=== instr_encoder_loader ===
==> config.mk <==
export PLATFORM = sky130hd
export DESIGN_NAME = instr_encoder_loader
export DESIGN_NICKNAME = d
export VERILOG_FILES = /design/src/rtl/instr_encoder_loader_pkg.sv /design/src/rtl/instr_encoder_loader_encoder.sv /design/src/rtl/instr_encoder_loader.sv
export SDC_FILE = /design/constraint.sdc
export NUM_CORES = 1
export LEC_CHECK = 0
export CAP_MARGIN = 20
export CORE_UTILIZATION = 42
export DETAILED_ROUTE_END_ITERATION = 16
export GPL_TIMING_DRIVEN = 0
export PLACE_DENSITY = 0.84
export SLEW_MARGIN = 10
export SYNTH_ARGS = -nofsm -noshare
export SYNTH_HDL_FRONTEND = slang
export SYNTH_SLANG_ARGS = --single-unit
==> constraint.sdc <==
create_clock -name clk -period 2.05 [get_ports clk]
set_input_delay 0.3075 -clock clk [delete_from_list [all_inputs] [get_ports clk]]
set_output_delay 0.3075 -clock clk [all_outputs]
set_load 0.02 [all_outputs]
==> src/rtl/instr_encoder_loader_pkg.sv <==
// Shared constants for the RV32I instruction encoder/loader: kind codes, opcodes, fixed funct3
// values and the loader FSM state type.
package instr_encoder_loader_pkg;

  localparam logic [2:0] KindLw   = 3'd0;
  localparam logic [2:0] KindSw   = 3'd1;
  localparam logic [2:0] KindR    = 3'd2;
  localparam logic [2:0] KindBeq  = 3'd3;
  localparam logic [2:0] KindAluI = 3'd4;
  localparam logic [2:0] KindJal  = 3'd5;

  // Same opcode values the main decoder recognises.
  localparam logic [6:0] OpLoad   = 7'b0000011;
  localparam logic [6:0] OpStore  = 7'b0100011;
  localparam logic [6:0] OpRtype  = 7'b0110011;
  localparam logic [6:0] OpBranch = 7'b1100011;
  localparam logic [6:0] OpImm    = 7'b0010011;
  localparam logic [6:0] OpJal    = 7'b1101111;

  localparam logic [2:0] F3Lw  = 3'b010;
  localparam logic [2:0] F3Sw  = 3'b010;
  localparam logic [2:0] F3Beq = 3'b000;

  typedef enum logic {StLoad, StDone} state_e;

  // True when v is a sign-extended value of msb+1 bits (bits 31..msb all equal).
  function automatic logic fits_signed(input logic [31:0] v, input int msb);
    logic ok;
    ok = 1'b1;
    for (int i = msb; i < 32; i++) begin
      if (v[i] != v[31]) ok = 1'b0;
    end
    return ok;
  endfunction

endpackage

==> src/rtl/instr_encoder_loader_encoder.sv <==
// Combinational RV32I field-to-word formatter. With IMM_CHECK_EN defined it also flags
// immediates that do not fit their format (or odd branch/jump offsets) as not legal.
module instr_encoder
  import instr_encoder_loader_pkg::*;
(
  input  logic [2:0]  kind_i,
  input  logic [2:0]  funct3_i,
  input  logic        funct7b5_i,
  input  logic [4:0]  rd_i,
  input  logic [4:0]  rs1_i,
  input  logic [4:0]  rs2_i,
  input  logic [31:0] imm_i,
  output logic [31:0] word_o,
  output logic        legal_o
);

  always_comb begin
    word_o  = '0;
    legal_o = 1'b1;
    case (kind_i)
      KindLw:   word_o = {imm_i[11:0], rs1_i, F3Lw, rd_i, OpLoad};
      KindSw:   word_o = {imm_i[11:5], rs2_i, rs1_i, F3Sw, imm_i[4:0], OpStore};
      KindR:    word_o = {1'b0, funct7b5_i, 5'b0, rs2_i, rs1_i, funct3_i, rd_i, OpRtype};
      KindBeq:  word_o = {imm_i[12], imm_i[10:5], rs2_i, rs1_i, F3Beq, imm_i[4:1], imm_i[11],
                          OpBranch};
      KindAluI: word_o = {imm_i[11:0], rs1_i, funct3_i, rd_i, OpImm};
      KindJal:  word_o = {imm_i[20], imm_i[10:1], imm_i[11], imm_i[19:12], rd_i, OpJal};
      default:  legal_o = 1'b0;
    endcase
`ifdef IMM_CHECK_EN
    case (kind_i)
      KindLw, KindSw, KindAluI: if (!fits_signed(imm_i, 11)) legal_o = 1'b0;
      KindBeq: if (!fits_signed(imm_i, 12) || imm_i[0]) legal_o = 1'b0;
      KindJal: if (!fits_signed(imm_i, 20) || imm_i[0]) legal_o = 1'b0;
      default: ;
    endcase
`endif
  end

`ifndef IMM_CHECK_EN
  // Upper immediate bits are silently truncated when range checking is off.
  logic unused_imm_hi;
  assign unused_imm_hi = ^imm_i[31:21];
`endif

endmodule

==> src/rtl/instr_encoder_loader.sv <==
// Instruction memory preloader: encodes one RV32I instruction per cycle and writes it to
// consecutive word addresses. Optional immediate range checking via IMM_CHECK_EN.
module instr_encoder_loader
  import instr_encoder_loader_pkg::*;
#(
  parameter int unsigned DEPTH  = 64,
  parameter int unsigned ADDR_W = 6
) (
  input  logic              clk,
  input  logic              reset,
  input  logic              in_valid,
  output logic              in_ready,
  input  logic [2:0]        in_kind,
  input  logic [2:0]        in_funct3,
  input  logic              in_funct7b5,
  input  logic [4:0]        in_rd,
  input  logic [4:0]        in_rs1,
  input  logic [4:0]        in_rs2,
  input  logic [31:0]       in_imm,
  input  logic              finish,
  output logic              imem_we,
  output logic [ADDR_W+1:0] imem_addr,
  output logic [31:0]       imem_wdata,
  output logic [ADDR_W:0]   count,
  output logic              full,
  output logic              done,
  output logic              err
);

  localparam logic [ADDR_W:0] DepthW = (ADDR_W + 1)'(DEPTH);
  localparam logic [ADDR_W:0] One    = (ADDR_W + 1)'(1);

  state_e            state_q, state_d;
  logic              fin_pend_q, fin_pend_d;
  logic              we_q;
  logic [31:0]       wdata_q;
  logic [ADDR_W:0]   ptr_q, count_q;
  logic              err_q;
  logic [31:0]       enc_word;
  logic              enc_legal;
  logic              accept;
  logic [ADDR_W-1:0] waddr;

  instr_encoder u_encoder (
    .kind_i     (in_kind),
    .funct3_i   (in_funct3),
    .funct7b5_i (in_funct7b5),
    .rd_i       (in_rd),
    .rs1_i      (in_rs1),
    .rs2_i      (in_rs2),
    .imm_i      (in_imm),
    .word_o     (enc_word),
    .legal_o    (enc_legal)
  );

  // count already includes the write in flight, so it doubles as full_next.
  assign full     = (count_q == DepthW);
  assign in_ready = (state_q == StLoad) && !full && !fin_pend_q;
  assign accept   = in_valid && in_ready;

  // A finish that coincides with an accept waits one cycle so that word reaches memory first.
  always_comb begin
    state_d    = state_q;
    fin_pend_d = fin_pend_q;
    case (state_q)
      StLoad: begin
        if (finish || fin_pend_q) begin
          if (accept) begin
            fin_pend_d = 1'b1;
          end else begin
            state_d    = StDone;
            fin_pend_d = 1'b0;
          end
        end
      end
      StDone: ;
      default: state_d = StLoad;
    endcase
  end

  always_ff @(posedge clk) begin
    if (reset) begin
      state_q    <= StLoad;
      fin_pend_q <= 1'b0;
      we_q       <= 1'b0;
      wdata_q    <= '0;
      ptr_q      <= '0;
      count_q    <= '0;
      err_q      <= 1'b0;
    end else begin
      state_q    <= state_d;
      fin_pend_q <= fin_pend_d;
      we_q       <= accept && enc_legal;
      if (accept && enc_legal) begin
        wdata_q <= enc_word;
        count_q <= count_q + One;
      end
      if (accept && !enc_legal) err_q <= 1'b1;
      if (we_q && (ptr_q != DepthW)) ptr_q <= ptr_q + One;
    end
  end

  // Once the pointer saturates at DEPTH the address holds at the last word.
  assign waddr      = ptr_q[ADDR_W] ? '1 : ptr_q[ADDR_W-1:0];
  assign imem_addr  = {waddr, 2'b00};
  assign imem_we    = we_q;
  assign imem_wdata = wdata_q;
  assign count      = count_q;
  assign done       = (state_q == StDone);
  assign err        = err_q;

endmodule

=== rtype_instr_encoder ===
[config.mk]
export PLATFORM = sky130hd
export DESIGN_NAME = rtype_instr_encoder
export DESIGN_NICKNAME = d
export VERILOG_FILES = /design/src/rtl/rtype_instr_encoder_pkg.sv /design/src/rtl/rtype_field_packer.sv /design/src/rtl/rtype_instr_encoder.sv
export SDC_FILE = /design/constraint.sdc
export NUM_CORES = 1
export LEC_CHECK = 0
export ABC_CLOCK_PERIOD_IN_PS = 2300
export CAP_MARGIN = 20
export CORE_ASPECT_RATIO = 1.25
export CORE_MARGIN = 2
export CORE_UTILIZATION = 31
export CTS_CLUSTER_SIZE = 24
export DETAILED_ROUTE_END_ITERATION = 12
export GPL_TIMING_DRIVEN = 0
export SLEW_MARGIN = 15
export SYNTH_ARGS = -nofsm -noshare
export SYNTH_HDL_FRONTEND = slang
export SYNTH_HIERARCHICAL = 1
export SYNTH_SLANG_ARGS = --single-unit
[constraint.sdc]
create_clock -name clk -period 2.3 [get_ports clk]
set_input_delay 0.46 -clock clk [delete_from_list [all_inputs] [get_ports clk]]
set_output_delay 0.46 -clock clk [all_outputs]
set_load 0.03 [all_outputs]
[src/rtl/rtype_instr_encoder_pkg.sv]
// Shared definitions for the R-type instruction encoder.
// Contents:
//   - RV32I R-type opcode and instruction field positions
//   - ALU op codes, encoded as {funct7[5], funct3}
//   - Encoder FSM state enum
//   - alu_op_legal(): whether an ALU op code has an R-type encoding
package rtype_instr_encoder_pkg;

  localparam logic [6:0] OPCODE_RTYPE = 7'b0110011;

  localparam logic [3:0] ALU_ADD  = 4'b0000;
  localparam logic [3:0] ALU_SUB  = 4'b1000;
  localparam logic [3:0] ALU_SLL  = 4'b0001;
  localparam logic [3:0] ALU_SLT  = 4'b0010;
  localparam logic [3:0] ALU_SLTU = 4'b0011;
  localparam logic [3:0] ALU_XOR  = 4'b0100;
  localparam logic [3:0] ALU_SRL  = 4'b0101;
  localparam logic [3:0] ALU_SRA  = 4'b1101;
  localparam logic [3:0] ALU_OR   = 4'b0110;
  localparam logic [3:0] ALU_AND  = 4'b0111;

  localparam int OPCODE_LSB = 0;
  localparam int RD_LSB     = 7;
  localparam int FUNCT3_LSB = 12;
  localparam int RS1_LSB    = 15;
  localparam int RS2_LSB    = 20;
  localparam int FUNCT7_LSB = 25;

  typedef enum logic [1:0] {
    ST_IDLE = 2'd0,
    ST_LOAD = 2'd1,
    ST_DONE = 2'd2
  } enc_state_e;

  // Only SUB and SRA use the funct7[5] alternate encoding in RV32I.
  function automatic logic alu_op_legal(input logic [3:0] op);
    return !op[3] || (op == ALU_SUB) || (op == ALU_SRA);
  endfunction

endpackage

[src/rtl/rtype_field_packer.sv]
// Combinational packer: builds a 32-bit RV32I R-type instruction word.
// Ports:
//   alu_control  in  4   {funct7[5], funct3}
//   rd/rs1/rs2   in  5   register numbers
//   word         out 32  encoded instruction
//   legal        out 1   alu_control has a valid R-type encoding
module rtype_field_packer
  import rtype_instr_encoder_pkg::*;
(
  input  logic [3:0]  alu_control,
  input  logic [4:0]  rd,
  input  logic [4:0]  rs1,
  input  logic [4:0]  rs2,
  output logic [31:0] word,
  output logic        legal
);

  always_comb begin
    word                    = '0;
    word[OPCODE_LSB +: 7]   = OPCODE_RTYPE;
    word[RD_LSB     +: 5]   = rd;
    word[FUNCT3_LSB +: 3]   = alu_control[2:0];
    word[RS1_LSB    +: 5]   = rs1;
    word[RS2_LSB    +: 5]   = rs2;
    word[FUNCT7_LSB +: 7]   = {1'b0, alu_control[3], 5'b0};
    legal                   = alu_op_legal(alu_control);
  end

endmodule

[src/rtl/rtype_instr_encoder.sv]
// R-type instruction encoder / program loader.
// Accepts ALU op requests over valid/ready, encodes each legal one into an
// RV32I R-type word and writes it to consecutive instruction memory words,
// starting at BASE_ADDR after each start pulse.
// Ports:
//   clk, reset_n          clock, asynchronous active-low reset
//   start                 begin a load session (ignored while loading)
//   reqValid/reqReady     request handshake
//   reqAluControl/reqRd/reqRs1/reqRs2/reqLast  request payload
//   memWe/memAddr/memWData  registered instruction memory write port
//   busy, done, full, illegal, wordCount  session status
module rtype_instr_encoder
  import rtype_instr_encoder_pkg::*;
#(
  parameter int ADDR_WIDTH = 6,
  parameter int BASE_ADDR  = 0
) (
  input  logic                  clk,
  input  logic                  reset_n,
  input  logic                  start,
  input  logic                  reqValid,
  output logic                  reqReady,
  input  logic [3:0]            reqAluControl,
  input  logic [4:0]            reqRd,
  input  logic [4:0]            reqRs1,
  input  logic [4:0]            reqRs2,
  input  logic                  reqLast,
  output logic                  memWe,
  output logic [ADDR_WIDTH-1:0] memAddr,
  output logic [31:0]           memWData,
  output logic                  busy,
  output logic                  done,
  output logic                  full,
  output logic                  illegal,
  output logic [ADDR_WIDTH:0]   wordCount
);

  localparam logic [ADDR_WIDTH:0]   BASE_PTR  = (ADDR_WIDTH+1)'(BASE_ADDR);
  localparam logic [ADDR_WIDTH-1:0] BASE_WORD = ADDR_WIDTH'(BASE_ADDR);
  localparam logic [ADDR_WIDTH:0]   PTR_ONE   = (ADDR_WIDTH+1)'(1);

  enc_state_e state, state_next;

  // One extra MSB so that running past the last word is visible as a flag
  // instead of wrapping back to address 0.
  logic [ADDR_WIDTH:0] ptr;
  logic                ptr_exhausted;
  logic                at_last;

  logic [31:0] packed_word;
  logic        op_legal;
  logic        xfer;
  logic        write_now;
  logic        session_start;

  rtype_field_packer u_packer (
    .alu_control (reqAluControl),
    .rd          (reqRd),
    .rs1         (reqRs1),
    .rs2         (reqRs2),
    .word        (packed_word),
    .legal       (op_legal)
  );

  assign ptr_exhausted = ptr[ADDR_WIDTH];
  assign at_last       = (ptr[ADDR_WIDTH-1:0] == {ADDR_WIDTH{1'b1}});

  assign reqReady      = (state == ST_LOAD) && !ptr_exhausted;
  assign xfer          = reqValid && reqReady;
  assign write_now     = xfer && op_legal;
  assign session_start = start && (state != ST_LOAD);

  assign done = (state == ST_DONE);
  assign busy = (state == ST_LOAD) || memWe;

  always_comb begin
    state_next = state;
    case (state)
      ST_IDLE, ST_DONE: begin
        if (start) state_next = ST_LOAD;
      end
      ST_LOAD: begin
        // An illegal op never consumes the last address, so only a legal
        // write there exhausts the memory.
        if (xfer && (reqLast || (op_legal && at_last))) state_next = ST_DONE;
      end
      default: state_next = ST_IDLE;
    endcase
  end

  always_ff @(posedge clk or negedge reset_n) begin
    if (!reset_n) state <= ST_IDLE;
    else          state <= state_next;
  end

  always_ff @(posedge clk or negedge reset_n) begin
    if (!reset_n) begin
      memWe     <= 1'b0;
      memAddr   <= BASE_WORD;
      memWData  <= '0;
      ptr       <= BASE_PTR;
      wordCount <= '0;
      full      <= 1'b0;
      illegal   <= 1'b0;
    end else begin
      memWe <= write_now;
      if (session_start) begin
        ptr       <= BASE_PTR;
        wordCount <= '0;
        full      <= 1'b0;
        illegal   <= 1'b0;
      end
      if (write_now) begin
        memAddr   <= ptr[ADDR_WIDTH-1:0];
        memWData  <= packed_word;
        ptr       <= ptr + PTR_ONE;
        wordCount <= wordCount + PTR_ONE;
        if (at_last) full <= 1'b1;
      end
      if (xfer && !op_legal) illegal <= 1'b1;
    end
  end

endmodule


==> gallery <==
Signal wires on met2.
Cells faint in the background.
picture 1
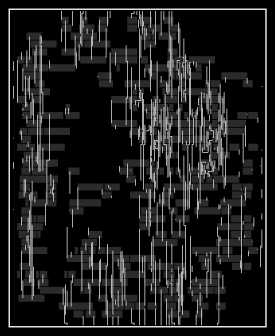
picture 2
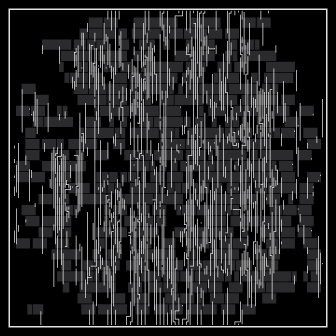
instr_encoder_loader: picture 2
rtype_instr_encoder: picture 1

Figure 1. Metal 3 (instr_encoder_loader).
Scale bar: 20 um. Cells faint in the background.
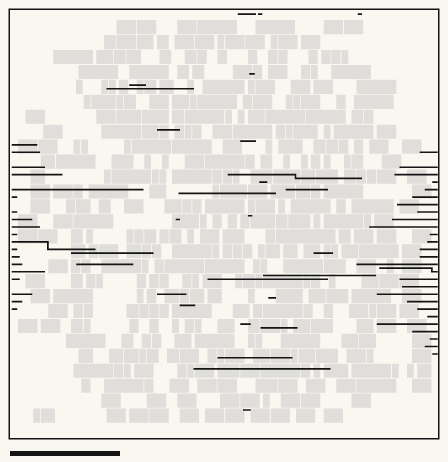
- share of all routed wire: 6.2%
- longest straight run: 24.6 um
- wire length on this layer: 439 um

==> notes.md, instr_encoder_loader <==
Reports from this run.

- The flow ran to the end, and the final reports show no timing, DRC or antenna violations.
- The hold-critical path depth is 2.
- The clock buffer and inverter area fraction after layout reads 3.006%.
- The final hold violation count recorded for this run is 0.
- The number of standard cells reported by yosys reads 294.
- The count of hold buffers inserted by post-cts repair is 0.
- The fraction of met3 tracks used by global routing is 4.588%.
- Once placement completed, the tool counted placed cells totaling 462.
- The total number of sequential cells is 48.
- The final layout contains routed wiring with a total length of 7.053 mm.
- The wire length the detailed router placed on met1 is 3.015 mm.
- The layout net count is 458.
- The commonest cells after synthesis are dfxtp_1, nor2_1, a21oi_1, nand2_1, nor3_1.
- The routed wire length per instance is 15.04 um.
- The congestion estimate from routability-driven global placement came to 0.8054.
- The worst pin sits at a relative slew slack of 56.31%.
- The final design instance area without fill reads 3580 sq um.
- The pin count of the biggest net entering global routing reads 15.
- The starting density of the core is 43.70%.
- STA classifies the critical path endpoint as an output port.
- The commonest register cell is dfxtp_1.
- The count of inverters not on the clock network in the layout reads 10.
- The critical path launch point reads count[2]$_SDFFE_PP0P_.
[instr_encoder_loader: critical path, delay by kind of cell, from the launching register on]
| family | cells | cell delay (ns) |
|---|---|---|
| and+or+nand+nor | 3 | 0.78 |
| buffers and inverters | 1 | 0.27 |
| DFF | 1 | 0.36 |
[instr_encoder_loader: where the power goes]
| group | switching, mW | internal (mW) |
|---|---|---|
| logic | 0.315 | 0.303 |
| registers | 0.0436 | 0.994 |
| clock network | 0.318 | 0.362 |
| total | 0.677 | 1.66 |
[instr_encoder_loader: layout by cell type (no fill, tap or decap), types with 2 or more instances in the layout]
cell	instances
mux2i_1	2
nand2b_1	7
clkbuf_8	5
nor2_1	36
o21ai_0	3
nor3_2	7
o21ai_1	5
nand4_1	3
a21oi_1	25
or2_2	6
o211a_1	2
dfxtp_2	2
clkdlybuf4s50_1	93
buf_2	4
inv_1	10
mux2_2	6
nor3_1	19
a221oi_1	10
nand3b_1	2
clkbuf_2	3
conb_1	2
xor2_1	4
ha_1	4
nand2_1	19
nor2b_1	4
buf_4	5
clkbuf_1	9
a211oi_1	8
buf_6	3
dfxtp_1	46
or4_1	2
xnor2_1	2
nand3_1	14
or3_1	6
a211oi_2	2
Figure 2. Met1 routing (rtype_instr_encoder).
Scale bar: 20 um. Cells faint in the background.
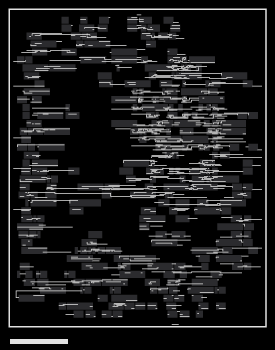
- longest straight run: 22.5 um
- nets with wire on the layer: 269
- share of all routed wire: 42%

==> notes.md, rtype_instr_encoder <==
Reports from this run.

- Across all register-to-register paths, the minimum setup slack is 0.49 ns.
- The most frequently used cell type in the post-synthesis netlist is dfrtp_1.
- The power per cell area reads 1336 nW/um^2.
- The run finished with clean final reports.
- The critical path data required time is 2.48 ns.
- The CTS root buffer reads clkbuf_8.
- The total wire length is 5.514 mm.
- The clock tree from TritonCTS reads built.
- The clock insertion delay at the later pin of the skew report is 0.34 ns.
- The area share of xor/xnor cells in the synthesized design reads 0.3251%.
- The standard-cell row count is 38.
- The count of placed standard cells including taps is 382.
- The share of the clock period used by the worst path is 93.30%.
- The peak supply drop is 0.4919 mV.
- The layout net count reads 319.
- The area added between synthesis and finish reads 35.67%.
- The synthesized-area fraction occupied by and/or/nand/nor cells is 8.082%.
- 75 I/O pins were placed.
- The endpoint of the worst-slack reg-to-reg timing path reads wordCount[2]$_DFFE_PN0P_.
- The number of buffers created by CTS reads 9.
- For this run, the detailed router reports a per-instance via density of 4.640.
- The endpoint kind of the worst setup timing path is a flop.
- The critical path endpoint reads wordCount[2]$_DFFE_PN0P_.
- The remaining routing DRC violations is 0.
- The max-capacitance violation count is 0.
- Signal nets in the final route climb as high as met4.
- The biggest cell delay along the critical path is 0.61 ns.
- The global route stage reports its total congestion overflow as 0.
- The via total after detailed routing reads 1842.
- The top-area cell type share of the netlist area reads 52.95%.
- The die extent in x is 87.38 um.
- The post-layout total power reads 4.881 mW.
- The maximum clock path buffer count reads 2.
- According to the floorplan report, the total die area is 9456 sq um.
- Nets still carrying antenna violations after routing amount to 0.
## rtype_instr_encoder: flip-flops by register name, indices dropped and copies added, names as in the netlist
| name | count |
|---|---|
| wordCount | 7 |
| memWe | 1 |
| memAddr | 6 |
| memWData | 32 |
| full | 1 |
| ptr | 7 |
| state | 2 |
| illegal | 1 |
## rtype_instr_encoder: final cells by class
type | count | area (sq um)
multi-input cells | 119 | 991.0
clock buffers | 12 | 155.1
repair buffers | 59 | 593.1
well taps | 100 | 125.1
flip-flops and latches | 57 | 1426
plain buffers | 40 | 297.8
fillers | 832 | 4903
clock inverters | 3 | 40.04
inverters | 7 | 26.28
## rtype_instr_encoder: worst max-delay path, delay by kind of cell
family          cells  cell delay [ns]
xor+xnor            1             0.15
buf+inv             2             0.64
compound gates      3             1.07
## rtype_instr_encoder: what timing repair did
item,4_1_cts,5_1_grt
endpoints found under the hold margin,0,0
resized,0,5
endpoints found under the setup margin,0,6
## rtype_instr_encoder: where the power goes
group / switching (mW) / internal [mW]
logic: 1.22 / 1.12
clock network: 0.390 / 0.550
registers: 0.230 / 1.37
total: 1.84 / 3.04

=== ft833_bus_decoder ===
Figure 3. Met1 routing (ft833_bus_decoder).
Scale bar: 50 um. Cells faint in the background.
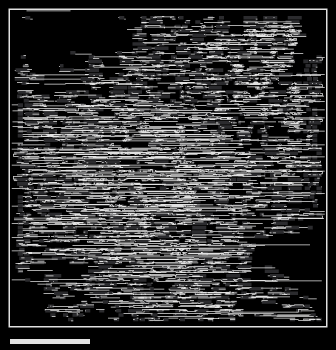

`src/rtl/ft833_bus_decoder.sv`:
```
// Programmable-window chip-select decoder with per-channel wait states, ack handshake,
// read-data steering and a timeout that turns a stuck access into a one-cycle bus error.
module ft833_bus_decoder #(
    parameter int unsigned NCH        = 4,
    parameter int unsigned AW         = 26,
    parameter int unsigned DW         = 8,
    parameter int unsigned WSW        = 4,
    parameter int unsigned TMO        = 255,
    parameter int unsigned DEFAULT_WS = 0,
    localparam int unsigned CW        = (NCH > 1) ? $clog2(NCH) : 1
) (
    input  logic              clk,
    input  logic              rst,
    input  logic              vda,
    input  logic              rw,
    input  logic [AW-1:0]     ad,
    input  logic              cfg_we,
    input  logic [CW-1:0]     cfg_ch,
    input  logic [AW-1:0]     cfg_base,
    input  logic [AW-1:0]     cfg_mask,
    input  logic [WSW-1:0]    cfg_ws,
    input  logic              cfg_en,
    output logic [NCH-1:0]    cs,
    input  logic [NCH-1:0]    ch_ack,
    input  logic [NCH*DW-1:0] ch_dat,
    input  logic [DW-1:0]     ext_dat,
    output logic [DW-1:0]     dat_o,
    output logic              rdy,
    output logic              err,
    output logic [AW-1:0]     err_ad
);
    localparam logic [15:0]    TmoCnt = 16'(TMO);
    localparam logic [WSW-1:0] WsRst  = WSW'(DEFAULT_WS);

    typedef enum logic [1:0] {StIdle, StWait, StDone, StErr} state_e;

    state_e         state_q, state_d;
    logic [AW-1:0]  base_q [NCH];
    logic [AW-1:0]  base_d [NCH];
    logic [AW-1:0]  mask_q [NCH];
    logic [AW-1:0]  mask_d [NCH];
    logic [WSW-1:0] ws_q   [NCH];
    logic [WSW-1:0] ws_d   [NCH];
    logic [NCH-1:0] en_q, en_d;
    logic [CW-1:0]  ch_q, ch_d;
    logic [WSW-1:0] wcnt_q, wcnt_d;
    logic [15:0]    tcnt_q, tcnt_d;
    logic [DW-1:0]  dat_r_q, dat_r_d;
    logic [AW-1:0]  ad_q, ad_d;
    logic           rw_q, rw_d;
    logic [AW-1:0]  err_ad_q, err_ad_d;

    logic           hit;
    logic [CW-1:0]  hit_idx;
    logic           sel_ack;
    logic [DW-1:0]  sel_dat;
    logic [NCH-1:0] ch_onehot;

    always_comb begin
        base_d = base_q;
        mask_d = mask_q;
        ws_d   = ws_q;
        en_d   = en_q;
        if (cfg_we && (32'(cfg_ch) < NCH)) begin
            base_d[cfg_ch] = cfg_base;
            mask_d[cfg_ch] = cfg_mask;
            ws_d[cfg_ch]   = cfg_ws;
            en_d[cfg_ch]   = cfg_en;
        end
    end

    // Scan downwards so the lowest matching index is the last one written.
    always_comb begin
        hit     = 1'b0;
        hit_idx = '0;
        for (int i = int'(NCH) - 1; i >= 0; i--) begin
            if (en_q[i] && (((ad ^ base_q[i]) & mask_q[i]) == '0)) begin
                hit     = 1'b1;
                hit_idx = CW'(i);
            end
        end
    end

    always_comb begin
        sel_ack = 1'b0;
        sel_dat = '0;
        for (int i = 0; i < int'(NCH); i++) begin
            if (ch_q == CW'(i)) begin
                sel_ack = ch_ack[i];
                sel_dat = ch_dat[i*DW +: DW];
            end
        end
    end

    assign ch_onehot = NCH'(1) << ch_q;
    assign err_ad    = err_ad_q;

    always_comb begin
        state_d  = state_q;
        ch_d     = ch_q;
        wcnt_d   = wcnt_q;
        tcnt_d   = tcnt_q;
        dat_r_d  = dat_r_q;
        ad_d     = ad_q;
        rw_d     = rw_q;
        err_ad_d = err_ad_q;
        cs       = '0;
        rdy      = 1'b1;
        err      = 1'b0;
        dat_o    = '0;
        unique case (state_q)
            StIdle: begin
                dat_o = rw ? ext_dat : '0;
                if (vda && hit) begin
                    rdy     = 1'b0;
                    ch_d    = hit_idx;
                    wcnt_d  = ws_q[hit_idx];
                    tcnt_d  = '0;
                    ad_d    = ad;
                    rw_d    = rw;
                    state_d = StWait;
                end
            end
            StWait: begin
                cs     = ch_onehot;
                rdy    = 1'b0;
                wcnt_d = (wcnt_q != '0) ? wcnt_q - 1'b1 : '0;
                tcnt_d = tcnt_q + 16'd1;
                // Abandoned access, then ack, then timeout: ack wins a tie with timeout.
                if (!vda) begin
                    state_d = StIdle;
                end else if ((wcnt_q == '0) && sel_ack) begin
                    dat_r_d = rw_q ? sel_dat : '0;
                    state_d = StDone;
                end else if (tcnt_q == TmoCnt) begin
                    err_ad_d = ad_q;
                    state_d  = StErr;
                end
            end
            StDone: begin
                cs      = ch_onehot;
                dat_o   = dat_r_q;
                state_d = StIdle;
            end
            StErr: begin
                err     = 1'b1;
                dat_o   = rw_q ? '1 : '0;
                state_d = StIdle;
            end
            default: state_d = StIdle;
        endcase
    end

    always_ff @(posedge clk or posedge rst) begin
        if (rst) begin
            state_q  <= StIdle;
            ch_q     <= '0;
            wcnt_q   <= '0;
            tcnt_q   <= '0;
            dat_r_q  <= '0;
            ad_q     <= '0;
            rw_q     <= 1'b0;
            err_ad_q <= '0;
            en_q     <= '0;
            for (int i = 0; i < int'(NCH); i++) begin
                base_q[i] <= '0;
                mask_q[i] <= '0;
                ws_q[i]   <= WsRst;
            end
        end else begin
            state_q  <= state_d;
            ch_q     <= ch_d;
            wcnt_q   <= wcnt_d;
            tcnt_q   <= tcnt_d;
            dat_r_q  <= dat_r_d;
            ad_q     <= ad_d;
            rw_q     <= rw_d;
            err_ad_q <= err_ad_d;
            en_q     <= en_d;
            base_q   <= base_d;
            mask_q   <= mask_d;
            ws_q     <= ws_d;
        end
    end

endmodule

```
`config.mk`:
```
export PLATFORM = sky130hd
export DESIGN_NAME = ft833_bus_decoder
export DESIGN_NICKNAME = d
export VERILOG_FILES = /design/src/rtl/ft833_bus_decoder.sv
export SDC_FILE = /design/constraint.sdc
export NUM_CORES = 1
export LEC_CHECK = 0
export CORE_MARGIN = 2
export CORE_UTILIZATION = 40
export DETAILED_ROUTE_END_ITERATION = 6
export SYNTH_ARGS = -nofsm -noshare
export SYNTH_HDL_FRONTEND = slang
export SYNTH_SLANG_ARGS = --single-unit
```
`constraint.sdc`:
```
create_clock -name clk -period 26.2 [get_ports clk]
set_clock_uncertainty 0.15 [all_clocks]
set_input_delay 2.62 -clock clk [delete_from_list [all_inputs] [get_ports clk]]
set_output_delay 2.62 -clock clk [all_outputs]
set_load 0.03 [all_outputs]
```
=== fifo_umbral_flat ===
--- src/rtl/fifo_umbral_if.sv ---
// Push/pop, threshold-programming and status bundle of one fifo_umbral lane.
// The FIFO connects through the slave modport; its user or driver connects through master.
interface fifo_umbral_if #(
  parameter int DATA_WIDTH = 6,
  parameter int ADDR_WIDTH = 3
);
  logic                  init;
  logic [ADDR_WIDTH-1:0] umbral_L;
  logic [ADDR_WIDTH-1:0] umbral_H;
  logic                  push;
  logic [DATA_WIDTH-1:0] data_in;
  logic                  pop;
  logic [DATA_WIDTH-1:0] data_out;
  logic                  valid_out;
  logic                  empty;
  logic                  full;
  logic                  almost_empty;
  logic                  almost_full;
  logic                  error;
  logic [ADDR_WIDTH:0]   count;

  modport master (
    output init, umbral_L, umbral_H, push, data_in, pop,
    input  data_out, valid_out, empty, full, almost_empty, almost_full, error, count
  );

  modport slave (
    input  init, umbral_L, umbral_H, push, data_in, pop,
    output data_out, valid_out, empty, full, almost_empty, almost_full, error, count
  );
endinterface

--- src/rtl/fifo_umbral.sv ---
// Synchronous FIFO with programmable almost-empty/almost-full thresholds and a
// sticky overflow/underflow flag. Occupancy comes from count, never from pointer compare.
module fifo_umbral #(
  parameter int DATA_WIDTH = 6,
  parameter int ADDR_WIDTH = 3
) (
  input  logic          clk,
  input  logic          reset,
  fifo_umbral_if.slave  bus
);
  localparam int DEPTH = 1 << ADDR_WIDTH;
  localparam int CW    = ADDR_WIDTH + 1;

  logic [DATA_WIDTH-1:0] mem [DEPTH];
  logic [ADDR_WIDTH-1:0] wr_ptr, rd_ptr;
  logic [CW-1:0]         count_q;
  logic [ADDR_WIDTH-1:0] umbral_l_q, umbral_h_q;
  logic [DATA_WIDTH-1:0] data_q;
  logic                  valid_q;
  logic                  error_q;

  logic          is_empty, is_full;
  logic          rd_en, wr_en;
  logic          overflow, underflow;
  logic [CW-1:0] af_level;

  assign is_empty  = (count_q == '0);
  assign is_full   = (count_q == CW'(DEPTH));
  assign rd_en     = bus.pop && !is_empty;
  // A pop in the same cycle frees a slot, so a push while full is still accepted.
  assign wr_en     = bus.push && (!is_full || rd_en);
  assign overflow  = bus.push && is_full && !bus.pop;
  assign underflow = bus.pop && is_empty;
  assign af_level  = CW'(DEPTH) - CW'(umbral_h_q);

  // NOTE: storage has no reset; stale words are unreachable because count gates every read.
  always_ff @(posedge clk) begin
    if (!reset && wr_en) mem[wr_ptr] <= bus.data_in;
  end

  // NOTE: non-blocking assignments let the full-case pop read the old word
  // from the same slot the simultaneous push overwrites.
  always_ff @(posedge clk) begin
    if (reset) begin
      wr_ptr     <= '0;
      rd_ptr     <= '0;
      count_q    <= '0;
      umbral_l_q <= '0;
      umbral_h_q <= '0;
      data_q     <= '0;
      valid_q    <= 1'b0;
      error_q    <= 1'b0;
    end else begin
      if (bus.init) begin
        umbral_l_q <= bus.umbral_L;
        umbral_h_q <= bus.umbral_H;
      end
      if (wr_en) wr_ptr <= wr_ptr + 1'b1;
      if (rd_en) begin
        rd_ptr <= rd_ptr + 1'b1;
        data_q <= mem[rd_ptr];
      end
      valid_q <= rd_en;
      if (wr_en && !rd_en)      count_q <= count_q + 1'b1;
      else if (rd_en && !wr_en) count_q <= count_q - 1'b1;
      if (overflow || underflow) error_q <= 1'b1;
    end
  end

  assign bus.data_out     = data_q;
  assign bus.valid_out    = valid_q;
  assign bus.empty        = is_empty;
  assign bus.full         = is_full;
  assign bus.almost_empty = (count_q <= CW'(umbral_l_q));
  assign bus.almost_full  = (count_q >= af_level);
  assign bus.error        = error_q;
  assign bus.count        = count_q;
endmodule
--- src/flat_wrapper.sv ---
// flat-port wrapper written by rule: the top's interface ports become plain ports
module fifo_umbral_flat 
#(
  parameter int DATA_WIDTH = 6,
  parameter int ADDR_WIDTH = 3
)
  (clk, reset, bus_init, bus_umbral_L, bus_umbral_H, bus_push, bus_data_in, bus_pop, bus_data_out, bus_valid_out, bus_empty, bus_full, bus_almost_empty, bus_almost_full, bus_error, bus_count);
  fifo_umbral_if #(.DATA_WIDTH(DATA_WIDTH), .ADDR_WIDTH(ADDR_WIDTH)) bus_i ();
  input  logic clk;
  input  logic reset;
  input wire logic [$bits(bus_i.init)-1:0] bus_init;
  input wire logic [$bits(bus_i.umbral_L)-1:0] bus_umbral_L;
  input wire logic [$bits(bus_i.umbral_H)-1:0] bus_umbral_H;
  input wire logic [$bits(bus_i.push)-1:0] bus_push;
  input wire logic [$bits(bus_i.data_in)-1:0] bus_data_in;
  input wire logic [$bits(bus_i.pop)-1:0] bus_pop;
  output wire logic [$bits(bus_i.data_out)-1:0] bus_data_out;
  output wire logic [$bits(bus_i.valid_out)-1:0] bus_valid_out;
  output wire logic [$bits(bus_i.empty)-1:0] bus_empty;
  output wire logic [$bits(bus_i.full)-1:0] bus_full;
  output wire logic [$bits(bus_i.almost_empty)-1:0] bus_almost_empty;
  output wire logic [$bits(bus_i.almost_full)-1:0] bus_almost_full;
  output wire logic [$bits(bus_i.error)-1:0] bus_error;
  output wire logic [$bits(bus_i.count)-1:0] bus_count;
  assign bus_i.init = bus_init;
  assign bus_i.umbral_L = bus_umbral_L;
  assign bus_i.umbral_H = bus_umbral_H;
  assign bus_i.push = bus_push;
  assign bus_i.data_in = bus_data_in;
  assign bus_i.pop = bus_pop;
  assign bus_data_out = bus_i.data_out;
  assign bus_valid_out = bus_i.valid_out;
  assign bus_empty = bus_i.empty;
  assign bus_full = bus_i.full;
  assign bus_almost_empty = bus_i.almost_empty;
  assign bus_almost_full = bus_i.almost_full;
  assign bus_error = bus_i.error;
  assign bus_count = bus_i.count;
  fifo_umbral #(.DATA_WIDTH(DATA_WIDTH), .ADDR_WIDTH(ADDR_WIDTH)) u_core (.clk(clk), .reset(reset), .bus(bus_i));
endmodule
--- config.mk ---
export PLATFORM = sky130hd
export DESIGN_NAME = fifo_umbral_flat
export DESIGN_NICKNAME = d
export VERILOG_FILES = /design/src/rtl/fifo_umbral_if.sv /design/src/rtl/fifo_umbral.sv /design/src/flat_wrapper.sv
export SDC_FILE = /design/constraint.sdc
export NUM_CORES = 1
export LEC_CHECK = 0
export CAP_MARGIN = 20
export CORE_MARGIN = 3
export CORE_UTILIZATION = 50
export CTS_CLUSTER_DIAMETER = 100
export DETAILED_ROUTE_END_ITERATION = 8
export GPL_TIMING_DRIVEN = 0
export HOLD_SLACK_MARGIN = 0.03
export PLACE_DENSITY_LB_ADDON = 0.05
export SLEW_MARGIN = 40
export SYNTH_ARGS = -nofsm -noshare
export SYNTH_HDL_FRONTEND = slang
export SYNTH_SLANG_ARGS = --single-unit
--- constraint.sdc ---
create_clock -name clk -period 2.4 [get_ports clk]
set_input_delay 0.36 -clock clk [delete_from_list [all_inputs] [get_ports clk]]
set_output_delay 0.36 -clock clk [all_outputs]
set_load 0.005 [all_outputs]
Figure 4. Sequential cells coloured by netlist name (fifo_umbral_flat).
Other sequential cells in the stronger grey, the rest of the logic in the fainter grey.
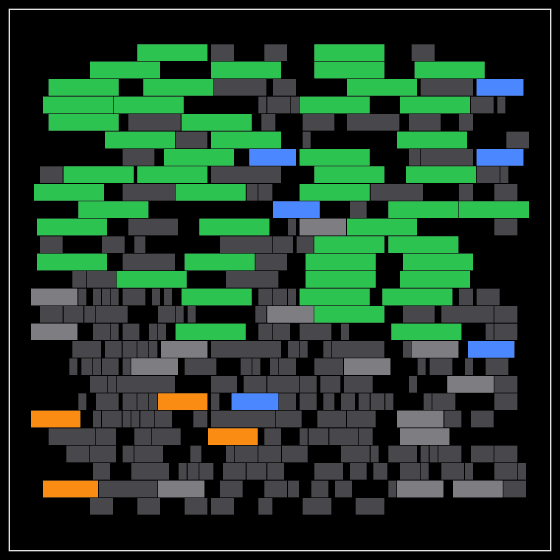
- green: u_core.mem (sequential cells 48)
- blue: u_core.bus.data_out (sequential cells 6)
- orange: u_core.bus.count (sequential cells 4; where bottom left)

==> notes.md, fifo_umbral_flat <==
Reports from this run.

- Summing all placed instances gives a cell area of 3501 sq um.
- The number of synthesized flops with an enable pin reads 48.
- The pin count of the biggest net entering global routing is 13.
- The net load switching power reads 1.073 mW.
- The final layout report lists a filler cell count of 399.
- The post-synthesis compound-gate area fraction reads 5.080%.
- The met1 routing resource usage after global routing is 24.80%.
- The run finished with clean final reports.
- The number of nets still failing antenna checks after routing is 0.
- The register with the most flip-flops in the layout has 48 of them.
- The number of synthesized register bits reads 72.
- On the worst path, the slowest cell contributes a delay of 0.42 ns.
- The worst setup path is captured at a flop.
- Before any placement, the netlist area is recorded as 3054 sq um.
- The final setup TNS reads 0 ns.
- The kind of cell with the highest combined delay along the critical path is AND-OR/OR-AND gates.
- Of all the cell area in the finished design, the clock network holds 5.434%.
- The minimum setup slack after placement reads -0.5561 ns.
- The top cell type in the final layout, fill and taps aside, is edfxtp_1.
- The worst hold-check path type is flop to flop.
- Compared with the post-synthesis result, the final layout area differs by 27.41%.
- The number of warnings the tools reported is 27.
- The clock group total power is 1.01 mW.
- Dividing total power by cell area gives a power density of 976.0 nW/um^2.
- The critical path in the final layout is reported with a setup slack of 0.02309 ns.
- The non-clock buffer area fraction after layout reads 12.28%.
- In the synthesized netlist, the number of instances is 216.
- The hold violation count in the final report is 0.
- Across all hold checks on the routed design, the worst slack comes to 0.4807 ns.
- The dominant kind of cell reads flip-flops and latches.
- The HPWL after detailed placement is 3.917 mm.
- The shortest period the worst path allows is 2.377 ns.
- The Yosys warning count reads 0.
- The routed wire length on met2 is 2.887 mm.
==> fifo_umbral_flat: synth_stat cells (all sizes together), types with 3 or more instances <==
cell type and instances:
clkbuf 3, edfxtp 48, mux4 12, dfxtp 24, xor2 3, o22ai 6
nor2 27, nor3 9, buf 7, nand2 10, inv 9, nand2b 6
a21o 3, nor4 3, mux2i 8, a21oi 8, ha 13
==> fifo_umbral_flat: final timing paths <==
kind | startpoint | to | slack (ns) | depth (start not counted)
worst min-delay path | u_core.bus.error$_SDFFE_PP0P_ | u_core.bus.error$_SDFFE_PP0P_ | 0.48 | 2
worst min register to register | u_core.bus.error$_SDFFE_PP0P_ | u_core.bus.error$_SDFFE_PP0P_ | 0.48 | 2
worst max-delay path | u_core.bus.count[3]$_SDFFE_PP0P_ | u_core.bus.count[3]$_SDFFE_PP0P_ | 0.02 | 11
worst max register to register | u_core.bus.count[3]$_SDFFE_PP0P_ | u_core.bus.count[3]$_SDFFE_PP0P_ | 0.02 | 11
==> fifo_umbral_flat: what timing repair did <==
item | in CTS | in global routing
gates resized | 21 | 3
pin swaps | 6 | 3
setup buffers | 15 | 0
setup endpoints to repair | 4 | 4
hold buffers | 0 | 0
Figure 5. Signal wires on met2 (ft833_bus_decoder).
Cells faint in the background.
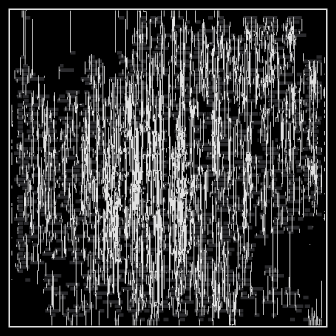
- nets with wire on the layer: 1312
- longest straight run: 76.8 um
- share of all routed wire: 46%
- wire length on this layer: 19500 um
- main direction: vertical

Figure 6. Metal 3 (ft833_bus_decoder).
Scale bar: 50 um. Cells faint in the background.
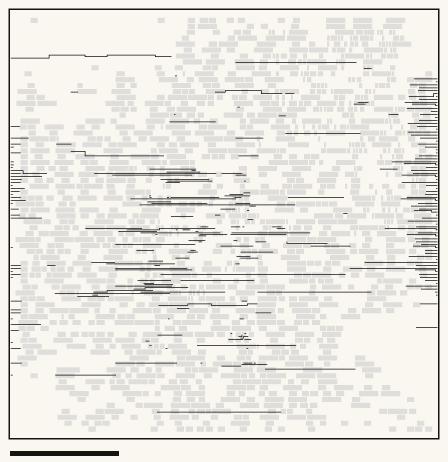
- longest straight run: 84.6 um
- nets with wire on the layer: 203
- share of all routed wire: 6.7%
- wire length on this layer: 2850 um
- main direction: horizontal

## Picture notes: Figure 3
- longest straight run: 67.6 um
- share of all routed wire: 45%

==> notes.md, ft833_bus_decoder <==
Reports from this run.

- The flow ran to the end, and the final reports show no timing, DRC or antenna violations.
- The critical path data required time is 23.43 ns.
- The maximum clock path buffer count is 3.
- The number of buffer and inverter instances along the worst setup path is 3.
- Leaving out buffers and inverters, the combinational logic in the layout accounts for 6608 sq um.
- The worst hold path belongs to the class flop to flop.
- The number of warnings the tools reported is 29.
- The minimum setup slack after placement reads 16.94 ns.
- The total wire length is 42.77 mm.
- The H-tree was split into 2 levels.
- The worst setup slack after layout is 16.99 ns.
- The hold-critical path depth reads 1.
- The total routing usage reported by global routing reads 22.55%.
- The peak fanout along the critical path reads 26.
- The HPWL after detailed placement is 31.45 mm.
- The hold violation count in the final report is 0.
- In this design, the largest share of critical-path delay is due to buffers and inverters.
- The boundary pin count reads 174.
- The top-area cell type share of the netlist area is 52.82%.
- For reference, the top cells by area after synthesis are dfrtp_1, mux2_2, xor2_1.
- The flow reports that combinational logic draws 22.9% of the design power.
- The combinational power is 344 uW.
- The Yosys warning count is 0.
- The number of buffers created by CTS reads 36.
- The synthesized area reads 14830 sq um.
- The worst setup path is captured at an output port.
- The final count of negative-setup-slack endpoints is 0.
ft833_bus_decoder: sequential cells by signal, indices dropped and copies added (netlist names), 4 cells and up:
signal and cells:
dat_r_q 8, mask_q 104, en_q 4, base_q 104, ws_q 16, wcnt_q 4, err_ad 26, ad_q 26
tcnt_q 16
ft833_bus_decoder: layout make-up:
type,count,share of cell area [%]
timing repair buffer,185,10.07
clock inverter,5,0.4911
inverter,10,0.2490
tap,468,3.237
multi-input combinational,746,36.53
clock buffer,56,6.128
sequential,313,43.30
ft833_bus_decoder: stage by stage:
stage | hold WS, ns | utilization [%] | total power, mW
finish | 0.3343 | 49.53 | 1.504
global route | 0.3532 | 49.53 | 1.579
CTS | 0.3324 | 49.53 | 1.517
detailed placement | 0.3190 | 46.25 | 1.004
global placement | 0.3189 | 46.25 | 0.9976
floorplan | 0.2988 | - | 0.8713
ft833_bus_decoder: per-layer routing:
metal / track usage [%] / vias to the layer above / wire length, um
met5: 0 / - / 0
met3: 4.654 / 51 / 2845
met2: 35.76 / 351 / 19480
li1: - / 4479 / -
met1: 31.23 / 5076 / 19300
met4: 6.818 / 0 / 1156

=== spi_xfer_ctrl_flat ===
Figure 7. Cell placement (spi_xfer_ctrl_flat).
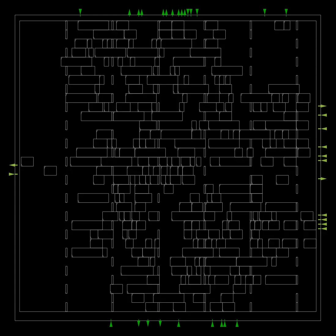

==> config.mk <==
export PLATFORM = sky130hd
export DESIGN_NAME = spi_xfer_ctrl_flat
export DESIGN_NICKNAME = d
export VERILOG_FILES = /design/src/rtl/spi_xfer_ctrl_if.sv /design/src/rtl/spi_xfer_ctrl.sv /design/src/flat_wrapper.sv
export SDC_FILE = /design/constraint.sdc
export NUM_CORES = 1
export LEC_CHECK = 0
export CAP_MARGIN = 0
export CORE_UTILIZATION = 30
export DETAILED_ROUTE_END_ITERATION = 6
export MAX_ROUTING_LAYER = met4
export PLACE_DENSITY_LB_ADDON = 0.25
export REMOVE_ABC_BUFFERS = 1
export SLEW_MARGIN = 20
export SYNTH_ARGS = -nofsm -noshare
export SYNTH_HDL_FRONTEND = slang
export SYNTH_SLANG_ARGS = --single-unit
==> constraint.sdc <==
create_clock -name clk -period 2.8 [get_ports clk]
set_input_delay 0.56 -clock clk [delete_from_list [all_inputs] [get_ports clk]]
set_output_delay 0.56 -clock clk [all_outputs]
set_load 0.01 [all_outputs]
==> src/rtl/spi_xfer_ctrl_if.sv <==
// Upstream command/data handshake between the command logic and the SPI
// transfer controller.
//   master : command logic (drives start/xfer_len/tx_data)
//   slave  : spi_xfer_ctrl (returns tx_ack/rx_data/rx_valid/busy/done)
interface spi_xfer_ctrl_if #(
  parameter int DATA_W = 8,
  parameter int LEN_W  = 8
) ();
  logic              start;
  logic [LEN_W-1:0]  xfer_len;
  logic [DATA_W-1:0] tx_data;
  logic              tx_ack;
  logic [DATA_W-1:0] rx_data;
  logic              rx_valid;
  logic              busy;
  logic              done;

  modport master (output start, xfer_len, tx_data,
                  input  tx_ack, rx_data, rx_valid, busy, done);
  modport slave  (input  start, xfer_len, tx_data,
                  output tx_ack, rx_data, rx_valid, busy, done);
endinterface

==> src/rtl/spi_xfer_ctrl.sv <==
// SPI mode-0 (CPOL=0, CPHA=0) multi-word master transfer sequencer, MSB first.
// SCK timing comes from external single-cycle lead (rise) / trail (fall)
// strobes; this block owns chip-select setup/hold and per-word handshakes.
// Ports:
//   clk, rst_n            clock, async active-low reset
//   edge_lead, edge_trail SCK rise / fall strobes from the divider
//   cmd (slave)           start/xfer_len/tx_data in; tx_ack/rx_data/
//                         rx_valid/busy/done out
//   spi_cs_n/sck/mosi     SPI pins out (all registered)
//   spi_miso              SPI data in
module spi_xfer_ctrl #(
  parameter int DATA_W   = 8,
  parameter int LEN_W    = 8,
  parameter int CS_SETUP = 2,
  parameter int CS_HOLD  = 2
) (
  input  logic             clk,
  input  logic             rst_n,
  input  logic             edge_lead,
  input  logic             edge_trail,
  spi_xfer_ctrl_if.slave   cmd,
  output logic             spi_cs_n,
  output logic             spi_sck,
  output logic             spi_mosi,
  input  logic             spi_miso
);
  localparam int BC_W    = $clog2(DATA_W) + 1;
  localparam int GAP_MAX = (CS_SETUP > CS_HOLD) ? CS_SETUP : CS_HOLD;
  localparam int GAP_W   = $clog2(GAP_MAX + 1);
  localparam logic [BC_W-1:0]  BIT_LAST   = BC_W'(DATA_W);
  localparam logic [GAP_W-1:0] SETUP_LAST = GAP_W'(CS_SETUP - 1);
  localparam logic [GAP_W-1:0] HOLD_LAST  = GAP_W'(CS_HOLD - 1);
  localparam logic [LEN_W-1:0] ONE_WORD   = LEN_W'(1);

  typedef enum logic [1:0] {IDLE, SETUP, SHIFT, HOLD} state_t;

  state_t            state_q, state_d;
  // one counter serves both the CS setup and CS hold gaps (never overlap)
  logic [GAP_W-1:0]  gap_q, gap_d;
  logic [BC_W-1:0]   bit_q, bit_d;
  logic [LEN_W-1:0]  words_q, words_d;
  logic [DATA_W-1:0] tx_q, tx_d, rx_sh_q, rx_sh_d, rx_data_q, rx_data_d;
  logic              cs_n_q, cs_n_d, sck_q, sck_d, mosi_q, mosi_d;
  logic              busy_q, busy_d, done_q, done_d;
  logic              tx_ack_q, tx_ack_d, rx_valid_q, rx_valid_d;

  always_ff @(posedge clk or negedge rst_n) begin
    if (!rst_n) begin
      state_q    <= IDLE;
      gap_q      <= '0;
      bit_q      <= '0;
      words_q    <= '0;
      tx_q       <= '0;
      rx_sh_q    <= '0;
      rx_data_q  <= '0;
      cs_n_q     <= 1'b1;
      sck_q      <= 1'b0;
      mosi_q     <= 1'b0;
      busy_q     <= 1'b0;
      done_q     <= 1'b0;
      tx_ack_q   <= 1'b0;
      rx_valid_q <= 1'b0;
    end else begin
      state_q    <= state_d;
      gap_q      <= gap_d;
      bit_q      <= bit_d;
      words_q    <= words_d;
      tx_q       <= tx_d;
      rx_sh_q    <= rx_sh_d;
      rx_data_q  <= rx_data_d;
      cs_n_q     <= cs_n_d;
      sck_q      <= sck_d;
      mosi_q     <= mosi_d;
      busy_q     <= busy_d;
      done_q     <= done_d;
      tx_ack_q   <= tx_ack_d;
      rx_valid_q <= rx_valid_d;
    end
  end

  always_comb begin
    state_d    = state_q;
    gap_d      = gap_q;
    bit_d      = bit_q;
    words_d    = words_q;
    tx_d       = tx_q;
    rx_sh_d    = rx_sh_q;
    rx_data_d  = rx_data_q;
    cs_n_d     = cs_n_q;
    sck_d      = sck_q;
    mosi_d     = mosi_q;
    busy_d     = busy_q;
    done_d     = 1'b0;
    tx_ack_d   = 1'b0;
    rx_valid_d = 1'b0;
    case (state_q)
      IDLE: begin
        if (cmd.start && cmd.xfer_len != '0) begin
          words_d  = cmd.xfer_len;
          tx_d     = cmd.tx_data;
          mosi_d   = cmd.tx_data[DATA_W-1];
          cs_n_d   = 1'b0;
          busy_d   = 1'b1;
          tx_ack_d = 1'b1;
          gap_d    = '0;
          state_d  = SETUP;
        end
      end
      SETUP: begin
        if (edge_trail) begin
          if (gap_q == SETUP_LAST) begin
            bit_d   = '0;
            state_d = SHIFT;
          end else begin
            gap_d = gap_q + 1'b1;
          end
        end
      end
      SHIFT: begin
        // trail wins over a coincident lead; a trail before the word's
        // first lead (bit_q == 0) is not an SCK fall and is ignored
        if (edge_trail) begin
          if (bit_q == BIT_LAST) begin
            sck_d      = 1'b0;
            rx_data_d  = rx_sh_q;
            rx_valid_d = 1'b1;
            words_d    = words_q - 1'b1;
            if (words_q > ONE_WORD) begin
              tx_d     = cmd.tx_data;
              mosi_d   = cmd.tx_data[DATA_W-1];
              tx_ack_d = 1'b1;
              bit_d    = '0;
            end else begin
              gap_d   = '0;
              state_d = HOLD;
            end
          end else if (bit_q != '0) begin
            sck_d  = 1'b0;
            mosi_d = tx_q[DATA_W-2];
            tx_d   = tx_q << 1;
          end
        end else if (edge_lead && bit_q != BIT_LAST) begin
          sck_d   = 1'b1;
          rx_sh_d = {rx_sh_q[DATA_W-2:0], spi_miso};
          bit_d   = bit_q + 1'b1;
        end
      end
      HOLD: begin
        if (edge_trail) begin
          if (gap_q == HOLD_LAST) begin
            cs_n_d  = 1'b1;
            busy_d  = 1'b0;
            done_d  = 1'b1;
            state_d = IDLE;
          end else begin
            gap_d = gap_q + 1'b1;
          end
        end
      end
      default: state_d = IDLE;
    endcase
  end

  assign cmd.tx_ack   = tx_ack_q;
  assign cmd.rx_data  = rx_data_q;
  assign cmd.rx_valid = rx_valid_q;
  assign cmd.busy     = busy_q;
  assign cmd.done     = done_q;
  assign spi_cs_n     = cs_n_q;
  assign spi_sck      = sck_q;
  assign spi_mosi     = mosi_q;
endmodule

==> src/flat_wrapper.sv <==
// flat-port wrapper written by rule: the top's interface ports become plain ports
module spi_xfer_ctrl_flat 
#(
  parameter int DATA_W   = 8,
  parameter int LEN_W    = 8,
  parameter int CS_SETUP = 2,
  parameter int CS_HOLD  = 2
)
  (clk, rst_n, edge_lead, edge_trail, spi_cs_n, spi_sck, spi_mosi, spi_miso, cmd_start, cmd_xfer_len, cmd_tx_data, cmd_tx_ack, cmd_rx_data, cmd_rx_valid, cmd_busy, cmd_done);
  spi_xfer_ctrl_if #(.DATA_W(DATA_W), .LEN_W(LEN_W)) cmd_i ();
  input  logic clk;
  input  logic rst_n;
  input  logic edge_lead;
  input  logic edge_trail;
  output logic spi_cs_n;
  output logic spi_sck;
  output logic spi_mosi;
  input  logic spi_miso;
  input wire logic [$bits(cmd_i.start)-1:0] cmd_start;
  input wire logic [$bits(cmd_i.xfer_len)-1:0] cmd_xfer_len;
  input wire logic [$bits(cmd_i.tx_data)-1:0] cmd_tx_data;
  output wire logic [$bits(cmd_i.tx_ack)-1:0] cmd_tx_ack;
  output wire logic [$bits(cmd_i.rx_data)-1:0] cmd_rx_data;
  output wire logic [$bits(cmd_i.rx_valid)-1:0] cmd_rx_valid;
  output wire logic [$bits(cmd_i.busy)-1:0] cmd_busy;
  output wire logic [$bits(cmd_i.done)-1:0] cmd_done;
  assign cmd_i.start = cmd_start;
  assign cmd_i.xfer_len = cmd_xfer_len;
  assign cmd_i.tx_data = cmd_tx_data;
  assign cmd_tx_ack = cmd_i.tx_ack;
  assign cmd_rx_data = cmd_i.rx_data;
  assign cmd_rx_valid = cmd_i.rx_valid;
  assign cmd_busy = cmd_i.busy;
  assign cmd_done = cmd_i.done;
  spi_xfer_ctrl #(.DATA_W(DATA_W), .LEN_W(LEN_W), .CS_SETUP(CS_SETUP), .CS_HOLD(CS_HOLD)) u_core (.clk(clk), .rst_n(rst_n), .edge_lead(edge_lead), .edge_trail(edge_trail), .cmd(cmd_i), .spi_cs_n(spi_cs_n), .spi_sck(spi_sck), .spi_mosi(spi_mosi), .spi_miso(spi_miso));
endmodule
=== seg595_display_arbiter ===
--- src/rtl/seg595_display_arbiter.sv ---
// Round-robin owner of one 8-digit 2x74HC595 hex display: snapshots the owner's word per scan
// and bit-bangs segment/select bytes onto the 595 shift, data and latch pins.
module seg595_display_arbiter #(
    parameter int DIV   = 256,
    parameter int DWELL = 64
) (
    input  logic         sys_clk,
    input  logic         sys_rst_n,
    input  logic [3:0]   req,
    input  logic [127:0] data_in,
    output logic [3:0]   gnt,
    output logic [1:0]   owner,
    output logic         frame_done,
    output logic         clk,
    output logic         dat,
    output logic         str
);

    localparam int DIV_W   = $clog2(DIV);
    localparam int DWELL_W = $clog2(DWELL + 1);
    localparam logic [DIV_W-1:0]   DIV_LAST   = DIV_W'(DIV - 1);
    localparam logic [DWELL_W-1:0] DWELL_MAX  = DWELL_W'(DWELL);
    localparam logic [5:0]         PH_LATCH   = 6'd32;
    localparam logic [5:0]         PH_LAST    = 6'd33;
    localparam logic [2:0]         DIGIT_LAST = 3'd7;

    typedef enum logic [1:0] {
        STEP_DATA,
        STEP_CLK_HI,
        STEP_LATCH,
        STEP_UNLATCH
    } step_e;

    function automatic logic [7:0] seg_of(input logic [3:0] nib);
        logic [7:0] seg;
        case (nib)
            4'h0:    seg = 8'hC0;
            4'h1:    seg = 8'hF9;
            4'h2:    seg = 8'hA4;
            4'h3:    seg = 8'hB0;
            4'h4:    seg = 8'h99;
            4'h5:    seg = 8'h92;
            4'h6:    seg = 8'h82;
            4'h7:    seg = 8'hF8;
            4'h8:    seg = 8'h80;
            4'h9:    seg = 8'h90;
            4'hA:    seg = 8'h88;
            4'hB:    seg = 8'h83;
            4'hC:    seg = 8'hC6;
            4'hD:    seg = 8'hA1;
            4'hE:    seg = 8'h86;
            4'hF:    seg = 8'h8E;
            default: seg = 8'hFF;
        endcase
        return seg;
    endfunction

    logic [DIV_W-1:0]   div_q, div_d;
    logic [5:0]         phase_q, phase_d;
    logic [2:0]         digit_q, digit_d;
    logic [DWELL_W-1:0] dwell_q, dwell_d;
    logic [31:0]        snap_q, snap_d;
    logic [3:0]         gnt_q, gnt_d;
    logic [1:0]         owner_q, owner_d;
    logic               frame_done_q, frame_done_d;
    logic               clk_q, clk_d;
    logic               dat_q, dat_d;
    logic               str_q, str_d;

    logic               tick_s;
    logic               scan_start_s;
    logic               scan_end_s;
    logic [3:0]         nib_s;
    logic [7:0]         seg_s;
    logic [7:0]         sel_s;
    logic [15:0]        word_s;
    step_e              step_s;
    logic               owner_live_s;
    logic               others_s;
    logic               found_s;
    logic [1:0]         cand_s;
    logic [1:0]         idx_s;
    logic [DWELL_W-1:0] dwell_inc_s;

    // Serial tick divider and the digit/phase sequencer it steps
    always_comb begin
        tick_s       = (div_q == DIV_LAST);
        div_d        = tick_s ? {DIV_W{1'b0}} : div_q + DIV_W'(1);
        scan_start_s = tick_s && (digit_q == 3'd0) && (phase_q == 6'd0);
        scan_end_s   = tick_s && (digit_q == DIGIT_LAST) && (phase_q == PH_LAST);
        phase_d      = phase_q;
        digit_d      = digit_q;
        if (tick_s) begin
            if (phase_q == PH_LAST) begin
                phase_d = 6'd0;
                digit_d = digit_q + 3'd1;
            end else begin
                phase_d = phase_q + 6'd1;
            end
        end else begin
            phase_d = phase_q;
            digit_d = digit_q;
        end
    end

    // Frame snapshot and the 16-bit word for the digit being shifted
    always_comb begin
        snap_d = snap_q;
        if (scan_start_s) begin
            snap_d = (gnt_q != 4'd0) ? data_in[{owner_q, 5'd0} +: 32] : 32'd0;
        end else begin
            snap_d = snap_q;
        end
        // snap_d feeds the word so digit 0 uses the fresh snapshot on its first tick
        nib_s  = snap_d[{digit_q, 2'b00} +: 4];
        seg_s  = (gnt_q == 4'd0) ? 8'hFF : seg_of(nib_s);
        sel_s  = 8'd1 << digit_q;
        word_s = {seg_s, sel_s};
    end

    // 595 pin sequencing: data/clock-low, clock-high, latch, unlatch
    always_comb begin
        clk_d = clk_q;
        dat_d = dat_q;
        str_d = str_q;
        if (phase_q < PH_LATCH) begin
            step_s = phase_q[0] ? STEP_CLK_HI : STEP_DATA;
        end else if (phase_q == PH_LATCH) begin
            step_s = STEP_LATCH;
        end else begin
            step_s = STEP_UNLATCH;
        end
        if (tick_s) begin
            case (step_s)
                STEP_DATA: begin
                    clk_d = 1'b0;
                    dat_d = word_s[4'd15 - phase_q[4:1]];
                end
                STEP_CLK_HI: begin
                    clk_d = 1'b1;
                end
                STEP_LATCH: begin
                    clk_d = 1'b0;
                    str_d = 1'b1;
                end
                STEP_UNLATCH: begin
                    str_d = 1'b0;
                end
                default: begin
                    clk_d = 1'b0;
                    str_d = 1'b0;
                end
            endcase
        end else begin
            clk_d = clk_q;
            dat_d = dat_q;
            str_d = str_q;
        end
    end

    // Scan-boundary arbitration with dwell and round-robin search
    always_comb begin
        frame_done_d = scan_end_s;
        gnt_d        = gnt_q;
        owner_d      = owner_q;
        dwell_d      = dwell_q;
        owner_live_s = (gnt_q != 4'd0) && req[owner_q];
        others_s     = |(req & ~(4'd1 << owner_q));
        dwell_inc_s  = (dwell_q == DWELL_MAX) ? DWELL_MAX : dwell_q + DWELL_W'(1);
        found_s      = 1'b0;
        cand_s       = owner_q;
        idx_s        = owner_q;
        // The fourth probe wraps back onto the current owner itself
        for (int k = 1; k <= 4; k++) begin
            idx_s = owner_q + 2'(k);
            if (!found_s && req[idx_s]) begin
                found_s = 1'b1;
                cand_s  = idx_s;
            end else begin
                found_s = found_s;
            end
        end
        if (scan_end_s) begin
            if (owner_live_s) begin
                if ((dwell_inc_s == DWELL_MAX) && others_s) begin
                    gnt_d   = 4'd1 << cand_s;
                    owner_d = cand_s;
                    dwell_d = {DWELL_W{1'b0}};
                end else begin
                    dwell_d = dwell_inc_s;
                end
            end else if (found_s) begin
                gnt_d   = 4'd1 << cand_s;
                owner_d = cand_s;
                dwell_d = {DWELL_W{1'b0}};
            end else begin
                gnt_d   = 4'd0;
                dwell_d = {DWELL_W{1'b0}};
            end
        end else begin
            gnt_d   = gnt_q;
            owner_d = owner_q;
            dwell_d = dwell_q;
        end
    end

    // State and output registers; reset aborts any frame in flight
    always_ff @(posedge sys_clk) begin
        if (!sys_rst_n) begin
            div_q        <= {DIV_W{1'b0}};
            phase_q      <= 6'd0;
            digit_q      <= 3'd0;
            dwell_q      <= {DWELL_W{1'b0}};
            snap_q       <= 32'd0;
            gnt_q        <= 4'd0;
            owner_q      <= 2'd0;
            frame_done_q <= 1'b0;
            clk_q        <= 1'b0;
            dat_q        <= 1'b0;
            str_q        <= 1'b0;
        end else begin
            div_q        <= div_d;
            phase_q      <= phase_d;
            digit_q      <= digit_d;
            dwell_q      <= dwell_d;
            snap_q       <= snap_d;
            gnt_q        <= gnt_d;
            owner_q      <= owner_d;
            frame_done_q <= frame_done_d;
            clk_q        <= clk_d;
            dat_q        <= dat_d;
            str_q        <= str_d;
        end
    end

    assign gnt        = gnt_q;
    assign owner      = owner_q;
    assign frame_done = frame_done_q;
    assign clk        = clk_q;
    assign dat        = dat_q;
    assign str        = str_q;

endmodule

--- config.mk ---
export PLATFORM = sky130hd
export DESIGN_NAME = seg595_display_arbiter
export DESIGN_NICKNAME = d
export VERILOG_FILES = /design/src/rtl/seg595_display_arbiter.sv
export SDC_FILE = /design/constraint.sdc
export NUM_CORES = 1
export LEC_CHECK = 0
export ABC_AREA = 1
export CELL_PAD_IN_SITES_DETAIL_PLACEMENT = 0
export CELL_PAD_IN_SITES_GLOBAL_PLACEMENT = 1
export CORE_MARGIN = 5
export CORE_UTILIZATION = 35
export CTS_CLUSTER_SIZE = 24
export DETAILED_ROUTE_END_ITERATION = 12
export PLACE_DENSITY = 0.91
export SYNTH_ARGS = -nofsm -noshare
export SYNTH_HDL_FRONTEND = slang
export SYNTH_SLANG_ARGS = --single-unit
--- constraint.sdc ---
create_clock -name sys_clk -period 7.8 [get_ports sys_clk]
set_input_delay 1.17 -clock sys_clk [delete_from_list [all_inputs] [get_ports sys_clk]]
set_output_delay 1.17 -clock sys_clk [all_outputs]
set_load 0.005 [all_outputs]
=== prog_loader_flat ===
`config.mk`:
```
export PLATFORM = sky130hd
export DESIGN_NAME = prog_loader_flat
export DESIGN_NICKNAME = d
export VERILOG_FILES = /design/src/rtl/cpu_pkg.sv /design/src/rtl/prog_loader_if.sv /design/src/rtl/imem_256x8.sv /design/src/rtl/prog_loader.sv /design/src/flat_wrapper.sv
export SDC_FILE = /design/constraint.sdc
export NUM_CORES = 2
export LEC_CHECK = 0
export CORE_AREA = 2 2 345 483
export CTS_CLUSTER_DIAMETER = 100
export DETAILED_ROUTE_END_ITERATION = 10
export DIE_AREA = 0 0 347 485
export GPL_TIMING_DRIVEN = 1
export SYNTH_ARGS = -nofsm -noshare
export SYNTH_HDL_FRONTEND = slang
export SYNTH_SLANG_ARGS = --single-unit
```
`constraint.sdc`:
```
create_clock -name clk -period 6.99 [get_ports clk]
set_clock_uncertainty 0.15 [all_clocks]
set_input_delay 1.398 -clock clk [delete_from_list [all_inputs] [get_ports clk]]
set_output_delay 1.398 -clock clk [all_outputs]
set_load 0.005 [all_outputs]
```
`src/rtl/cpu_pkg.sv`:
```
// Shared definitions for the program loader and its instruction memory.
//   DATA_W / ADDR_W : byte-wide data path and 8-bit fetch/write addresses
//   IMEM_DEPTH      : number of instruction bytes held in memory
//   state_t         : loader FSM encoding
package cpu_pkg;

    localparam int DATA_W     = 8;
    localparam int ADDR_W     = 8;
    localparam int IMEM_DEPTH = 256;

    typedef enum logic [2:0] {
        ST_IDLE = 3'd0,
        ST_LOAD = 3'd1,
        ST_CHK  = 3'd2,
        ST_RUN  = 3'd3,
        ST_ERR  = 3'd4
    } state_t;

endpackage

```
`src/rtl/prog_loader_if.sv`:
```
// Byte-stream handshake from the host link into the program loader.
//   in_data  : byte offered by the host
//   in_valid : in_data is valid
//   in_ready : loader accepts the byte (transfer when valid && ready on clk rise)
// Modports: master = host side, slave = loader side.
interface prog_loader_if;
    import cpu_pkg::*;

    logic [DATA_W-1:0] in_data;
    logic              in_valid;
    logic              in_ready;

    modport master (output in_data, output in_valid, input in_ready);
    modport slave  (input in_data, input in_valid, output in_ready);

endinterface

```
`src/rtl/imem_256x8.sv`:
```
// Instruction memory: one synchronous write port, one combinational read port.
// Contents are never reset. A read of the address being written shows the old
// value until the write edge.
//   clk   : write clock
//   we    : write enable
//   waddr : write address
//   wdata : write data
//   raddr : read address
//   rdata : mem[raddr], zero latency
module imem_256x8
    import cpu_pkg::*;
(
    input  logic              clk,
    input  logic              we,
    input  logic [ADDR_W-1:0] waddr,
    input  logic [DATA_W-1:0] wdata,
    input  logic [ADDR_W-1:0] raddr,
    output logic [DATA_W-1:0] rdata
);

    logic [DATA_W-1:0] mem [IMEM_DEPTH];

    always_ff @(posedge clk) begin
        if (we) begin
            mem[waddr] <= wdata;
        end
    end

    assign rdata = mem[raddr];

endmodule

```
`src/rtl/prog_loader.sv`:
```
// Program loader: receives a length byte, then L payload bytes written to
// instruction memory from address 0, optionally followed by a checksum byte,
// and then releases the CPU from reset.
// Optional feature macro: PROG_LOADER_CHECKSUM_EN (adds CHK state, running
// sum and err reporting; without it err is tied to 0).
//   clk     : clock
//   reset   : asynchronous active-low reset
//   host    : byte-stream handshake (slave modport)
//   reload  : level request to abort/restart loading (wins over a transfer)
//   rd_addr : CPU fetch address
//   rd_data : instruction byte at rd_addr (combinational)
//   cpu_rst : holds the CPU in reset unless in RUN
//   done    : state is RUN
//   err     : state is ERR (checksum mismatch)
module prog_loader
    import cpu_pkg::*;
(
    input  logic              clk,
    input  logic              reset,
    prog_loader_if.slave      host,
    input  logic              reload,
    input  logic [ADDR_W-1:0] rd_addr,
    output logic [DATA_W-1:0] rd_data,
    output logic              cpu_rst,
    output logic              done,
    output logic              err
);

    state_t            state;
    logic [ADDR_W-1:0] addr;
    logic [ADDR_W-1:0] count;   // payload bytes accepted so far
    logic [ADDR_W-1:0] len;     // 0 encodes 256
    logic              xfer;
    logic              last;
    logic              we;
`ifdef PROG_LOADER_CHECKSUM_EN
    logic [DATA_W-1:0] sum;
`endif

    // Ready is decoded straight from state so reload blocks the byte in the
    // same cycle it is raised.
    assign host.in_ready = !reload &&
                           (state == ST_IDLE || state == ST_LOAD || state == ST_CHK);
    assign xfer = host.in_valid && host.in_ready;
    // 8-bit wrap makes len=0 terminate after the 256th byte.
    assign last = (count + 8'd1) == len;
    assign we   = xfer && (state == ST_LOAD);

    always_ff @(posedge clk or negedge reset) begin
        if (!reset) begin
            state <= ST_IDLE;
            addr  <= '0;
            count <= '0;
            len   <= '0;
`ifdef PROG_LOADER_CHECKSUM_EN
            sum   <= '0;
`endif
        end else if (reload) begin
            state <= ST_IDLE;
        end else if (xfer) begin
            case (state)
                ST_IDLE: begin
                    len   <= host.in_data;
                    addr  <= '0;
                    count <= '0;
`ifdef PROG_LOADER_CHECKSUM_EN
                    sum   <= '0;
`endif
                    state <= ST_LOAD;
                end
                ST_LOAD: begin
                    addr  <= addr + 8'd1;
                    count <= count + 8'd1;
`ifdef PROG_LOADER_CHECKSUM_EN
                    sum   <= sum + host.in_data;
                    if (last) state <= ST_CHK;
`else
                    if (last) state <= ST_RUN;
`endif
                end
`ifdef PROG_LOADER_CHECKSUM_EN
                ST_CHK: begin
                    state <= (host.in_data == sum) ? ST_RUN : ST_ERR;
                end
`endif
                default: ;
            endcase
        end
    end

    assign cpu_rst = (state != ST_RUN);
    assign done    = (state == ST_RUN);
`ifdef PROG_LOADER_CHECKSUM_EN
    assign err     = (state == ST_ERR);
`else
    assign err     = 1'b0;
`endif

    imem_256x8 u_imem (
        .clk   (clk),
        .we    (we),
        .waddr (addr),
        .wdata (host.in_data),
        .raddr (rd_addr),
        .rdata (rd_data)
    );

endmodule

```
`src/flat_wrapper.sv`:
```
// flat-port wrapper written by rule: the top's interface ports become plain ports
module prog_loader_flat import cpu_pkg::*;
  (clk, reset, reload, rd_addr, rd_data, cpu_rst, done, err, host_in_data, host_in_valid, host_in_ready);
  prog_loader_if host_i ();
  input  logic clk;
  input  logic reset;
  input  logic reload;
  input  logic [ADDR_W-1:0] rd_addr;
  output logic [DATA_W-1:0] rd_data;
  output logic cpu_rst;
  output logic done;
  output logic err;
  input wire logic [$bits(host_i.in_data)-1:0] host_in_data;
  input wire logic [$bits(host_i.in_valid)-1:0] host_in_valid;
  output wire logic [$bits(host_i.in_ready)-1:0] host_in_ready;
  assign host_i.in_data = host_in_data;
  assign host_i.in_valid = host_in_valid;
  assign host_in_ready = host_i.in_ready;
  prog_loader u_core (.clk(clk), .reset(reset), .host(host_i), .reload(reload), .rd_addr(rd_addr), .rd_data(rd_data), .cpu_rst(cpu_rst), .done(done), .err(err));
endmodule
```
=== count_wrap_monitor_flat ===
File: config.mk
export PLATFORM = sky130hd
export DESIGN_NAME = count_wrap_monitor_flat
export DESIGN_NICKNAME = d
export VERILOG_FILES = /design/src/rtl/count_wrap_monitor_if.sv /design/src/rtl/count_wrap_monitor.sv /design/src/flat_wrapper.sv
export SDC_FILE = /design/constraint.sdc
export NUM_CORES = 1
export LEC_CHECK = 0
export CAP_MARGIN = 20
export CORE_ASPECT_RATIO = 0.8
export CORE_MARGIN = 5
export CORE_UTILIZATION = 42
export DETAILED_ROUTE_END_ITERATION = 6
export PLACE_DENSITY = 0.84
export SYNTH_ARGS = -nofsm -noshare
export SYNTH_HDL_FRONTEND = slang
export SYNTH_SLANG_ARGS = --single-unit
File: constraint.sdc
create_clock -name clk -period 3.11 [get_ports clk]
set_clock_uncertainty 0.2 [all_clocks]
set_input_delay 0.622 -clock clk [delete_from_list [all_inputs] [get_ports clk]]
set_output_delay 0.622 -clock clk [all_outputs]
set_load 0.02 [all_outputs]
File: src/rtl/count_wrap_monitor_if.sv
// Signal bundle between the up/down counter side and count_wrap_monitor.
// slave is the monitor's view; master is the driver/readout view.
interface count_wrap_monitor_if #(
    parameter int CNT_W = 4,
    parameter int EXT_W = 4
);
    logic                   x;
    logic [CNT_W-1:0]       q;
    logic                   clr;
    logic                   valid;
    logic                   ovf;
    logic                   unf;
    logic                   step_err;
    logic                   sat;
    logic [EXT_W-1:0]       ext;
    logic [EXT_W+CNT_W-1:0] value;

    modport master (
        output x, q, clr,
        input  valid, ovf, unf, step_err, sat, ext, value
    );

    modport slave (
        input  x, q, clr,
        output valid, ovf, unf, step_err, sat, ext, value
    );
endinterface

File: src/rtl/count_wrap_monitor.sv
// Tracks a negedge-clocked up/down counter, extends it with a wrap count and flags illegal steps.
// Optional CWM_SATURATE_EN: ext saturates at 0 / all-ones and sets a sticky sat flag.
//
// state    | meaning
// UNPRIMED | no history yet; next edge loads q_prev/x_prev
// TRACK    | classifying each sampled step against the history
// FAULT    | illegal step seen; ext frozen, history still follows q
module count_wrap_monitor #(
    parameter int CNT_W = 4,
    parameter int EXT_W = 4
) (
    input  logic                 clk,
    input  logic                 rst_n,
    count_wrap_monitor_if.slave  bus
);
    typedef enum logic [1:0] {
        UNPRIMED = 2'd0,
        TRACK    = 2'd1,
        FAULT    = 2'd2
    } state_t;

    state_t           state;
    logic [CNT_W-1:0] q_prev;
    logic             x_prev;
    logic [EXT_W-1:0] ext;
    logic             valid;
    logic             ovf;
    logic             unf;
    logic             step_err;
`ifdef CWM_SATURATE_EN
    logic             sat;
`endif

    logic [CNT_W-1:0] q_inc;
    logic [CNT_W-1:0] q_dec;
    logic             step_up;
    logic             step_dn;
    logic             bad_step;

    always_comb begin
        q_inc    = q_prev + CNT_W'(1);
        q_dec    = q_prev - CNT_W'(1);
        step_up  = 1'b0;
        step_dn  = 1'b0;
        bad_step = 1'b0;
        if (bus.q == q_prev) begin
            step_up = 1'b0;
        end else if (CNT_W == 1) begin
            // a 1-bit toggle is ambiguous, so the recorded direction decides it
            step_up = ~x_prev;
            step_dn = x_prev;
        end else if (bus.q == q_inc) begin
            step_up  = 1'b1;
            bad_step = x_prev;
        end else if (bus.q == q_dec) begin
            step_dn  = 1'b1;
            bad_step = ~x_prev;
        end else begin
            bad_step = 1'b1;
        end
    end

    always_ff @(posedge clk) begin
        if (!rst_n || bus.clr) begin
            state    <= UNPRIMED;
            q_prev   <= '0;
            x_prev   <= 1'b0;
            ext      <= '0;
            valid    <= 1'b0;
            ovf      <= 1'b0;
            unf      <= 1'b0;
            step_err <= 1'b0;
`ifdef CWM_SATURATE_EN
            sat      <= 1'b0;
`endif
        end else begin
            ovf    <= 1'b0;
            unf    <= 1'b0;
            q_prev <= bus.q;
            x_prev <= bus.x;
            valid  <= 1'b1;
            case (state)
                UNPRIMED: state <= TRACK;
                TRACK: begin
                    if (bad_step) begin
                        step_err <= 1'b1;
                        state    <= FAULT;
                    end else if (step_up && (q_prev == '1)) begin
                        ovf <= 1'b1;
`ifdef CWM_SATURATE_EN
                        if (ext == '1) sat <= 1'b1;
                        else           ext <= ext + EXT_W'(1);
`else
                        ext <= ext + EXT_W'(1);
`endif
                    end else if (step_dn && (q_prev == '0)) begin
                        unf <= 1'b1;
`ifdef CWM_SATURATE_EN
                        if (ext == '0) sat <= 1'b1;
                        else           ext <= ext - EXT_W'(1);
`else
                        ext <= ext - EXT_W'(1);
`endif
                    end
                end
                FAULT:   state <= FAULT;
                default: state <= UNPRIMED;
            endcase
        end
    end

    assign bus.valid    = valid;
    assign bus.ovf      = ovf;
    assign bus.unf      = unf;
    assign bus.step_err = step_err;
    assign bus.ext      = ext;
    // ext and q_prev share one edge, so value is never torn across a wrap
    assign bus.value    = {ext, q_prev};
`ifdef CWM_SATURATE_EN
    assign bus.sat      = sat;
`else
    assign bus.sat      = 1'b0;
`endif
endmodule

File: src/flat_wrapper.sv
// flat-port wrapper written by rule: the top's interface ports become plain ports
module count_wrap_monitor_flat 
#(
    parameter int CNT_W = 4,
    parameter int EXT_W = 4
)
  (clk, rst_n, bus_x, bus_q, bus_clr, bus_valid, bus_ovf, bus_unf, bus_step_err, bus_sat, bus_ext, bus_value);
  count_wrap_monitor_if #(.CNT_W(CNT_W), .EXT_W(EXT_W)) bus_i ();
  input  logic clk;
  input  logic rst_n;
  input wire logic [$bits(bus_i.x)-1:0] bus_x;
  input wire logic [$bits(bus_i.q)-1:0] bus_q;
  input wire logic [$bits(bus_i.clr)-1:0] bus_clr;
  output wire logic [$bits(bus_i.valid)-1:0] bus_valid;
  output wire logic [$bits(bus_i.ovf)-1:0] bus_ovf;
  output wire logic [$bits(bus_i.unf)-1:0] bus_unf;
  output wire logic [$bits(bus_i.step_err)-1:0] bus_step_err;
  output wire logic [$bits(bus_i.sat)-1:0] bus_sat;
  output wire logic [$bits(bus_i.ext)-1:0] bus_ext;
  output wire logic [$bits(bus_i.value)-1:0] bus_value;
  assign bus_i.x = bus_x;
  assign bus_i.q = bus_q;
  assign bus_i.clr = bus_clr;
  assign bus_valid = bus_i.valid;
  assign bus_ovf = bus_i.ovf;
  assign bus_unf = bus_i.unf;
  assign bus_step_err = bus_i.step_err;
  assign bus_sat = bus_i.sat;
  assign bus_ext = bus_i.ext;
  assign bus_value = bus_i.value;
  count_wrap_monitor #(.CNT_W(CNT_W), .EXT_W(EXT_W)) u_core (.clk(clk), .rst_n(rst_n), .bus(bus_i));
endmodule
Figure 8. Sequential cells coloured by netlist name (count_wrap_monitor_flat).
Other sequential cells in the stronger grey, the rest of the logic in the fainter grey.
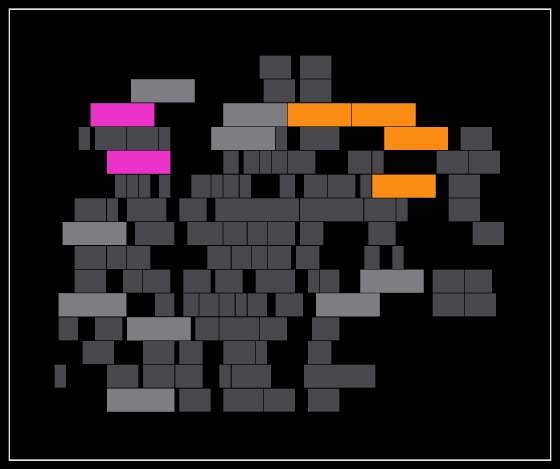
- magenta: u_core.state (sequential cells 2)
- orange: u_core.bus.ext (sequential cells 4)

==> notes.md, count_wrap_monitor_flat <==
Reports from this run.

- The flow ran to the end, and the final reports show no timing, DRC or antenna violations.
- The critical path crosses 10 cells after its start point.
- CTS built an H-tree with a depth of 1.
- The share of total power dissipated in sequential elements is 53.9%.
- The boundary pin count reads 25.
- The number of tapcells reads 25.
- The largest cell class by area is multi-input combinational cells.
- The achievable clock frequency reads 340.5 MHz.
- The worst hold slack across all endpoints is 0.2518 ns.
- The routed wire length on met2 is 798 um.
- The layout net count is 134.
- The number of antenna violations at the first check in global routing reads 0.
- The final timing report lists a max-slew violation count of 0.
- The footprint of the flip-flops and latches is 302.8 sq um.
- The routed wirelength on the met1 layer is recorded as 705 um.
- Routing resource usage on met3 recorded by global route was 4.040%.
- The standard-cell row count is 15.
- The slack of the worst reg-to-reg path reads 0.20 ns.
-- count_wrap_monitor_flat: what timing repair did --
| item | 4_1_cts | 5_1_grt |
|---|---|---|
| setup buffers | 0 | 0 |
| resized | 0 | 1 |
| setup endpoints to repair | 0 | 1 |
| hold buffers | 0 | 0 |
-- count_wrap_monitor_flat: worst register-to-register path, cell delays in order, from the launching register on --
cell     delay, ns
dfxtp_2       0.39
inv_1         0.07
ha_1          0.30
xor2_1        0.18
or2_0         0.23
or3_1         0.34
ha_1          0.29
a21o_1        0.18
a21oi_1       0.17
xnor2_1       0.17
a21oi_1       0.10
a31o_1        0.20
-- count_wrap_monitor_flat: through the flow --
stage / TNS, ns / instance area [sq um] / setup WS (ns) / util [%]
2_1_floorplan: 0 / 902.1 / 0.003571 / -
3_3_place_gp: -0.02806 / 1132 / -0.02806 / 53.87
3_5_place_dp: -0.1021 / 1132 / -0.1021 / 53.87
4_1_cts: 0 / 1159 / 0.1392 / 55.12
5_1_grt: 0 / 1160 / 0.03333 / 55.18
6_report: 0 / 1160 / 0.1733 / 55.18
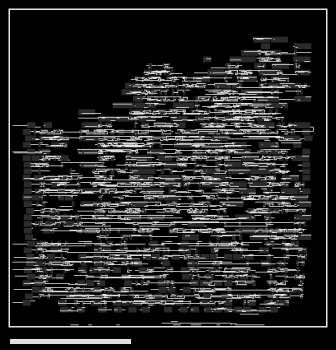
Figure 9: seg595_display_arbiter, met1 routing.
Scale bar: 50 um. Cells faint in the background.
- main direction: horizontal
- wire length on this layer: 6950 um

==> notes.md, seg595_display_arbiter <==
Reports from this run.

- The flow ran to the end, and the final reports show no timing, DRC or antenna violations.
- At the end of the flow, the number of nets in the layout was 1118.
- The number of nets still failing antenna checks after routing reads 0.
- Listed in order, past its start point the critical path passes clkinv_1, ha_1, inv_1, nor2_1, nand3_4, nor2_4, nand2_1, nand3_1, nand3_1, nand3_1, nand2_1, inv_1, ha_1, nand3_1, nand3_1, nand2_1, nand2_1, nand2_1, inv_1, nand2_1, nand3_1, nand2_1, a21oi_2.
- The count of placed standard cells including taps is 1135.
- The total die area is 17040 sq um.
- Among all flip-flop cells after synthesis, the most frequent one is dfxtp_1.
- Switching power as a fraction of the total was reported as 21.02%.
- Synthesis produced 846 cells.
- The clock insertion delay at the later pin of the skew report reads 0.33 ns.
- The synthesized-area fraction occupied by and/or/nand/nor cells is 48.22%.
- The dominant kind of combinational cell is simple AND/OR/NAND/NOR gates.
- The total wire length reads 15.61 mm.
- In the final layout, flip-flops and latches occupy 1323 sq um.
- The Yosys warning count is 0.
- The final cell count without fillers reads 1151.
- The transition at the pin with the smallest max-transition slack is 0.7588 ns.
- After synthesis, the chip area reported by Yosys is 5086 sq um.
- The largest delay contributor family on the critical path reads simple AND/OR/NAND/NOR gates.
- Across all hold checks on the routed design, the worst slack comes to 0.4490 ns.
- The routed wire length on met2 reads 7.540 mm.
- The multi-input combinational area share is 48.27%.
- Of all nets on the critical path, the largest fanout is 29.
- The final setup TNS reads 0 ns.
- The report counts max-capacitance violations totalling 0.
[seg595_display_arbiter: worst paths after layout]
check | startpoint | endpoint | slack, ns | depth (start not counted)
min | div_q[0]$_SDFF_PP0_ | div_q[0]$_SDFF_PP0_ | 0.45 | 1
max | digit_q[0]$_SDFFE_PN0P_ | dat$_SDFFE_PN0P_ | 3.62 | 23
min reg2reg | div_q[0]$_SDFF_PP0_ | div_q[0]$_SDFF_PP0_ | 0.45 | 1
max reg2reg | digit_q[0]$_SDFFE_PN0P_ | dat$_SDFFE_PN0P_ | 3.62 | 23
[seg595_display_arbiter: cells in the mapped netlist (3+ instances only)]
library cell  number  area share, %
o21bai_1           8            1.2
buf_2             19            1.9
nor2_4             3           0.66
nand3_4            3            1.0
nand2_2            8           0.98
a2111oi_0          7            1.2
o21ai_0           22            2.2
nand3b_1           3           0.44
dfxtp_1           66             26
clkbuf_1          14            1.0
a21oi_1           38            3.7
nand3_1          144             14
xor2_1             9            1.5
inv_2              3           0.22
o21ai_1            3           0.30
inv_1             50            3.7
a211oi_1           3           0.44
nor2_1            92            6.8
buf_4              4           0.59
ha_1              22            5.4
nand2_1          287             21
buf_6              4           0.89
nor3_1             7           0.69
Figure 10. Met1 routing (prog_loader_flat).
Scale bar: 100 um. Cells faint in the background.
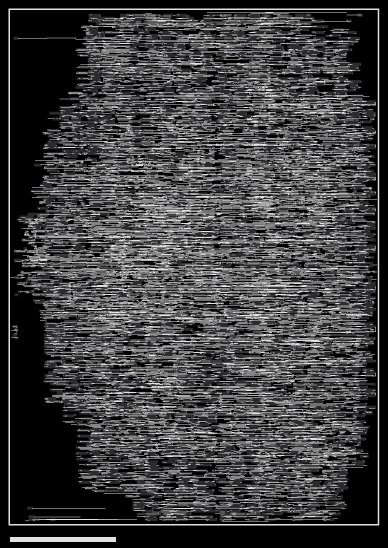
- nets with wire on the layer: 4243
- wire length on this layer: 87.1 mm

Figure 11. Cell placement (prog_loader_flat).
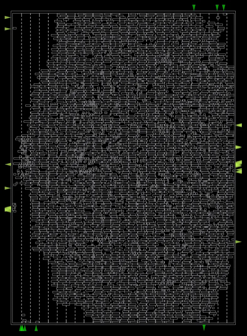
fill cell total of the finished layout: 12348
sequential cells: 2074
non-filler cells in the finished layout: 6635
Well-Tap Cells: 2136
core region area: 164100 sq um

==> notes.md, prog_loader_flat <==
Reports from this run.

- The HPWL after detailed placement reads 149.3 mm.
- Per the finish-stage timing summary, setup violations number 1.
- The multi-input combinational area share reads 19.47%.
- The max-capacitance violation count reads 0.
- The shortest period the worst path allows is 7.001 ns.
- The share of flip-flops with an asynchronous set or reset is 1.254%.
- The flow ran to the end, but the final reports show violations.
- The synthesized-area fraction occupied by and/or/nand/nor cells reads 3.575%.
- The peak fanout along the critical path reads 57.
- The power per cell area is 279.5 nW/um^2.
- The share of total power consumed by net switching is 22.26%.
- Yosys shows that the main logic family after synthesis is multiplexers.
- The fraction of final cell area spent on non-clock buffers in this run is 2.976%.
- The post-synthesis compound-gate area fraction reads 3.678%.
- The fraction of area in registers reads 67.96%.
- The leakage power total is 28.99 nW.
- The net load switching power reads 5.690 mW.
- The portion of total power attributed to combinational logic is 6.2%.
- Hold-check failures listed in the final report amount to 0.
- The critical path endpoint is rd_data[3].
- The checks that failed: setup timing.
- Across all setup checks in the final design, the least slack found is -0.01066 ns.
- The chip area line in the Yosys stat output reads 81580 sq um.
- The launch point of the critical path was reported as rd_addr[2].
- The number of logic gates reads 1771.
## prog_loader_flat: state kept, by name, summed over array words and instances, names as in the netlist
signal             flops
u_core.u_imem.mem   2048
u_core.addr            8
u_core.count           8
u_core.len             8
u_core.state           2
## prog_loader_flat: synth_stat cells (7+ instances only)
cell type	instances	area, sq um
mux2i_1	264	2643
nand2b_1	17	106.4
a21oi_1	74	370.4
o211ai_1	7	52.55
nor4_1	22	137.6
nor3_1	39	195.2
buf_4	35	262.8
clkbuf_1	90	337.8
a31oi_1	8	50.05
buf_2	51	255.2
buf_8	14	210.2
buf_6	44	495.5
a221oi_1	19	166.4
dfrtp_1	26	650.6
a22o_1	14	122.6
edfxtp_1	2048	61500
mux4_2	375	8446
nand3_1	64	320.3
and3_1	7	43.79
a22oi_1	77	578.1
mux2_2	36	405.4
o22ai_1	68	425.4
inv_1	7	26.28
and2_1	20	125.1
xnor2_1	7	61.31
a211oi_1	33	247.7
nor2_1	299	1122
o21ai_0	41	205.2
o221ai_1	48	420.4
nand2_1	99	371.6
nand4_1	20	125.1
buf_1	8	30.03
or2_2	8	50.05
nor2b_1	19	118.9
Figure 12. Metal 3 (spi_xfer_ctrl_flat).
Scale bar: 20 um. Cells faint in the background.
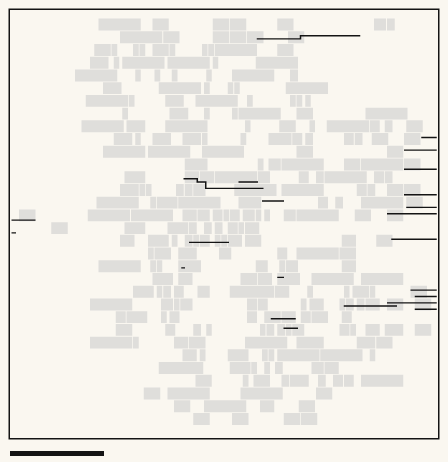
- wire length on this layer: 157 um
- longest straight run: 12.7 um
- nets with wire on the layer: 19

## Picture notes: Figure 7
register fraction of the total cell area: 38.63%
fill cell total of the finished layout: 776
sequential cells: 46
Well-Tap Cells: 102

==> notes.md, spi_xfer_ctrl_flat <==
Reports from this run.

- The worst VDD IR drop from the latest analysis is 0.2910 mV.
- The routed wire length on met2 is 2.396 mm.
- The post-layout total power is 2.700 mW.
- The count of inverters not on the clock network in the layout reads 15.
- The launch point of the worst reg-to-reg path reads u_core.state_q[0]$_DFFE_PN0P_.
- The number of buffers inserted by post-CTS setup repair is 0.
- The flow ran to the end, and the final reports show no timing, DRC or antenna violations.
- The endpoint of the worst-slack reg-to-reg timing path reads u_core.words_q[4]$_DFFE_PN0P_.
- The count of placed standard cells including taps is 369.
- The clock reaches the later pin of the worst-skew pair after 0.31 ns.
- The total count of max-transition violations in the final report reads 0.
- The stat command in Yosys gives a chip area of 2404 sq um.
- By area the synthesized netlist is led by dfrtp_1, mux2i_1, nand2_1.
- The layout net count reads 306.
- The count of hold buffers inserted by post-cts repair reads 0.
- The remaining global-route overflow reads 0.
- The Yosys warning count reads 0.
## spi_xfer_ctrl_flat: cell usage after synthesis (2+ instances only)
cell,n
a21oi_1,10
a31oi_1,8
and3_1,3
buf_2,4
clkbuf_1,3
dfrtp_1,45
ha_1,10
inv_1,14
mux2_2,9
mux2i_1,15
nand2_1,35
nand3_1,7
nand3b_1,3
nand4_1,4
nor2_1,14
nor3_1,2
nor3_2,2
nor4_1,3
o21ai_0,4
o22ai_1,2
o32ai_1,4
or4_4,2
## spi_xfer_ctrl_flat: cell usage in the layout (no fill, tap or decap), types with 3 or more instances in the layout
master	count
clkbuf_8	5
nand4_1	4
o32ai_1	4
and3_1	3
nor2_1	14
buf_4	6
a31oi_1	8
nor4_1	3
nand3_1	7
dfrtp_1	45
nand2_1	35
mux2i_1	15
ha_1	10
mux2_2	9
inv_1	14
o21ai_0	4
clkdlybuf4s50_1	35
a21oi_1	10
nand3b_1	3
## spi_xfer_ctrl_flat: report_power, final
group	switching (mW)	total, mW	internal (mW)	leakage (nW)
Combinational	0.680	1.23	0.545	0.711
Sequential	0.168	1.05	0.882	0.575
Clock	0.245	0.425	0.180	0.0447

=== mem_fill_arbiter ===
Figure 13. Cell placement (mem_fill_arbiter).
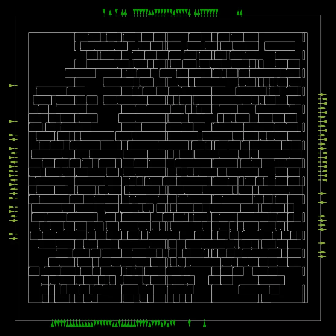

File: src/rtl/mem_fill_arbiter.sv
// Shares the single-ported main memory between the I-cache and D-cache miss handlers:
// round-robin arbitration, burst block fills with return counting, single-word D writes.
module mem_fill_arbiter #(
    parameter int ADDR_W        = 16,
    parameter int DATA_W        = 16,
    parameter int WORDS_PER_BLK = 8
) (
    input  logic                             clk,
    input  logic                             rst,
    input  logic                             i_req,
    input  logic [ADDR_W-1:0]                i_addr,
    input  logic                             d_req,
    input  logic                             d_wr,
    input  logic [ADDR_W-1:0]                d_addr,
    input  logic [DATA_W-1:0]                d_wdata,
    output logic                             mem_en,
    output logic                             mem_wr,
    output logic [ADDR_W-1:0]                mem_addr,
    output logic [DATA_W-1:0]                mem_wdata,
    input  logic [DATA_W-1:0]                mem_rdata,
    input  logic                             mem_rvalid,
    output logic [DATA_W-1:0]                fill_data,
    output logic [$clog2(WORDS_PER_BLK)-1:0] fill_idx,
    output logic                             i_fill_vld,
    output logic                             d_fill_vld,
    output logic                             i_done,
    output logic                             d_done,
    output logic                             busy
);

    localparam int IDX_W = $clog2(WORDS_PER_BLK);
    localparam int CNT_W = IDX_W + 1;
    localparam logic [CNT_W-1:0] BLK_WORDS = CNT_W'(WORDS_PER_BLK);
    localparam logic [CNT_W-1:0] LAST_WORD = CNT_W'(WORDS_PER_BLK - 1);
    localparam logic [CNT_W-1:0] CNT_ONE   = CNT_W'(1);
    localparam logic             OWN_I     = 1'b0;
    localparam logic             OWN_D     = 1'b1;

    typedef enum logic [1:0] {
        ST_IDLE  = 2'd0,
        ST_FILL  = 2'd1,
        ST_WRITE = 2'd2
    } state_t;

    state_t              r_state;
    state_t              w_state_nxt;
    logic [CNT_W-1:0]    r_iss_cnt;
    logic [CNT_W-1:0]    r_ret_cnt;
    logic [CNT_W-1:0]    w_iss_nxt;
    logic [CNT_W-1:0]    w_ret_nxt;
    logic                r_owner;
    logic                r_last_owner;
    logic [ADDR_W-1:0]   r_base;
    logic [DATA_W-1:0]   r_wdata;
    logic                w_grant_i;
    logic                w_grant_d;
    logic                w_grant;
    logic                w_fill_vld;
    logic                w_done;
    logic                w_mem_en;
    logic                w_mem_wr;
    logic [ADDR_W-1:0]   w_mem_addr;
    logic [DATA_W-1:0]   w_mem_wdata;

    // Arbitration: on a tie the requester that did not win last time is served.
    always_comb begin
        w_grant_i = 1'b0;
        w_grant_d = 1'b0;
        if (i_req && d_req) begin
            w_grant_d = (r_last_owner == OWN_I);
            w_grant_i = (r_last_owner == OWN_D);
        end else begin
            w_grant_d = d_req;
            w_grant_i = i_req;
        end
    end

    // Next-state, issue sequencing and return accounting.
    always_comb begin
        w_state_nxt = r_state;
        w_iss_nxt   = r_iss_cnt;
        w_ret_nxt   = r_ret_cnt;
        w_grant     = 1'b0;
        w_fill_vld  = 1'b0;
        w_done      = 1'b0;
        w_mem_en    = 1'b0;
        w_mem_wr    = 1'b0;
        w_mem_addr  = '0;
        w_mem_wdata = '0;
        case (r_state)
            ST_IDLE: begin
                w_iss_nxt = '0;
                w_ret_nxt = '0;
                w_grant   = w_grant_i | w_grant_d;
                if (w_grant) begin
                    w_state_nxt = (w_grant_d && d_wr) ? ST_WRITE : ST_FILL;
                end else begin
                    w_state_nxt = ST_IDLE;
                end
            end
            ST_FILL: begin
                if (r_iss_cnt < BLK_WORDS) begin
                    w_mem_en   = 1'b1;
                    w_mem_addr = {r_base[ADDR_W-1:IDX_W+1], r_iss_cnt[IDX_W-1:0], 1'b0};
                    w_iss_nxt  = r_iss_cnt + CNT_ONE;
                end else begin
                    w_iss_nxt  = r_iss_cnt;
                end
                // Returns arrive in issue order, so the return count is the word index.
                if (mem_rvalid && (r_ret_cnt < BLK_WORDS)) begin
                    w_fill_vld = 1'b1;
                    w_ret_nxt  = r_ret_cnt + CNT_ONE;
                    if (r_ret_cnt == LAST_WORD) begin
                        w_done      = 1'b1;
                        w_state_nxt = ST_IDLE;
                        w_iss_nxt   = '0;
                        w_ret_nxt   = '0;
                    end else begin
                        w_state_nxt = ST_FILL;
                    end
                end else begin
                    w_ret_nxt = r_ret_cnt;
                end
            end
            ST_WRITE: begin
                w_mem_en    = 1'b1;
                w_mem_wr    = 1'b1;
                w_mem_addr  = r_base;
                w_mem_wdata = r_wdata;
                w_done      = 1'b1;
                w_state_nxt = ST_IDLE;
            end
            default: begin
                w_state_nxt = ST_IDLE;
                w_iss_nxt   = '0;
                w_ret_nxt   = '0;
            end
        endcase
    end

    // State, counters and the request latched at grant time.
    always_ff @(posedge clk or posedge rst) begin
        if (rst) begin
            r_state      <= ST_IDLE;
            r_iss_cnt    <= '0;
            r_ret_cnt    <= '0;
            r_owner      <= OWN_I;
            r_last_owner <= OWN_I;
            r_base       <= '0;
            r_wdata      <= '0;
        end else begin
            r_state   <= w_state_nxt;
            r_iss_cnt <= w_iss_nxt;
            r_ret_cnt <= w_ret_nxt;
            if (w_grant) begin
                r_owner      <= w_grant_d;
                r_last_owner <= w_grant_d;
                r_base       <= w_grant_d ? d_addr : i_addr;
                r_wdata      <= d_wdata;
            end else begin
                r_owner      <= r_owner;
                r_last_owner <= r_last_owner;
                r_base       <= r_base;
                r_wdata      <= r_wdata;
            end
        end
    end

    assign mem_en     = w_mem_en;
    assign mem_wr     = w_mem_wr;
    assign mem_addr   = w_mem_addr;
    assign mem_wdata  = w_mem_wdata;
    assign fill_data  = rst ? '0 : mem_rdata;
    assign fill_idx   = w_fill_vld ? r_ret_cnt[IDX_W-1:0] : '0;
    assign i_fill_vld = w_fill_vld & (r_owner == OWN_I);
    assign d_fill_vld = w_fill_vld & (r_owner == OWN_D);
    assign i_done     = w_done & (r_owner == OWN_I);
    assign d_done     = w_done & (r_owner == OWN_D);
    assign busy       = (r_state != ST_IDLE);

endmodule
File: config.mk
export PLATFORM = sky130hd
export DESIGN_NAME = mem_fill_arbiter
export DESIGN_NICKNAME = d
export VERILOG_FILES = /design/src/rtl/mem_fill_arbiter.sv
export SDC_FILE = /design/constraint.sdc
export NUM_CORES = 1
export LEC_CHECK = 0
export CAP_MARGIN = 20
export CORE_MARGIN = 4
export CORE_UTILIZATION = 34
export DETAILED_ROUTE_END_ITERATION = 16
export PLACE_DENSITY = 0.74
export SETUP_SLACK_MARGIN = 0.4
export SLEW_MARGIN = 40
export SYNTH_ARGS = -nofsm -noshare
export SYNTH_HDL_FRONTEND = slang
export SYNTH_SLANG_ARGS = --single-unit
export TNS_END_PERCENT = 30
File: constraint.sdc
create_clock -name clk -period 1.4 [get_ports clk]
set_input_delay 0.21 -clock clk [delete_from_list [all_inputs] [get_ports clk]]
set_output_delay 0.21 -clock clk [all_outputs]
set_load 0.005 [all_outputs]
=== modinv_32 ===
**src/rtl/modinv_32.sv**
```systemverilog
// Modular inverse d = e^-1 mod m via extended Euclid; each quotient is formed
// bit-serially by a restoring shift-subtract loop that also updates the cofactor.
module modinv_32 (
    input  logic        clk,
    input  logic        rst,
    input  logic        start,
    input  logic [31:0] ina,
    input  logic [31:0] inb,
    output logic [31:0] result,
    output logic        err,
    output logic        ready_n,
    output logic [2:0]  state_dbg
);

    typedef enum logic [2:0] {
        IDLE = 3'd0,
        DIV  = 3'd1,
        SWAP = 3'd2,
        FIN  = 3'd3,
        DONE = 3'd4
    } state_t;

    state_t state, state_nxt;

    logic [31:0]        r0, r1, m_reg;
    logic signed [33:0] t0, t1;
    logic [4:0]         i;
    logic               degen;

    logic               degen_in;
    logic [63:0]        r_term;
    logic               fits;
    logic [31:0]        r_diff;
    logic signed [33:0] t_term;
    logic signed [33:0] t_diff;

    assign state_dbg = state;
    assign degen_in  = (ina == 32'd0) || (inb < 32'd2);

    // One restoring-divider step: subtract r1<<i when it fits, and mirror the
    // same subtraction on the cofactor. Cofactor arithmetic is exact modulo 2^34.
    assign r_term = {32'd0, r1} << i;
    assign fits   = (r_term <= {32'd0, r0});
    assign r_diff = r0 - r_term[31:0];
    assign t_term = t1 <<< i;
    assign t_diff = t0 - t_term;

    always_ff @(posedge clk or posedge rst) begin
        if (rst) begin
            state <= IDLE;
        end else begin
            state <= state_nxt;
        end
    end

    always_comb begin
        state_nxt = state;
        case (state)
            IDLE, DONE: begin
                if (start) begin
                    state_nxt = degen_in ? FIN : DIV;
                end
            end
            DIV: begin
                if (i == 5'd0) begin
                    state_nxt = SWAP;
                end
            end
            // r0 holds the fresh remainder that becomes r1 after the swap.
            SWAP:    state_nxt = (r0 == 32'd0) ? FIN : DIV;
            FIN:     state_nxt = DONE;
            default: state_nxt = IDLE;
        endcase
    end

    always_ff @(posedge clk or posedge rst) begin
        if (rst) begin
            r0      <= 32'd0;
            r1      <= 32'd0;
            t0      <= 34'sd0;
            t1      <= 34'sd0;
            m_reg   <= 32'd0;
            i       <= 5'd0;
            degen   <= 1'b0;
            result  <= 32'd0;
            err     <= 1'b0;
            ready_n <= 1'b1;
        end else begin
            case (state)
                IDLE, DONE: begin
                    if (start) begin
                        r0      <= inb;
                        r1      <= ina;
                        t0      <= 34'sd0;
                        t1      <= 34'sd1;
                        m_reg   <= inb;
                        i       <= 5'd31;
                        degen   <= degen_in;
                        ready_n <= 1'b1;
                    end
                end
                DIV: begin
                    if (fits) begin
                        r0 <= r_diff;
                        t0 <= t_diff;
                    end
                    i <= i - 5'd1;
                end
                SWAP: begin
                    r0 <= r1;
                    r1 <= r0;
                    t0 <= t1;
                    t1 <= t0;
                    i  <= 5'd31;
                end
                FIN: begin
                    if (degen || (r0 != 32'd1)) begin
                        err    <= 1'b1;
                        result <= 32'd0;
                    end else begin
                        err    <= 1'b0;
                        // |t0| < m, so the low 32 bits of t0 + m are exact.
                        result <= t0[33] ? (t0[31:0] + m_reg) : t0[31:0];
                    end
                    ready_n <= 1'b0;
                end
                default: ;
            endcase
        end
    end

endmodule

```
**config.mk**
```make
export PLATFORM = sky130hd
export DESIGN_NAME = modinv_32
export DESIGN_NICKNAME = d
export VERILOG_FILES = /design/src/rtl/modinv_32.sv
export SDC_FILE = /design/constraint.sdc
export NUM_CORES = 1
export LEC_CHECK = 0
export CORE_MARGIN = 3
export CORE_UTILIZATION = 30
export CTS_BUF_LIST = sky130_fd_sc_hd__clkbuf_8 sky130_fd_sc_hd__clkbuf_16
export CTS_CLUSTER_DIAMETER = 40
export DETAILED_ROUTE_END_ITERATION = 8
export PLACE_DENSITY = 0.58
export SKIP_LAST_GASP = 1
export SLEW_MARGIN = 20
export SYNTH_ARGS = -nofsm -noshare
export SYNTH_HDL_FRONTEND = slang
export SYNTH_SLANG_ARGS = --single-unit
```
**constraint.sdc**
```tcl
create_clock -name clk -period 9.1 [get_ports clk]
set_input_delay 2.73 -clock clk [delete_from_list [all_inputs] [get_ports clk]]
set_output_delay 2.73 -clock clk [all_outputs]
set_load 0.02 [all_outputs]
```
=== uart_frame_ctrl ===
<file path="config.mk">
export PLATFORM = sky130hd
export DESIGN_NAME = uart_frame_ctrl
export DESIGN_NICKNAME = d
export VERILOG_FILES = /design/src/rtl/uart_frame_ctrl.sv
export SDC_FILE = /design/constraint.sdc
export NUM_CORES = 1
export LEC_CHECK = 0
export ABC_CLOCK_PERIOD_IN_PS = 2700
export CELL_PAD_IN_SITES_DETAIL_PLACEMENT = 1
export CELL_PAD_IN_SITES_GLOBAL_PLACEMENT = 2
export CORE_MARGIN = 3
export CORE_UTILIZATION = 32
export CTS_BUF_LIST = sky130_fd_sc_hd__clkbuf_16
export CTS_CLUSTER_SIZE = 24
export DETAILED_ROUTE_END_ITERATION = 8
export PLACE_DENSITY = 0.72
export SYNTH_ARGS = -nofsm -noshare
export SYNTH_HDL_FRONTEND = slang
export SYNTH_SLANG_ARGS = --single-unit
</file>
<file path="constraint.sdc">
create_clock -name clk -period 2.7 [get_ports clk]
set_input_delay 0.81 -clock clk [delete_from_list [all_inputs] [get_ports clk]]
set_output_delay 0.81 -clock clk [all_outputs]
set_load 0.05 [all_outputs]
</file>
<file path="src/rtl/uart_frame_ctrl.sv">
// ---------------------------------------------------------------------------
// uart_frame_ctrl
//
// Frame-level sequencer sitting between the byte-level uart_rx / uart_tx
// cores and the interface register buffers. Received bytes are assembled
// into a BUFFER_SIZE-bit frame whose top 32 bits must carry MSGID. A valid
// frame is published on rx_data with a one-cycle sync pulse; after a short
// turnaround the reply frame (tx_data, captured at sync) is sent MSB byte
// first through the transmitter's start/busy handshake. A link watchdog,
// an inter-byte gap abort and a saturating frame error counter round it off.
//
// Ports:
//   clk            system clock
//   rst_n          asynchronous active-low reset
//   rx_byte        received byte from uart_rx
//   rx_byte_valid  one-cycle strobe, rx_byte valid
//   rx_eop         end-of-packet strobe from uart_rx
//   tx_byte        byte presented to uart_tx
//   tx_start       one-cycle transmit request
//   tx_busy        transmitter busy
//   tx_data        reply frame, sampled when sync is issued
//   rx_data        last valid received frame
//   sync           one-cycle pulse, rx_data updated
//   pkg_timeout    watchdog expired, sticky until the next valid frame
//   frame_err_cnt  saturating count of aborted or bad-MSGID frames
// ---------------------------------------------------------------------------
module uart_frame_ctrl #(
  parameter int unsigned BUFFER_SIZE = 80,
  parameter logic [31:0] MSGID       = 32'h74697277,
  parameter logic [31:0] TIMEOUT     = 32'd4800000,
  parameter logic [15:0] BYTE_GAP    = 16'd240,
  parameter logic [15:0] TURNAROUND  = 16'd24
) (
  input  logic                   clk,
  input  logic                   rst_n,
  input  logic [7:0]             rx_byte,
  input  logic                   rx_byte_valid,
  input  logic                   rx_eop,
  output logic [7:0]             tx_byte,
  output logic                   tx_start,
  input  logic                   tx_busy,
  input  logic [BUFFER_SIZE-1:0] tx_data,
  output logic [BUFFER_SIZE-1:0] rx_data,
  output logic                   sync,
  output logic                   pkg_timeout,
  output logic [7:0]             frame_err_cnt
);

  localparam int unsigned NBYTES = BUFFER_SIZE / 8;
  localparam int unsigned CNT_W = $clog2(NBYTES + 1);
  localparam logic [CNT_W-1:0] FRAME_BYTES = CNT_W'(NBYTES);

  typedef enum logic [2:0] {
    IDLE,
    RECV,
    CHECK,
    WAIT_TA,
    SEND,
    SEND_WAIT
  } state_t;

  state_t                 state, state_n;
  logic [BUFFER_SIZE-1:0] shift_buf, shift_buf_n;
  logic [BUFFER_SIZE-1:0] reply, reply_n;
  logic [CNT_W-1:0]       byte_cnt, byte_cnt_n;
  logic [CNT_W-1:0]       tx_cnt, tx_cnt_n;
  logic [15:0]            gap_cnt, gap_cnt_n;
  logic [15:0]            ta_cnt, ta_cnt_n;
  logic [31:0]            wd_cnt, wd_cnt_n;
  logic                   busy_seen, busy_seen_n;
  logic [7:0]             tx_byte_n;
  logic                   tx_start_n;
  logic [BUFFER_SIZE-1:0] rx_data_n;
  logic                   sync_n;
  logic                   pkg_timeout_n;
  logic [7:0]             frame_err_cnt_n;
  logic [7:0]             err_inc;

  always_comb begin
    state_n         = state;
    shift_buf_n     = shift_buf;
    reply_n         = reply;
    byte_cnt_n      = byte_cnt;
    tx_cnt_n        = tx_cnt;
    gap_cnt_n       = gap_cnt;
    ta_cnt_n        = ta_cnt;
    wd_cnt_n        = wd_cnt;
    busy_seen_n     = busy_seen;
    tx_byte_n       = tx_byte;
    tx_start_n      = 1'b0;
    rx_data_n       = rx_data;
    sync_n          = 1'b0;
    pkg_timeout_n   = pkg_timeout;
    frame_err_cnt_n = frame_err_cnt;
    err_inc         = (frame_err_cnt == 8'hFF) ? 8'hFF : frame_err_cnt + 8'd1;

    // Watchdog runs in every state; a valid frame in CHECK overrides it below.
    if (wd_cnt < TIMEOUT) begin
      wd_cnt_n = wd_cnt + 32'd1;
    end
    if (wd_cnt_n >= TIMEOUT) begin
      pkg_timeout_n = 1'b1;
    end

    case (state)
      IDLE: begin
        if (rx_byte_valid) begin
          shift_buf_n = {shift_buf[BUFFER_SIZE-9:0], rx_byte};
          byte_cnt_n  = CNT_W'(1);
          gap_cnt_n   = 16'd0;
          state_n     = RECV;
        end
      end

      RECV: begin
        // A byte arriving together with eop is taken first; eop only aborts
        // when that byte leaves the frame incomplete.
        if (rx_byte_valid) begin
          shift_buf_n = {shift_buf[BUFFER_SIZE-9:0], rx_byte};
          byte_cnt_n  = byte_cnt + CNT_W'(1);
          gap_cnt_n   = 16'd0;
          if (byte_cnt_n == FRAME_BYTES) begin
            state_n = CHECK;
          end else if (rx_eop) begin
            frame_err_cnt_n = err_inc;
            state_n         = IDLE;
          end
        end else if (rx_eop) begin
          frame_err_cnt_n = err_inc;
          state_n         = IDLE;
        end else begin
          if (gap_cnt != 16'hFFFF) begin
            gap_cnt_n = gap_cnt + 16'd1;
          end
          if (gap_cnt_n >= BYTE_GAP) begin
            frame_err_cnt_n = err_inc;
            state_n         = IDLE;
          end
        end
      end

      CHECK: begin
        if (shift_buf[BUFFER_SIZE-1 -: 32] == MSGID) begin
          rx_data_n     = shift_buf;
          sync_n        = 1'b1;
          reply_n       = tx_data;
          wd_cnt_n      = 32'd0;
          pkg_timeout_n = 1'b0;
          ta_cnt_n      = 16'd0;
          state_n       = WAIT_TA;
        end else begin
          frame_err_cnt_n = err_inc;
          state_n         = IDLE;
        end
      end

      WAIT_TA: begin
        // Widened compare so a TURNAROUND of zero cannot underflow.
        if (({1'b0, ta_cnt} + 17'd1) >= {1'b0, TURNAROUND}) begin
          tx_cnt_n = '0;
          state_n  = SEND;
        end else begin
          ta_cnt_n = ta_cnt + 16'd1;
        end
      end

      SEND: begin
        if (!tx_busy) begin
          tx_byte_n   = reply[BUFFER_SIZE-1 -: 8];
          tx_start_n  = 1'b1;
          busy_seen_n = 1'b0;
          state_n     = SEND_WAIT;
        end
      end

      SEND_WAIT: begin
        // A byte is done only after busy has been seen high and then low;
        // if busy never rises we deliberately stay here.
        if (tx_busy) begin
          busy_seen_n = 1'b1;
        end else if (busy_seen) begin
          busy_seen_n = 1'b0;
          reply_n     = {reply[BUFFER_SIZE-9:0], 8'h00};
          tx_cnt_n    = tx_cnt + CNT_W'(1);
          state_n     = (tx_cnt_n == FRAME_BYTES) ? IDLE : SEND;
        end
      end

      default: state_n = IDLE;
    endcase
  end

  always_ff @(posedge clk or negedge rst_n) begin
    if (!rst_n) begin
      state         <= IDLE;
      shift_buf     <= '0;
      reply         <= '0;
      byte_cnt      <= '0;
      tx_cnt        <= '0;
      gap_cnt       <= 16'd0;
      ta_cnt        <= 16'd0;
      wd_cnt        <= 32'd0;
      busy_seen     <= 1'b0;
      tx_byte       <= 8'd0;
      tx_start      <= 1'b0;
      rx_data       <= '0;
      sync          <= 1'b0;
      pkg_timeout   <= 1'b0;
      frame_err_cnt <= 8'd0;
    end else begin
      state         <= state_n;
      shift_buf     <= shift_buf_n;
      reply         <= reply_n;
      byte_cnt      <= byte_cnt_n;
      tx_cnt        <= tx_cnt_n;
      gap_cnt       <= gap_cnt_n;
      ta_cnt        <= ta_cnt_n;
      wd_cnt        <= wd_cnt_n;
      busy_seen     <= busy_seen_n;
      tx_byte       <= tx_byte_n;
      tx_start      <= tx_start_n;
      rx_data       <= rx_data_n;
      sync          <= sync_n;
      pkg_timeout   <= pkg_timeout_n;
      frame_err_cnt <= frame_err_cnt_n;
    end
  end

endmodule
</file>
=== vlg_echo_dist ===
### src/rtl/vlg_echo_dist.sv
// Echo-time to distance converter.
// Takes one echo high-time sample (us) and range-checks it.
// In-range samples are converted to mm with a shift-add multiply by COEF
// and a right shift by SHIFT.
// The result is then smoothed with a 4-entry moving average.
module vlg_echo_dist #(
    parameter int T_MIN    = 11,
    parameter int T_MAX    = 26011,
    parameter int COEF     = 177,
    parameter int SHIFT    = 10,
    parameter int AVG_LOG2 = 2
) (
    input  logic        i_clk,
    input  logic        i_rst,
    input  logic        i_t_vld,
    input  logic [15:0] i_t_us,
    output logic        o_busy,
    output logic        o_dist_vld,
    output logic [15:0] o_dist_mm,
    output logic [15:0] o_dist_raw,
    output logic        o_range_err
);

    localparam int           DEPTH     = 1 << AVG_LOG2;
    localparam logic [7:0]   COEF_BITS = 8'(COEF);
    localparam logic [15:0]  T_LO      = 16'(T_MIN);
    localparam logic [15:0]  T_HI      = 16'(T_MAX);

    typedef enum logic [2:0] {
        IDLE,
        CHECK,
        MUL,
        AVG,
        OUT
    } state_t;

    state_t state_reg;
    state_t state_next;

    logic [15:0]            t_reg;
    logic [23:0]            acc_reg;
    logic [2:0]             k_reg;
    logic [AVG_LOG2-1:0]    wr_ptr_reg;
    logic                   fill_reg;
    logic [DEPTH-1:0][15:0] ring_reg;
    logic [DEPTH-1:0][15:0] ring_next;
    logic [15:0]            dist_mm_reg;
    logic [15:0]            dist_raw_reg;
    logic                   range_err_reg;

    logic        in_range;
    logic [23:0] t_ext;
    logic [23:0] partial;
    logic [15:0] raw;
    logic [17:0] sum;
    logic [15:0] avg;

    assign in_range = (t_reg >= T_LO) && (t_reg <= T_HI);
    assign t_ext    = {8'd0, t_reg};
    // Partial product for multiplier bit k; zero when that coefficient bit is clear.
    assign partial  = COEF_BITS[k_reg] ? (t_ext << k_reg) : 24'd0;
    assign raw      = 16'(acc_reg >> SHIFT);

    // Until the ring is filled the first in-range sample preloads every entry,
    // so the average starts at that sample rather than ramping up from zero.
    // After that only the oldest entry, at the write pointer, is replaced.
    for (genvar gi = 0; gi < DEPTH; gi++) begin : gen_ring_next
        assign ring_next[gi] = (!fill_reg || (wr_ptr_reg == AVG_LOG2'(gi))) ? raw : ring_reg[gi];
    end

    // Sum of the ring contents as they will be after this write.
    always_comb begin
        sum = 18'd0;
        for (int i = 0; i < DEPTH; i++) begin
            sum = sum + 18'(ring_next[i]);
        end
    end

    assign avg = 16'(sum >> AVG_LOG2);

    // State register.
    always_ff @(posedge i_clk or posedge i_rst) begin
        if (i_rst) begin
            state_reg <= IDLE;
        end else begin
            state_reg <= state_next;
        end
    end

    // Next-state logic.
    // Strobes that arrive outside IDLE are simply not looked at, so they are dropped.
    always_comb begin
        state_next = state_reg;
        case (state_reg)
            IDLE:    if (i_t_vld) state_next = CHECK;
            CHECK:   state_next = in_range ? MUL : OUT;
            MUL:     if (k_reg == 3'd7) state_next = AVG;
            AVG:     state_next = OUT;
            OUT:     state_next = IDLE;
            default: state_next = IDLE;
        endcase
    end

    // Datapath: sample latch, shift-add multiply, ring update and result registers.
    always_ff @(posedge i_clk or posedge i_rst) begin
        if (i_rst) begin
            t_reg         <= '0;
            acc_reg       <= '0;
            k_reg         <= '0;
            wr_ptr_reg    <= '0;
            fill_reg      <= 1'b0;
            ring_reg      <= '0;
            dist_mm_reg   <= '0;
            dist_raw_reg  <= '0;
            range_err_reg <= 1'b0;
        end else begin
            case (state_reg)
                IDLE: begin
                    if (i_t_vld) t_reg <= i_t_us;
                end
                CHECK: begin
                    if (!in_range) begin
                        // Out-of-range samples only raise the error flag.
                        // The ring and the distance outputs keep their values.
                        range_err_reg <= 1'b1;
                    end else begin
                        acc_reg <= '0;
                        k_reg   <= '0;
                    end
                end
                MUL: begin
                    acc_reg <= acc_reg + partial;
                    k_reg   <= k_reg + 3'd1;
                end
                AVG: begin
                    ring_reg      <= ring_next;
                    fill_reg      <= 1'b1;
                    if (fill_reg) wr_ptr_reg <= wr_ptr_reg + 1'b1;
                    dist_raw_reg  <= raw;
                    dist_mm_reg   <= avg;
                    range_err_reg <= 1'b0;
                end
                default: begin
                end
            endcase
        end
    end

    assign o_busy      = (state_reg != IDLE);
    assign o_dist_vld  = (state_reg == OUT);
    assign o_dist_mm   = dist_mm_reg;
    assign o_dist_raw  = dist_raw_reg;
    assign o_range_err = range_err_reg;

endmodule

### config.mk
export PLATFORM = sky130hd
export DESIGN_NAME = vlg_echo_dist
export DESIGN_NICKNAME = d
export VERILOG_FILES = /design/src/rtl/vlg_echo_dist.sv
export SDC_FILE = /design/constraint.sdc
export NUM_CORES = 1
export LEC_CHECK = 0
export CAP_MARGIN = 0
export CORE_MARGIN = 2
export CORE_UTILIZATION = 58
export DETAILED_ROUTE_END_ITERATION = 7
export PLACE_DENSITY = 0.78
export SYNTH_ARGS = -nofsm -noshare
export SYNTH_HDL_FRONTEND = slang
export SYNTH_SLANG_ARGS = --single-unit
### constraint.sdc
create_clock -name i_clk -period 6.12 [get_ports i_clk]
set_clock_uncertainty 0.1 [all_clocks]
set_input_delay 1.224 -clock i_clk [delete_from_list [all_inputs] [get_ports i_clk]]
set_output_delay 1.224 -clock i_clk [all_outputs]
set_load 0.01 [all_outputs]

==> notes/layouts.md <==
Pictures saved along the way, in no particular order.

Sequential cells coloured by netlist name.
Other sequential cells in the stronger grey, the rest of the logic in the fainter grey.
panel A
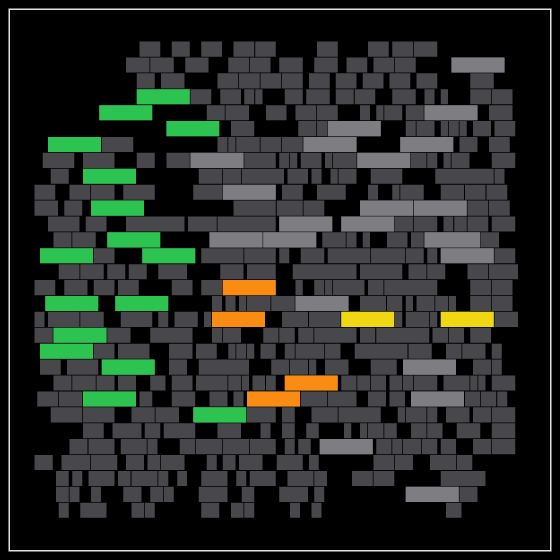
panel B
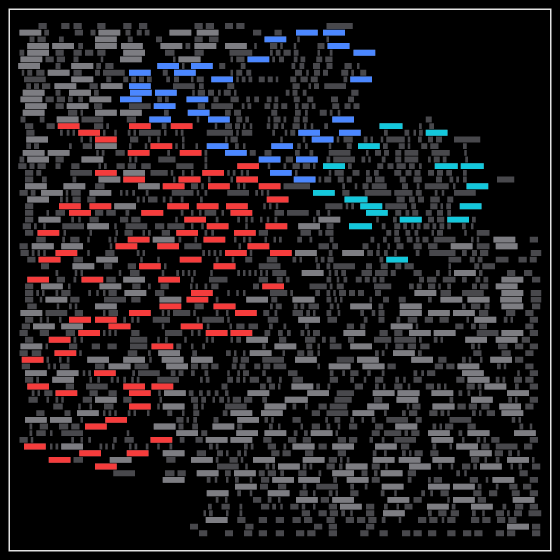
panel C
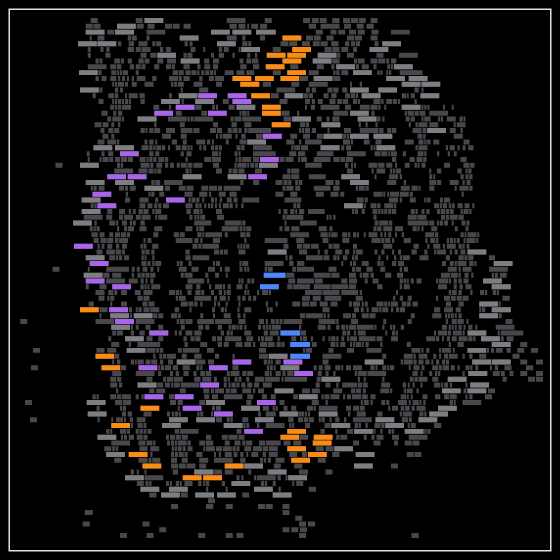
panel D
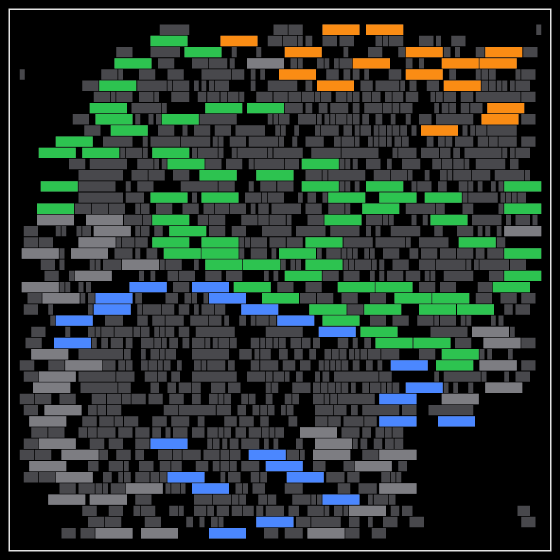
| picture | from |
|---|---|
| panel A | mem_fill_arbiter |
| panel D | vlg_echo_dist |
| panel C | modinv_32 |
| panel B | uart_frame_ctrl |

Key to panel A:
- orange: r_iss_cnt (sequential cells 4)
- green: r_wdata (sequential cells 16)
- yellow: r_state (sequential cells 2)
- not coloured: 21

Figure 14. Metal 3 (vlg_echo_dist).
Scale bar: 50 um. Cells faint in the background.
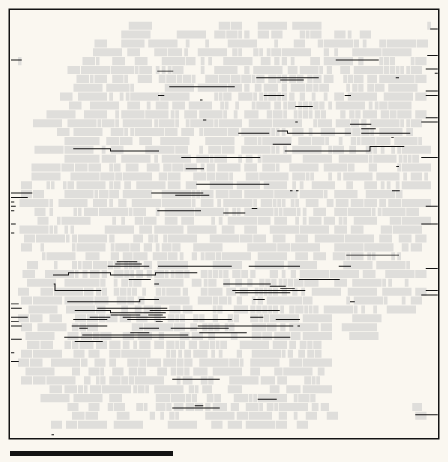
- main direction: horizontal
- longest straight run: 69.0 um
- nets with wire on the layer: 86

==> notes.md, vlg_echo_dist <==
Reports from this run.

- Yosys reports that the leading cell type by area covers 38.34% of the netlist area.
- The flow ran to the end, and the final reports show no timing, DRC or antenna violations.
- The number of buffers created by CTS is 17.
- Counting flops with a built-in enable in the synthesized netlist gives 0.
- By instance count after routing, the leading logic cell types are nand2_1, dfrtp_1, mux2_2.
- Clock-pin slew was measured on the worst setup and hold paths at 0.06 ns.
- The instance count of the mapped netlist is 960.
- The hold violation count in the final report is 0.
- The starting DRC count in detailed routing is 458.
- The count of hold buffers inserted by post-cts repair is 0.
- Listed in order, past its start point the critical path passes inv_1, ha_1, nor2b_1, buf_4, mux2_2, fa_1, inv_1, fa_1, inv_1, ha_1, a21oi_1, a31oi_1, o21ai_1, o21ai_1, xnor2_1, o21ai_1.
- For hold timing, the worst endpoint is o_dist_raw[11]$_DFFE_PP0N_.
- The placement stage leaves a total instance area of 10000 sq um.
- The iteration count of the initial detailed-routing pass reads 5.
- The number of standard cells reported by yosys reads 960.
- The Yosys warning count is 0.
==> vlg_echo_dist: routing by layer <==
metal	vias to the layer above	share of wire, %	global-route usage (%)
met3	30	5.0	5.054
met5	-	0	0
met4	0	1.7	8.092
li1	3314	-	-
met2	177	46	40.38
met1	3473	47	37.22
==> vlg_echo_dist: cell type report <==
cell class,count,share of cell area [%]
clock buffers,20,4.271
clock inverters,10,2.176
inverters,68,2.434
multi-input cells,686,49.42
flip-flops and latches,144,33.70
well taps,216,2.527
repair buffers,61,5.476
==> vlg_echo_dist: where the power goes <==
group	internal (mW)	switching, mW
logic	1.32	1.73
registers	1.25	0.356
clock network	0.823	0.402
total	3.39	2.49
==> vlg_echo_dist: per-stage QoR <==
| stage | hold slack [ns] | setup WS, ns | total power, mW | util [%] |
|---|---|---|---|---|
| after floorplan | 0.3522 | 0.9297 | 3.818 | - |
| after global placement | 0.3596 | 1.567 | 4.503 | 62.98 |
| after detailed placement | 0.3616 | 1.486 | 4.595 | 62.98 |
| after CTS | 0.3802 | 1.340 | 5.870 | 67.32 |
| after global routing | 0.3981 | 1.041 | 6.346 | 67.32 |
| final | 0.3737 | 1.278 | 5.875 | 67.32 |
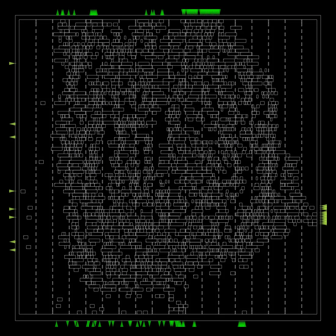
Figure 15: modinv_32, cell placement.
Well-Tap Cells: 782
# rows: 90
sequential cells: 207

==> notes.md, modinv_32 <==
Reports from this run.

- The adder and majority cell fraction of the synthesized area is 9.085%.
- In the finished layout, the clock tree contains a buffer count of 46.
- The number of gates on the worst path with buffers counted reads 21.
- The synthesized area per cell reads 8.567 sq um.
- For this run, the detailed router's first-pass iteration total came to 6.
- The die extent in x reads 253.8 um.
- The remaining global-route overflow is 0.
- The endpoint kind of the worst setup timing path reads a flop.
- The number of sinks driven by the clock tree is 207.
- The largest registers in the layout are t0: 34 flops, t1: 34 flops.
- The dominant kind of combinational cell reads AND-OR/OR-AND gates.
- The run finished with clean final reports.
- Buffers inserted to repair hold after CTS numbered 0.
- The cell taking the most area after synthesis reads dfrtp_1.
- The achievable clock frequency is 166.1 MHz.
- Note, the detailed placer reported a final HPWL of 49.18 mm.
- At the worst endpoint, the required time is 9.54 ns.
- The launch point of the worst reg-to-reg path is i[1]$_DFFE_PP0P_.
- According to the floorplan report, the total die area is 64430 sq um.
- The worst hold slack across all endpoints is 0.4793 ns.
- The peak fanout along the critical path is 67.
- The transition at the pin with the smallest max-transition slack is 1.127 ns.
- The total count of max-transition violations in the final report is 0.
- The final setup TNS is 0 ns.
- 104 I/O pins were placed.
- The area share of xor/xnor cells in the synthesized design is 3.755%.
- The net count after synthesis is 2350.
==> modinv_32: placed cells by master, fill, tap and decap left out, types with 25 or more instances in the layout <==
cell,instances
nor3_1,25
mux2_2,65
a21oi_1,180
a22oi_1,60
clkbuf_16,42
nor2_1,169
nor4_1,26
mux4_2,40
dfrtp_1,202
o21ai_0,147
nand2_1,217
mux2i_1,113
xnor2_1,55
a21o_1,51
inv_1,102
nand3_1,28
a31oi_1,37
a211oi_1,25
clkdlybuf4s50_1,103
a22o_1,37
ha_1,129
nand2b_1,26
==> modinv_32: per-stage QoR <==
step / total power, mW / util, % / cell area [sq um] / cells / setup WS, ns
after global placement: 8.543 / 33.15 / 20080 / 2925 / 3.216
final: 10.35 / 35.66 / 21600 / 3001 / 3.081
after global routing: 11.21 / 35.66 / 21600 / 3001 / 2.495
after floorplan: 6.832 / - / 18430 / 2151 / 0.7192
after CTS: 10.33 / 35.66 / 21600 / 3001 / 3.097
after detailed placement: 8.590 / 33.15 / 20080 / 2925 / 3.138
==> modinv_32: where the power goes <==
group | switching (mW) | internal [mW]
Clock | 0.561 | 1.11
Combinational | 3.94 | 2.86
Sequential | 0.625 | 1.25
Total | 5.13 | 5.22
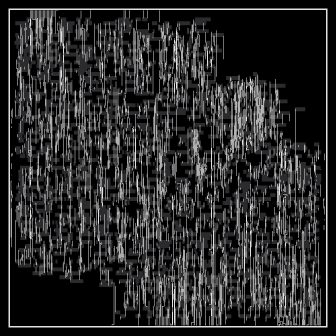
Figure 16: uart_frame_ctrl, signal wires on met2.
Cells faint in the background.
- longest straight run: 74.5 um
- wire length on this layer: 18400 um
- nets with wire on the layer: 1526
- share of all routed wire: 46%
- main direction: vertical

Figure 17. Cell placement (uart_frame_ctrl).
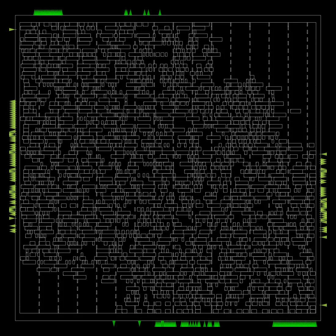
# rows: 77
fill cell total of the finished layout: 4959

==> notes.md, uart_frame_ctrl <==
Reports from this run.

- The final reports fail on setup timing.
- The setup check on the worst reg-to-reg path leaves a slack of 0.03 ns.
- The clock insertion delay at the later pin of the skew report reads 0.56 ns.
- The average vias per placed instance reads 4.814.
- Note that the worst hold path type here is input pin to asynchronous set/reset pin.
- The post-synth net total reads 1522.
- Measured in cells, the most critical reg-to-reg path has a length of 8.
- Along the critical path, the tally of buffer and inverter instances is 1.
- The Yosys warning count is 0.
- Per the finish-stage timing summary, setup violations number 1.
- The final design instance area without fill reads 19500 sq um.
- The number of standard cells reported by yosys is 1420.
- The nature of the critical path startpoint reads an input pin.
- The HPWL after detailed placement is 27.47 mm.
- The number of buffers inserted by post-CTS setup repair is 0.
- The run finished, with violations left.
- The count of placed standard cells including taps is 2218.
- The die covers 48420 sq um.
- The hold violation count in the final report is 0.
- The worst setup slack after layout reads -0.0006637 ns.
## uart_frame_ctrl: cells by family (layout without fill, tap and decap cells)
family	count (synthesis)	after routing	synth area share, %
AND-OR/OR-AND	188	188	7.622
XOR/XNOR	29	29	1.733
adder cells (fa/ha/maj)	9	9	0.7681
buffers and inverters	86	373	2.552
flip-flops	335	335	57.18
multiplexers	139	139	10.05
AND/OR/NAND/NOR	634	634	20.10
## uart_frame_ctrl: report_power, final
group | total, mW | internal [mW] | switching [mW]
clock | 5.39 | 3.20 | 2.19
combinational | 1.45 | 0.639 | 0.808
sequential | 5.61 | 5.32 | 0.286
total | 12.4 | 9.16 | 3.29
## uart_frame_ctrl: area by class of cell
| type | instances | share of cell area [%] |
|---|---|---|
| Timing Repair Buffer | 289 | 15.01 |
| Clock inverter | 33 | 1.649 |
| Tap cell | 592 | 3.799 |
| Sequential cell | 335 | 43.03 |
| Clock buffer | 40 | 5.134 |
| Multi-Input combinational cell | 999 | 31.16 |
| Inverter | 11 | 0.2118 |
## uart_frame_ctrl: metal layers
metal	vias up	global-route usage, %	wire, um
met1	5511	22.43	18460
met2	152	27.13	18420
li1	5354	-	-
met5	-	0	11
met3	48	4.537	2183
met4	2	4.250	692
Figure 18. Met1 routing (mem_fill_arbiter).
Scale bar: 20 um. Cells faint in the background.
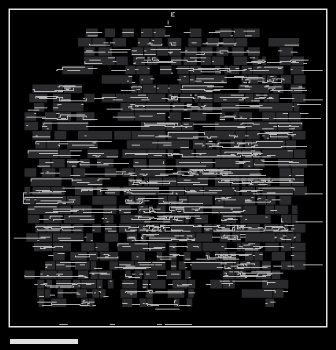
- longest straight run: 28.1 um
- main direction: horizontal
- wire length on this layer: 2990 um
- nets with wire on the layer: 427
- share of all routed wire: 37%

## Picture notes: Figure 13
Final Core Density: 69.51%
non-filler cells in the finished layout: 512
register fraction of the total cell area: 22.56%

==> notes.md, mem_fill_arbiter <==
Reports from this run.

- The run finished, with violations left.
- The final reports fail on setup timing.
- The minimum setup slack after placement is -0.5762 ns.
- The routed wirelength on the met1 layer is recorded as 2.987 mm.
- By instance count, the cell type seen most on the critical path is buf_6.
- The post-place instance area is 4099 sq um.
- The start-to-end type of the worst setup path reads flop to output port.
- The standard-cell row count is 30.
- The portion of netlist area occupied by mux cells is 14.48%.
- The launch point of the worst reg-to-reg path reads r_state[1]$_DFFE_PP0N_.
- The worst setup slack after layout reads -0.6073 ns.
- The last timing report of the flow puts the setup violation total at 77.
- The chip area from the yosys synthesis statistics is 2420 sq um.
- The number of cell instances on the worst register-to-register path reads 9.
- The peak supply drop is 0.7612 mV.
- Power spread over the standard cell area amounts to 1577 nW/um^2.
- In this run the standard cell core region covers 6869 sq um.
- The wire length of the first global-routing pass is 12.63 mm.
- The die is 92.37 um tall.
- The worst clock skew is 0.005000 ns.
- The synthesized area per cell reads 10.12 sq um.
- The leakage power total reads 2.366 nW.
- The critical path endpoint reads mem_addr[12].
- The critical path launch point is r_state[1]$_DFFE_PP0N_.
## mem_fill_arbiter: worst max-delay path: cells and delay by family, from the launching register on
family                     cells  cell delay, ns
AOI/OAI and AO/OA              1            0.25
adders and majority gates      1            0.20
buffers and inverters          4            0.50
DFF                            1            0.42
and+or+nand+nor                1            0.13
## mem_fill_arbiter: synth_stat cells, types with 2 or more instances
library cell / number / share of area [%]
a22oi_1: 3 / 0.93
and2_1: 34 / 8.8
a21oi_1: 6 / 1.2
a31oi_1: 3 / 0.78
nand3_1: 4 / 0.83
nand4b_1: 2 / 0.72
mux2_2: 16 / 7.4
a22o_1: 3 / 1.1
ha_1: 6 / 3.1
nor2_1: 4 / 0.62
buf_4: 2 / 0.62
nor2b_1: 21 / 5.4
mux2i_1: 17 / 7.0
buf_2: 3 / 0.62
dfrtp_1: 43 / 44
clkbuf_1: 7 / 1.1
nand2_1: 21 / 3.3
inv_1: 7 / 1.1
o21ai_1: 10 / 2.1
nand4_1: 2 / 0.52
o21ai_0: 8 / 1.7
## mem_fill_arbiter: what timing repair did
action,CTS,global route
pin swaps,21,10
hold buffers,0,0
gates resized,272,110
setup endpoints to repair,101,101
buffers inserted,15,4
gates cloned,3,0

=== axis_width_fifo ===
[src/rtl/axis_width_fifo.sv]
// AXI-Stream FIFO with integer-ratio width conversion.
// Upsizing packs narrow beats into a wide entry before the FIFO; downsizing
// stores wide entries and unpacks them slice by slice at the output.
// One datapath serves all three modes: the pack counter only runs when
// upsizing and the slice counter only when downsizing, so in the other modes
// each counter stays at 0 and its part-selects cover the whole word.
module axis_width_fifo #(
    parameter int INPUT_BYTES  = 4,
    parameter int OUTPUT_BYTES = 4,
    parameter int DEPTH        = 4
) (
    input  logic                       clk_i,
    input  logic                       rstn_i,
    input  logic [INPUT_BYTES*8-1:0]   axis_s_data_i,
    input  logic                       axis_s_valid_i,
    output logic                       axis_s_ready_o,
    input  logic                       axis_s_last_i,
    output logic [OUTPUT_BYTES*8-1:0]  axis_m_data_o,
    output logic [OUTPUT_BYTES-1:0]    axis_m_keep_o,
    output logic                       axis_m_valid_o,
    input  logic                       axis_m_ready_i,
    output logic                       axis_m_last_o,
    output logic [$clog2(DEPTH):0]     level_o
);

    typedef enum logic [1:0] {MODE_EQUAL, MODE_UP, MODE_DOWN} mode_e;

    localparam int IB    = INPUT_BYTES;
    localparam int OB    = OUTPUT_BYTES;
    localparam int WB    = (IB > OB) ? IB : OB;
    localparam int NB    = (IB > OB) ? OB : IB;
    localparam int RATIO = WB / NB;
    localparam mode_e MODE = (IB == OB) ? MODE_EQUAL : ((OB > IB) ? MODE_UP : MODE_DOWN);
    localparam int UPR   = (MODE == MODE_UP)   ? RATIO : 1;
    localparam int DNR   = (MODE == MODE_DOWN) ? RATIO : 1;
    localparam int CW    = (RATIO > 1) ? $clog2(RATIO) : 1;
    localparam int AW    = $clog2(DEPTH);
    localparam int LW    = AW + 1;

    localparam logic [CW-1:0] BEAT_LAST  = CW'(UPR - 1);
    localparam logic [CW-1:0] SLICE_LAST = CW'(DNR - 1);
    localparam logic [LW-1:0] FULL_LVL   = LW'(DEPTH);

    logic [WB*8-1:0] r_mem_data [DEPTH];
    logic [WB-1:0]   r_mem_keep [DEPTH];
    logic            r_mem_last [DEPTH];

    logic            r_run;
    logic [AW-1:0]   r_wr_ptr;
    logic [AW-1:0]   r_rd_ptr;
    logic [LW-1:0]   r_level;
    logic [CW-1:0]   r_beat;
    logic [CW-1:0]   r_slice;
    logic [WB*8-1:0] r_pack;

    logic            w_full;
    logic            w_s_ready;
    logic            w_accept;
    logic            w_push;
    logic            w_m_valid;
    logic            w_m_hs;
    logic            w_pop;
    logic [WB*8-1:0] w_merged;
    logic [WB-1:0]   w_keep;
    logic [WB*8-1:0] w_head_data;
    logic [WB-1:0]   w_head_keep;
    logic            w_head_last;

    assign w_full    = (r_level == FULL_LVL);
    assign w_s_ready = r_run && !w_full;
    assign w_accept  = axis_s_valid_i && w_s_ready;
    assign w_push    = w_accept && ((r_beat == BEAT_LAST) || axis_s_last_i);
    assign w_m_valid = (r_level != '0);
    assign w_m_hs    = w_m_valid && axis_m_ready_i;
    assign w_pop     = w_m_hs && (r_slice == SLICE_LAST);

    assign w_head_data = r_mem_data[r_rd_ptr];
    assign w_head_keep = r_mem_keep[r_rd_ptr];
    assign w_head_last = r_mem_last[r_rd_ptr];

    // Merge the incoming beat into its lane slice and build the lane mask.
    always_comb begin
        w_merged = r_pack;
        w_merged[r_beat*IB*8 +: IB*8] = axis_s_data_i;
        w_keep = '0;
        for (int unsigned j = 0; j < WB; j++) begin
            w_keep[j] = (j < (32'(r_beat) + 32'd1) * 32'(IB));
        end
    end

    // FIFO storage; not reset, outputs are masked while empty.
    always_ff @(posedge clk_i) begin
        if (w_push) begin
            r_mem_data[r_wr_ptr] <= w_merged;
            r_mem_keep[r_wr_ptr] <= w_keep;
            r_mem_last[r_wr_ptr] <= axis_s_last_i;
        end
    end

    // Pointers, occupancy and the reset-released flag.
    always_ff @(posedge clk_i) begin
        if (!rstn_i) begin
            r_run    <= 1'b0;
            r_wr_ptr <= '0;
            r_rd_ptr <= '0;
            r_level  <= '0;
        end else begin
            r_run <= 1'b1;
            if (w_push) r_wr_ptr <= r_wr_ptr + 1'b1;
            if (w_pop)  r_rd_ptr <= r_rd_ptr + 1'b1;
            case ({w_push, w_pop})
                2'b10:   r_level <= r_level + 1'b1;
                2'b01:   r_level <= r_level - 1'b1;
                default: r_level <= r_level;
            endcase
        end
    end

    // Packer: accumulate beats until the word completes or the packet ends.
    always_ff @(posedge clk_i) begin
        if (!rstn_i) begin
            r_beat <= '0;
            r_pack <= '0;
        end else if (w_accept) begin
            if (w_push) begin
                r_beat <= '0;
                r_pack <= '0;
            end else begin
                r_beat <= r_beat + 1'b1;
                r_pack <= w_merged;
            end
        end
    end

    // Unpacker: step through output slices of the head entry.
    always_ff @(posedge clk_i) begin
        if (!rstn_i) begin
            r_slice <= '0;
        end else if (w_m_hs) begin
            if (r_slice == SLICE_LAST) r_slice <= '0;
            else                       r_slice <= r_slice + 1'b1;
        end
    end

    assign axis_s_ready_o = w_s_ready;
    assign axis_m_valid_o = w_m_valid;
    assign axis_m_data_o  = w_m_valid ? w_head_data[r_slice*OB*8 +: OB*8] : '0;
    assign axis_m_keep_o  = w_m_valid ? w_head_keep[r_slice*OB +: OB] : '0;
    assign axis_m_last_o  = w_m_valid && w_head_last && (r_slice == SLICE_LAST);
    assign level_o        = r_level;

endmodule

[config.mk]
export PLATFORM = sky130hd
export DESIGN_NAME = axis_width_fifo
export DESIGN_NICKNAME = d
export VERILOG_FILES = /design/src/rtl/axis_width_fifo.sv
export SDC_FILE = /design/constraint.sdc
export NUM_CORES = 1
export LEC_CHECK = 0
export CAP_MARGIN = 5
export CORE_MARGIN = 2
export CORE_UTILIZATION = 50
export CTS_BUF_LIST = sky130_fd_sc_hd__clkbuf_16
export DETAILED_ROUTE_END_ITERATION = 12
export GPL_TIMING_DRIVEN = 0
export PLACE_DENSITY_LB_ADDON = 0.1
export SYNTH_ARGS = -nofsm -noshare
export SYNTH_HDL_FRONTEND = slang
export SYNTH_SLANG_ARGS = --single-unit
[constraint.sdc]
create_clock -name clk_i -period 3.05 [get_ports clk_i]
set_clock_uncertainty 0.05 [all_clocks]
set_input_delay 0.7625 -clock clk_i [delete_from_list [all_inputs] [get_ports clk_i]]
set_output_delay 0.7625 -clock clk_i [all_outputs]
set_load 0.1 [all_outputs]
=== ex_mem_stage_reg ===
$ cat config.mk
export PLATFORM = sky130hd
export DESIGN_NAME = ex_mem_stage_reg
export DESIGN_NICKNAME = d
export VERILOG_FILES = /design/src/rtl/ex_mem_stage_reg.sv
export SDC_FILE = /design/constraint.sdc
export NUM_CORES = 1
export LEC_CHECK = 0
export CORE_MARGIN = 3
export CORE_UTILIZATION = 60
export DETAILED_ROUTE_END_ITERATION = 7
export DONT_BUFFER_PORTS = 1
export HOLD_SLACK_MARGIN = 0.12
export PLACE_DENSITY_LB_ADDON = 0.1
export SYNTH_ARGS = -nofsm -noshare
export SYNTH_HDL_FRONTEND = slang
export SYNTH_SLANG_ARGS = --single-unit
$ cat constraint.sdc
create_clock -name clk -period 1.86 [get_ports clk]
set_clock_uncertainty 0.1 [all_clocks]
set_input_delay 0.558 -clock clk [delete_from_list [all_inputs] [get_ports clk]]
set_output_delay 0.558 -clock clk [all_outputs]
set_load 0.02 [all_outputs]
$ cat src/rtl/ex_mem_stage_reg.sv
// ex_mem_stage_reg
// ----------------
// EX/MEM pipeline boundary register. It captures the EX-stage shifter/ALU
// result, destination register, memory controls and store data on each
// rising clock edge. It also holds the architectural Z/V/N flag register.
// The hazard unit can hold the register (stall) or load a bubble (flush).
//
// Priority on each edge: reset (rst_n low) > flush > stall > load.
//
// Ports:
//   clk            system clock, rising edge
//   rst_n          synchronous active-low reset
//   stall, flush   hazard-unit controls
//   ex_*           EX-stage result, store data, destination and controls
//   ex_flag_en     per-flag update mask {Z,V,N}
//   ex_v, ex_n     overflow and sign from the adder
//   mem_*          registered MEM-side copies; control bits are qualified by valid
//   flag_z/v/n     registered flag register
//   stall_cnt      saturating count of stall cycles
//   flush_cnt      saturating count of flushes
//
// Optional build macro EXMEM_PERF_EN:
//   Defined   : builds stall_cnt and flush_cnt as saturating counters.
//   Undefined : no counter flops are built; both count outputs are tied to 0.
//   The port list is the same in both builds.

module ex_mem_stage_reg #(
  parameter int DATA_W = 16,
  parameter int REG_AW = 4,
  parameter int CNT_W  = 16
) (
  input  logic              clk,
  input  logic              rst_n,
  input  logic              stall,
  input  logic              flush,
  input  logic              ex_valid,
  input  logic [DATA_W-1:0] ex_result,
  input  logic [DATA_W-1:0] ex_store_data,
  input  logic [REG_AW-1:0] ex_rd,
  input  logic              ex_regwrite,
  input  logic              ex_memread,
  input  logic              ex_memwrite,
  input  logic [2:0]        ex_flag_en,
  input  logic              ex_v,
  input  logic              ex_n,
  output logic              mem_valid,
  output logic [DATA_W-1:0] mem_result,
  output logic [DATA_W-1:0] mem_store_data,
  output logic [REG_AW-1:0] mem_rd,
  output logic              mem_regwrite,
  output logic              mem_memread,
  output logic              mem_memwrite,
  output logic              flag_z,
  output logic              flag_v,
  output logic              flag_n,
  output logic [CNT_W-1:0]  stall_cnt,
  output logic [CNT_W-1:0]  flush_cnt
);

  logic              valid_reg;
  logic [DATA_W-1:0] result_reg;
  logic [DATA_W-1:0] store_data_reg;
  logic [REG_AW-1:0] rd_reg;
  logic              regwrite_reg;
  logic              memread_reg;
  logic              memwrite_reg;
  logic              z_reg;
  logic              v_reg;
  logic              n_reg;

  // Flag writes are allowed only on a real load edge. A flushed, stalled or
  // invalid slot never changes the flags.
  logic flag_load;
  assign flag_load = ex_valid && !flush && !stall;

  always_ff @(posedge clk) begin
    if (!rst_n) begin
      valid_reg      <= 1'b0;
      result_reg     <= '0;
      store_data_reg <= '0;
      rd_reg         <= '0;
      regwrite_reg   <= 1'b0;
      memread_reg    <= 1'b0;
      memwrite_reg   <= 1'b0;
      z_reg          <= 1'b0;
      v_reg          <= 1'b0;
      n_reg          <= 1'b0;
    end else if (flush) begin
      // Bubble: clear the MEM-side contents. The flags are left unchanged.
      valid_reg      <= 1'b0;
      result_reg     <= '0;
      store_data_reg <= '0;
      rd_reg         <= '0;
      regwrite_reg   <= 1'b0;
      memread_reg    <= 1'b0;
      memwrite_reg   <= 1'b0;
    end else if (!stall) begin
      valid_reg      <= ex_valid;
      result_reg     <= ex_result;
      store_data_reg <= ex_store_data;
      rd_reg         <= ex_rd;
      // An invalid EX slot must never start a register-file or memory write.
      regwrite_reg   <= ex_regwrite && ex_valid;
      memread_reg    <= ex_memread  && ex_valid;
      memwrite_reg   <= ex_memwrite && ex_valid;
      if (flag_load) begin
        if (ex_flag_en[2]) z_reg <= (ex_result == '0);
        if (ex_flag_en[1]) v_reg <= ex_v;
        if (ex_flag_en[0]) n_reg <= ex_n;
      end
    end
  end

  assign mem_valid      = valid_reg;
  assign mem_result     = result_reg;
  assign mem_store_data = store_data_reg;
  assign mem_rd         = rd_reg;
  assign mem_regwrite   = regwrite_reg;
  assign mem_memread    = memread_reg;
  assign mem_memwrite   = memwrite_reg;
  assign flag_z         = z_reg;
  assign flag_v         = v_reg;
  assign flag_n         = n_reg;

`ifdef EXMEM_PERF_EN
  logic [CNT_W-1:0] stall_cnt_reg;
  logic [CNT_W-1:0] flush_cnt_reg;

  // Both counters saturate at all-ones instead of wrapping. A flush that
  // arrives together with a stall counts only as a flush.
  always_ff @(posedge clk) begin
    if (!rst_n) begin
      stall_cnt_reg <= '0;
      flush_cnt_reg <= '0;
    end else begin
      if (flush && !(&flush_cnt_reg))
        flush_cnt_reg <= flush_cnt_reg + 1'b1;
      if (stall && !flush && !(&stall_cnt_reg))
        stall_cnt_reg <= stall_cnt_reg + 1'b1;
    end
  end

  assign stall_cnt = stall_cnt_reg;
  assign flush_cnt = flush_cnt_reg;
`else
  assign stall_cnt = '0;
  assign flush_cnt = '0;
`endif

endmodule

Figure 19. Metal 3 (axis_width_fifo).
Scale bar: 20 um. Cells faint in the background.
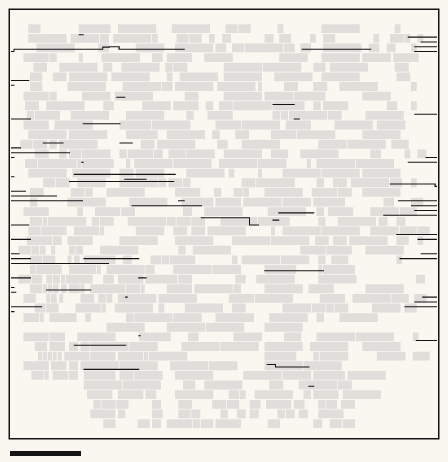
- wire length on this layer: 585 um
- longest straight run: 29.4 um
- main direction: horizontal

==> notes.md, axis_width_fifo <==
Reports from this run.

- The flow ran to the end, and the final reports show no timing, DRC or antenna violations.
- The number of buffers inserted by post-CTS setup repair is 0.
- The total routing usage reported by global routing is 18.75%.
- Among all stages on the critical path, the largest delay is contributed by mux4_2.
- The total number of sequential cells reads 175.
- The fraction of layout instances using a drive strength above 1 reads 38.62%.
- The number of different library cells in the post-synthesis netlist reads 27.
- The final timing report derives a shortest allowable period of 2.979 ns.
- For this block, the via count after detailed routing is 3501.
- The clock buffer and inverter area fraction after layout is 6.298%.
- The multi-input combinational area share reads 22.87%.
- The largest delay contributor family on the critical path reads buffers and inverters.
- The count of placed standard cells including taps reads 637.
- Before CTS, the worst setup slack after placement is -0.8656 ns.
- Per the post-run analysis, buffers plus inverters along the critical path come to 3.
- The post-placement cell area is 8064 sq um.
-- axis_width_fifo: cells by family (layout without fill, tap and decap cells) --
family / count (synthesis) / count (layout)
multiplexers: 67 / 67
buffers and inverters: 32 / 145
adder cells (fa/ha/maj): 6 / 6
XOR/XNOR: 2 / 2
AND-OR/OR-AND: 9 / 9
AND/OR/NAND/NOR: 88 / 88
flip-flops: 175 / 175
-- axis_width_fifo: metal layers --
metal / up-vias / share of wire [%]
li1: 1621 / -
met1: 1778 / 44
met2: 82 / 49
met3: 20 / 4.6
met4: 0 / 1.8
met5: - / 0
-- axis_width_fifo: sequential cells by signal, summed over array words and instances, names as in the netlist, named ones only --
signal	count
level_o	3
r_beat	1
r_mem_data	128
r_mem_last	4
r_pack	32
r_rd_ptr	2
r_run	1
r_wr_ptr	2
Figure 20. Sequential cells coloured by netlist name (ex_mem_stage_reg).
Other sequential cells in the stronger grey, the rest of the logic in the fainter grey.
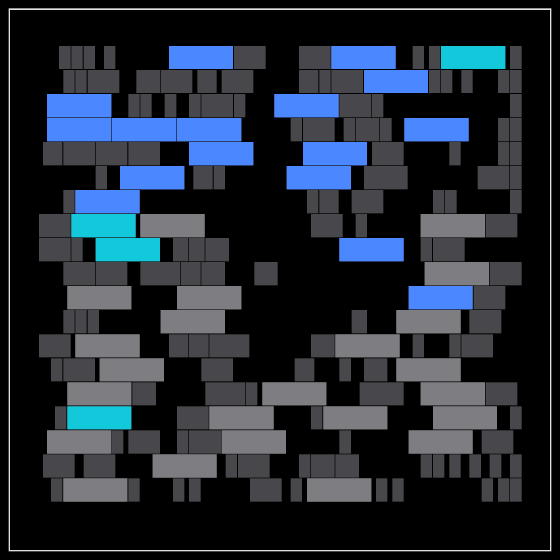
- blue: mem_result (sequential cells 16)
- cyan: mem_rd (sequential cells 4)

Figure 21. Metal 3 (ex_mem_stage_reg).
Scale bar: 20 um. Cells faint in the background.
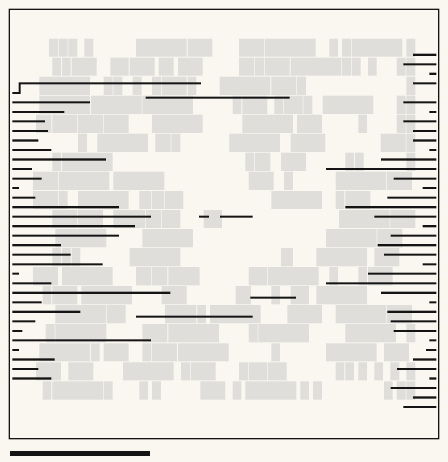
- wire length on this layer: 497 um
- nets with wire on the layer: 69

==> notes.md, ex_mem_stage_reg <==
Reports from this run.

- The run finished with clean final reports.
- The dominant kind of combinational cell is multiplexers.
- According to the tapcell log, the count of inserted taps is 31.
- The number of global-route vias before repair is 1103.
- The total count of max-transition violations in the final report reads 0.
- The nature of the critical path startpoint reads a flop.
- The launch point of the worst reg-to-reg path reads mem_regwrite$_SDFFE_PP0N_.
- The number of buffers inserted by post-CTS setup repair is 0.
- In the final report, the number of hold violations comes to 0.
- The number of buffers created by CTS is 5.
- Of all the cell area in the finished design, the clock network holds 3.898%.
- Setup repair after global routing left no endpoint under its margin.
- The starting density of the core reads 64.48%.
- The total routing usage reported by global routing reads 18.29%.
- The STA report counts the stages on the worst setup path as 0.
- The most critical min-delay path falls under input pin to flop.
ex_mem_stage_reg: metal layers:
metal	vias to the layer above	share of wire, %	track usage, %
met5	-	0	0
met4	0	1.5	7.430
met3	6	15	12.16
met2	76	50	29.76
met1	515	34	18.44
li1	538	-	-
ex_mem_stage_reg: synthesized netlist by cell type, drive strengths merged:
library cell,number
a22oi,3
a21oi,2
mux2i,38
nor2,40
buf,38
o21ai,1
clkbuf,3
conb,1
nand4,1
nand2b,1
nor4,4
dfxtp,43
nor2b,3
and4bb,3
ex_mem_stage_reg: cells by family (layout without fill, tap and decap cells):
family,Yosys count,after routing
buffers and inverters,41,10
DFF,43,43
AOI/OAI and AO/OA,6,6
muxes,38,38
other,1,32
and+or+nand+nor,52,52
ex_mem_stage_reg: sequential cells by signal, indices dropped and copies added (netlist names):
signal and flops:
mem_valid 1, mem_regwrite 1, flag_z 1, mem_result 16, mem_store_data 16, flag_n 1, mem_rd 4, flag_v 1
mem_memread 1, mem_memwrite 1

## Gallery

Met1 routing.
Scale bar: 20 um. Cells faint in the background.
shot_01.png
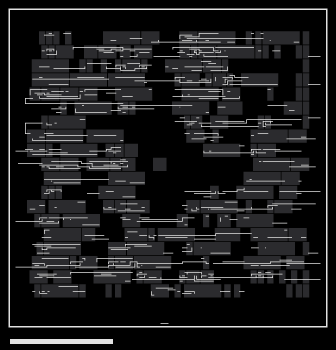
shot_02.png
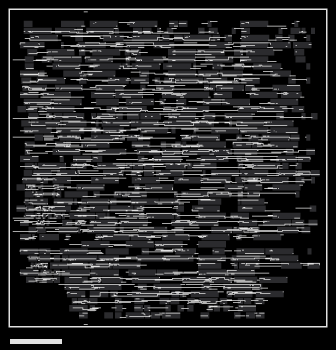
shot_01.png -> ex_mem_stage_reg
shot_02.png -> axis_width_fifo

Key to shot_01.png:
- longest straight run: 18.9 um
- nets with wire on the layer: 191
- wire length on this layer: 1140 um



==> gallery <==
Sequential cells coloured by netlist name.
Other sequential cells in the stronger grey, the rest of the logic in the fainter grey.
Plate I
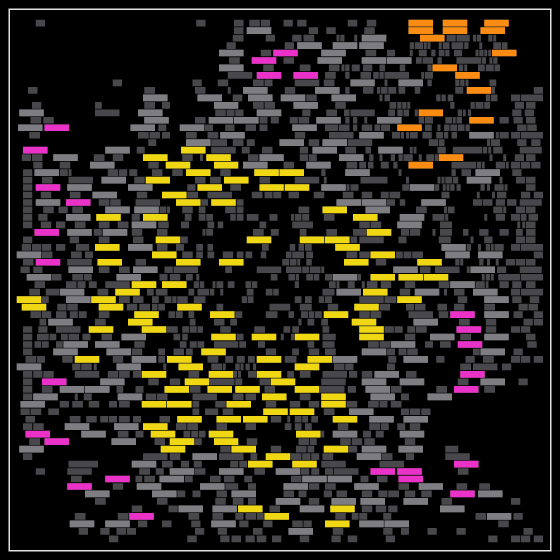
Plate II
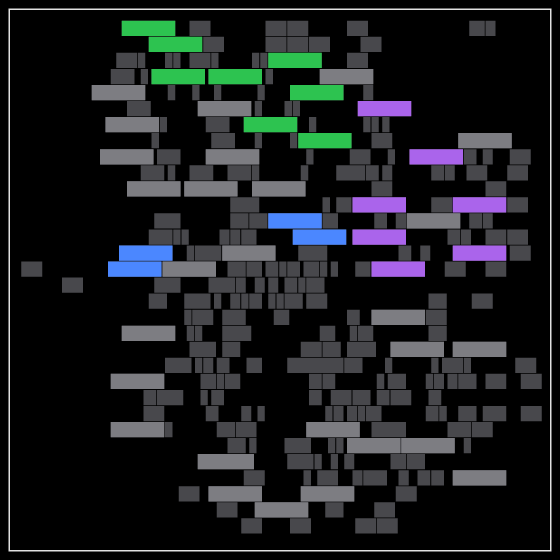
Plate III
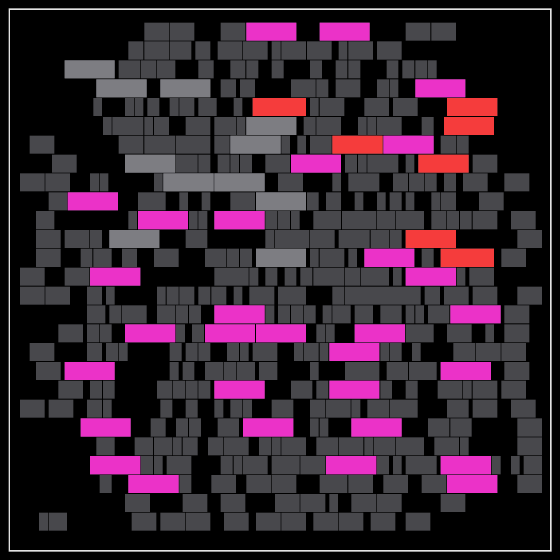
Plate IV
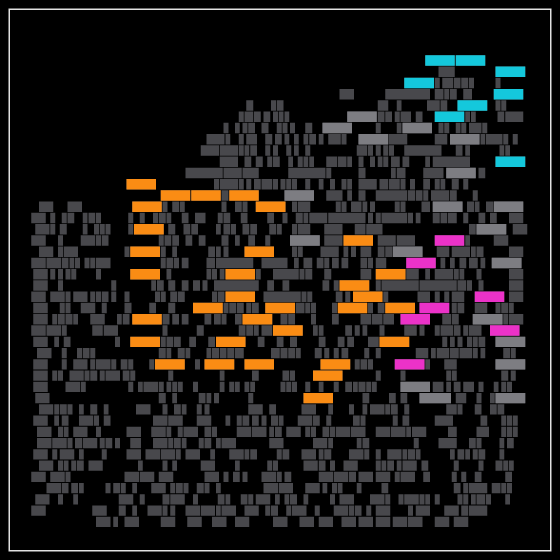
Plate V
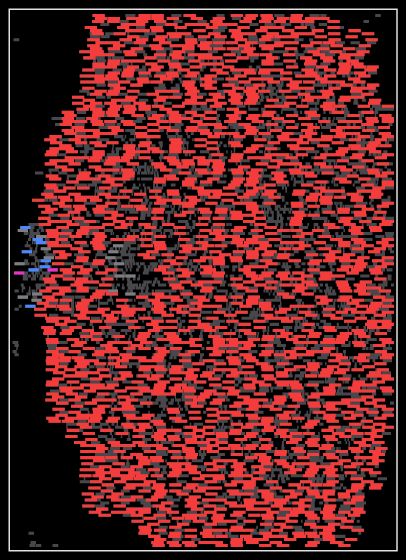
Plate VI
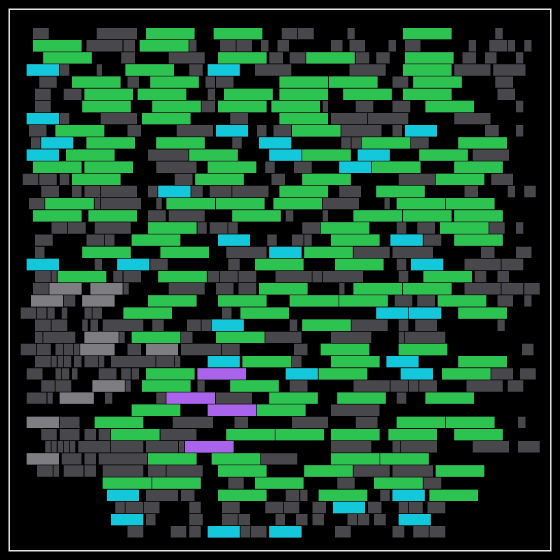
- most sequential cells: Plate V
- most cells: Plate V
- axis_width_fifo = Plate VI
- ft833_bus_decoder = Plate I
- prog_loader_flat = Plate V
- instr_encoder_loader = Plate III
- seg595_display_arbiter = Plate IV
- spi_xfer_ctrl_flat = Plate II


## Gallery

Cell placement.
(a)
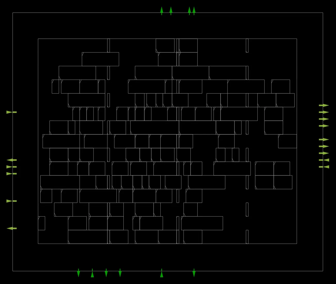
(b)
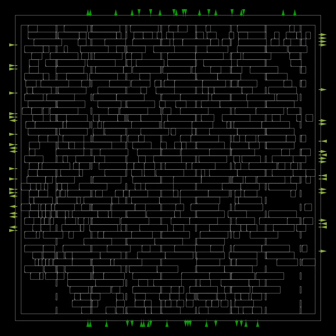
(c)
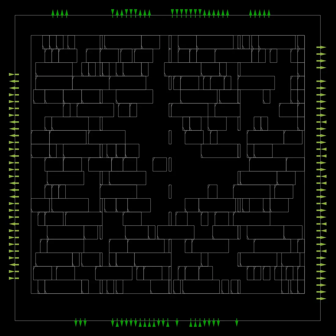
(d)
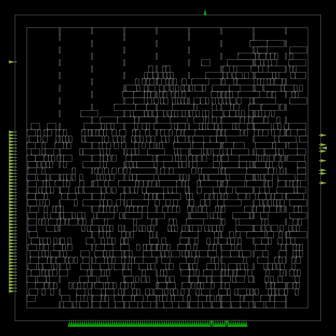
(e)
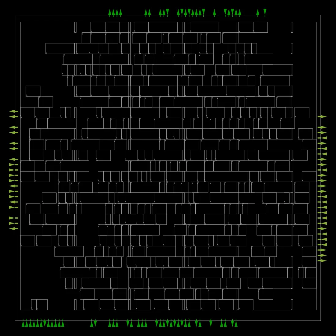
(f)
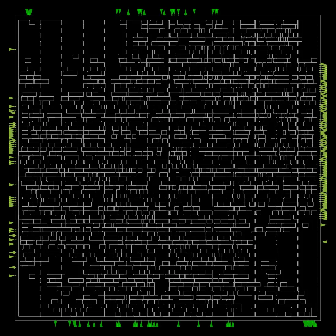
- ex_mem_stage_reg = (c)
- instr_encoder_loader = (e)
- count_wrap_monitor_flat = (a)
- axis_width_fifo = (b)
- ft833_bus_decoder = (f)
- seg595_display_arbiter = (d)

No activity file was given, so power comes from the tool's default toggle rates.
